=== block 1 ===
--- src/rtl/demux1to2_stream.sv ---
// 1-to-2 stream demultiplexer with per-channel registered output stage; packets are kept whole.
// Optional DEMUX1TO2_BEAT_CNT_EN adds 16-bit per-channel output handshake counters cnt0/cnt1.
module demux1to2_stream #(
  parameter int WIDTH = 8
) (
  input  logic             clk,
  input  logic             rst,
  input  logic [WIDTH-1:0] A_data,
  input  logic             A_valid,
  input  logic             A_last,
  output logic             A_ready,
  input  logic             S,
  output logic [WIDTH-1:0] Y0_data,
  output logic             Y0_valid,
  output logic             Y0_last,
  input  logic             Y0_ready,
  output logic [WIDTH-1:0] Y1_data,
  output logic             Y1_valid,
  output logic             Y1_last,
  input  logic             Y1_ready
`ifdef DEMUX1TO2_BEAT_CNT_EN
  ,
  output logic [15:0]      cnt0,
  output logic [15:0]      cnt1
`endif
);

  typedef enum logic {IDLE, LOCK} state_t;

  state_t state;
  logic   sel_lock;
  logic   sel_eff;
  logic   acc;

  // Select is live only between packets; mid-packet the captured select steers every beat.
  assign sel_eff = (state == LOCK) ? sel_lock : S;
  assign A_ready = sel_eff ? (~Y1_valid | Y1_ready) : (~Y0_valid | Y0_ready);
  assign acc     = A_valid & A_ready;

  always_ff @(posedge clk) begin
    if (rst) begin
      state    <= IDLE;
      sel_lock <= 1'b0;
    end else if (acc) begin
      if (state == IDLE && !A_last) begin
        state    <= LOCK;
        sel_lock <= S;
      end else if (state == LOCK && A_last) begin
        state <= IDLE;
      end
    end
  end

  // Output stage: a new beat may load in the same cycle the held one drains.
  always_ff @(posedge clk) begin
    if (rst) begin
      Y0_valid <= 1'b0;
      Y0_data  <= '0;
      Y0_last  <= 1'b0;
      Y1_valid <= 1'b0;
      Y1_data  <= '0;
      Y1_last  <= 1'b0;
    end else begin
      if (acc && !sel_eff) begin
        Y0_data  <= A_data;
        Y0_last  <= A_last;
        Y0_valid <= 1'b1;
      end else if (Y0_ready) begin
        Y0_valid <= 1'b0;
      end
      if (acc && sel_eff) begin
        Y1_data  <= A_data;
        Y1_last  <= A_last;
        Y1_valid <= 1'b1;
      end else if (Y1_ready) begin
        Y1_valid <= 1'b0;
      end
    end
  end

`ifdef DEMUX1TO2_BEAT_CNT_EN
  always_ff @(posedge clk) begin
    if (rst) begin
      cnt0 <= '0;
      cnt1 <= '0;
    end else begin
      if (Y0_valid && Y0_ready) cnt0 <= cnt0 + 16'd1;
      if (Y1_valid && Y1_ready) cnt1 <= cnt1 + 16'd1;
    end
  end
`endif

endmodule

--- config.mk ---
export PLATFORM = sky130hd
export DESIGN_NAME = demux1to2_stream
export DESIGN_NICKNAME = d
export VERILOG_FILES = /design/src/rtl/demux1to2_stream.sv
export SDC_FILE = /design/constraint.sdc
export NUM_CORES = 1
export LEC_CHECK = 0
export CORE_ASPECT_RATIO = 1.5
export CORE_MARGIN = 2
export CORE_UTILIZATION = 39
export CTS_BUF_LIST = sky130_fd_sc_hd__clkbuf_2 sky130_fd_sc_hd__clkbuf_4 sky130_fd_sc_hd__clkbuf_8
export CTS_CLUSTER_SIZE = 25
export DETAILED_ROUTE_END_ITERATION = 10
export GPL_ROUTABILITY_DRIVEN = 0
export HOLD_SLACK_MARGIN = 0.08
export PLACE_DENSITY = 0.8
export SYNTH_ARGS = -nofsm -noshare
export SYNTH_HDL_FRONTEND = slang
export SYNTH_SLANG_ARGS = --single-unit
--- constraint.sdc ---
create_clock -name clk -period 1.4 [get_ports clk]
set_input_delay 0.14 -clock clk [delete_from_list [all_inputs] [get_ports clk]]
set_output_delay 0.14 -clock clk [all_outputs]
set_load 0.02 [all_outputs]
==> datasheet_impl.txt <==
Physical design parameters

Parameter                              Value

Detailed routing
  Via/cell ratio .................. 5.03

Die
  Ports .................. 36
  Die span in x .................. 42.8 um

Outcome
  Violated checks .................. setup timing
  Status .................. finished with violations

Logic synthesis
  Top-area cell type share of the netlist area .................. 50.1%
  Area fraction in full adders, half adders and majority gates .................. 1.42%
  Top logic cell family in the synthesized netlist .................. multiplexers
  Number of cells in Yosys stat .................. 85
  Commonest register cell after synthesis .................. dfxtp_1

Final layout
  Register share of the cell area .................. 30.9%
  Signal buffers share of area .................. 32.1%
  Clock buffer count .................. 3
  Final Non-Filler Cells .................. 157

CTS
  Clk pin slew, worst setup/hold paths .................. 0.12 ns
  Latency at later pin .................. 0.30 ns

Pwr
  Combinational cell fraction of total power .................. 22.9%
  Proportion of total power due to net switching .................. 24.8%
  Power Dens Cells .................. 1060 mW/mm2
  Sequential Power Share .................. 45.4%
  Group with the largest share of power .................. sequential cells
  Power dissipated in sequential cells .................. 0.000685 W
  Internal power .................. 0.00113 W

Timing
  Max-slew headroom at the worst pin .................. 80.7%
  Endpoints failing setup .................. 11
  Final worst-path cycle share .................. 109%
  Min setup slack post-route .................. -0.122 ns

Global routing
  Most crowded layer after global routing .................. met2
  Met1 usage .................. 20.8%
  Global-route wire length before repair .................. 3630 um

Worst setup path
  Startpoint type of the worst setup path .................. register
  CP endpoint .................. state
==> block_1/wire_density.png <==
Drawn at 4 px/um. 9 x 12 tiles, from dark purple (low) to yellow (high), scaled to the fullest tile. Values are wire area over tile area, all layers added.
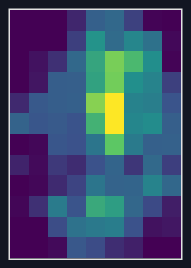
fullest tile: 0.51
nearly empty tiles: 20%
emptiest ninth of the die: top left
tiles over half the peak: 12%
mean over tiles: 0.14
combined global-route utilization of all metal layers: 17.8%
total number of vias: 789
average wire length per cell after detail routing: 14.4 um
DRT Wirelength: 2260 um

==> block_1/cell_classes.png <==
Drawn at 10 px/um.
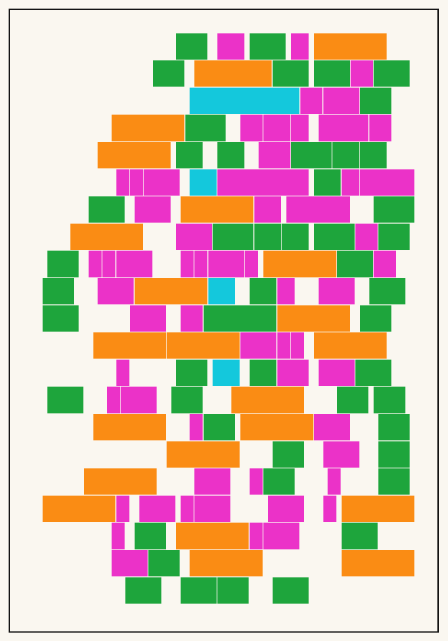
| color | class | cells |
|---|---|---|
| magenta | all other logic | 59 |
| cyan | clock drivers and dummy loads | 4 |
| green | other buffers and delay cells | 49 |
| orange | flip-flops | 22 |
post-route cell area: 0.00143 mm2
utilization after layout: 65.5%
Core Rows: 21


=== block 2 ===
==> block_2/pins.png <==
Drawn at 6 px/um. Pins as bars across the die edge, other pins in gray.
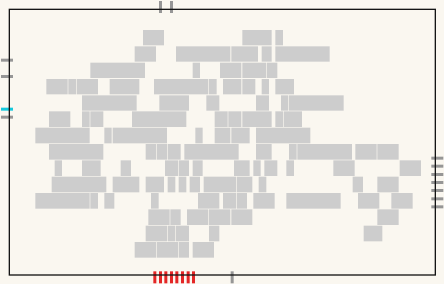
==> block_2/met3.png <==
Drawn at 10 px/um.
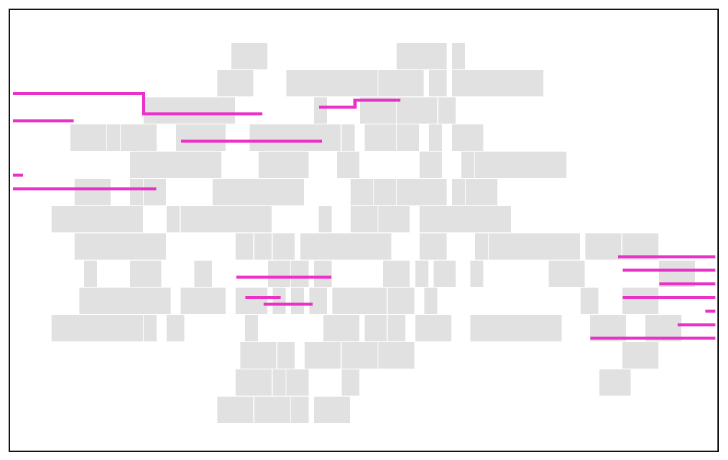
$ cat src/rtl/airlock_pkg.sv
// Shared state encoding and default thresholds for the airlock controller.
package airlock_pkg;

   typedef enum logic [2:0] {
      CHECK,
      PRESSURIZED,
      DEPRESS,
      EVACUATED,
      PRESS,
      FAULT
   } airlock_state_t;

   localparam logic [7:0]  DEF_FULL_LEVEL     = 8'd28;
   localparam logic [7:0]  DEF_EMPTY_LEVEL    = 8'd0;
   localparam int unsigned DEF_TIMEOUT_CYCLES = 64;
   localparam int unsigned TIMER_W            = 7;

   function automatic logic is_pump_state(input airlock_state_t s);
      return (s == PRESS) || (s == DEPRESS);
   endfunction

endpackage

$ cat src/rtl/pump_timer.sv
// Saturating cycle counter for one pump phase; expired flags the cycle the count reaches the limit.
module pump_timer
   import airlock_pkg::*;
#(
   parameter int unsigned TIMEOUT_CYCLES = DEF_TIMEOUT_CYCLES
) (
   input  logic clk,
   input  logic rst,
   input  logic clear,
   input  logic enable,
   output logic expired
);

   localparam logic [TIMER_W-1:0] LIMIT = TIMER_W'(TIMEOUT_CYCLES);

   logic [TIMER_W-1:0] count_d;
   logic [TIMER_W-1:0] count_q;

   always_comb begin
      count_d = count_q;
      if (clear) begin
         count_d = '0;
      end else if (enable && (count_q != '1)) begin
         count_d = count_q + TIMER_W'(1);
      end
   end

   // Looks at the count this edge will load, so the check lines up with the FSM's decision.
   assign expired = (count_d >= LIMIT);

   always_ff @(posedge clk or posedge rst) begin
      if (rst) begin
         count_q <= '0;
      end else begin
         count_q <= count_d;
      end
   end

endmodule

$ cat src/rtl/airlock_controller.sv
// Airlock sequencer: drives the pressure unit and gates both doors on chamber pressure.
module airlock_controller
   import airlock_pkg::*;
#(
   parameter logic [7:0]  FULL_LEVEL     = DEF_FULL_LEVEL,
   parameter logic [7:0]  EMPTY_LEVEL    = DEF_EMPTY_LEVEL,
   parameter int unsigned TIMEOUT_CYCLES = DEF_TIMEOUT_CYCLES
) (
   input  logic       clock,
   input  logic       reset,
   input  logic [7:0] pressure,
   input  logic       reqPressurize,
   input  logic       reqDepressurize,
   input  logic       innerDoorReq,
   input  logic       outerDoorReq,
   input  logic       innerDoorClosed,
   input  logic       outerDoorClosed,
   output logic       startPressurization,
   output logic       startDepressurization,
   output logic       innerDoorOpen,
   output logic       outerDoorOpen,
   output logic       busy,
   output logic       fault
);

   airlock_state_t state_d, state_q;
   logic start_press_d, start_press_q;
   logic start_depress_d, start_depress_q;
   logic inner_open_d, inner_open_q;
   logic outer_open_d, outer_open_q;
   logic busy_d, busy_q;
   logic fault_d, fault_q;

   logic at_full;
   logic at_empty;
   logic pump_active;
   logic timer_expired;
   logic doors_shut;

   assign at_full     = (pressure >= FULL_LEVEL);
   assign at_empty    = (pressure <= EMPTY_LEVEL);
   assign pump_active = is_pump_state(state_q);
   assign doors_shut  = innerDoorClosed && outerDoorClosed;

   // Held clear outside the pump states so each phase starts from zero without a state_d loop.
   pump_timer #(
      .TIMEOUT_CYCLES(TIMEOUT_CYCLES)
   ) u_pump_timer (
      .clk    (clock),
      .rst    (reset),
      .clear  (!pump_active),
      .enable (pump_active),
      .expired(timer_expired)
   );

   always_comb begin
      state_d = state_q;
      unique case (state_q)
         CHECK:       state_d = at_full ? PRESSURIZED : PRESS;
         PRESSURIZED: begin
            if (reqDepressurize && !innerDoorReq && !inner_open_q && doors_shut) begin
               state_d = DEPRESS;
            end
         end
         DEPRESS: begin
            if (at_empty) begin
               state_d = EVACUATED;
            end else if (timer_expired) begin
               state_d = FAULT;
            end
         end
         EVACUATED: begin
            if (reqPressurize && !outerDoorReq && !outer_open_q && doors_shut) begin
               state_d = PRESS;
            end
         end
         PRESS: begin
            if (at_full) begin
               state_d = PRESSURIZED;
            end else if (timer_expired) begin
               state_d = FAULT;
            end
         end
         FAULT:       state_d = FAULT;
         default:     state_d = CHECK;
      endcase
   end

   // A door opens only once the idle state has been held for a full cycle.
   always_comb begin
      start_press_d   = (state_d == PRESS);
      start_depress_d = (state_d == DEPRESS);
      busy_d          = start_press_d || start_depress_d;
      fault_d         = (state_d == FAULT);
      inner_open_d    = (state_q == PRESSURIZED) && (state_d == PRESSURIZED) && innerDoorReq;
      outer_open_d    = (state_q == EVACUATED) && (state_d == EVACUATED) && outerDoorReq;
   end

   always_ff @(posedge clock or posedge reset) begin
      if (reset) begin
         state_q         <= CHECK;
         start_press_q   <= 1'b0;
         start_depress_q <= 1'b0;
         inner_open_q    <= 1'b0;
         outer_open_q    <= 1'b0;
         busy_q          <= 1'b0;
         fault_q         <= 1'b0;
      end else begin
         state_q         <= state_d;
         start_press_q   <= start_press_d;
         start_depress_q <= start_depress_d;
         inner_open_q    <= inner_open_d;
         outer_open_q    <= outer_open_d;
         busy_q          <= busy_d;
         fault_q         <= fault_d;
      end
   end

   assign startPressurization   = start_press_q;
   assign startDepressurization = start_depress_q;
   assign innerDoorOpen         = inner_open_q;
   assign outerDoorOpen         = outer_open_q;
   assign busy                  = busy_q;
   assign fault                 = fault_q;

endmodule

$ cat config.mk
export PLATFORM = sky130hd
export DESIGN_NAME = airlock_controller
export DESIGN_NICKNAME = d
export VERILOG_FILES = /design/src/rtl/airlock_pkg.sv /design/src/rtl/pump_timer.sv /design/src/rtl/airlock_controller.sv
export SDC_FILE = /design/constraint.sdc
export NUM_CORES = 1
export LEC_CHECK = 0
export CAP_MARGIN = 20
export CORE_ASPECT_RATIO = 0.6
export CORE_MARGIN = 2
export CORE_UTILIZATION = 30
export DETAILED_ROUTE_END_ITERATION = 12
export GPL_TIMING_DRIVEN = 0
export RECOVER_POWER = 50
export SLEW_MARGIN = 15
export SYNTH_ARGS = -nofsm -noshare
export SYNTH_HDL_FRONTEND = slang
export SYNTH_SLANG_ARGS = --single-unit
$ cat constraint.sdc
create_clock -name clock -period 2.6 [get_ports clock]
set_input_delay 0.52 -clock clock [delete_from_list [all_inputs] [get_ports clock]]
set_output_delay 0.52 -clock clock [all_outputs]
set_load 0.03 [all_outputs]
==> datasheet_impl.txt <==
Physical design parameters

Parameter                              Value

Final layout
  Max FFs per register .................. 7
  Plain + repair buffers .................. 23

Worst setup path
  Worst-case register-to-register setup slack .................. 0.80 ns
  Reg2Reg Depth .................. 6
  Timing startpoint of the critical path .................. outerDoorClosed

Outcome
  Status .................. completed

Timing
  Hold Worst Slack .................. 0.554 ns
  Final worst-path cycle share .................. 75.6%
  Final Hold Fails .................. 0

CTS
  Total clock buffers created by CTS .................. 3

Detailed routing
  Detailed route wirelength on metal2 .................. 626 um
  DRT iter0 DRCs .................. 21

Logic synthesis
  Chip area from the yosys synthesis statistics .................. 802 um2

Hold path
  Terminating pin of the worst hold path .................. u_pump_timer.count_q[1]
  Worst hold path stage count .................. 2

Die
  Area of the chip .................. 0.00312 mm2
## Picture notes: block_2/pins.png
| color | port | pins | direction | edge |
|---|---|---|---|---|
| cyan | startDepressurization | 1 | output | left |
| red | pressure | 8 | input | bottom |
vertical extent of the die: 44.1 um
number of port buffers: 21
die span in x: 70.8 um

## Picture notes: block_2/met3.png
main direction: horizontal
nets with wire on the layer: 15
longest straight run: 14.0 um
wire length on this layer: 135 um
DRT Wirelength: 1650 um
total number of vias: 659
met3 Track Usage GR: 5.69%


=== block 3 ===
==> block_3/met4.png <==
Drawn at 1 px/um. Supply wires on this layer in gray.
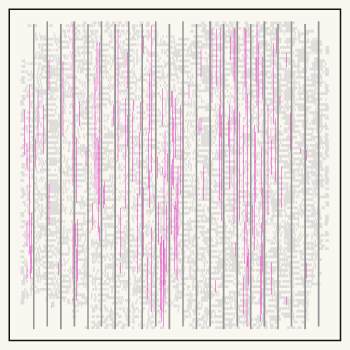
==> block_3/zoom.png <==
Region (222, 222) to (272, 272) um. Cells in gray, sequential cells in the stronger gray; small squares are vias.
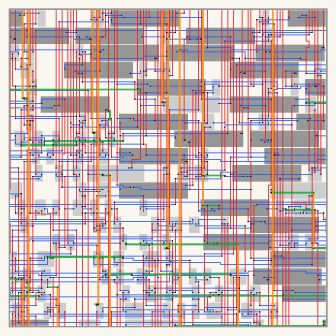
==> block_3/pins.png <==
Drawn at 1 px/um. Pins as bars across the die edge, other pins in gray.
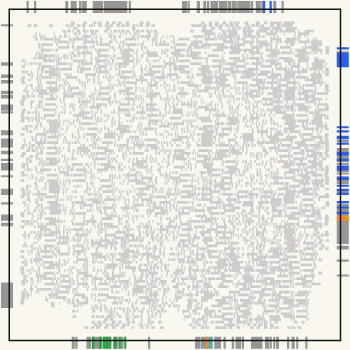
===== src/rtl/branch_resolve_queue.sv =====
// branch_resolve_queue: in-order branch queue snooping CDB operands; in_* enqueue, cdb_* capture, out_* resolved head, count occupancy
module branch_resolve_queue #(
  parameter int DEPTH = 4,
  parameter int CDB_NUM = 2,
  parameter int RSID_WIDTH = 4
) (
  input  logic                           clk,
  input  logic                           rst,
  input  logic                           flush,
  input  logic                           in_valid,
  output logic                           in_ready,
  input  logic [2:0]                     in_kind,
  input  logic [31:0]                    in_pc,
  input  logic [31:0]                    in_target,
  input  logic                           in_pred_taken,
  input  logic [31:0]                    in_pred_target,
  input  logic                           in_op1_is_rsid,
  input  logic                           in_op2_is_rsid,
  input  logic [31:0]                    in_op1,
  input  logic [31:0]                    in_op2,
  input  logic [CDB_NUM-1:0]             cdb_valid,
  input  logic [CDB_NUM*RSID_WIDTH-1:0]  cdb_rsid,
  input  logic [CDB_NUM*32-1:0]          cdb_data,
  output logic                           out_valid,
  input  logic                           out_ready,
  output logic [31:0]                    out_pc,
  output logic                           out_taken,
  output logic [31:0]                    out_target,
  output logic                           out_mispredict,
  output logic [$clog2(DEPTH):0]         count
);
  localparam int AW = $clog2(DEPTH);
  localparam int CW = AW + 1;
  logic [DEPTH-1:0] v, r1, r2, pt;
  logic [2:0] kind [DEPTH];
  logic [31:0] pc [DEPTH];
  logic [31:0] tgt [DEPTH];
  logic [31:0] ptg [DEPTH];
  logic [31:0] op1 [DEPTH];
  logic [31:0] op2 [DEPTH];
  logic [32:0] s1 [DEPTH];
  logic [32:0] s2 [DEPTH];
  logic [32:0] e1, e2;
  logic [AW-1:0] wp, rp;
  logic enq, deq, tk, hv;
  logic [2:0] hk;
  logic [31:0] a, b, nt;
  function automatic logic [32:0] snoop(
    input logic [RSID_WIDTH-1:0] id,
    input logic [CDB_NUM-1:0] cv,
    input logic [CDB_NUM*RSID_WIDTH-1:0] cr,
    input logic [CDB_NUM*32-1:0] cd
  );
    snoop = '0;
    for (int i = CDB_NUM - 1; i >= 0; i--)
      if (cv[i] && cr[i*RSID_WIDTH +: RSID_WIDTH] == id) snoop = {1'b1, cd[i*32 +: 32]};
  endfunction
  always_comb begin
    for (int i = 0; i < DEPTH; i++) begin
      s1[i] = snoop(op1[i][RSID_WIDTH-1:0], cdb_valid, cdb_rsid, cdb_data);
      s2[i] = snoop(op2[i][RSID_WIDTH-1:0], cdb_valid, cdb_rsid, cdb_data);
    end
  end
  assign e1 = snoop(in_op1[RSID_WIDTH-1:0], cdb_valid, cdb_rsid, cdb_data);
  assign e2 = snoop(in_op2[RSID_WIDTH-1:0], cdb_valid, cdb_rsid, cdb_data);
  assign in_ready = count < CW'(DEPTH);
  assign enq = in_valid && in_ready;
  assign deq = out_valid && out_ready;
  assign hk = kind[rp];
  assign a = op1[rp];
  assign b = op2[rp];
  // op2 only matters for the two-operand compares EQ/NE
  assign hv = v[rp] && r1[rp] && (hk > 3'd1 || r2[rp]);
  assign out_valid = hv;
  always_comb begin
    tk = hk == 3'd0 ? a == b :
         hk == 3'd1 ? a != b :
         hk == 3'd2 ? $signed(a) > 32'sd0 :
         hk == 3'd3 ? $signed(a) <= 32'sd0 :
         hk == 3'd4 ? a[31] :
         hk == 3'd5 ? !a[31] :
         hk == 3'd6;
    nt = hk == 3'd6 ? a : tk ? tgt[rp] : pc[rp] + 32'd4;
    out_pc = hv ? pc[rp] : '0;
    out_taken = hv && tk;
    out_target = hv ? nt : '0;
    out_mispredict = hv && ((tk != pt[rp]) || (tk && nt != ptg[rp]));
  end
  always_ff @(posedge clk) begin
    if (!rst || flush) begin
      v <= '0;
      r1 <= '0;
      r2 <= '0;
      wp <= '0;
      rp <= '0;
      count <= '0;
    end else begin
      for (int i = 0; i < DEPTH; i++) begin
        if (enq && wp == AW'(i)) begin
          v[i] <= 1'b1;
          kind[i] <= in_kind;
          pc[i] <= in_pc;
          tgt[i] <= in_target;
          pt[i] <= in_pred_taken;
          ptg[i] <= in_pred_target;
          op1[i] <= in_op1_is_rsid && e1[32] ? e1[31:0] : in_op1;
          op2[i] <= in_op2_is_rsid && e2[32] ? e2[31:0] : in_op2;
          r1[i] <= !in_op1_is_rsid || e1[32];
          r2[i] <= !in_op2_is_rsid || e2[32];
        end else begin
          if (deq && rp == AW'(i)) v[i] <= 1'b0;
          if (v[i] && !r1[i] && s1[i][32]) begin
            op1[i] <= s1[i][31:0];
            r1[i] <= 1'b1;
          end
          if (v[i] && !r2[i] && s2[i][32]) begin
            op2[i] <= s2[i][31:0];
            r2[i] <= 1'b1;
          end
        end
      end
      if (enq) wp <= wp + 1'b1;
      if (deq) rp <= rp + 1'b1;
      count <= count + CW'(enq) - CW'(deq);
    end
  end
endmodule


===== config.mk =====
export PLATFORM = sky130hd
export DESIGN_NAME = branch_resolve_queue
export DESIGN_NICKNAME = d
export VERILOG_FILES = /design/src/rtl/branch_resolve_queue.sv
export SDC_FILE = /design/constraint.sdc
export NUM_CORES = 1
export LEC_CHECK = 0
export ABC_AREA = 1
export CAP_MARGIN = 40
export CELL_PAD_IN_SITES_DETAIL_PLACEMENT = 1
export CELL_PAD_IN_SITES_GLOBAL_PLACEMENT = 2
export CORE_MARGIN = 10
export CORE_UTILIZATION = 39
export CTS_CLUSTER_SIZE = 20
export DETAILED_ROUTE_END_ITERATION = 10
export HOLD_SLACK_MARGIN = 0.06
export PLACE_DENSITY_LB_ADDON = 0.15
export SKIP_CTS_REPAIR_TIMING = 1
export SLEW_MARGIN = 30
export SYNTH_ARGS = -nofsm -noshare
export SYNTH_HDL_FRONTEND = slang
export SYNTH_SLANG_ARGS = --single-unit

===== constraint.sdc =====
create_clock -name clk -period 18.8 [get_ports clk]
set_input_delay 3.76 -clock clk [delete_from_list [all_inputs] [get_ports clk]]
set_output_delay 3.76 -clock clk [all_outputs]
set_load 0.01 [all_outputs]

==> datasheet_impl.txt <==
Physical design parameters

Parameter                              Value

Outcome
  Status .................. completed

Logic synthesis
  Area fraction in full adders, half adders and majority gates .................. 0.421%
  Chip area from the yosys synthesis statistics .................. 0.0374 mm2
  Post-synth tally of flip-flops with integrated enable .................. 656
  Mapped Cells .................. 4,345
  Commonest register cell after synthesis .................. edfxtp_1
  Synthesis warning total .................. 0
  Area share of xor/xnor cells in the synthesized design .................. 0.983%
  Syn Area/Cell .................. 8.61 um2

Worst setup path
  Crit path max-delay cell type .................. clkdlybuf4s50_1
  Kind of capture point of the worst setup path .................. output pin
  Most frequent cell on the critical path .................. nand2_1
  Highest net fanout along the worst path .................. 90
  Count of buffer and inverter cells on the critical path .................. 6
  Reg2Reg Depth .................. 20
  Worst endpoint required time .................. 15.04 ns

CTS
  Clock H-tree levels .................. 3
  Latency at later pin .................. 0.65 ns

Run
  Maximum capacitance violations .................. 0

Global routing
  Met3 Track Usage GR .................. 3.64%
  Met1 usage .................. 34.7%

Final layout
  Register share of the cell area .................. 45.6%
  Count of inserted antenna diode cells .................. 2
  Area growth from synthesis to final layout .................. 18.0%
  Signal buffers share of area .................. 8.90%
  Multi-input logic portion of the cell area .................. 34.1%

Pwr
  Clk power .................. 0.00151 W
  Power Dens Cells .................. 79.3 mW/mm2
  Power consumed by combinational cells .................. 0.000303 W
  Sequential Power Share .................. 48.1%

Die
  N_taps .................. 1,265
  Total core area .................. 0.0952 mm2

Timing
  Final Hold Fails .................. 0
  Min Clock Period, post-route .................. 10.74 ns

Detailed routing
  Average wire length per cell after detail routing .................. 26.6 um
  Detailed-routing wirelength on met1 .................. 64,300 um
  DRT iter0 DRCs .................. 2,708
About block_3/met4.png:
wire length on this layer: 7,050 um
longest straight run: 169 um
nets with wire on the layer: 89
main direction: vertical
total number of vias: 33,400
DRT Wirelength: 155,000 um

About block_3/zoom.png:
| color | layer |
|---|---|
| red | met2 |
| orange | met4 |
| green | met3 |
| blue | met1 |
sequential cells in the window: 26
cells with their middle in the window: 131
netlist names of flops here include: ptg (18), tgt (8)
most frequent: nand2_1 (37), edfxtp_1 (26), nor2_1 (24)

About block_3/pins.png:
| color | port | pins | direction | edge |
|---|---|---|---|---|
| cyan | out_ready | 1 | input | bottom |
| orange | in_kind | 3 | input | 2 right, 1 bottom |
| blue | in_target | 32 | input | 30 right, 2 top |
| green | cdb_rsid | 8 | input | bottom |
all pins by edge: 97 top, 78 bottom, 78 right, 63 left
vertical extent of the die: 330 um
die span in x: 330 um
number of port buffers: 315


=== block 4 ===
[src/rtl/pipeline_ctrl_pkg.sv]
// Shared pipeline-control definitions: stall bus layout, stall levels and reset/exception addresses.
package pipeline_ctrl_pkg;

  localparam int          STALL_BUS     = 4;
  localparam logic        STOP          = 1'b1;
  localparam logic        NOSTOP        = 1'b0;
  localparam logic [31:0] ZERO_WORD     = 32'h0000_0000;
  localparam logic [31:0] PC_INIT       = 32'hBFC0_0000;
  localparam logic [31:0] EXC_ENTRY_DEF = 32'hBFC0_0380;
  localparam int          DIV_CNT_W     = 6;

  typedef logic [STALL_BUS-1:0] stall_bus_t;

  // Stage k stalls itself and every stage behind it.
  function automatic stall_bus_t stall_upto(input int k);
    stall_bus_t mask;
    for (int i = 0; i < STALL_BUS; i++) begin
      mask[i] = (i <= k) ? STOP : NOSTOP;
    end
    return mask;
  endfunction

endpackage

[src/rtl/div_timer.sv]
// Counts the cycles of one divide; done marks the final cycle, clear aborts it.
module div_timer
  import pipeline_ctrl_pkg::*;
#(
  parameter int DIV_CYCLES = 32
) (
  input  logic clk,
  input  logic srst,
  input  logic start,
  input  logic clear,
  output logic busy,
  output logic done
);

  localparam logic [DIV_CNT_W-1:0] LAST = DIV_CNT_W'(DIV_CYCLES - 1);

  logic [DIV_CNT_W-1:0] cnt_reg;
  logic                 busy_reg;

  always_ff @(posedge clk) begin
    if (srst || clear) begin
      busy_reg <= 1'b0;
      cnt_reg  <= '0;
    end else if (busy_reg) begin
      if (cnt_reg == LAST) begin
        busy_reg <= 1'b0;
        cnt_reg  <= '0;
      end else begin
        cnt_reg <= cnt_reg + DIV_CNT_W'(1);
      end
    end else if (start) begin
      busy_reg <= 1'b1;
      cnt_reg  <= '0;
    end
  end

  assign busy = busy_reg;
  assign done = busy_reg && (cnt_reg == LAST);

endmodule

[src/rtl/pipeline_ctrl.sv]
// Pipeline controller: stall priority, multi-cycle divide tracking and exception/eret flush with redirect.
module pipeline_ctrl
  import pipeline_ctrl_pkg::*;
#(
  parameter int          DIV_CYCLES = 32,
  parameter logic [31:0] EXC_ENTRY  = EXC_ENTRY_DEF
) (
  input  logic                 cpu_clk_50M,
  input  logic                 cpu_rst_n,
  input  logic                 stallreq_id,
  input  logic                 stallreq_mem,
  input  logic                 div_start,
  input  logic                 exc_req,
  input  logic                 exc_is_eret,
  input  logic [31:0]          cp0_epc,
  output logic [STALL_BUS-1:0] stall,
  output logic                 flush,
  output logic                 redirect_valid,
  output logic [31:0]          redirect_pc,
  output logic                 div_busy,
  output logic                 div_done,
  output logic                 div_cancel
);

  typedef enum logic [1:0] {
    IDLE     = 2'd0,
    DIV_BUSY = 2'd1,
    FLUSH    = 2'd2
  } state_t;

  state_t      state_reg;
  logic        flush_reg;
  logic        redirect_valid_reg;
  logic [31:0] redirect_pc_reg;
  logic        div_cancel_reg;

  logic tmr_start, tmr_clear, tmr_busy, tmr_done;
  logic div_stall;

  assign tmr_start = (state_reg == IDLE) && div_start && !exc_req;
  assign tmr_clear = (state_reg == DIV_BUSY) && exc_req;

  div_timer #(
    .DIV_CYCLES(DIV_CYCLES)
  ) u_div_timer (
    .clk  (cpu_clk_50M),
    .srst (cpu_rst_n),
    .start(tmr_start),
    .clear(tmr_clear),
    .busy (tmr_busy),
    .done (tmr_done)
  );

  always_ff @(posedge cpu_clk_50M) begin
    if (cpu_rst_n) begin
      state_reg          <= IDLE;
      flush_reg          <= 1'b0;
      redirect_valid_reg <= 1'b0;
      redirect_pc_reg    <= ZERO_WORD;
      div_cancel_reg     <= 1'b0;
    end else begin
      flush_reg          <= 1'b0;
      redirect_valid_reg <= 1'b0;
      redirect_pc_reg    <= ZERO_WORD;
      div_cancel_reg     <= 1'b0;
      case (state_reg)
        IDLE, DIV_BUSY: begin
          if (exc_req) begin
            state_reg          <= FLUSH;
            flush_reg          <= 1'b1;
            redirect_valid_reg <= 1'b1;
            redirect_pc_reg    <= exc_is_eret ? cp0_epc : EXC_ENTRY;
            div_cancel_reg     <= (state_reg == DIV_BUSY);
          end else if (state_reg == IDLE) begin
            if (div_start) state_reg <= DIV_BUSY;
          end else if (tmr_done || !tmr_busy) begin
            state_reg <= IDLE;
          end
        end
        default: state_reg <= IDLE;
      endcase
    end
  end

  // Divide stalls are masked during reset so stall tracks only the stage requests.
  assign div_stall = !cpu_rst_n && ((state_reg == DIV_BUSY) || div_start);

  always_comb begin
    stall = {STALL_BUS{NOSTOP}};
    if (flush_reg)         stall = {STALL_BUS{NOSTOP}};
    else if (stallreq_mem) stall = stall_upto(3);
    else if (div_stall)    stall = stall_upto(2);
    else if (stallreq_id)  stall = stall_upto(1);
  end

  assign flush          = flush_reg;
  assign redirect_valid = redirect_valid_reg;
  assign redirect_pc    = redirect_pc_reg;
  assign div_cancel     = div_cancel_reg;
  assign div_busy       = (state_reg == DIV_BUSY);
  assign div_done       = tmr_done && (state_reg == DIV_BUSY) && !exc_req && !cpu_rst_n;

endmodule

[config.mk]
export PLATFORM = sky130hd
export DESIGN_NAME = pipeline_ctrl
export DESIGN_NICKNAME = d
export VERILOG_FILES = /design/src/rtl/pipeline_ctrl_pkg.sv /design/src/rtl/div_timer.sv /design/src/rtl/pipeline_ctrl.sv
export SDC_FILE = /design/constraint.sdc
export NUM_CORES = 1
export LEC_CHECK = 0
export ABC_AREA = 1
export ABC_CLOCK_PERIOD_IN_PS = 2800
export CORE_MARGIN = 3
export CORE_UTILIZATION = 42
export DETAILED_ROUTE_END_ITERATION = 16
export PLACE_DENSITY = 0.85
export SYNTH_ARGS = -nofsm -noshare
export SYNTH_HDL_FRONTEND = slang
export SYNTH_SLANG_ARGS = --single-unit
[constraint.sdc]
create_clock -name cpu_clk_50M -period 2.8 [get_ports cpu_clk_50M]
set_input_delay 0.42 -clock cpu_clk_50M [delete_from_list [all_inputs] [get_ports cpu_clk_50M]]
set_output_delay 0.42 -clock cpu_clk_50M [all_outputs]
set_load 0.005 [all_outputs]
==> block_4/cell_classes.png <==
Drawn at 8 px/um.
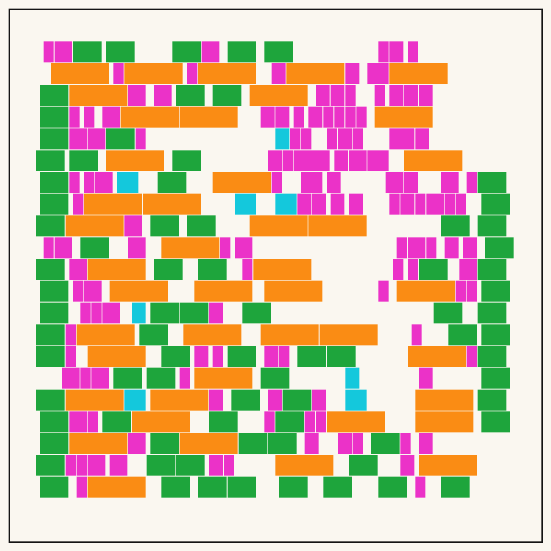
| color | class | cells |
|---|---|---|
| green | other buffers and delay cells | 79 |
| cyan | clock drivers and dummy loads | 8 |
| magenta | all other logic | 129 |
| orange | flip-flops | 43 |
post-route cell area: 0.00238 mm2
total core area: 0.00342 mm2

==> datasheet_impl.txt <==
Physical design parameters

Parameter                              Value

Global routing
  Met1 usage .................. 16.4%

Logic synthesis
  Synth mux share .................. 0%
  Synth Area in Simple Gates .................. 18.4%
  Area fraction in full adders, half adders and majority gates .................. 0.816%
  Area share of xor/xnor cells in the synthesized design .................. 0.571%
  Chip area from the yosys synthesis statistics .................. 0.00153 mm2

Detailed routing
  Residual antenna-violating net count after detailed routing .................. 0
  Total number of vias .................. 1,356

Outcome
  Status .................. completed

Pwr
  Power Dens Cells .................. 454 mW/mm2

Final layout
  Flip-flop and latch area .................. 861 um2
  Seq Cell Count .................. 43
  Register share of the cell area .................. 36.1%

Worst setup path
  CP endpoint .................. div_done

Run
  Maximum capacitance violations .................. 0

Placed design
  Half-perimeter wire length after detailed placement .................. 2580 um
==> block_4/final_clocks.png <==
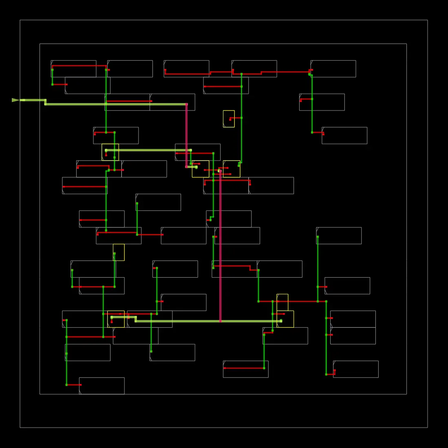
clock buffer count: 5
Latency at later pin: 0.35 ns
Num Clock Sinks: 43


=== block 5 ===
==> block_5/met4.png <==
Drawn at 3 px/um. Supply wires on this layer in gray.
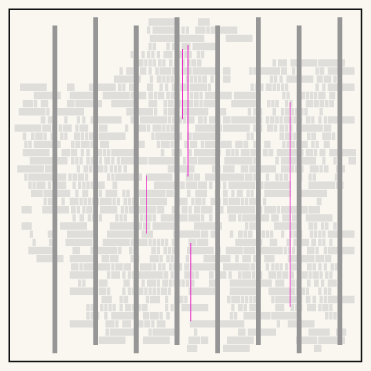
==> src/rtl/switch_debouncer_pkg.sv <==
// ----------------------------------------------------------------------------
// switch_debouncer_pkg
// Shared constants and helpers for the front-panel mode-switch path.
//   NUM_SWITCHES         number of front-panel mode switches
//   DEBOUNCE_CYCLES_DEF  default debounce length (10 ms at the board clock)
//   is_onehot()          one-hot check, also used by the mode decoder
// ----------------------------------------------------------------------------
package switch_debouncer_pkg;

    localparam int NUM_SWITCHES        = 5;
    localparam int CLK_FREQ_HZ         = 27_000_000;
    localparam int DEBOUNCE_MS         = 10;
    localparam int DEBOUNCE_CYCLES_DEF = (CLK_FREQ_HZ / 1000) * DEBOUNCE_MS;

    // Vectors up to 32 bits wide; callers zero-extend narrower vectors.
    // x & (x-1) clears the lowest set bit, so the result is zero only when
    // at most one bit was set.
    function automatic logic is_onehot(input logic [31:0] vec);
        return (vec != 32'd0) && ((vec & (vec - 32'd1)) == 32'd0);
    endfunction

endpackage

==> src/rtl/switch_debouncer_debounce_channel.sv <==
// ----------------------------------------------------------------------------
// debounce_channel
// One switch bit: 2-FF synchroniser followed by a stability counter. The
// output only takes a new level after the synchronised input has held that
// level for DEBOUNCE_CYCLES consecutive clocks.
//   clock     system clock
//   reset_n   asynchronous active-low reset
//   i_sw      normalised raw switch (1 = closed), asynchronous
//   o_stable  debounced level (1 = closed)
// ----------------------------------------------------------------------------
module debounce_channel
    import switch_debouncer_pkg::*;
#(
    parameter int DEBOUNCE_CYCLES = DEBOUNCE_CYCLES_DEF,
    parameter int CNT_WIDTH       = $clog2(DEBOUNCE_CYCLES)
) (
    input  logic clock,
    input  logic reset_n,
    input  logic i_sw,
    output logic o_stable
);

    localparam logic [CNT_WIDTH-1:0] CNT_LAST = CNT_WIDTH'(DEBOUNCE_CYCLES - 1);

    logic                 r_sync1;
    logic                 r_sync2;
    logic                 r_stable;
    logic [CNT_WIDTH-1:0] r_cnt;

    // Synchroniser: plain flop-to-flop, nothing between the stages.
    // Reset value is the open level so no phantom press follows reset.
    always_ff @(posedge clock or negedge reset_n) begin
        if (!reset_n) begin
            r_sync1 <= 1'b0;
            r_sync2 <= 1'b0;
        end else begin
            r_sync1 <= i_sw;
            r_sync2 <= r_sync1;
        end
    end

    // Counter only runs while the input disagrees with the accepted level;
    // any bounce back restarts it, and commit clears it, so it never wraps.
    always_ff @(posedge clock or negedge reset_n) begin
        if (!reset_n) begin
            r_stable <= 1'b0;
            r_cnt    <= '0;
        end else if (r_sync2 == r_stable) begin
            r_cnt    <= '0;
        end else if (r_cnt == CNT_LAST) begin
            r_stable <= r_sync2;
            r_cnt    <= '0;
        end else begin
            r_cnt    <= r_cnt + CNT_WIDTH'(1);
        end
    end

    assign o_stable = r_stable;

endmodule

==> src/rtl/switch_debouncer.sv <==
// ----------------------------------------------------------------------------
// switch_debouncer
// Conditions the raw front-panel mode switches for the mode decoder:
// normalise polarity, synchronise and debounce each bit, then forward only
// one-hot debounced vectors. The last valid selection is held otherwise.
//   clock          system clock
//   reset_n        asynchronous active-low reset
//   switch_raw     raw bouncing switch pins (asynchronous)
//   switch_stable  debounced levels, 1 = closed
//   select_out     last accepted one-hot selection (0 until the first one)
//   select_strobe  1-cycle pulse when select_out changes
// ----------------------------------------------------------------------------
module switch_debouncer #(
    parameter int NUM_SWITCHES    = switch_debouncer_pkg::NUM_SWITCHES,
    parameter int DEBOUNCE_CYCLES = switch_debouncer_pkg::DEBOUNCE_CYCLES_DEF,
    parameter int ACTIVE_LOW      = 1
) (
    input  logic                    clock,
    input  logic                    reset_n,
    input  logic [NUM_SWITCHES-1:0] switch_raw,
    output logic [NUM_SWITCHES-1:0] switch_stable,
    output logic [NUM_SWITCHES-1:0] select_out,
    output logic                    select_strobe
);
    import switch_debouncer_pkg::*;

    localparam int CNT_WIDTH = $clog2(DEBOUNCE_CYCLES);

    logic [NUM_SWITCHES-1:0] w_sw_n;
    logic [NUM_SWITCHES-1:0] w_stable;
    logic                    w_take;
    logic [NUM_SWITCHES-1:0] r_select;
    logic                    r_strobe;

    // Polarity is fixed before the synchroniser so every flop downstream
    // works in "1 = closed".
    assign w_sw_n = (ACTIVE_LOW != 0) ? ~switch_raw : switch_raw;

    for (genvar g = 0; g < NUM_SWITCHES; g++) begin : g_ch
        debounce_channel #(
            .DEBOUNCE_CYCLES (DEBOUNCE_CYCLES),
            .CNT_WIDTH       (CNT_WIDTH)
        ) u_ch (
            .clock    (clock),
            .reset_n  (reset_n),
            .i_sw     (w_sw_n[g]),
            .o_stable (w_stable[g])
        );
    end

    // Qualification has two states, IDLE (r_select == 0) and HELD, so the
    // selection register is the state. Channels committing together are
    // judged as one combined vector; zero or multi-bit vectors are dropped.
    always_comb begin
        w_take = 1'b0;
        if (is_onehot(32'(w_stable)) && (w_stable != r_select))
            w_take = 1'b1;
    end

    always_ff @(posedge clock or negedge reset_n) begin
        if (!reset_n) begin
            r_select <= '0;
            r_strobe <= 1'b0;
        end else begin
            r_strobe <= w_take;
            if (w_take)
                r_select <= w_stable;
        end
    end

    assign switch_stable = w_stable;
    assign select_out    = r_select;
    assign select_strobe = r_strobe;

endmodule

==> config.mk <==
export PLATFORM = sky130hd
export DESIGN_NAME = switch_debouncer
export DESIGN_NICKNAME = d
export VERILOG_FILES = /design/src/rtl/switch_debouncer_pkg.sv /design/src/rtl/switch_debouncer_debounce_channel.sv /design/src/rtl/switch_debouncer.sv
export SDC_FILE = /design/constraint.sdc
export NUM_CORES = 1
export LEC_CHECK = 0
export ABC_AREA = 1
export CORE_UTILIZATION = 45
export CTS_BUF_LIST = sky130_fd_sc_hd__clkbuf_4
export CTS_CLUSTER_SIZE = 20
export DETAILED_ROUTE_END_ITERATION = 8
export PLACE_DENSITY = 0.7
export SLEW_MARGIN = 20
export SYNTH_ARGS = -nofsm -noshare
export SYNTH_HDL_FRONTEND = slang
export SYNTH_SLANG_ARGS = --single-unit
==> constraint.sdc <==
create_clock -name clock -period 1.5 [get_ports clock]
set_clock_uncertainty 0.05 [all_clocks]
set_input_delay 0.225 -clock clock [delete_from_list [all_inputs] [get_ports clock]]
set_output_delay 0.225 -clock clock [all_outputs]
set_load 0.03 [all_outputs]
==> datasheet_impl.txt <==
Physical design parameters

Parameter                              Value

Global routing
  Initial antenna violation count .................. 0
  Global routing usage on met2 .................. 30.7%
  Pin count of the biggest net entering global routing .................. 73

Worst setup path
  Timing startpoint of the critical path .................. g_ch[1].u_ch.o_stable
  Worst Setup Path Type .................. reg2out
  CP endpoint .................. switch_stable[1]
  Worst-case register-to-register setup slack .................. 0.04 ns
  Startpoint type of the worst setup path .................. register
  Critical register-to-register path endpoint .................. select_strobe
  Kind of capture point of the worst setup path .................. output pin

Final layout
  Multi-input logic area .................. 0.00292 mm2
  Area growth from synthesis to final layout .................. 18.9%
  Leading cell category by total area .................. combinational gates
  Share of final-layout standard cells stronger than drive strength 1 .................. 18.6%
  Top library cells by usage in the layout, fill and taps aside .................. nor2_1 (176), nand2_1 (162), dfrtp_1 (112)
  Multi-input logic portion of the cell area .................. 41.3%
  Utilization after layout .................. 55.5%
  Count of inserted antenna diode cells .................. 0

Logic synthesis
  Area fraction in full adders, half adders and majority gates .................. 1.05%
  Top-area cell type share of the netlist area .................. 48.9%
  Number of cells in Yosys stat .................. 738
  Chip area from the yosys synthesis statistics .................. 0.00594 mm2
  Post-synth top area cell .................. dfrtp_1

Timing
  Final max-slew violation count .................. 0
  Final worst-path cycle share .................. 98.0%
  Endpoints failing setup .................. 0
  RSZ-0062 raised after global routing .................. yes

Pwr
  Clk power .................. 0.00195 W
  Proportion of total power due to net switching .................. 24.5%
  VDD IR-drop max .................. 0.545 mV
  Group with the largest share of power .................. sequential cells

Outcome
  Status .................. completed

Placed design
  Placement Setup Slack .................. -0.0171 ns
  Cell area reported after detailed placement .................. 0.00641 mm2

Detailed routing
  DRT iter0 DRCs .................. 284
  # DRC .................. 0

Die
  Vertical extent of the die .................. 117 um
  Area of the chip .................. 0.0137 mm2

CTS
  Num Clock Sinks .................. 116
  Post-cts hold buffer count .................. 1
About block_5/met4.png:
share of all routed wire: 1.5%
longest straight run: 68.0 um
main direction: vertical
nets with wire on the layer: 4
DRT Wirelength: 11,700 um
total number of vias: 4,779


=== block 6 ===
==> block_6/met4.png <==
Drawn at 4 px/um. Supply wires on this layer in gray.
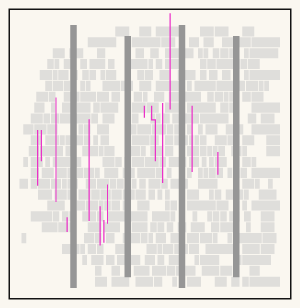
==> block_6/pins.png <==
Drawn at 4 px/um. Pins as bars across the die edge, other pins in gray.
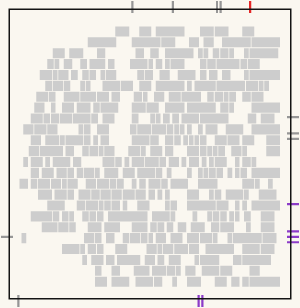
==> block_6/final_clocks.png <==
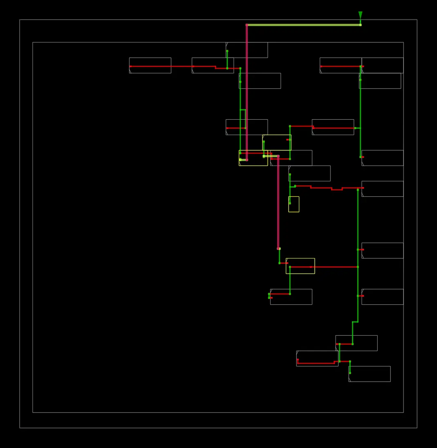
### src/rtl/clock_enable_pkg.sv
// Shared constants and types for the base clock-enable generator.
// The 60-cycle phase frame of the 107.4 MHz base clock is divided into
// 21.48 / 7.16 / 3.58 / 1.79 MHz single-cycle enables.
package clock_enable_pkg;

    typedef logic [5:0] phase_t;

    localparam phase_t PHASE_LAST = 6'd59;
    localparam int     DIV_21M    = 5;
    localparam int     DIV_7M     = 15;
    localparam int     DIV_3M58   = 30;
    localparam int     DIV_1M79   = 60;

    // An enable with divider div fires on the last phase of each div-cycle slot,
    // so every divider lines up on PHASE_LAST.
    function automatic logic phase_hit(input phase_t ph, input int div);
        return (int'(ph) % div) == (div - 1);
    endfunction

endpackage

### src/rtl/base_clock_enable_reset_stretch.sv
// reset_stretch: holds the system reset high for RESET_HOLD ticks (EN_1M79
// pulses) after RESET is released. HOLD drops in the cycle after the final
// tick, which is always the start of a fresh phase frame.
module reset_stretch #(
    parameter int RESET_HOLD = 16   // legal range 1..255
) (
    input  logic CLK,
    input  logic RESET,
    input  logic TICK,
    output logic HOLD
);

    logic [7:0] cnt_q, cnt_d;
    logic       hold_q, hold_d;

    // Next-state: count ticks while holding; release on the last one.
    always_comb begin
        // NOTE: every output of this block gets a default first so no latch is inferred.
        cnt_d  = cnt_q;
        hold_d = hold_q;
        if (hold_q && TICK) begin
            if (cnt_q == 8'(RESET_HOLD - 1)) begin
                hold_d = 1'b0;
            end else begin
                cnt_d = cnt_q + 8'd1;
            end
        end
    end

    // State registers with synchronous reset back into the hold state.
    always_ff @(posedge CLK) begin
        // NOTE: state is updated with non-blocking assignments so all flops sample together.
        if (RESET) begin
            cnt_q  <= 8'd0;
            hold_q <= 1'b1;
        end else begin
            cnt_q  <= cnt_d;
            hold_q <= hold_d;
        end
    end

    assign HOLD = hold_q;

endmodule

### src/rtl/base_clock_enable.sv
// base_clock_enable: 60-phase counter on the 107.4 MHz base clock producing
// registered single-cycle enables, the CPU enable and a stretched system reset.
// Build option: define CLKEN_TURBO_EN to let TURBO select a 7.16 MHz CPU
// enable; without it TURBO is ignored and the CPU always runs at 3.58 MHz.
module base_clock_enable
    import clock_enable_pkg::*;
#(
    parameter int RESET_HOLD = 16
) (
    input  logic       CLK,
    input  logic       RESET,
    input  logic       TURBO,
    output logic [5:0] PHASE,
    output logic       EN_21M,
    output logic       EN_7M,
    output logic       EN_3M58,
    output logic       EN_1M79,
    output logic       CPU_EN,
    output logic       TURBO_ACTIVE,
    output logic       SYS_RESET
);

    phase_t phase_q, phase_d;
    logic   en_21m_q, en_21m_d;
    logic   en_7m_q, en_7m_d;
    logic   en_3m58_q, en_3m58_d;
    logic   en_1m79_q, en_1m79_d;
    logic   cpu_en_q, cpu_en_d;

    // Enables are decoded from the next phase so the registered enable is
    // high in exactly the cycle PHASE holds the matching value.
    always_comb begin
        phase_d   = (phase_q == PHASE_LAST) ? '0 : phase_q + 6'd1;
        en_21m_d  = phase_hit(phase_d, DIV_21M);
        en_7m_d   = phase_hit(phase_d, DIV_7M);
        en_3m58_d = phase_hit(phase_d, DIV_3M58);
        en_1m79_d = phase_hit(phase_d, DIV_1M79);
    end

`ifdef CLKEN_TURBO_EN
    logic turbo_q, turbo_d;

    // TURBO is only looked at on the frame boundary so the CPU enable never
    // switches mid-frame; both enables coincide at PHASE_LAST.
    always_comb begin
        turbo_d  = (phase_q == PHASE_LAST) ? TURBO : turbo_q;
        cpu_en_d = turbo_d ? en_7m_d : en_3m58_d;
    end

    // Turbo sample register.
    always_ff @(posedge CLK) begin
        if (RESET) begin
            turbo_q <= 1'b0;
        end else begin
            turbo_q <= turbo_d;
        end
    end

    assign TURBO_ACTIVE = turbo_q;
`else
    logic unused_turbo;
    assign unused_turbo = TURBO;

    // Without turbo support the CPU enable is the 3.58 MHz enable.
    always_comb begin
        cpu_en_d = en_3m58_d;
    end

    assign TURBO_ACTIVE = 1'b0;
`endif

    // Phase counter and enable registers; reset clears every pulse at once.
    always_ff @(posedge CLK) begin
        if (RESET) begin
            phase_q   <= '0;
            en_21m_q  <= 1'b0;
            en_7m_q   <= 1'b0;
            en_3m58_q <= 1'b0;
            en_1m79_q <= 1'b0;
            cpu_en_q  <= 1'b0;
        end else begin
            phase_q   <= phase_d;
            en_21m_q  <= en_21m_d;
            en_7m_q   <= en_7m_d;
            en_3m58_q <= en_3m58_d;
            en_1m79_q <= en_1m79_d;
            cpu_en_q  <= cpu_en_d;
        end
    end

    reset_stretch #(
        .RESET_HOLD(RESET_HOLD)
    ) u_reset_stretch (
        .CLK  (CLK),
        .RESET(RESET),
        .TICK (en_1m79_q),
        .HOLD (SYS_RESET)
    );

    assign PHASE   = phase_q;
    assign EN_21M  = en_21m_q;
    assign EN_7M   = en_7m_q;
    assign EN_3M58 = en_3m58_q;
    assign EN_1M79 = en_1m79_q;
    assign CPU_EN  = cpu_en_q;

endmodule

### config.mk
export PLATFORM = sky130hd
export DESIGN_NAME = base_clock_enable
export DESIGN_NICKNAME = d
export VERILOG_FILES = /design/src/rtl/clock_enable_pkg.sv /design/src/rtl/base_clock_enable_reset_stretch.sv /design/src/rtl/base_clock_enable.sv
export SDC_FILE = /design/constraint.sdc
export NUM_CORES = 1
export LEC_CHECK = 0
export ABC_CLOCK_PERIOD_IN_PS = 8950
export CORE_AREA = 2 2 68 70
export DETAILED_ROUTE_END_ITERATION = 7
export DIE_AREA = 0 0 70 72
export PLACE_DENSITY = 0.84
export SLEW_MARGIN = 15
export SYNTH_ARGS = -nofsm -noshare
export SYNTH_HDL_FRONTEND = slang
export SYNTH_HIERARCHICAL = 1
export SYNTH_SLANG_ARGS = --single-unit
### constraint.sdc
create_clock -name CLK -period 8.95 [get_ports CLK]
set_clock_uncertainty 0.15 [all_clocks]
set_input_delay 2.685 -clock CLK [delete_from_list [all_inputs] [get_ports CLK]]
set_output_delay 2.685 -clock CLK [all_outputs]
set_load 0.05 [all_outputs]
==> datasheet_impl.txt <==
Physical design parameters

Parameter                              Value

CTS
  CTS tree .................. yes
  Cell resize tally after clock tree synthesis .................. 0
  CTS Buffer Depth .................. 2
  Clk root buf .................. clkbuf_8

Hold path
  Hold Crit Start .................. u_reset_stretch/cnt_q[3]
  Hold Crit Class .................. reg2reg

Timing
  Setup total negative slack .................. 0 ns
  Min setup slack post-route .................. 1.83 ns
  Highest clock rate .................. 140 MHz
  Hold Worst Slack .................. 0.346 ns
  Actual slew at the worst max-slew pin .................. 0.702 ns
  Min Clock Period, post-route .................. 7.12 ns
  Final max-slew violation count .................. 0

Final layout
  Final Non-Filler Cells .................. 413
  Signal buffers share of area .................. 5.07%
  Max FFs per register .................. 8
  Register share of the cell area .................. 13.3%
  Multi-input gates .................. 309

Placed design
  Cell count after placement .................. 409
  Cell area reported after detailed placement .................. 0.00282 mm2

Worst setup path
  Reg2Reg Depth .................. 22
  Reg2reg start .................. PHASE[1]
  Path length in cells of the critical path .................. 22
  Worst Setup Path Type .................. reg2reg
  CP endpoint .................. EN_21M

Detailed routing
  Residual antenna-violating net count after detailed routing .................. 0
  DRT iter0 DRCs .................. 231
  Via/cell ratio .................. 7.01

Logic synthesis
  Commonest register cell after synthesis .................. dfxtp_1
  Top logic cell family in the synthesized netlist .................. AND-OR/OR-AND gates
  Async SR Flop Fraction .................. 0%
  Sequential share of the synthesized area .................. 13.9%
  Chip area from the yosys synthesis statistics .................. 0.00273 mm2

Pwr
  Power Dens Cells .................. 76.9 mW/mm2
  Group with the largest share of power .................. sequential cells
  Proportion of total power due to net switching .................. 35.6%
  VDD IR-drop max .................. 0.0670 mV

Outcome
  Status .................. completed

Global routing
  Met1 usage .................. 36.1%
## Picture notes: block_6/met4.png
wire length on this layer: 183 um
nets with wire on the layer: 14
longest straight run: 25.8 um
main direction: vertical
share of all routed wire: 2.7%
DRT Wirelength: 6730 um
total number of vias: 2,897

## Picture notes: block_6/pins.png
| color | port | pins | direction | edge |
|---|---|---|---|---|
| purple | PHASE | 6 | output | 4 right, 2 bottom |
| red | CLK | 1 | input | top |
all pins by edge: 7 right, 5 top, 3 bottom, 1 left
number of port buffers: 13
die span in x: 70 um

## Picture notes: block_6/final_clocks.png
total clock buffers created by CTS: 3
Num Clock Sinks: 19
Latency at later pin: 0.26 ns


=== block 7 ===
==> block_7/met3.png <==
Drawn at 4 px/um.
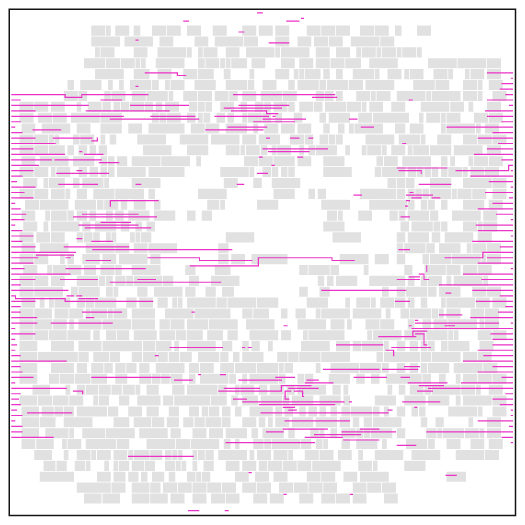
==> block_7/final_clocks.png <==
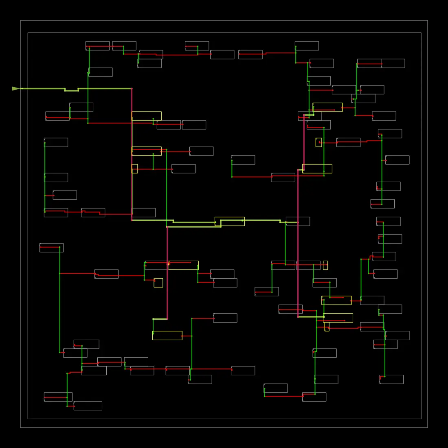
--- config.mk ---
export PLATFORM = sky130hd
export DESIGN_NAME = id_ex_stage
export DESIGN_NICKNAME = d
export VERILOG_FILES = /design/src/rtl/cpu_pkg.sv /design/src/rtl/id_ex_stage_op_fwd_mux.sv /design/src/rtl/id_ex_stage.sv
export SDC_FILE = /design/constraint.sdc
export NUM_CORES = 1
export LEC_CHECK = 0
export CAP_MARGIN = 40
export CORE_MARGIN = 2
export CORE_UTILIZATION = 40
export DETAILED_ROUTE_END_ITERATION = 8
export PLACE_DENSITY = 0.79
export RECOVER_POWER = 50
export REMOVE_ABC_BUFFERS = 1
export SKIP_CTS_REPAIR_TIMING = 1
export SYNTH_ARGS = -nofsm -noshare
export SYNTH_HDL_FRONTEND = slang
export SYNTH_HIERARCHICAL = 1
export SYNTH_SLANG_ARGS = --single-unit
--- constraint.sdc ---
create_clock -name clk -period 2 [get_ports clk]
set_input_delay 0.5 -clock clk [delete_from_list [all_inputs] [get_ports clk]]
set_output_delay 0.5 -clock clk [all_outputs]
set_load 0.03 [all_outputs]
--- src/rtl/cpu_pkg.sv ---
// Shared CPU definitions: datapath widths, register-zero constant,
// ALU opcode encodings and the ID/EX stage occupancy states.
package cpu_pkg;

   localparam int unsigned DATA_W = 32;
   localparam int unsigned REG_AW = 5;
   localparam int unsigned IMM_W  = 16;

   localparam logic [REG_AW-1:0] REG_ZERO = '0;

   typedef enum logic [2:0] {
      ALU_ADD = 3'b000,
      ALU_AND = 3'b001,
      ALU_XOR = 3'b010,
      ALU_SUB = 3'b100,
      ALU_OR  = 3'b101,
      ALU_LUI = 3'b110
   } alu_op_e;

   typedef enum logic {
      ST_EMPTY = 1'b0,
      ST_FULL  = 1'b1
   } stage_state_e;

endpackage

--- src/rtl/id_ex_stage_op_fwd_mux.sv ---
// Operand bypass mux for one source register. Register zero always reads
// as zero; otherwise the instruction held in ID/EX (non-load) wins over
// the MEM-stage writer, which wins over the register file.
module op_fwd_mux #(
   parameter int unsigned DATA_W = 32,
   parameter int unsigned REG_AW = 5
) (
   input  logic [REG_AW-1:0] addr,
   input  logic [DATA_W-1:0] rf_data,
   input  logic              ex_valid,
   input  logic              ex_reg_write,
   input  logic              ex_mem_read,
   input  logic [REG_AW-1:0] ex_dst,
   input  logic [DATA_W-1:0] ex_data,
   input  logic              mem_we,
   input  logic [REG_AW-1:0] mem_dst,
   input  logic [DATA_W-1:0] mem_data,
   output logic [DATA_W-1:0] operand
);

   logic ex_hit;
   logic mem_hit;

   // A held load has no result yet, so it is never a bypass source
   always_comb begin
      ex_hit  = ex_valid & ex_reg_write & ~ex_mem_read & (ex_dst == addr);
      mem_hit = mem_we & (mem_dst == addr);
   end

   // Priority select: zero register, EX result, MEM result, register file
   always_comb begin
      operand = rf_data;
      if (addr == '0) begin
         operand = '0;
      end else if (ex_hit) begin
         operand = ex_data;
      end else if (mem_hit) begin
         operand = mem_data;
      end
   end

endmodule

--- src/rtl/id_ex_stage.sv ---
// ID/EX pipeline register feeding the ALU. Resolves both operands through
// the bypass network, extends the immediate, detects load-use hazards and
// handles stall, bubble, drain and flush.
module id_ex_stage #(
   parameter int unsigned DATA_W = 32,
   parameter int unsigned REG_AW = 5,
   parameter int unsigned IMM_W  = 16
) (
   input  logic              clk,
   input  logic              rst_n,
   input  logic              in_valid,
   output logic              in_ready,
   input  logic [REG_AW-1:0] rs_addr,
   input  logic [REG_AW-1:0] rt_addr,
   input  logic [DATA_W-1:0] rs_data,
   input  logic [DATA_W-1:0] rt_data,
   input  logic [IMM_W-1:0]  imm,
   input  logic              imm_sign,
   input  logic              use_imm,
   input  logic [2:0]        alu_op,
   input  logic [REG_AW-1:0] dst_addr,
   input  logic              reg_write,
   input  logic              mem_read,
   input  logic [DATA_W-1:0] alu_result,
   input  logic              mem_we,
   input  logic [REG_AW-1:0] mem_dst,
   input  logic [DATA_W-1:0] mem_data,
   input  logic              flush,
   input  logic              out_ready,
   output logic              out_valid,
   output logic [DATA_W-1:0] num1,
   output logic [DATA_W-1:0] num2,
   output logic [2:0]        operateType,
   output logic [REG_AW-1:0] out_dst,
   output logic              out_reg_write,
   output logic              out_mem_read
);

   import cpu_pkg::*;

   stage_state_e      state_q, state_d;
   logic [DATA_W-1:0] num1_q, num1_d;
   logic [DATA_W-1:0] num2_q, num2_d;
   logic [2:0]        op_q, op_d;
   logic [REG_AW-1:0] dst_q, dst_d;
   logic              reg_write_q, reg_write_d;
   logic              mem_read_q, mem_read_d;

   logic [DATA_W-1:0] rs_operand;
   logic [DATA_W-1:0] rt_operand;
   logic [DATA_W-1:0] imm_ext;
   logic              held_valid;
   logic              hazard;
   logic              stall;
   logic              capture;

   assign held_valid = (state_q == ST_FULL);

   op_fwd_mux #(
      .DATA_W (DATA_W),
      .REG_AW (REG_AW)
   ) u_rs_fwd (
      .addr         (rs_addr),
      .rf_data      (rs_data),
      .ex_valid     (held_valid),
      .ex_reg_write (reg_write_q),
      .ex_mem_read  (mem_read_q),
      .ex_dst       (dst_q),
      .ex_data      (alu_result),
      .mem_we       (mem_we),
      .mem_dst      (mem_dst),
      .mem_data     (mem_data),
      .operand      (rs_operand)
   );

   op_fwd_mux #(
      .DATA_W (DATA_W),
      .REG_AW (REG_AW)
   ) u_rt_fwd (
      .addr         (rt_addr),
      .rf_data      (rt_data),
      .ex_valid     (held_valid),
      .ex_reg_write (reg_write_q),
      .ex_mem_read  (mem_read_q),
      .ex_dst       (dst_q),
      .ex_data      (alu_result),
      .mem_we       (mem_we),
      .mem_dst      (mem_dst),
      .mem_data     (mem_data),
      .operand      (rt_operand)
   );

   // Immediate extension, load-use hazard detection and handshake
   always_comb begin
      imm_ext  = {{(DATA_W-IMM_W){imm_sign & imm[IMM_W-1]}}, imm};
      hazard   = held_valid & mem_read_q & reg_write_q & (dst_q != '0) & in_valid &
                 ((dst_q == rs_addr) | (~use_imm & (dst_q == rt_addr)));
      stall    = held_valid & ~out_ready;
      in_ready = (~held_valid | out_ready) & ~hazard & ~flush;
      capture  = in_valid & in_ready;
   end

   // Next-state: capture, hold on stall, otherwise empty with flags cleared.
   // Flush is checked before stall so it also kills a stalled instruction.
   always_comb begin
      state_d     = state_q;
      num1_d      = num1_q;
      num2_d      = num2_q;
      op_d        = op_q;
      dst_d       = dst_q;
      reg_write_d = reg_write_q;
      mem_read_d  = mem_read_q;
      if (flush) begin
         state_d     = ST_EMPTY;
         reg_write_d = 1'b0;
         mem_read_d  = 1'b0;
      end else if (stall) begin
         state_d = state_q;
      end else if (capture) begin
         state_d     = ST_FULL;
         num1_d      = rs_operand;
         num2_d      = use_imm ? imm_ext : rt_operand;
         op_d        = alu_op;
         dst_d       = dst_addr;
         reg_write_d = reg_write;
         mem_read_d  = mem_read;
      end else begin
         state_d     = ST_EMPTY;
         reg_write_d = 1'b0;
         mem_read_d  = 1'b0;
      end
   end

   // Pipeline register with synchronous active-low reset
   always_ff @(posedge clk) begin
      if (!rst_n) begin
         state_q     <= ST_EMPTY;
         num1_q      <= '0;
         num2_q      <= '0;
         op_q        <= '0;
         dst_q       <= '0;
         reg_write_q <= 1'b0;
         mem_read_q  <= 1'b0;
      end else begin
         state_q     <= state_d;
         num1_q      <= num1_d;
         num2_q      <= num2_d;
         op_q        <= op_d;
         dst_q       <= dst_d;
         reg_write_q <= reg_write_d;
         mem_read_q  <= mem_read_d;
      end
   end

   assign out_valid     = held_valid;
   assign num1          = num1_q;
   assign num2          = num2_q;
   assign operateType   = op_q;
   assign out_dst       = dst_q;
   assign out_reg_write = reg_write_q;
   assign out_mem_read  = mem_read_q;

endmodule

==> datasheet_impl.txt <==
Physical design parameters

Parameter                              Value

Final layout
  Seq Cell Count .................. 75
  Signal buffers share of area .................. 36.9%
  Register share of the cell area .................. 15.1%

Global routing
  Sum of overflow across all layers after global routing .................. 0
  Number of global-route vias before repair .................. 7,038
  Met1 usage .................. 37.9%

Detailed routing
  # DRC .................. 0
  Topmost layer with routed signal wires .................. met5

Logic synthesis
  Most frequent cell after synthesis .................. nand2_1
  Top-area cell type share of the netlist area .................. 25.1%

Timing
  Min setup slack post-route .................. -0.176 ns
  Setup total negative slack .................. -2.26 ns
  Final max-slew violation count .................. 0
  Endpoints failing setup .................. 35

Hold path
  Hold Crit Start .................. num1[30]

Worst setup path
  Cell breakdown of the critical path .................. or4_4, o21ai_2, o21a_1, buf_6

Die
  Area of the chip .................. 0.0159 mm2
  Pre-placement core utilization .................. 40.9%

Outcome
  Violated checks .................. setup timing
  Status .................. finished with violations

CTS
  CTS tree .................. yes

Pwr
  Proportion of total power due to net switching .................. 31.9%
  VDD IR-drop max .................. 0.366 mV

Placed design
  Routability Congestion .................. 0.825
Notes on block_7/met3.png above:
nets with wire on the layer: 212
share of all routed wire: 8.2%
DRT Wirelength: 25,200 um
total number of vias: 7,122
met3 Track Usage GR: 5.90%

Notes on block_7/final_clocks.png above:
Num Clock Sinks: 75
total clock buffers created by CTS: 9
clock buffer count: 11
Latency at later pin: 0.34 ns


=== block 8 ===
`src/rtl/img_filter_pkg.sv`:
```
// Shared constants and types for the streaming 3x3 Gaussian image filter.
// Kernel is [1 2 1; 2 4 2; 1 2 1], normalised by a right shift of KERNEL_SHIFT.
package img_filter_pkg;

  localparam int DATA_W       = 8;
  localparam int IMG_W        = 16;
  localparam int IMG_H        = 16;
  localparam int SUM_GUARD    = 4;
  localparam int SUM_W        = DATA_W + SUM_GUARD;

  localparam int K_CORNER     = 1;
  localparam int K_EDGE       = 2;
  localparam int K_CENTRE     = 4;
  localparam int KERNEL_SHIFT = 4;

  typedef logic [DATA_W-1:0] pixel_t;
  typedef pixel_t [2:0][2:0] window_t;

endpackage

```
`src/rtl/img_line_buffer.sv`:
```
// One image line of storage: asynchronous read, synchronous write at the same index,
// so a read in the writing cycle returns the previous line's pixel.
module img_line_buffer #(
  parameter int DEPTH = 16,
  parameter int WIDTH = 8
) (
  input  logic                     clk,
  input  logic                     en,
  input  logic [$clog2(DEPTH)-1:0] addr,
  input  logic [WIDTH-1:0]         wdata,
  output logic [WIDTH-1:0]         rdata
);
  import img_filter_pkg::*;

  logic [WIDTH-1:0] mem_r [DEPTH];

  assign rdata = mem_r[addr];

  // store the incoming pixel over the one just read out
  always_ff @(posedge clk) begin
    if (en) begin
      mem_r[addr] <= wdata;
    end
  end

endmodule

```
`src/rtl/rtl_top_img_filter.sv`:
```
// Streaming 3x3 Gaussian filter core: raster counters, two line buffers, 3x3 window,
// registered adder tree output. Valid convolution only; latency two cycles after accept.
module rtl_top_img_filter #(
  parameter int DATA_W = img_filter_pkg::DATA_W,
  parameter int IMG_W  = img_filter_pkg::IMG_W,
  parameter int IMG_H  = img_filter_pkg::IMG_H
) (
  input  logic              clk,
  input  logic              rstn,
  input  logic              i_valid,
  input  logic [DATA_W-1:0] i_x,
  output logic              o_valid,
  output logic [DATA_W-1:0] o_y,
  output logic              o_last
);
  import img_filter_pkg::*;

  localparam int COL_W = $clog2(IMG_W);
  localparam int ROW_W = $clog2(IMG_H);
  localparam int ACC_W = DATA_W + SUM_GUARD;

  logic [COL_W-1:0]  col_r;
  logic [ROW_W-1:0]  row_r;
  logic [DATA_W-1:0] lb1_rd_s;
  logic [DATA_W-1:0] lb2_rd_s;
  // [row][col]: row 0 is line r-2, row 2 the current line; col 2 is the newest column
  logic [DATA_W-1:0] win_r [3][3];
  logic              win_valid_r;
  logic              win_last_r;
  logic [ACC_W-1:0]  sum_s;
  logic              col_wrap_s;
  logic              row_wrap_s;
  logic              emit_s;
  logic              last_s;

  img_line_buffer #(.DEPTH(IMG_W), .WIDTH(DATA_W)) u_lb1 (
    .clk   (clk),
    .en    (i_valid),
    .addr  (col_r),
    .wdata (i_x),
    .rdata (lb1_rd_s)
  );

  img_line_buffer #(.DEPTH(IMG_W), .WIDTH(DATA_W)) u_lb2 (
    .clk   (clk),
    .en    (i_valid),
    .addr  (col_r),
    .wdata (lb1_rd_s),
    .rdata (lb2_rd_s)
  );

  // position decode for the pixel presented this cycle
  always_comb begin
    col_wrap_s = 1'b0;
    row_wrap_s = 1'b0;
    emit_s     = 1'b0;
    last_s     = 1'b0;
    col_wrap_s = (col_r == COL_W'(IMG_W - 1));
    row_wrap_s = (row_r == ROW_W'(IMG_H - 1));
    if (i_valid) begin
      emit_s = (row_r >= ROW_W'(2)) && (col_r >= COL_W'(2));
      last_s = col_wrap_s && row_wrap_s;
    end else begin
      emit_s = 1'b0;
      last_s = 1'b0;
    end
  end

  // raster column/row counters, frozen on idle cycles
  always_ff @(posedge clk) begin
    if (rstn) begin
      col_r <= COL_W'(0);
      row_r <= ROW_W'(0);
    end else if (i_valid) begin
      if (col_wrap_s) begin
        col_r <= COL_W'(0);
        row_r <= row_wrap_s ? ROW_W'(0) : row_r + ROW_W'(1);
      end else begin
        col_r <= col_r + COL_W'(1);
      end
    end
  end

  // shift a new column into the window on every accepted pixel
  always_ff @(posedge clk) begin
    if (rstn) begin
      for (int i = 0; i < 3; i++) begin
        for (int j = 0; j < 3; j++) begin
          win_r[i][j] <= {DATA_W{1'b0}};
        end
      end
      win_valid_r <= 1'b0;
      win_last_r  <= 1'b0;
    end else begin
      if (i_valid) begin
        for (int i = 0; i < 3; i++) begin
          win_r[i][0] <= win_r[i][1];
          win_r[i][1] <= win_r[i][2];
        end
        win_r[0][2] <= lb2_rd_s;
        win_r[1][2] <= lb1_rd_s;
        win_r[2][2] <= i_x;
      end
      win_valid_r <= emit_s;
      win_last_r  <= last_s;
    end
  end

  // weighted sum; 16 * max pixel fits in ACC_W so no overflow
  always_comb begin
    sum_s = {ACC_W{1'b0}};
    sum_s = ACC_W'(win_r[0][0]) * ACC_W'(K_CORNER) + ACC_W'(win_r[0][1]) * ACC_W'(K_EDGE)
          + ACC_W'(win_r[0][2]) * ACC_W'(K_CORNER) + ACC_W'(win_r[1][0]) * ACC_W'(K_EDGE)
          + ACC_W'(win_r[1][1]) * ACC_W'(K_CENTRE) + ACC_W'(win_r[1][2]) * ACC_W'(K_EDGE)
          + ACC_W'(win_r[2][0]) * ACC_W'(K_CORNER) + ACC_W'(win_r[2][1]) * ACC_W'(K_EDGE)
          + ACC_W'(win_r[2][2]) * ACC_W'(K_CORNER);
  end

  // output register stage; o_y holds its last value between valid outputs
  always_ff @(posedge clk) begin
    if (rstn) begin
      o_valid <= 1'b0;
      o_y     <= {DATA_W{1'b0}};
      o_last  <= 1'b0;
    end else begin
      o_valid <= win_valid_r;
      o_last  <= win_last_r;
      if (win_valid_r) begin
        o_y <= DATA_W'(sum_s >> KERNEL_SHIFT);
      end
    end
  end

endmodule

```
`config.mk`:
```
export PLATFORM = sky130hd
export DESIGN_NAME = rtl_top_img_filter
export DESIGN_NICKNAME = d
export VERILOG_FILES = /design/src/rtl/img_filter_pkg.sv /design/src/rtl/img_line_buffer.sv /design/src/rtl/rtl_top_img_filter.sv
export SDC_FILE = /design/constraint.sdc
export NUM_CORES = 1
export LEC_CHECK = 0
export ABC_AREA = 0
export CELL_PAD_IN_SITES_DETAIL_PLACEMENT = 0
export CELL_PAD_IN_SITES_GLOBAL_PLACEMENT = 1
export CORE_MARGIN = 4
export CORE_UTILIZATION = 29
export DETAILED_ROUTE_END_ITERATION = 8
export GPL_TIMING_DRIVEN = 0
export PLACE_DENSITY = 0.58
export SLEW_MARGIN = 20
export SYNTH_ARGS = -nofsm -noshare
export SYNTH_HDL_FRONTEND = slang
export SYNTH_SLANG_ARGS = --single-unit
export TNS_END_PERCENT = 100
```
`constraint.sdc`:
```
create_clock -name clk -period 5 [get_ports clk]
set_input_delay 1 -clock clk [delete_from_list [all_inputs] [get_ports clk]]
set_output_delay 1 -clock clk [all_outputs]
set_load 0.02 [all_outputs]
```
==> datasheet_impl.txt <==
Physical design parameters

Parameter                              Value

Outcome
  Status .................. completed

CTS
  Total clock buffers created by CTS .................. 38

Timing
  Highest clock rate .................. 214 MHz

Pwr
  Group with the largest share of power .................. sequential cells
  Switching power summed over all nets .................. 0.00191 W

Detailed routing
  Residual antenna-violating net count after detailed routing .................. 0
  # DRC .................. 0
  Detailed route wirelength on metal2 .................. 16,300 um

Run
  Number of OpenROAD warnings .................. 30
  Maximum capacitance violations .................. 0

Global routing
  Combined global-route utilization of all metal layers .................. 11.7%

Hold path
  Terminating pin of the worst hold path .................. o_last

Worst setup path
  Crit path max-delay cell type .................. fa_1

Final layout
  Utilization after layout .................. 33.8%
  Multi-input gates .................. 384

Logic synthesis
  Top-area cell type share of the netlist area .................. 65.1%
  Async SR Flop Fraction .................. 0%
==> block_8/met3.png <==
Drawn at 2 px/um.
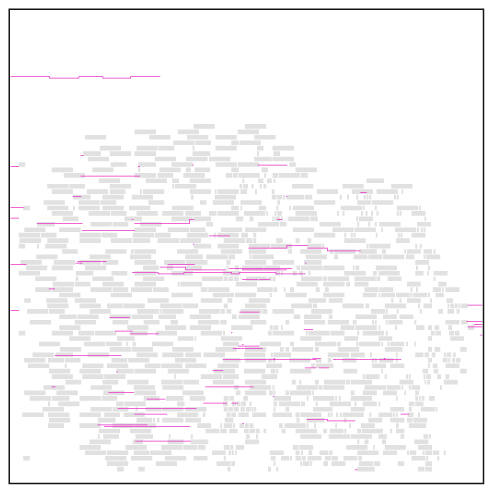
nets with wire on the layer: 35
longest straight run: 46.5 um
wire length on this layer: 1,010 um
share of all routed wire: 3.1%
DRT Wirelength: 32,600 um
total number of vias: 7,275

==> block_8/cell_classes.png <==
Drawn at 2 px/um.
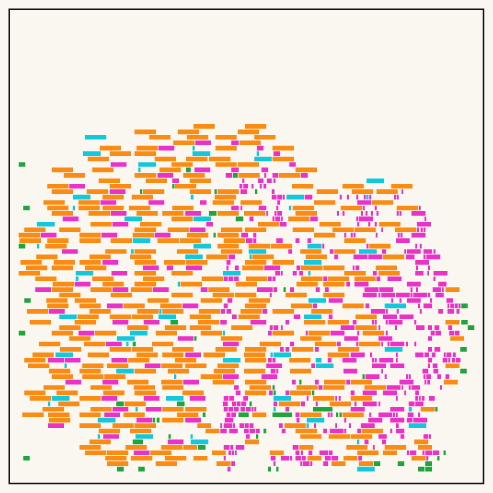
| color | class | cells |
|---|---|---|
| orange | flip-flops | 352 |
| magenta | all other logic | 472 |
| green | other buffers and delay cells | 57 |
| cyan | clock drivers and dummy loads | 70 |
register share of the cell area: 59.3%
Core Rows: 83
total core area: 0.0515 mm2

==> block_8/final_clocks.png <==
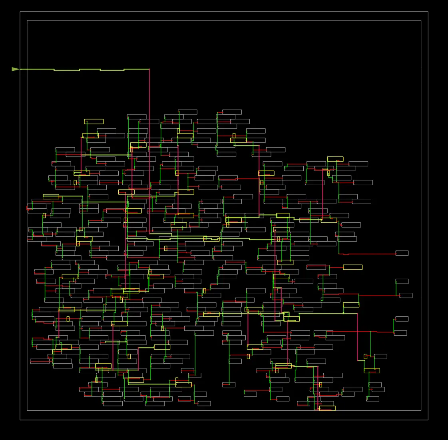
Num Clock Sinks: 352
Seq Cell Count: 352
Latency at later pin: 0.54 ns
clock buffer count: 55


=== block 9 ===
==> block_9/zoom.png <==
Region (77, 36) to (127, 86) um. Cells in gray, sequential cells in the stronger gray; small squares are vias.
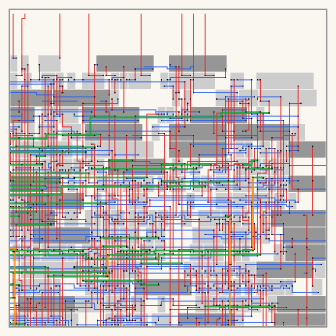
**src/rtl/loader_pkg.sv**
```systemverilog
// loader_pkg
// Shared types and constants for the serial boot loader.
//   loader_state_t : frame-parsing FSM states used by boot_loader
//   rx_state_t     : bit-level states used by uart_rx
//   SYNC_BYTE      : opens a load frame
//   GO_BYTE        : releases the core from reset
//   clks_per_bit() : clock cycles per serial bit, rounded to nearest
package loader_pkg;

    typedef enum logic [2:0] {
        ST_IDLE,
        ST_ADDR_H,
        ST_ADDR_L,
        ST_LEN,
        ST_DATA,
        ST_CSUM,
        ST_RUN
    } loader_state_t;

    typedef enum logic [2:0] {
        RX_IDLE,
        RX_START,
        RX_DATA,
        RX_STOP,
        RX_WAIT_HIGH
    } rx_state_t;

    localparam logic [7:0] SYNC_BYTE = 8'hA5;
    localparam logic [7:0] GO_BYTE   = 8'h5A;

    function automatic int clks_per_bit(input int clk_hz, input int baud);
        return (clk_hz + baud / 2) / baud;
    endfunction

endpackage

```
**src/rtl/boot_loader_uart_rx.sv**
```systemverilog
// uart_rx
// 8N1 serial receiver for the boot loader.
//   clk      : system clock
//   rst_n    : asynchronous active-low reset
//   rx       : asynchronous serial input, idle high
//   rx_byte  : last byte received with a valid stop bit
//   rx_valid : one-cycle pulse when rx_byte is updated
//   rx_ferr  : one-cycle pulse when a stop bit was sampled low
module uart_rx
    import loader_pkg::*;
#(
    parameter int CLKS_PER_BIT = 104
) (
    input  logic       clk,
    input  logic       rst_n,
    input  logic       rx,
    output logic [7:0] rx_byte,
    output logic       rx_valid,
    output logic       rx_ferr
);

    localparam int CW = $clog2(CLKS_PER_BIT + 1);
    localparam logic [CW-1:0] HALF_LIM = CW'(CLKS_PER_BIT / 2 - 1);
    localparam logic [CW-1:0] FULL_LIM = CW'(CLKS_PER_BIT - 1);

    logic            rx_meta;
    logic            rx_sync;
    rx_state_t       state;
    logic [CW-1:0]   cnt;
    logic [2:0]      bit_idx;
    logic [7:0]      shift;

    // Two-flop synchroniser; both stages reset to the idle level so a
    // reset release never looks like a start bit.
    always_ff @(posedge clk or negedge rst_n) begin
        if (!rst_n) begin
            rx_meta <= 1'b1;
            rx_sync <= 1'b1;
        end else begin
            rx_meta <= rx;
            rx_sync <= rx_meta;
        end
    end

    // Bit timing. The start bit is re-checked at half a bit so a glitch
    // is rejected, and every later sample lands mid-bit. After a framing
    // error the line may still be low, so we wait for it to go high before
    // hunting for the next start bit.
    always_ff @(posedge clk or negedge rst_n) begin
        if (!rst_n) begin
            state    <= RX_IDLE;
            cnt      <= '0;
            bit_idx  <= '0;
            shift    <= '0;
            rx_byte  <= '0;
            rx_valid <= 1'b0;
            rx_ferr  <= 1'b0;
        end else begin
            rx_valid <= 1'b0;
            rx_ferr  <= 1'b0;
            unique case (state)
                RX_IDLE: begin
                    cnt <= '0;
                    if (!rx_sync) begin
                        state <= RX_START;
                    end
                end
                RX_START: begin
                    if (cnt == HALF_LIM) begin
                        cnt     <= '0;
                        bit_idx <= '0;
                        state   <= rx_sync ? RX_IDLE : RX_DATA;
                    end else begin
                        cnt <= cnt + 1'b1;
                    end
                end
                RX_DATA: begin
                    if (cnt == FULL_LIM) begin
                        cnt   <= '0;
                        shift <= {rx_sync, shift[7:1]};
                        if (bit_idx == 3'd7) begin
                            state <= RX_STOP;
                        end else begin
                            bit_idx <= bit_idx + 3'd1;
                        end
                    end else begin
                        cnt <= cnt + 1'b1;
                    end
                end
                RX_STOP: begin
                    if (cnt == FULL_LIM) begin
                        cnt <= '0;
                        if (rx_sync) begin
                            rx_byte  <= shift;
                            rx_valid <= 1'b1;
                            state    <= RX_IDLE;
                        end else begin
                            rx_ferr <= 1'b1;
                            state   <= RX_WAIT_HIGH;
                        end
                    end else begin
                        cnt <= cnt + 1'b1;
                    end
                end
                RX_WAIT_HIGH: begin
                    if (rx_sync) begin
                        state <= RX_IDLE;
                    end
                end
                default: state <= RX_IDLE;
            endcase
        end
    end

endmodule

```
**src/rtl/boot_loader.sv**
```systemverilog
// boot_loader
// Receives framed program images over a UART and writes them into the
// 6502 core's program memory, holding the core in reset until told to go.
// Frame: A5, ADDR_H, ADDR_L, LEN (0 = 256), LEN data bytes, CSUM (sum of data).
// Command: 5A in IDLE releases the core.
//   clk       : system clock (shared with the core)
//   rst_n     : asynchronous active-low reset
//   rx        : serial input, idle high
//   ld_addr   : memory write address
//   ld_data   : memory write data
//   ld_we     : one-cycle memory write strobe
//   cpu_rst_n : core reset, active-low
//   busy      : high while a frame is being parsed
//   err       : sticky error, cleared by the next SYNC byte
module boot_loader
    import loader_pkg::*;
#(
    parameter int CLK_HZ       = 12000000,
    parameter int BAUD         = 115200,
    parameter int TIMEOUT_BITS = 64
) (
    input  logic        clk,
    input  logic        rst_n,
    input  logic        rx,
    output logic [15:0] ld_addr,
    output logic [7:0]  ld_data,
    output logic        ld_we,
    output logic        cpu_rst_n,
    output logic        busy,
    output logic        err
);

    localparam int CLKS_PER_BIT = clks_per_bit(CLK_HZ, BAUD);
    localparam int TIMEOUT_CLKS = TIMEOUT_BITS * CLKS_PER_BIT;
    localparam int TW           = $clog2(TIMEOUT_CLKS + 1);
    localparam logic [TW-1:0] TIMEOUT_LIM = TW'(TIMEOUT_CLKS - 1);

    logic [7:0]    rx_byte;
    logic          rx_valid;
    logic          rx_ferr;

    loader_state_t state;
    logic [7:0]    addr_hi;
    logic [15:0]   cur_addr;
    logic [8:0]    remaining;
    logic [7:0]    csum;
    logic [TW-1:0] timer;
    logic          in_frame;

    uart_rx #(
        .CLKS_PER_BIT(CLKS_PER_BIT)
    ) u_rx (
        .clk      (clk),
        .rst_n    (rst_n),
        .rx       (rx),
        .rx_byte  (rx_byte),
        .rx_valid (rx_valid),
        .rx_ferr  (rx_ferr)
    );

    assign in_frame = (state != ST_IDLE) && (state != ST_RUN);

    // Frame parser. cur_addr is the running write pointer; ld_addr only
    // changes on a write so the memory side sees a stable address/data
    // pair between strobes. A completed or aborted frame always lands in
    // IDLE, which keeps the core in reset until an explicit GO.
    always_ff @(posedge clk or negedge rst_n) begin
        if (!rst_n) begin
            state     <= ST_IDLE;
            ld_addr   <= '0;
            ld_data   <= '0;
            ld_we     <= 1'b0;
            cpu_rst_n <= 1'b0;
            busy      <= 1'b0;
            err       <= 1'b0;
            addr_hi   <= '0;
            cur_addr  <= '0;
            remaining <= '0;
            csum      <= '0;
            timer     <= '0;
        end else begin
            ld_we <= 1'b0;
            if (rx_valid) begin
                timer <= '0;
                unique case (state)
                    ST_IDLE, ST_RUN: begin
                        if (rx_byte == SYNC_BYTE) begin
                            state     <= ST_ADDR_H;
                            busy      <= 1'b1;
                            err       <= 1'b0;
                            cpu_rst_n <= 1'b0;
                        end else if (rx_byte == GO_BYTE && state == ST_IDLE) begin
                            state     <= ST_RUN;
                            cpu_rst_n <= 1'b1;
                        end
                    end
                    ST_ADDR_H: begin
                        addr_hi <= rx_byte;
                        state   <= ST_ADDR_L;
                    end
                    ST_ADDR_L: begin
                        cur_addr <= {addr_hi, rx_byte};
                        state    <= ST_LEN;
                    end
                    ST_LEN: begin
                        remaining <= (rx_byte == 8'h00) ? 9'd256 : {1'b0, rx_byte};
                        csum      <= '0;
                        state     <= ST_DATA;
                    end
                    ST_DATA: begin
                        ld_addr   <= cur_addr;
                        ld_data   <= rx_byte;
                        ld_we     <= 1'b1;
                        cur_addr  <= cur_addr + 16'd1;
                        remaining <= remaining - 9'd1;
                        csum      <= csum + rx_byte;
                        if (remaining == 9'd1) begin
                            state <= ST_CSUM;
                        end
                    end
                    ST_CSUM: begin
                        if (rx_byte != csum) begin
                            err <= 1'b1;
                        end
                        state <= ST_IDLE;
                        busy  <= 1'b0;
                    end
                    default: begin
                        state <= ST_IDLE;
                        busy  <= 1'b0;
                    end
                endcase
            end else if (rx_ferr) begin
                // A corrupt byte outside a frame only flags the error; inside
                // a frame the rest of the frame can no longer be trusted.
                timer <= '0;
                err   <= 1'b1;
                if (in_frame) begin
                    state <= ST_IDLE;
                    busy  <= 1'b0;
                end
            end else if (in_frame) begin
                if (timer == TIMEOUT_LIM) begin
                    timer <= '0;
                    err   <= 1'b1;
                    state <= ST_IDLE;
                    busy  <= 1'b0;
                end else begin
                    timer <= timer + 1'b1;
                end
            end else begin
                timer <= '0;
            end
        end
    end

endmodule

```
**config.mk**
```make
export PLATFORM = sky130hd
export DESIGN_NAME = boot_loader
export DESIGN_NICKNAME = d
export VERILOG_FILES = /design/src/rtl/loader_pkg.sv /design/src/rtl/boot_loader_uart_rx.sv /design/src/rtl/boot_loader.sv
export SDC_FILE = /design/constraint.sdc
export NUM_CORES = 1
export LEC_CHECK = 0
export CORE_ASPECT_RATIO = 0.6
export CORE_MARGIN = 5
export CORE_UTILIZATION = 60
export DETAILED_ROUTE_END_ITERATION = 16
export GPL_TIMING_DRIVEN = 0
export PLACE_DENSITY = 0.8
export SETUP_SLACK_MARGIN = 0.4
export SLEW_MARGIN = 25
export SYNTH_ARGS = -nofsm -noshare
export SYNTH_HDL_FRONTEND = slang
export SYNTH_SLANG_ARGS = --single-unit
```
**constraint.sdc**
```tcl
create_clock -name clk -period 2.8 [get_ports clk]
set_input_delay 0.56 -clock clk [delete_from_list [all_inputs] [get_ports clk]]
set_output_delay 0.56 -clock clk [all_outputs]
set_load 0.01 [all_outputs]
```
==> datasheet_impl.txt <==
Physical design parameters

Parameter                              Value

Timing
  Min setup slack post-route .................. 0.508 ns
  Final worst-path cycle share .................. 81.8%
  Actual slew at the worst max-slew pin .................. 0.786 ns

Worst setup path
  Critical register-to-register path endpoint .................. csum[6]
  Highest cell delay on the worst timing path .................. 0.47 ns
  Worst Setup Path Type .................. reg2reg

Placed design
  Number of port buffers .................. 30
  Cell area reported after detailed placement .................. 0.00623 mm2

Global routing
  Initial antenna violation count .................. 0

Outcome
  Status .................. completed

Logic synthesis
  Chip area from the yosys synthesis statistics .................. 0.00574 mm2
  Sequential share of the synthesized area .................. 51.5%

Die
  Core Rows .................. 27

Pwr
  Power dissipated in sequential cells .................. 0.00171 W
  Total Power .................. 0.00381 W

Run
  Number of OpenROAD warnings .................. 28

Final layout
  Regs by FF count .................. cur_addr (16), ld_addr (16), timer (13)
  Most common cell after layout, fill and taps aside .................. nand2_1
  Multi-input logic area .................. 0.00261 mm2
About block_9/zoom.png:
| color | layer |
|---|---|
| green | met3 |
| blue | met1 |
| red | met2 |
| orange | met4 |
netlist names of flops here include: remaining (9), ld_addr (4), cur_addr (3)
most frequent: nor2_1 (29), dfrtp_1 (26), nand2_1 (23)
sequential cells in the window: 26
cells with their middle in the window: 193


=== block 10 ===
<file path="src/rtl/paddle_centroid.sv">
// Per-frame centroid of two mask colors: accumulates count/sumX/sumY, then divides sequentially.
// Latency: results and result_valid 113 clocks after the edge sampling the frame's last pixel.
// Backpressure: none; pixels are always accepted, a frame ending while busy is dropped with overrun.
module paddle_centroid #(
    parameter int LINE_WIDTH   = 640,
    parameter int FRAME_HEIGHT = 480,
    parameter int MIN_PIXELS   = 64
) (
    input  logic        clk,
    input  logic        reset,
    input  logic        in_valid,
    input  logic [1:0]  colorCode,
    input  logic [10:0] row,
    input  logic [11:0] col,
    output logic [11:0] cx1,
    output logic [10:0] cy1,
    output logic        found1,
    output logic [11:0] cx2,
    output logic [10:0] cy2,
    output logic        found2,
    output logic        result_valid,
    output logic        busy,
    output logic        overrun
);

    typedef enum logic [1:0] {ACCUM, DIVIDE, PUBLISH} state_t;

    state_t state, next_state;

    logic        accepted, is_last, add1, add2;
    logic [18:0] cnt1, cnt2, cnt1_nxt, cnt2_nxt;
    logic [27:0] sx1, sy1, sx2, sy2;
    logic [27:0] sx1_nxt, sy1_nxt, sx2_nxt, sy2_nxt;
    logic [18:0] snap_cnt1, snap_cnt2;
    logic [27:0] snap_sy1, snap_sx2, snap_sy2;

    logic [27:0] dq, q_nxt, next_dividend;
    logic [18:0] rem, rem_nxt, divisor;
    logic [19:0] rem_sh;
    logic        sub_ok;
    logic [4:0]  bit_cnt;
    logic [1:0]  div_idx;
    logic        last_step;
    logic [11:0] q_x1, q_x2;
    logic [10:0] q_y1, q_y2;
    logic        snap_found1, snap_found2;

    assign accepted = in_valid && (row < 11'(FRAME_HEIGHT)) && (col < 12'(LINE_WIDTH));
    assign is_last  = accepted && (row == 11'(FRAME_HEIGHT - 1)) && (col == 12'(LINE_WIDTH - 1));
    assign add1     = accepted && (colorCode == 2'b01);
    assign add2     = accepted && (colorCode == 2'b10);

    assign cnt1_nxt = cnt1 + 19'(add1);
    assign sx1_nxt  = sx1 + (add1 ? 28'(col) : 28'd0);
    assign sy1_nxt  = sy1 + (add1 ? 28'(row) : 28'd0);
    assign cnt2_nxt = cnt2 + 19'(add2);
    assign sx2_nxt  = sx2 + (add2 ? 28'(col) : 28'd0);
    assign sy2_nxt  = sy2 + (add2 ? 28'(row) : 28'd0);

    // Accumulation never stalls; the last pixel's contribution goes into the snapshot, not the next frame.
    always_ff @(posedge clk or posedge reset) begin
        if (reset) begin
            cnt1 <= '0; sx1 <= '0; sy1 <= '0;
            cnt2 <= '0; sx2 <= '0; sy2 <= '0;
        end else if (is_last) begin
            cnt1 <= '0; sx1 <= '0; sy1 <= '0;
            cnt2 <= '0; sx2 <= '0; sy2 <= '0;
        end else begin
            cnt1 <= cnt1_nxt; sx1 <= sx1_nxt; sy1 <= sy1_nxt;
            cnt2 <= cnt2_nxt; sx2 <= sx2_nxt; sy2 <= sy2_nxt;
        end
    end

    always_ff @(posedge clk or posedge reset) begin
        if (reset) begin
            snap_cnt1 <= '0; snap_sy1 <= '0;
            snap_cnt2 <= '0; snap_sx2 <= '0; snap_sy2 <= '0;
        end else if (is_last && state == ACCUM) begin
            snap_cnt1 <= cnt1_nxt; snap_sy1 <= sy1_nxt;
            snap_cnt2 <= cnt2_nxt; snap_sx2 <= sx2_nxt; snap_sy2 <= sy2_nxt;
        end
    end

    // Restoring divider: dq shifts the dividend out the top while quotient bits enter at the bottom.
    assign divisor   = div_idx[1] ? snap_cnt2 : snap_cnt1;
    assign rem_sh    = {rem, dq[27]};
    assign sub_ok    = rem_sh >= {1'b0, divisor};
    assign rem_nxt   = sub_ok ? (rem_sh[18:0] - divisor) : rem_sh[18:0];
    assign q_nxt     = {dq[26:0], sub_ok};
    assign last_step = (state == DIVIDE) && (bit_cnt == 5'd27);

    always_comb begin
        next_dividend = '0;
        case (div_idx)
            2'd0:    next_dividend = snap_sy1;
            2'd1:    next_dividend = snap_sx2;
            2'd2:    next_dividend = snap_sy2;
            default: next_dividend = '0;
        endcase
    end

    always_ff @(posedge clk or posedge reset) begin
        if (reset) begin
            dq <= '0; rem <= '0; bit_cnt <= '0; div_idx <= '0;
            q_x1 <= '0; q_y1 <= '0; q_x2 <= '0; q_y2 <= '0;
        end else if (state == ACCUM && is_last) begin
            dq <= sx1_nxt; rem <= '0; bit_cnt <= '0; div_idx <= '0;
        end else if (state == DIVIDE) begin
            if (bit_cnt == 5'd27) begin
                case (div_idx)
                    2'd0:    q_x1 <= q_nxt[11:0];
                    2'd1:    q_y1 <= q_nxt[10:0];
                    2'd2:    q_x2 <= q_nxt[11:0];
                    default: q_y2 <= q_nxt[10:0];
                endcase
                dq      <= next_dividend;
                rem     <= '0;
                bit_cnt <= '0;
                div_idx <= div_idx + 2'd1;
            end else begin
                dq      <= q_nxt;
                rem     <= rem_nxt;
                bit_cnt <= bit_cnt + 5'd1;
            end
        end
    end

    always_ff @(posedge clk or posedge reset) begin
        if (reset) state <= ACCUM;
        else       state <= next_state;
    end

    always_comb begin
        next_state = state;
        case (state)
            ACCUM:   if (is_last) next_state = DIVIDE;
            DIVIDE:  if (last_step && div_idx == 2'd3) next_state = PUBLISH;
            PUBLISH: next_state = ACCUM;
            default: next_state = ACCUM;
        endcase
    end

    assign busy        = (state != ACCUM);
    assign snap_found1 = snap_cnt1 >= 19'(MIN_PIXELS);
    assign snap_found2 = snap_cnt2 >= 19'(MIN_PIXELS);

    // Undetected colors keep their last centroid so the overlay does not jump to the origin.
    always_ff @(posedge clk or posedge reset) begin
        if (reset) begin
            cx1 <= '0; cy1 <= '0; found1 <= 1'b0;
            cx2 <= '0; cy2 <= '0; found2 <= 1'b0;
            result_valid <= 1'b0;
            overrun      <= 1'b0;
        end else begin
            result_valid <= (state == PUBLISH);
            overrun      <= is_last && (state != ACCUM);
            if (state == PUBLISH) begin
                found1 <= snap_found1;
                found2 <= snap_found2;
                if (snap_found1) begin
                    cx1 <= q_x1;
                    cy1 <= q_y1;
                end
                if (snap_found2) begin
                    cx2 <= q_x2;
                    cy2 <= q_y2;
                end
            end
        end
    end

endmodule

</file>
<file path="config.mk">
export PLATFORM = sky130hd
export DESIGN_NAME = paddle_centroid
export DESIGN_NICKNAME = d
export VERILOG_FILES = /design/src/rtl/paddle_centroid.sv
export SDC_FILE = /design/constraint.sdc
export NUM_CORES = 1
export LEC_CHECK = 0
export CORE_MARGIN = 2
export CORE_UTILIZATION = 60
export CTS_BUF_LIST = sky130_fd_sc_hd__clkbuf_8
export CTS_CLUSTER_DIAMETER = 100
export CTS_CLUSTER_SIZE = 10
export DETAILED_ROUTE_END_ITERATION = 12
export HOLD_SLACK_MARGIN = 0.1
export PLACE_DENSITY = 0.89
export SETUP_SLACK_MARGIN = 0.1
export SYNTH_ARGS = -nofsm -noshare
export SYNTH_HDL_FRONTEND = slang
export SYNTH_SLANG_ARGS = --single-unit
</file>
<file path="constraint.sdc">
create_clock -name clk -period 23.8 [get_ports clk]
set_clock_uncertainty 0.05 [all_clocks]
set_input_delay 4.76 -clock clk [delete_from_list [all_inputs] [get_ports clk]]
set_output_delay 4.76 -clock clk [all_outputs]
set_load 0.02 [all_outputs]
</file>
==> block_10/met4.png <==
Drawn at 2 px/um. Supply wires on this layer in gray.
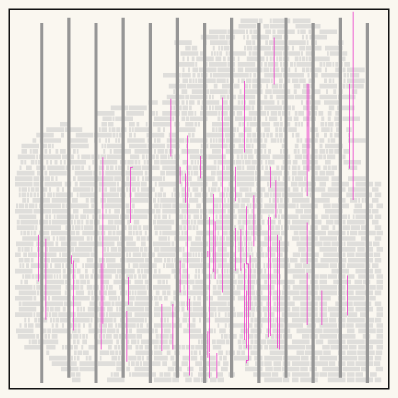
nets with wire on the layer: 44
main direction: vertical
longest straight run: 97.2 um
share of all routed wire: 3.6%
total number of vias: 15,500
DRT Wirelength: 47,900 um

==> datasheet_impl.txt <==
Physical design parameters

Parameter                              Value

Worst setup path
  Crit path max-delay cell type .................. nor3b_2
  Most frequent cell on the critical path .................. nor3b_2
  Reg2reg start .................. div_idx[1]

Detailed routing
  Total iterations of the first detailed-routing run .................. 10
  DRT iter0 DRCs .................. 1,461

Die
  Die span in x .................. 189 um
  Vertical extent of the die .................. 189 um

CTS
  Clk root buf .................. clkbuf_8
  CTS Buffer Depth .................. 3
  Post-cts hold buffer count .................. 0
  Num Clock Sinks .................. 424
  Total clock buffers created by CTS .................. 48

Placed design
  Number of port buffers .................. 78

Outcome
  Status .................. completed

Timing
  Highest clock rate .................. 112 MHz
  Setup total negative slack .................. 0 ns
  Final max-slew violation count .................. 0

Pwr
  Leakage dissipation .................. 10.5 nW
  Power Dens Cells .................. 61.2 mW/mm2

Final layout
  Utilization after layout .................. 66.6%
  Register share of the cell area .................. 47.4%
  Leading cell category by total area .................. registers
  Multi-input gates .................. 1,481
  Count of inverters other than clock inverters in the layout .................. 22
  Top library cells by usage in the layout, fill and taps aside .................. dfrtp_1 (424), nand2_1 (259), nor2_1 (210)

Logic synthesis
  Async SR Flop Fraction .................. 100%
  Post-synth top area cell .................. dfrtp_1

Hold path
  Hold Crit Start .................. snap_cnt2[1]
  Hold Crit Class .................. reg2reg

Global routing
  Initial antenna violation count .................. 0
  Pin count of the biggest net entering global routing .................. 138
  Global-route wire length before repair .................. 79,700 um

=== block 11 ===
==> block_11/final_clocks.png <==
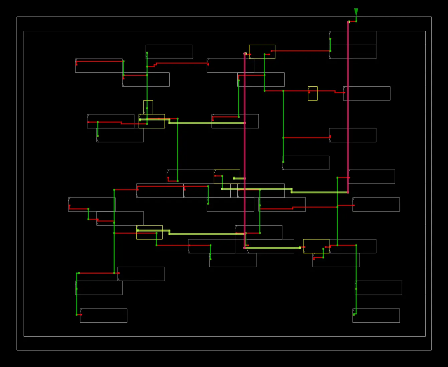
<file path="src/rtl/decoder_3of6_rx.sv">
`default_nettype none
// ============================================================================
// Module   : decoder_3of6_rx
// Brief    : 3-of-6 receive decoder. Checks each 6-bit group for weight 3 and
//            recovers 3 payload bits per group behind a one-entry output register.
//            Optional error counter: define DECODER_3OF6_ERRCNT_EN.
// Revision : 1.0
// ============================================================================
module decoder_3of6_rx #(
    parameter int NUM_GROUPS = 8,
    parameter int DROP_ERR   = 0,
    parameter int CNT_W      = 16
) (
    input  logic                    clk,
    input  logic                    rst,
    input  logic [6*NUM_GROUPS-1:0] in_code,
    input  logic                    in_valid,
    output logic                    in_ready,
    output logic [3*NUM_GROUPS-1:0] out_payload,
    output logic                    out_valid,
    input  logic                    out_ready,
    output logic                    out_err,
    output logic [NUM_GROUPS-1:0]   out_err_mask,
    output logic                    err_sticky,
`ifdef DECODER_3OF6_ERRCNT_EN
    output logic [CNT_W-1:0]        err_count,
`endif
    input  logic                    err_clr
);

    localparam bit c_DROP_EN = (DROP_ERR != 0);

    logic [NUM_GROUPS-1:0]   w_bad;
    logic [3*NUM_GROUPS-1:0] w_payload;
    logic                    w_accept;
    logic                    w_any_bad;
    logic                    w_bad_accept;
    logic                    w_load;

    logic                    r_valid;
    logic [3*NUM_GROUPS-1:0] r_payload;
    logic [NUM_GROUPS-1:0]   r_mask;
    logic                    r_sticky;

    generate
        if (NUM_GROUPS < 1 || CNT_W < 1) begin : g_param_check
            $error("decoder_3of6_rx: NUM_GROUPS and CNT_W must be at least 1");
        end

        for (genvar g = 0; g < NUM_GROUPS; g++) begin : g_group
            logic [2:0] w_weight;

            assign w_weight = {2'b00, in_code[6*g+0]} + {2'b00, in_code[6*g+1]}
                            + {2'b00, in_code[6*g+2]} + {2'b00, in_code[6*g+3]}
                            + {2'b00, in_code[6*g+4]} + {2'b00, in_code[6*g+5]};
            assign w_bad[g]               = (w_weight != 3'd3);
            // Bad groups still forward their raw upper bits
            assign w_payload[3*g +: 3]    = in_code[6*g+3 +: 3];
        end
    endgenerate

    assign in_ready     = !r_valid || out_ready;
    assign w_accept     = in_valid && in_ready;
    assign w_any_bad    = |w_bad;
    assign w_bad_accept = w_accept && w_any_bad;
    assign w_load       = w_accept && !(c_DROP_EN && w_any_bad);

    always_ff @(posedge clk or posedge rst) begin
        if (rst) begin
            r_valid   <= 1'b0;
            r_payload <= '0;
            r_mask    <= '0;
        end else if (w_load) begin
            r_valid   <= 1'b1;
            r_payload <= w_payload;
            r_mask    <= w_bad;
        end else if (out_ready) begin
            r_valid   <= 1'b0;
        end
    end

    // A new bad word outranks a coincident clear
    always_ff @(posedge clk or posedge rst) begin
        if (rst) begin
            r_sticky <= 1'b0;
        end else if (w_bad_accept) begin
            r_sticky <= 1'b1;
        end else if (err_clr) begin
            r_sticky <= 1'b0;
        end
    end

`ifdef DECODER_3OF6_ERRCNT_EN
    logic [CNT_W-1:0] r_err_count;

    always_ff @(posedge clk or posedge rst) begin
        if (rst) begin
            r_err_count <= '0;
        end else if (w_bad_accept) begin
            if (err_clr) begin
                r_err_count <= CNT_W'(1);
            end else if (r_err_count != {CNT_W{1'b1}}) begin
                r_err_count <= r_err_count + CNT_W'(1);
            end
        end else if (err_clr) begin
            r_err_count <= '0;
        end
    end

    assign err_count = r_err_count;
`endif

    assign out_valid    = r_valid;
    assign out_payload  = r_payload;
    assign out_err_mask = r_mask;
    assign out_err      = |r_mask;
    assign err_sticky   = r_sticky;

endmodule
`default_nettype wire

</file>
<file path="config.mk">
export PLATFORM = sky130hd
export DESIGN_NAME = decoder_3of6_rx
export DESIGN_NICKNAME = d
export VERILOG_FILES = /design/src/rtl/decoder_3of6_rx.sv
export SDC_FILE = /design/constraint.sdc
export NUM_CORES = 1
export LEC_CHECK = 0
export CORE_ASPECT_RATIO = 0.8
export CORE_UTILIZATION = 46
export CTS_BUF_LIST = sky130_fd_sc_hd__clkbuf_4 sky130_fd_sc_hd__clkbuf_8
export DETAILED_ROUTE_END_ITERATION = 16
export GPL_ROUTABILITY_DRIVEN = 0
export HOLD_SLACK_MARGIN = 0.08
export PLACE_DENSITY = 0.93
export SLEW_MARGIN = 20
export SYNTH_ARGS = -nofsm -noshare
export SYNTH_HDL_FRONTEND = slang
export SYNTH_SLANG_ARGS = --single-unit
</file>
<file path="constraint.sdc">
create_clock -name clk -period 1.35 [get_ports clk]
set_input_delay 0.27 -clock clk [delete_from_list [all_inputs] [get_ports clk]]
set_output_delay 0.27 -clock clk [all_outputs]
set_load 0.03 [all_outputs]
</file>
==> datasheet_impl.txt <==
Physical design parameters

Parameter                              Value

Outcome
  Status .................. finished with violations
  Violated checks .................. setup timing

Timing
  Endpoints failing setup .................. 10
  Min setup slack post-route .................. -1.30 ns
  Max-slew headroom at the worst pin .................. 78.0%

Logic synthesis
  Syn Area/Cell .................. 10.4 um2
  Mapped Cells .................. 222
  Number of cells in Yosys stat .................. 222

Worst setup path
  Startpoint type of the worst setup path .................. primary input
  Count of buffer and inverter cells on the critical path .................. 4

Die
  Core Rows .................. 22

Pwr
  Group with the largest share of power .................. combinational cells
  Total Power .................. 0.00399 W
  Power dissipated in sequential cells .................. 0.00128 W

Detailed routing
  Total iterations of the first detailed-routing run .................. 4
  Detailed route wirelength on metal2 .................. 3020 um

Global routing
  Initial antenna violation count .................. 0

Final layout
  Signal buffers share of area .................. 32.6%
  Layout net count .................. 440
  Count of inverters other than clock inverters in the layout .................. 58
  Area growth from synthesis to final layout .................. 58.8%
  Multi-input logic area .................. 0.00124 mm2
  Utilization after layout .................. 77.9%

CTS
  Latency at later pin .................. 0.29 ns
About block_11/final_clocks.png:
total clock buffers created by CTS: 5
skew final: 0.00233 ns
Num Clock Sinks: 34
Clk power: 0.000724 W
clock buffer count: 5


=== block 12 ===
===== src/rtl/width_adapt_pkg.sv =====
// rtl/width_adapt_pkg.sv - shared types and helpers for narrow-to-wide width adaptation
package width_adapt_pkg;

  typedef enum logic {PK_FILL, PK_EMIT} pack_state_e;

  // Returns 0 when the widths do not divide evenly so the caller can reject it at elaboration.
  function automatic int lane_ratio(input int wide, input int narrow);
    if (narrow <= 0 || (wide % narrow) != 0) return 0;
    return wide / narrow;
  endfunction

endpackage


===== src/rtl/idle_timeout_ctr.sv =====
// rtl/idle_timeout_ctr.sv - idle-cycle timer; expired marks the TIMEOUT-th consecutive enabled cycle
module idle_timeout_ctr #(
  parameter int TIMEOUT = 16
) (
  input  logic clk,
  input  logic rst_n,
  input  logic clr,
  input  logic en,
  output logic expired
);

  localparam int TW = (TIMEOUT > 0) ? $clog2(TIMEOUT + 1) : 1;
  localparam logic [TW-1:0] LAST = TW'((TIMEOUT > 0) ? TIMEOUT - 1 : 0);

  logic [TW-1:0] timer;

  always_ff @(posedge clk) begin
    if (!rst_n || clr) begin
      timer <= '0;
    end else if (en && timer != LAST) begin
      timer <= timer + 1'b1;
    end
  end

  // The cycle in which the timer already holds TIMEOUT-1 is the TIMEOUT-th idle cycle.
  assign expired = (TIMEOUT != 0) & en & (timer == LAST);

endmodule


===== src/rtl/narrow_to_wide_packer.sv =====
// rtl/narrow_to_wide_packer.sv - packs narrow beats into wide words with flush and idle-timeout
import width_adapt_pkg::*;

module narrow_to_wide_packer #(
  parameter int NARROW_W = 8,
  parameter int WIDE_W   = 16,
  parameter int TIMEOUT  = 16
) (
  input  logic                                      clk,
  input  logic                                      rst_n,
  input  logic                                      in_valid,
  output logic                                      in_ready,
  input  logic [NARROW_W-1:0]                       in_data,
  input  logic                                      flush,
  output logic                                      out_valid,
  input  logic                                      out_ready,
  output logic [WIDE_W-1:0]                         out_data,
  output logic [$clog2(WIDE_W/NARROW_W+1)-1:0]      out_beats,
  output logic                                      out_padded,
  output logic                                      busy
);

  localparam int RATIO = lane_ratio(WIDE_W, NARROW_W);
  localparam int CNT_W = $clog2(WIDE_W / NARROW_W + 1);
  localparam logic [CNT_W-1:0] RATIO_C = CNT_W'(RATIO);

  if (RATIO < 2) begin : g_ratio_check
    $error("WIDE_W must be an integer multiple of NARROW_W and at least twice as wide");
  end

  pack_state_e       state;
  logic [CNT_W-1:0]  cnt;
  logic [CNT_W-1:0]  cnt_inc;
  logic [WIDE_W-1:0] acc;
  logic [WIDE_W-1:0] acc_wr;
  logic              accept;
  logic              full_next;
  logic              tmr_en;
  logic              tmr_clr;
  logic              expired;

  // The only combinational path: while a word waits, the producer moves only when the consumer does.
  assign in_ready  = rst_n & ((state == PK_FILL) | out_ready);
  assign accept    = in_valid & in_ready;
  assign cnt_inc   = cnt + 1'b1;
  assign full_next = (cnt_inc == RATIO_C);

  always_comb begin
    acc_wr = acc;
    for (int i = 0; i < RATIO; i++) begin
      if (cnt == CNT_W'(i)) acc_wr[i*NARROW_W +: NARROW_W] = in_data;
    end
  end

  assign tmr_en  = (state == PK_FILL) & (cnt != '0) & ~accept;
  assign tmr_clr = accept | (state == PK_EMIT);

  idle_timeout_ctr #(
    .TIMEOUT (TIMEOUT)
  ) u_idle_timeout_ctr (
    .clk     (clk),
    .rst_n   (rst_n),
    .clr     (tmr_clr),
    .en      (tmr_en),
    .expired (expired)
  );

  always_ff @(posedge clk) begin
    if (!rst_n) begin
      state      <= PK_FILL;
      cnt        <= '0;
      acc        <= '0;
      out_beats  <= '0;
      out_padded <= 1'b0;
    end else begin
      case (state)
        PK_FILL: begin
          if (accept) begin
            acc <= acc_wr;
            cnt <= cnt_inc;
            if (full_next || flush) begin
              state      <= PK_EMIT;
              out_beats  <= cnt_inc;
              out_padded <= ~full_next;
            end
          end else if ((flush && cnt != '0) || expired) begin
            state      <= PK_EMIT;
            out_beats  <= cnt;
            out_padded <= 1'b1;
          end
        end
        PK_EMIT: begin
          if (out_ready) begin
            // A beat taken during handoff seeds lane 0 of a freshly cleared word.
            state      <= PK_FILL;
            out_beats  <= '0;
            out_padded <= 1'b0;
            acc        <= accept ? WIDE_W'(in_data) : '0;
            cnt        <= accept ? CNT_W'(1) : '0;
          end
        end
        default: state <= PK_FILL;
      endcase
    end
  end

  assign out_valid = (state == PK_EMIT);
  assign out_data  = acc;
  assign busy      = (cnt != '0) | out_valid;

endmodule


===== config.mk =====
export PLATFORM = sky130hd
export DESIGN_NAME = narrow_to_wide_packer
export DESIGN_NICKNAME = d
export VERILOG_FILES = /design/src/rtl/width_adapt_pkg.sv /design/src/rtl/idle_timeout_ctr.sv /design/src/rtl/narrow_to_wide_packer.sv
export SDC_FILE = /design/constraint.sdc
export NUM_CORES = 1
export LEC_CHECK = 0
export ABC_AREA = 1
export CORE_MARGIN = 3
export CORE_UTILIZATION = 43
export DETAILED_ROUTE_END_ITERATION = 8
export PLACE_DENSITY = 0.75
export SYNTH_ARGS = -nofsm -noshare
export SYNTH_HDL_FRONTEND = slang
export SYNTH_SLANG_ARGS = --single-unit

===== constraint.sdc =====
create_clock -name clk -period 1.46 [get_ports clk]
set_clock_uncertainty 0.1 [all_clocks]
set_input_delay 0.219 -clock clk [delete_from_list [all_inputs] [get_ports clk]]
set_output_delay 0.219 -clock clk [all_outputs]
set_load 0.02 [all_outputs]

==> block_12/final_clocks.png <==
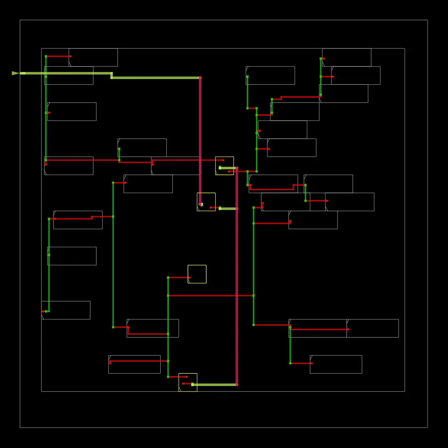
Clk power: 0.000356 W
clock buffer count: 3
total clock buffers created by CTS: 3

==> block_12/wire_density.png <==
Drawn at 4 px/um. 12 x 12 tiles, from dark purple (low) to yellow (high), scaled to the fullest tile. Values are wire area over tile area, all layers added.
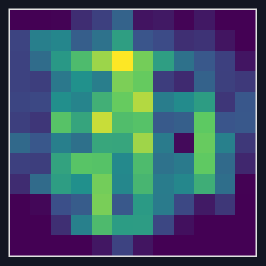
fullest tile: 0.43
densest ninth of the die: middle
tiles over half the peak: 26%
average wire length per cell after detail routing: 12.3 um
total number of vias: 1,364
DRT Wirelength: 3410 um
combined global-route utilization of all metal layers: 18.4%

==> datasheet_impl.txt <==
Physical design parameters

Parameter                              Value

Global routing
  Initial antenna violation count .................. 0
  Sum of overflow across all layers after global routing .................. 0
  Met1 usage .................. 20.8%

CTS
  Clk pin slew, worst setup/hold paths .................. 0.16 ns
  CTS tree .................. yes
  Post-CTS setup-driven buffer insertion count .................. 1

Worst setup path
  Crit path max-delay cell type .................. dfxtp_2
  CP endpoint .................. out_beats[0]
  Kind of capture point of the worst setup path .................. register
  Arrival time at the worst endpoint .................. 1.83 ns

Logic synthesis
  Post-synth tally of flip-flops with integrated enable .................. 0
  Synth mux share .................. 0%
  Yosys reg bits .................. 27

Timing
  Endpoints failing setup .................. 9
  Actual slew at the worst max-slew pin .................. 0.275 ns
  RSZ-0062 raised after global routing .................. yes
  Final worst-path cycle share .................. 111%
  Min setup slack post-route .................. -0.160 ns

Pwr
  VDD IR-drop max .................. 0.561 mV
  Power consumed by combinational cells .................. 0.000606 W

Outcome
  Violated checks .................. setup timing
  Status .................. finished with violations

Final layout
  Fillers .................. 252
  Layout net count .................. 264

Placed design
  Half-perimeter wire length after detailed placement .................. 2460 um

Hold path
  Hold Crit Start .................. out_ready

Run
  Number of OpenROAD warnings .................. 30

Die
  Ports .................. 35

Detailed routing
  Detailed route wirelength on metal2 .................. 1780 um

=== block 13 ===
==> block_13/met4.png <==
Drawn at 3 px/um. Supply wires on this layer in gray.
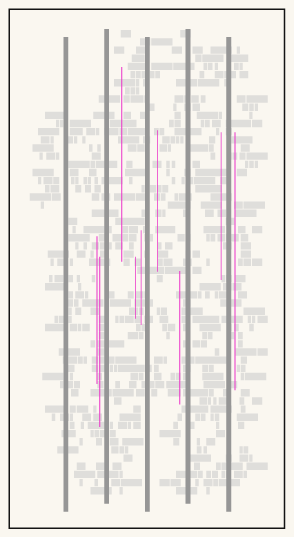
==> src/rtl/lock_sequencer.sv <==
// lock_sequencer: keypad code checker with entry timeout, lockout,
// timed auto-relock and user password change.
module lock_sequencer #(
    parameter int unsigned         DIGITS      = 4,
    parameter logic [4*DIGITS-1:0] DEFAULT_PWD = 16'h1234,
    parameter int unsigned         TIMEOUT_CYC = 60000000,
    parameter int unsigned         UNLOCK_CYC  = 120000000,
    parameter int unsigned         MAX_TRIES   = 3,
    parameter int unsigned         LOCKOUT_CYC = 360000000
) (
    input  logic       clk,
    input  logic       rst,
    input  logic       key_valid,
    input  logic [3:0] key_code,
    output logic       pw_true,
    output logic       pw_false,
    output logic       timeout_flag,
    output logic       pwd_changed,
    output logic       unlocked,
    output logic       lockout,
    output logic [3:0] digit_cnt,
    output logic [2:0] fail_cnt
);
    localparam int unsigned BW = 4 * DIGITS;

    localparam logic [2:0] S_IDLE     = 3'd0;
    localparam logic [2:0] S_ENTRY    = 3'd1;
    localparam logic [2:0] S_UNLOCKED = 3'd2;
    localparam logic [2:0] S_NEWPWD   = 3'd3;
    localparam logic [2:0] S_LOCKOUT  = 3'd4;

    logic [2:0]    state, state_n;
    logic [BW-1:0] buffer, buffer_n;
    logic [BW-1:0] stored, stored_n;
    logic [BW-1:0] shifted;
    logic [3:0]    cnt_n;
    logic [2:0]    fail_n;
    logic [31:0]   timer, limit;
    logic          expired, accepted, restart;
    logic          is_digit, is_star, is_hash, is_tmo;
    logic          true_n, false_n, tmo_n, chg_n;
    logic          in_entry;

    assign is_digit = key_valid && (key_code <= 4'd9);
    assign is_star  = key_valid && (key_code == 4'hA);
    assign is_hash  = key_valid && (key_code == 4'hB);
    assign accepted = is_digit | is_star | is_hash;
    assign shifted  = (buffer << 4) | BW'(key_code);

    assign in_entry = (state == S_ENTRY) || (state == S_NEWPWD);
    assign restart  = accepted && in_entry;

    always_comb begin
        case (state)
            S_UNLOCKED: limit = 32'(UNLOCK_CYC);
            S_LOCKOUT:  limit = 32'(LOCKOUT_CYC);
            default:    limit = 32'(TIMEOUT_CYC);
        endcase
    end

    assign expired = (state != S_IDLE) && (timer == limit - 32'd1);
    // a key landing on the expiry cycle of an entry wins over the timeout
    assign is_tmo  = expired && !accepted;

    always_comb begin
        state_n  = state;
        buffer_n = buffer;
        cnt_n    = digit_cnt;
        fail_n   = fail_cnt;
        stored_n = stored;
        true_n   = 1'b0;
        false_n  = 1'b0;
        tmo_n    = 1'b0;
        chg_n    = 1'b0;
        unique case (state)
            S_IDLE: begin
                if (is_digit) begin
                    state_n  = S_ENTRY;
                    buffer_n = BW'(key_code);
                    cnt_n    = 4'd1;
                end
            end
            S_ENTRY, S_NEWPWD: begin
                unique case (1'b1)
                    is_digit: begin
                        if (digit_cnt < 4'(DIGITS)) begin
                            buffer_n = shifted;
                            cnt_n    = digit_cnt + 4'd1;
                        end
                    end
                    is_star: begin
                        buffer_n = '0;
                        cnt_n    = '0;
                        if (state == S_NEWPWD)
                            state_n = S_UNLOCKED;
                    end
                    is_hash: begin
                        buffer_n = '0;
                        cnt_n    = '0;
                        if (state == S_NEWPWD) begin
                            if (digit_cnt == 4'(DIGITS)) begin
                                stored_n = buffer;
                                chg_n    = 1'b1;
                                state_n  = S_UNLOCKED;
                            end else begin
                                false_n = 1'b1;
                            end
                        end else if (digit_cnt == 4'(DIGITS)
                                     && buffer == stored) begin
                            true_n  = 1'b1;
                            fail_n  = '0;
                            state_n = S_UNLOCKED;
                        end else begin
                            false_n = 1'b1;
                            fail_n  = fail_cnt + 3'd1;
                            state_n = (fail_n == 3'(MAX_TRIES))
                                    ? S_LOCKOUT : S_IDLE;
                        end
                    end
                    is_tmo: begin
                        tmo_n    = 1'b1;
                        buffer_n = '0;
                        cnt_n    = '0;
                        state_n  = (state == S_NEWPWD)
                                 ? S_UNLOCKED : S_IDLE;
                    end
                    default: ;
                endcase
            end
            S_UNLOCKED: begin
                if (expired || is_hash) begin
                    state_n = S_IDLE;
                end else if (is_star) begin
                    state_n  = S_NEWPWD;
                    buffer_n = '0;
                    cnt_n    = '0;
                end
            end
            S_LOCKOUT: begin
                if (expired) begin
                    fail_n  = '0;
                    state_n = S_IDLE;
                end
            end
            default: state_n = S_IDLE;
        endcase
    end

    always_ff @(posedge clk) begin
        if (rst) begin
            state        <= S_IDLE;
            buffer       <= '0;
            stored       <= DEFAULT_PWD;
            timer        <= '0;
            digit_cnt    <= '0;
            fail_cnt     <= '0;
            pw_true      <= 1'b0;
            pw_false     <= 1'b0;
            timeout_flag <= 1'b0;
            pwd_changed  <= 1'b0;
            unlocked     <= 1'b0;
            lockout      <= 1'b0;
        end else begin
            state        <= state_n;
            buffer       <= buffer_n;
            stored       <= stored_n;
            digit_cnt    <= cnt_n;
            fail_cnt     <= fail_n;
            pw_true      <= true_n;
            pw_false     <= false_n;
            timeout_flag <= tmo_n;
            pwd_changed  <= chg_n;
            unlocked     <= (state_n == S_UNLOCKED)
                         || (state_n == S_NEWPWD);
            lockout      <= (state_n == S_LOCKOUT);
            if (state_n == S_IDLE || state_n != state || restart)
                timer <= '0;
            else
                timer <= timer + 32'd1;
        end
    end
endmodule
==> config.mk <==
export PLATFORM = sky130hd
export DESIGN_NAME = lock_sequencer
export DESIGN_NICKNAME = d
export VERILOG_FILES = /design/src/rtl/lock_sequencer.sv
export SDC_FILE = /design/constraint.sdc
export NUM_CORES = 1
export LEC_CHECK = 0
export CORE_ASPECT_RATIO = 2
export CORE_MARGIN = 5
export CORE_UTILIZATION = 30
export CTS_CLUSTER_SIZE = 12
export DETAILED_ROUTE_END_ITERATION = 16
export MAX_ROUTING_LAYER = met4
export PLACE_DENSITY_LB_ADDON = 0.1
export REMOVE_ABC_BUFFERS = 1
export SLEW_MARGIN = 20
export SYNTH_ARGS = -nofsm -noshare
export SYNTH_HDL_FRONTEND = slang
export SYNTH_SLANG_ARGS = --single-unit
==> constraint.sdc <==
create_clock -name clk -period 3.2 [get_ports clk]
set_clock_uncertainty 0.15 [all_clocks]
set_input_delay 0.64 -clock clk [delete_from_list [all_inputs] [get_ports clk]]
set_output_delay 0.64 -clock clk [all_outputs]
set_load 0.05 [all_outputs]
==> datasheet_impl.txt <==
Physical design parameters

Parameter                              Value

Logic synthesis
  Sequential share of the synthesized area .................. 40.4%
  Synth mux share .................. 0.253%
  Number of cells in Yosys stat .................. 478
  Chip area from the yosys synthesis statistics .................. 0.00396 mm2
  Post-synth design cell area .................. 0.00396 mm2
  Synth Area in Simple Gates .................. 29.0%

Pwr
  Power consumed by combinational cells .................. 0.000142 W
  Proportion of total power due to net switching .................. 22.3%
  Sequential Power Share .................. 44.7%
  Total Power .................. 0.00228 W
  Clk power .................. 0.00112 W
  Power Dens Cells .................. 477 mW/mm2

Final layout
  Count of inserted antenna diode cells .................. 0
  Flip-flop and latch area .................. 0.00160 mm2
  Top library cells by usage in the layout, fill and taps aside .................. dfxtp_1 (80), nor2_1 (52), nand2_1 (51)
  Multi-input gates .................. 359
  Post-route cell area .................. 0.00477 mm2

Global routing
  Initial antenna violation count .................. 0

Placed design
  Placement Setup Slack .................. 0.0277 ns

Run
  Maximum capacitance violations .................. 0
  Number of OpenROAD warnings .................. 27

CTS
  Clock H-tree levels .................. 3
  Latency at later pin .................. 0.34 ns
  Clk pin slew, worst setup/hold paths .................. 0.06 ns

Die
  Total core area .................. 0.0130 mm2
  Vertical extent of the die .................. 172 um

Timing
  Min Clock Period, post-route .................. 3.00 ns

Outcome
  Status .................. completed

Worst setup path
  Timing startpoint of the critical path .................. timer[14]
  Category of cells accounting for the largest share of critical-path delay .................. simple AND/OR/NAND/NOR gates
  Crit path max-delay cell type .................. or4_4
Notes on block_13/met4.png above:
share of all routed wire: 4.2%
nets with wire on the layer: 8
wire length on this layer: 447 um
longest straight run: 85.7 um
DRT Wirelength: 10,700 um
total number of vias: 3,426


=== block 14 ===
==> block_14/wire_density.png <==
Drawn at 4 px/um. 14 x 14 tiles, from dark purple (low) to yellow (high), scaled to the fullest tile. Values are wire area over tile area, all layers added.
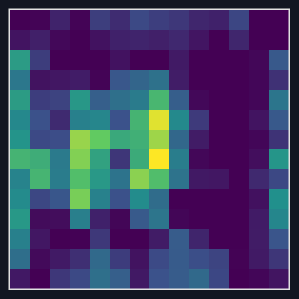
==> block_14/final_clocks.png <==
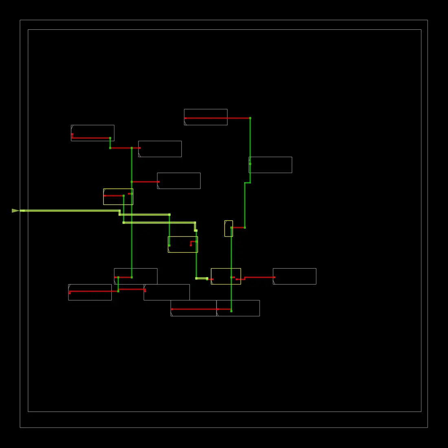
$ cat src/rtl/pipeline_ctrl.sv
// pipeline_ctrl -- stall / flush / memory-wait controller for a 5-stage pipeline.
//
// Ports:
//   clk, rst          clock; synchronous active-high reset
//   hazard_detected   stall request for the ID-stage instruction
//   branch_taken      taken branch/jump resolved in EXE this cycle
//   mem_req           MEM-stage instruction accesses data memory this cycle
//   mem_ready         data memory completes the access this cycle
//   freeze_PC         hold PC and IF/ID
//   bubble_ID_EXE     load a NOP into ID/EXE
//   flush_IF_ID       clear IF/ID to NOP
//   freeze_all        hold PC and every pipeline register
//   mem_error         sticky: a memory wait ran out of MEM_TIMEOUT cycles
//   stall_cnt, mem_wait_cnt, flush_cnt   saturating performance counters
//
// Configuration macro: STALL_COUNTERS_EN. When undefined the counter ports stay
// but are tied to zero and no counter flops exist.
module pipeline_ctrl #(
  parameter int MEM_TIMEOUT = 200,
  parameter int CNT_W       = 32
) (
  input  logic             clk,
  input  logic             rst,
  input  logic             hazard_detected,
  input  logic             branch_taken,
  input  logic             mem_req,
  input  logic             mem_ready,
  output logic             freeze_PC,
  output logic             bubble_ID_EXE,
  output logic             flush_IF_ID,
  output logic             freeze_all,
  output logic             mem_error,
  output logic [CNT_W-1:0] stall_cnt,
  output logic [CNT_W-1:0] mem_wait_cnt,
  output logic [CNT_W-1:0] flush_cnt
);

  localparam int WAIT_W = $clog2(MEM_TIMEOUT + 1);

  typedef enum logic [1:0] {RUN, MEM_WAIT, FLUSH} state_t;

  state_t            state;
  state_t            state_nxt;
  logic [WAIT_W-1:0] wait_cnt;
  logic [WAIT_W-1:0] wait_nxt;
  logic [WAIT_W-1:0] wait_inc;
  logic              err_set;
  logic              mem_stall;

  assign mem_stall = mem_req & ~mem_ready;
  assign wait_inc  = wait_cnt + 1'b1;

  always_ff @(posedge clk) begin
    if (rst) begin
      state     <= RUN;
      wait_cnt  <= '0;
      mem_error <= 1'b0;
    end else begin
      state    <= state_nxt;
      wait_cnt <= wait_nxt;
      if (err_set) mem_error <= 1'b1;
    end
  end

  // wait_cnt counts wait cycles already spent, including the RUN cycle that
  // first saw the stall; the MEM_WAIT cycle bringing it to MEM_TIMEOUT aborts.
  always_comb begin
    state_nxt     = state;
    wait_nxt      = wait_cnt;
    err_set       = 1'b0;
    freeze_PC     = 1'b0;
    bubble_ID_EXE = 1'b0;
    flush_IF_ID   = 1'b0;
    freeze_all    = 1'b0;
    if (rst) begin
      flush_IF_ID   = 1'b1;
      bubble_ID_EXE = 1'b1;
      state_nxt     = RUN;
      wait_nxt      = '0;
    end else begin
      case (state)
        MEM_WAIT: begin
          freeze_all = 1'b1;
          wait_nxt   = wait_inc;
          if (mem_ready) begin
            state_nxt = RUN;
            wait_nxt  = '0;
          end else if (wait_inc >= WAIT_W'(MEM_TIMEOUT)) begin
            err_set   = 1'b1;
            state_nxt = RUN;
            wait_nxt  = '0;
          end
        end
        RUN, FLUSH: begin
          // FLUSH behaves like RUN except the ID instruction is already a
          // bubble, so a hazard against it is meaningless.
          state_nxt = RUN;
          if (mem_stall) begin
            freeze_all = 1'b1;
            state_nxt  = MEM_WAIT;
            wait_nxt   = WAIT_W'(1);
          end else if (branch_taken) begin
            flush_IF_ID   = 1'b1;
            bubble_ID_EXE = 1'b1;
            state_nxt     = FLUSH;
          end else if (hazard_detected && (state == RUN)) begin
            freeze_PC     = 1'b1;
            bubble_ID_EXE = 1'b1;
          end
        end
        default: state_nxt = RUN;
      endcase
    end
  end

`ifdef STALL_COUNTERS_EN
  // freeze_PC is only ever raised by a hazard stall, so it marks stall cycles.
  always_ff @(posedge clk) begin
    if (rst) begin
      stall_cnt    <= '0;
      mem_wait_cnt <= '0;
      flush_cnt    <= '0;
    end else begin
      if (freeze_PC && (stall_cnt != '1))     stall_cnt    <= stall_cnt + 1'b1;
      if (freeze_all && (mem_wait_cnt != '1)) mem_wait_cnt <= mem_wait_cnt + 1'b1;
      if (flush_IF_ID && (flush_cnt != '1))   flush_cnt    <= flush_cnt + 1'b1;
    end
  end
`else
  assign stall_cnt    = '0;
  assign mem_wait_cnt = '0;
  assign flush_cnt    = '0;
`endif

endmodule

$ cat config.mk
export PLATFORM = sky130hd
export DESIGN_NAME = pipeline_ctrl
export DESIGN_NICKNAME = d
export VERILOG_FILES = /design/src/rtl/pipeline_ctrl.sv
export SDC_FILE = /design/constraint.sdc
export NUM_CORES = 1
export LEC_CHECK = 0
export CAP_MARGIN = 10
export CORE_UTILIZATION = 32
export CTS_CLUSTER_SIZE = 8
export DETAILED_ROUTE_END_ITERATION = 6
export GPL_TIMING_DRIVEN = 0
export PLACE_DENSITY = 0.79
export SYNTH_ARGS = -nofsm -noshare
export SYNTH_HDL_FRONTEND = slang
export SYNTH_SLANG_ARGS = --single-unit
export TNS_END_PERCENT = 100
$ cat constraint.sdc
create_clock -name clk -period 1.94 [get_ports clk]
set_clock_uncertainty 0.1 [all_clocks]
set_input_delay 0.388 -clock clk [delete_from_list [all_inputs] [get_ports clk]]
set_output_delay 0.388 -clock clk [all_outputs]
set_load 0.01 [all_outputs]
==> datasheet_impl.txt <==
Physical design parameters

Parameter                              Value

Outcome
  Status .................. completed

Logic synthesis
  Post-synth top area cell .................. buf_4
  Commonest register cell after synthesis .................. dfxtp_1
  Area fraction in full adders, half adders and majority gates .................. 1.71%
  Number of unique standard cell types used by synthesis .................. 39
  Synth mux share .................. 0.769%
  Chip area from the yosys synthesis statistics .................. 0.00146 mm2
  Area share of xor/xnor cells in the synthesized design .................. 1.79%

CTS
  Cell resize tally after clock tree synthesis .................. 26
  Clock H-tree levels .................. 1

Detailed routing
  Total iterations of the first detailed-routing run .................. 4
  DRT iter0 DRCs .................. 13
  # DRC .................. 0

Global routing
  Initial antenna violation count .................. 0
  Sum of overflow across all layers after global routing .................. 0
  Met1 usage .................. 9.57%
  Global routing usage on met2 .................. 19.7%

Worst setup path
  Path length in cells of the critical path .................. 4
  Category of cells accounting for the largest share of critical-path delay .................. buffers and inverters
  Count of buffer and inverter cells on the critical path .................. 2
  Reg2Reg Depth .................. 5

Timing
  Setup total negative slack .................. 0 ns
  Actual slew at the worst max-slew pin .................. 0.615 ns
  RSZ-0062 raised after global routing .................. no
  Final worst-path cycle share .................. 95.8%
  Min Clock Period, post-route .................. 1.86 ns
  Hold Worst Slack .................. 0.374 ns

Final layout
  Fillers .................. 447
  Signal buffers share of area .................. 41.0%

Die
  Die span in x .................. 69.6 um
  Vertical extent of the die .................. 69.6 um
  Area of the chip .................. 0.00485 mm2

Pwr
  Power Dens Cells .................. 375 mW/mm2

Run
  Maximum capacitance violations .................. 0

Placed design
  Routability Congestion .................. 0.826
Notes on block_14/wire_density.png above:
tiles over half the peak: 13%
emptiest ninth of the die: top right
nearly empty tiles: 28%
fullest tile: 0.39
mean over tiles: 0.085
combined global-route utilization of all metal layers: 9.69%
average wire length per cell after detail routing: 7.06 um
DRT Wirelength: 2480 um
total number of vias: 1,196

Notes on block_14/final_clocks.png above:
Latency at later pin: 0.24 ns
clock buffer count: 4
Clk power: 0.000236 W
Num Clock Sinks: 11
total clock buffers created by CTS: 3


=== block 15 ===
==> block_15/pins.png <==
Drawn at 2 px/um. Pins as bars across the die edge, other pins in gray.
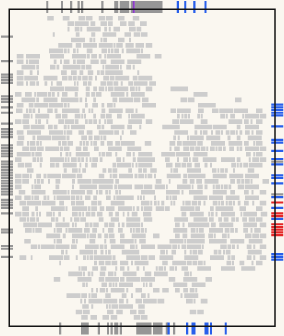
**config.mk**
```make
export PLATFORM = sky130hd
export DESIGN_NAME = fetch_unit
export DESIGN_NICKNAME = d
export VERILOG_FILES = /design/src/rtl/fetch_unit_pkg.sv /design/src/rtl/fetch_unit_toggle_detect.sv /design/src/rtl/fetch_unit.sv
export SDC_FILE = /design/constraint.sdc
export NUM_CORES = 1
export LEC_CHECK = 0
export CAP_MARGIN = 30
export CORE_ASPECT_RATIO = 1.2
export CORE_MARGIN = 2
export CORE_UTILIZATION = 38
export DETAILED_ROUTE_END_ITERATION = 16
export PLACE_DENSITY = 0.72
export SLEW_MARGIN = 30
export SYNTH_ARGS = -nofsm -noshare
export SYNTH_HDL_FRONTEND = slang
export SYNTH_SLANG_ARGS = --single-unit
export TNS_END_PERCENT = 1
```
**constraint.sdc**
```tcl
create_clock -name clk -period 2.99 [get_ports clk]
set_input_delay 0.4485 -clock clk [delete_from_list [all_inputs] [get_ports clk]]
set_output_delay 0.4485 -clock clk [all_outputs]
set_load 0.05 [all_outputs]
```
**src/rtl/fetch_unit_pkg.sv**
```systemverilog
// Shared definitions for the instruction-fetch stage: FSM state encoding,
// default geometry, and the byte-lane mapping helper.
// Optional build macro: FETCH_BIG_ENDIAN_EN selects big-endian lane placement.
package fetch_pkg;

  typedef enum logic [1:0] {
    IDLE,
    REQ,
    ACKWAIT,
    DRAIN
  } fetchState_t;

  localparam int unsigned ADDR_W_DEF = 32;
  localparam int unsigned BYTES_DEF  = 4;

  // Map the k-th fetched byte (from pc+k) to its lane in the assembled word.
  function automatic int unsigned laneIdx(input int unsigned k, input int unsigned nBytes);
`ifdef FETCH_BIG_ENDIAN_EN
    return nBytes - 1 - k;
`else
    return (k < nBytes) ? k : 0;
`endif
  endfunction

endpackage

```
**src/rtl/fetch_unit_toggle_detect.sv**
```systemverilog
// Toggle-style request detector: remembers the last acknowledged level of a
// toggling request line and flags a pending request whenever they differ.
module toggle_detect (
  input  logic clk,
  input  logic rst,
  input  logic sigIn,
  input  logic load,
  output logic pending
);

  logic seen;

  // Reset and load both re-arm on the current line level, dropping any toggle.
  always_ff @(posedge clk) begin
    if (rst || load) begin
      seen <= sigIn;
    end
  end

  assign pending = (sigIn != seen);

endmodule

```
**src/rtl/fetch_unit.sv**
```systemverilog
// Instruction-fetch stage: on each triggerIn toggle, reads BYTES bytes from a
// byte-wide memory over a readyIn/triggerOut toggle handshake, assembles them
// into dataOut and presents pcOut = pc + BYTES with readyOut.
// Optional build macro: FETCH_BIG_ENDIAN_EN (big-endian byte lanes).
module fetch_unit
  import fetch_pkg::*;
#(
  parameter int unsigned ADDR_W = ADDR_W_DEF,
  parameter int unsigned BYTES  = BYTES_DEF
) (
  input  logic              clk,
  input  logic              rst,
  input  logic              triggerIn,
  input  logic [ADDR_W-1:0] pcIn,
  output logic [ADDR_W-1:0] addrOut,
  input  logic [7:0]        dataIn,
  input  logic              readyIn,
  output logic              triggerOut,
  output logic [8*BYTES-1:0] dataOut,
  output logic              readyOut,
  output logic [ADDR_W-1:0] pcOut
);

  localparam int unsigned IDX_W  = (BYTES > 1) ? $clog2(BYTES) : 1;
  localparam int unsigned DATA_W = 8 * BYTES;

  fetchState_t       state, nextState;
  logic [IDX_W-1:0]  idx;
  logic [IDX_W-1:0]  lane;
  logic [ADDR_W-1:0] pc;
  logic [DATA_W-1:0] word, wordNext;
  logic              pending, startFetch, captureByte, advance, lastByte;

  toggle_detect uTrig (
    .clk     (clk),
    .rst     (rst),
    .sigIn   (triggerIn),
    .load    (startFetch),
    .pending (pending)
  );

  // State register.
  always_ff @(posedge clk) begin
    if (rst) begin
      state <= IDLE;
    end else begin
      state <= nextState;
    end
  end

  // Next-state logic: each byte needs a readyIn high (REQ) then low (ACKWAIT).
  always_comb begin
    nextState = state;
    unique case (state)
      IDLE:    if (pending) nextState = REQ;
      REQ:     if (readyIn) nextState = lastByte ? DRAIN : ACKWAIT;
      ACKWAIT: if (!readyIn) nextState = REQ;
      DRAIN:   if (!readyIn) nextState = IDLE;
      default: nextState = IDLE;
    endcase
  end

  // Output/control strobes decoded from the current state.
  always_comb begin
    startFetch  = 1'b0;
    captureByte = 1'b0;
    advance     = 1'b0;
    lastByte    = (idx == IDX_W'(BYTES - 1));
    unique case (state)
      IDLE:    startFetch  = pending;
      REQ:     captureByte = readyIn;
      ACKWAIT: advance     = !readyIn;
      default: ;
    endcase
  end

  // Merge the incoming byte into its lane of the shadow word.
  always_comb begin
    lane     = IDX_W'(laneIdx(32'(idx), BYTES));
    wordNext = word;
    wordNext[{lane, 3'b000} +: 8] = dataIn;
  end

  // Datapath registers. Bytes assemble in a shadow word so dataOut only
  // changes on completion and a reset mid-fetch discards the partial word.
  always_ff @(posedge clk) begin
    if (rst) begin
      addrOut    <= '0;
      dataOut    <= '0;
      pcOut      <= '0;
      triggerOut <= 1'b0;
      readyOut   <= 1'b0;
      idx        <= '0;
      pc         <= '0;
      word       <= '0;
    end else begin
      if (startFetch) begin
        pc       <= pcIn;
        addrOut  <= pcIn;
        idx      <= '0;
        readyOut <= 1'b0;
      end
      if (captureByte) begin
        word       <= wordNext;
        triggerOut <= ~triggerOut;
        if (lastByte) begin
          dataOut  <= wordNext;
          readyOut <= 1'b1;
          pcOut    <= pc + ADDR_W'(BYTES);
        end
      end
      if (advance) begin
        idx     <= idx + 1'b1;
        addrOut <= pc + ADDR_W'(idx) + ADDR_W'(1);
      end
    end
  end

endmodule

```
==> datasheet_impl.txt <==
Physical design parameters

Parameter                              Value

Outcome
  Status .................. completed

Timing
  Highest clock rate .................. 376 MHz

CTS
  Latency at later pin .................. 0.43 ns
  Clk root buf .................. clkbuf_16
  CTS tree .................. yes

Worst setup path
  Kind of capture point of the worst setup path .................. register
  Cell breakdown of the critical path .................. inv_1, ha_1, fa_1, and2b_1, nand4_2, nor4_1, xnor2_1, a221oi_1
  Critical register-to-register path endpoint .................. addrOut[28]
  Category of cells accounting for the largest share of critical-path delay .................. simple AND/OR/NAND/NOR gates
  Path length in cells of the critical path .................. 8

Pwr
  Proportion of total power due to net switching .................. 30.2%
  Sequential Power Share .................. 45.2%

Die
  Die span in x .................. 132 um
  Core Rows .................. 56
  Area of the chip .................. 0.0209 mm2
  Ports .................. 142

Final layout
  Multi-input logic area .................. 0.00374 mm2
  Top library cells by usage in the layout, fill and taps aside .................. dfxtp_1 (166), clkdlybuf4s50_1 (140), nor2_1 (115)
  Final-layout clock-cell area share .................. 5.75%
  Fillers .................. 1,831
  Utilization after layout .................. 49.3%

Logic synthesis
  Floorplan net count .................. 932
  Mapped Cells .................. 878
  Top cells by instance count after synthesis .................. dfxtp_1 (166), nor2_1 (116), nand2_1 (106)
  Post-synth top area cell .................. dfxtp_1
  Yosys reg bits .................. 167
  Number of cells in Yosys stat .................. 878

Detailed routing
  Average wire length per cell after detail routing .................. 16.1 um
  DRT Wirelength .................. 20,100 um
  # DRC .................. 0

Placed design
  Placement Setup Slack .................. 0.344 ns
  Routability Congestion .................. 0.888
  Cell area reported after detailed placement .................. 0.00902 mm2

Global routing
  Met3 Track Usage GR .................. 3.84%
  Met1 usage .................. 24.5%

Hold path
  Hold Crit Start .................. pcOut[1]
## Picture notes: block_15/pins.png
| color | port | pins | direction | edge |
|---|---|---|---|---|
| blue | dataOut | 32 | output | 20 right, 8 bottom, 4 top |
| red | dataIn | 8 | input | right |
| purple | rst | 1 | input | top |
number of port buffers: 141
vertical extent of the die: 158 um


=== block 16 ===
<file path="config.mk">
export PLATFORM = sky130hd
export DESIGN_NAME = reel_bank
export DESIGN_NICKNAME = d
export VERILOG_FILES = /design/src/rtl/slot_pkg.sv /design/src/rtl/reel_counter.sv /design/src/rtl/reel_bank.sv
export SDC_FILE = /design/constraint.sdc
export NUM_CORES = 1
export LEC_CHECK = 0
export CAP_MARGIN = 40
export CORE_ASPECT_RATIO = 0.5
export CORE_MARGIN = 2
export CORE_UTILIZATION = 60
export CTS_BUF_LIST = sky130_fd_sc_hd__clkbuf_2
export CTS_CLUSTER_SIZE = 14
export DETAILED_ROUTE_END_ITERATION = 12
export PLACE_DENSITY = 0.89
export SYNTH_ARGS = -nofsm -noshare
export SYNTH_HDL_FRONTEND = slang
export SYNTH_SLANG_ARGS = --single-unit
</file>
<file path="constraint.sdc">
create_clock -name clk -period 7.3 [get_ports clk]
set_input_delay 1.46 -clock clk [delete_from_list [all_inputs] [get_ports clk]]
set_output_delay 1.46 -clock clk [all_outputs]
set_load 0.01 [all_outputs]
</file>
<file path="src/rtl/slot_pkg.sv">
// Shared constants, state/outcome encodings and helpers for the slot-machine reel bank.
package slot_pkg;

    localparam int SYM_W          = 3;
    localparam int SYM_COUNT      = 6;
    localparam int NUM_REELS      = 4;
    localparam int WATCHDOG_TICKS = 255;
    localparam logic [7:0] LFSR_SEED = 8'hA5;

    typedef enum logic [1:0] {
        ST_IDLE = 2'd0,
        ST_SPIN = 2'd1,
        ST_EVAL = 2'd2
    } state_t;

    typedef enum logic [1:0] {
        WIN_NONE    = 2'd0,
        WIN_PAIR    = 2'd1,
        WIN_TRIPLE  = 2'd2,
        WIN_JACKPOT = 2'd3
    } win_class_t;

    // Folds a raw 3-bit value into the legal symbol range 0..5.
    function automatic logic [SYM_W-1:0] mod_sym(input logic [SYM_W-1:0] v);
        if (v >= SYM_W'(SYM_COUNT))
            return v - SYM_W'(SYM_COUNT);
        else
            return v;
    endfunction

    // Largest group of identical symbols across all reels decides the class.
    function automatic win_class_t classify(input logic [NUM_REELS*SYM_W-1:0] syms);
        logic [2:0] best;
        logic [2:0] cnt;
        win_class_t cls;
        best = 3'd1;
        for (int i = 0; i < NUM_REELS; i++) begin
            cnt = 3'd0;
            for (int j = 0; j < NUM_REELS; j++) begin
                if (syms[i*SYM_W +: SYM_W] == syms[j*SYM_W +: SYM_W])
                    cnt = cnt + 3'd1;
            end
            if (cnt > best)
                best = cnt;
        end
        case (best)
            3'd4:    cls = WIN_JACKPOT;
            3'd3:    cls = WIN_TRIPLE;
            3'd2:    cls = WIN_PAIR;
            default: cls = WIN_NONE;
        endcase
        return cls;
    endfunction

endpackage

</file>
<file path="src/rtl/reel_counter.sv">
// One reel position: loads a start symbol, advances on request and wraps 5 -> 0.
module reel_counter
    import slot_pkg::*;
(
    input  logic             clk,
    input  logic             rst_n,
    input  logic             load,
    input  logic [SYM_W-1:0] load_val,
    input  logic             advance,
    output logic [SYM_W-1:0] sym
);

    always_ff @(posedge clk or negedge rst_n) begin
        if (!rst_n)
            sym <= '0;
        else if (load)
            sym <= load_val;
        else if (advance)
            sym <= (sym == SYM_W'(SYM_COUNT - 1)) ? '0 : sym + SYM_W'(1);
    end

endmodule

</file>
<file path="src/rtl/reel_bank.sv">
// Four-reel slot bank: spin control FSM, stop synchronizers, watchdog and outcome evaluation.
module reel_bank
    import slot_pkg::*;
(
    input  logic                       clk,
    input  logic                       rst_n,
    input  logic                       start,
    input  logic                       spin_tick,
    input  logic [NUM_REELS-1:0]       stop_in,
    output logic                       is_spinning,
    output logic [NUM_REELS*SYM_W-1:0] reel_sym,
    output logic                       result_valid,
    output logic [1:0]                 win_class,
    output logic                       timeout
);

    state_t               state;
    logic [7:0]           lfsr;
    logic [8:0]           lfsr_ext;
    logic [NUM_REELS-1:0] sync1;
    logic [NUM_REELS-1:0] sync2;
    logic [NUM_REELS-1:0] stopped;
    logic [7:0]           watchdog;
    logic                 load;
    logic                 force_stop;
    logic                 tick_live;
    logic [NUM_REELS-1:0] advance;

    // Reel 3 wants lfsr[8:6]; bit 8 does not exist, so it reads as zero.
    assign lfsr_ext   = {1'b0, lfsr};
    assign load       = (state == ST_IDLE) && start;
    assign force_stop = (state == ST_SPIN) && spin_tick && (stopped != '1)
                        && (watchdog == 8'(WATCHDOG_TICKS - 1));
    assign tick_live  = (state == ST_SPIN) && spin_tick && !force_stop;
    assign advance    = {NUM_REELS{tick_live}} & ~stopped & ~sync2;

    always_ff @(posedge clk or negedge rst_n) begin
        if (!rst_n)
            lfsr <= LFSR_SEED;
        else
            lfsr <= {lfsr[6:0], lfsr[7] ^ lfsr[5] ^ lfsr[4] ^ lfsr[3]};
    end

    always_ff @(posedge clk or negedge rst_n) begin
        if (!rst_n) begin
            sync1 <= '0;
            sync2 <= '0;
        end else begin
            sync1 <= stop_in;
            sync2 <= sync1;
        end
    end

    for (genvar i = 0; i < NUM_REELS; i++) begin : g_reel
        logic [SYM_W-1:0] load_val;
        assign load_val = mod_sym(lfsr_ext[2*i +: SYM_W]);

        reel_counter u_reel (
            .clk      (clk),
            .rst_n    (rst_n),
            .load     (load),
            .load_val (load_val),
            .advance  (advance[i]),
            .sym      (reel_sym[i*SYM_W +: SYM_W])
        );
    end

    // Stop requests are only honoured in SPIN; a stop seen together with a tick wins.
    always_ff @(posedge clk or negedge rst_n) begin
        if (!rst_n) begin
            state        <= ST_IDLE;
            stopped      <= '0;
            watchdog     <= '0;
            is_spinning  <= 1'b0;
            result_valid <= 1'b0;
            win_class    <= WIN_NONE;
            timeout      <= 1'b0;
        end else begin
            case (state)
                ST_IDLE: begin
                    result_valid <= 1'b0;
                    if (start) begin
                        state       <= ST_SPIN;
                        stopped     <= '0;
                        watchdog    <= '0;
                        timeout     <= 1'b0;
                        win_class   <= WIN_NONE;
                        is_spinning <= 1'b1;
                    end
                end
                ST_SPIN: begin
                    if (stopped == '1) begin
                        state        <= ST_EVAL;
                        is_spinning  <= 1'b0;
                        result_valid <= 1'b1;
                        win_class    <= classify(reel_sym);
                    end else begin
                        stopped <= stopped | sync2;
                        if (spin_tick)
                            watchdog <= watchdog + 8'd1;
                        if (force_stop) begin
                            stopped <= '1;
                            timeout <= 1'b1;
                        end
                    end
                end
                ST_EVAL: begin
                    result_valid <= 1'b0;
                    state        <= ST_IDLE;
                end
                default: begin
                    state        <= ST_IDLE;
                    is_spinning  <= 1'b0;
                    result_valid <= 1'b0;
                end
            endcase
        end
    end

endmodule

</file>
==> datasheet_impl.txt <==
Physical design parameters

Parameter                              Value

Die
  Pre-placement core utilization .................. 63.8%
  N_taps .................. 66
  Total core area .................. 0.00449 mm2

Final layout
  Seq Cell Count .................. 47
  Regs by FF count .................. g_reel.u_reel.sym (12), lfsr (8), watchdog (8)
  Share of final-layout standard cells stronger than drive strength 1 .................. 7.79%
  Utilization after layout .................. 70.4%
  Post-route cell area .................. 0.00316 mm2
  Register ranked first by flip-flop count .................. g_reel.u_reel.sym
  Most common cell after layout, fill and taps aside .................. dfrtp_1

Timing
  Setup total negative slack .................. 0 ns
  Final Hold Fails .................. 0
  Highest clock rate .................. 155 MHz

Worst setup path
  Reg2Reg Depth .................. 24
  Cell breakdown of the critical path .................. xor2_1, nor3_4, inv_1, ha_1, mux2i_1, inv_1, ha_1, nor2b_1, o21a_1, o21ai_0, a311o_1, a21boi_0, ha_1, a32oi_1, inv_1, a21o_1, ha_1, nand3b_1, a32oi_1, or2_2, nor2b_1, a221o_1, or4_1, nand3_1
  Crit path max-delay cell type .................. dfrtp_1

Global routing
  Initial antenna violation count .................. 0

Detailed routing
  Total iterations of the first detailed-routing run .................. 4

Logic synthesis
  Top-area cell type share of the netlist area .................. 37.6%
  Number of cells in Yosys stat .................. 291
  Leading post-synthesis cells by cell area .................. dfrtp_1 (38%), ha_1 (8.7%), xnor2_1 (5.8%)
  Post-synth design cell area .................. 0.00287 mm2
  Synth mux share .................. 3.54%

Outcome
  Status .................. completed

CTS
  CTS tree .................. yes

Hold path
  Terminating pin of the worst hold path .................. sync2[0]
==> block_16/pins.png <==
Drawn at 4 px/um. Pins as bars across the die edge, other pins in gray.
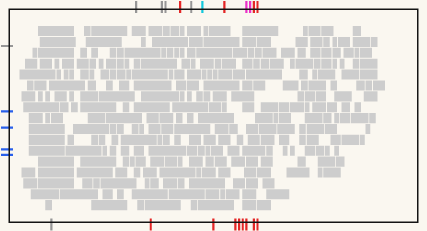
| color | port | pins | direction | edge |
|---|---|---|---|---|
| blue | stop_in | 4 | input | left |
| cyan | is_spinning | 1 | output | top |
| red | reel_sym | 12 | output | 8 bottom, 4 top |
| magenta | win_class | 2 | output | top |
all pins by edge: 11 top, 9 bottom, 5 left
number of port buffers: 24
die span in x: 102 um
vertical extent of the die: 52.9 um

==> block_16/wire_density.png <==
Drawn at 4 px/um. 20 x 11 tiles, from dark purple (low) to yellow (high), scaled to the fullest tile. Values are wire area over tile area, all layers added.
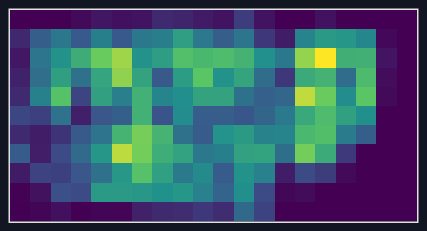
mean over tiles: 0.16
fullest tile: 0.49
tiles over half the peak: 30%
densest ninth of the die: middle
DRT Wirelength: 5470 um
combined global-route utilization of all metal layers: 23.1%
total number of vias: 2,157
average wire length per cell after detail routing: 14.6 um



==> screenshots <==
Clock routing.
Plate I
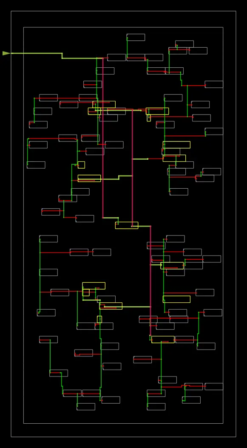
Plate II
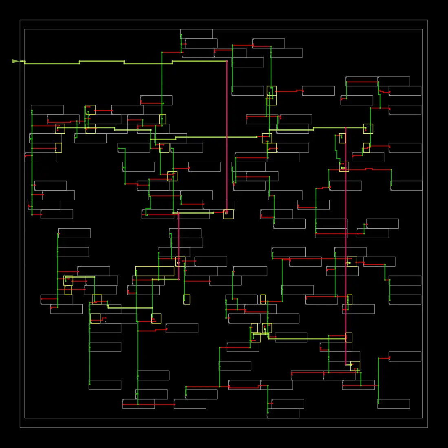
Plate III
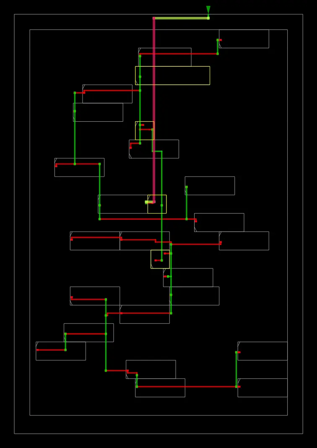
Plate IV
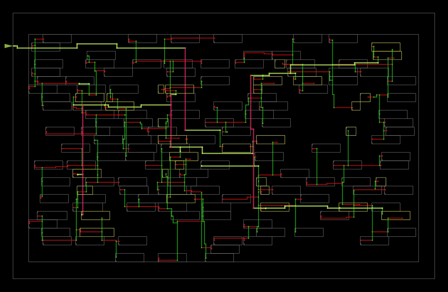
Plate V
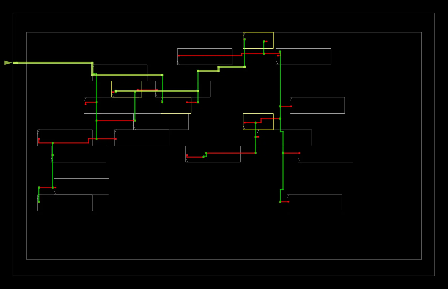
Plate VI
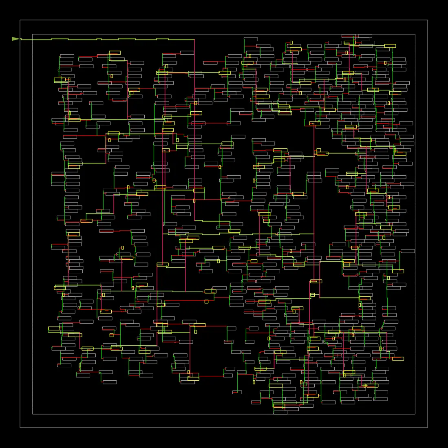
block 9 -> Plate IV
block 5 -> Plate II
block 13 -> Plate I
block 3 -> Plate VI
block 1 -> Plate III
block 2 -> Plate V
Of these, most sequential cells: Plate VI
Of these, fewest sequential cells: Plate V


## Gallery

Pin map.
picture 1
Drawn at 3 px/um. Pins as bars across the die edge, other pins in gray.
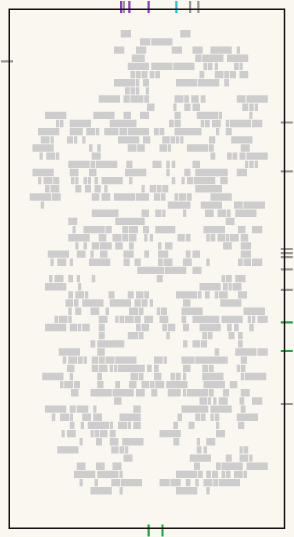
picture 2
Drawn at 6 px/um. Pins as bars across the die edge, other pins in gray.
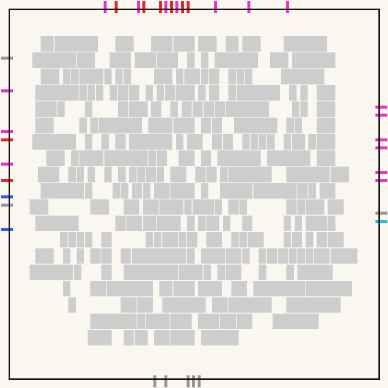
picture 3
Drawn at 6 px/um. Pins as bars across the die edge, other pins in gray.
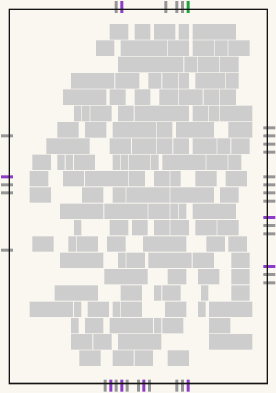
picture 4
Drawn at 6 px/um. Pins as bars across the die edge, other pins in gray.
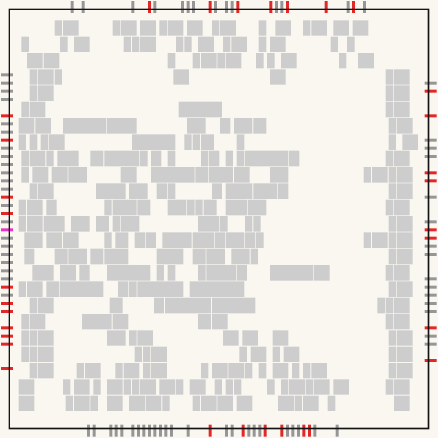
picture 5
Drawn at 3 px/um. Pins as bars across the die edge, other pins in gray.
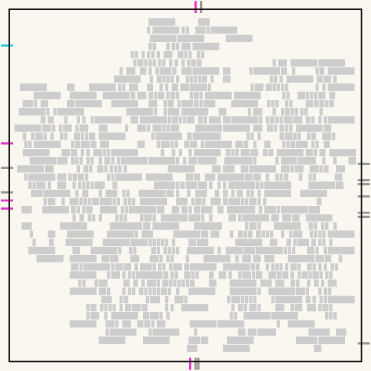
picture 6
Drawn at 2 px/um. Pins as bars across the die edge, other pins in gray.
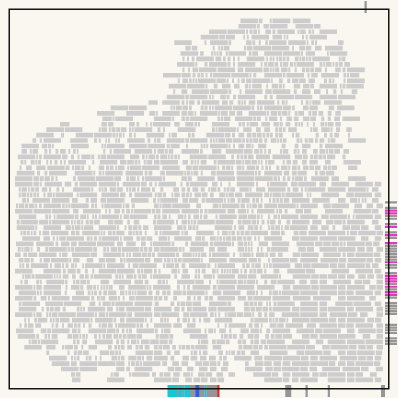
picture 2 -> block 12
picture 1 -> block 13
picture 5 -> block 5
picture 6 -> block 10
picture 3 -> block 1
picture 4 -> block 14
- most pins: picture 4
- largest die: picture 6

Key to picture 1:
| color | port | pins | direction | edge |
|---|---|---|---|---|
| green | digit_cnt | 4 | output | 2 bottom, 2 right |
| purple | fail_cnt | 3 | output | top |
| cyan | unlocked | 1 | output | top |

Power is estimated from default activity; no workload was simulated.
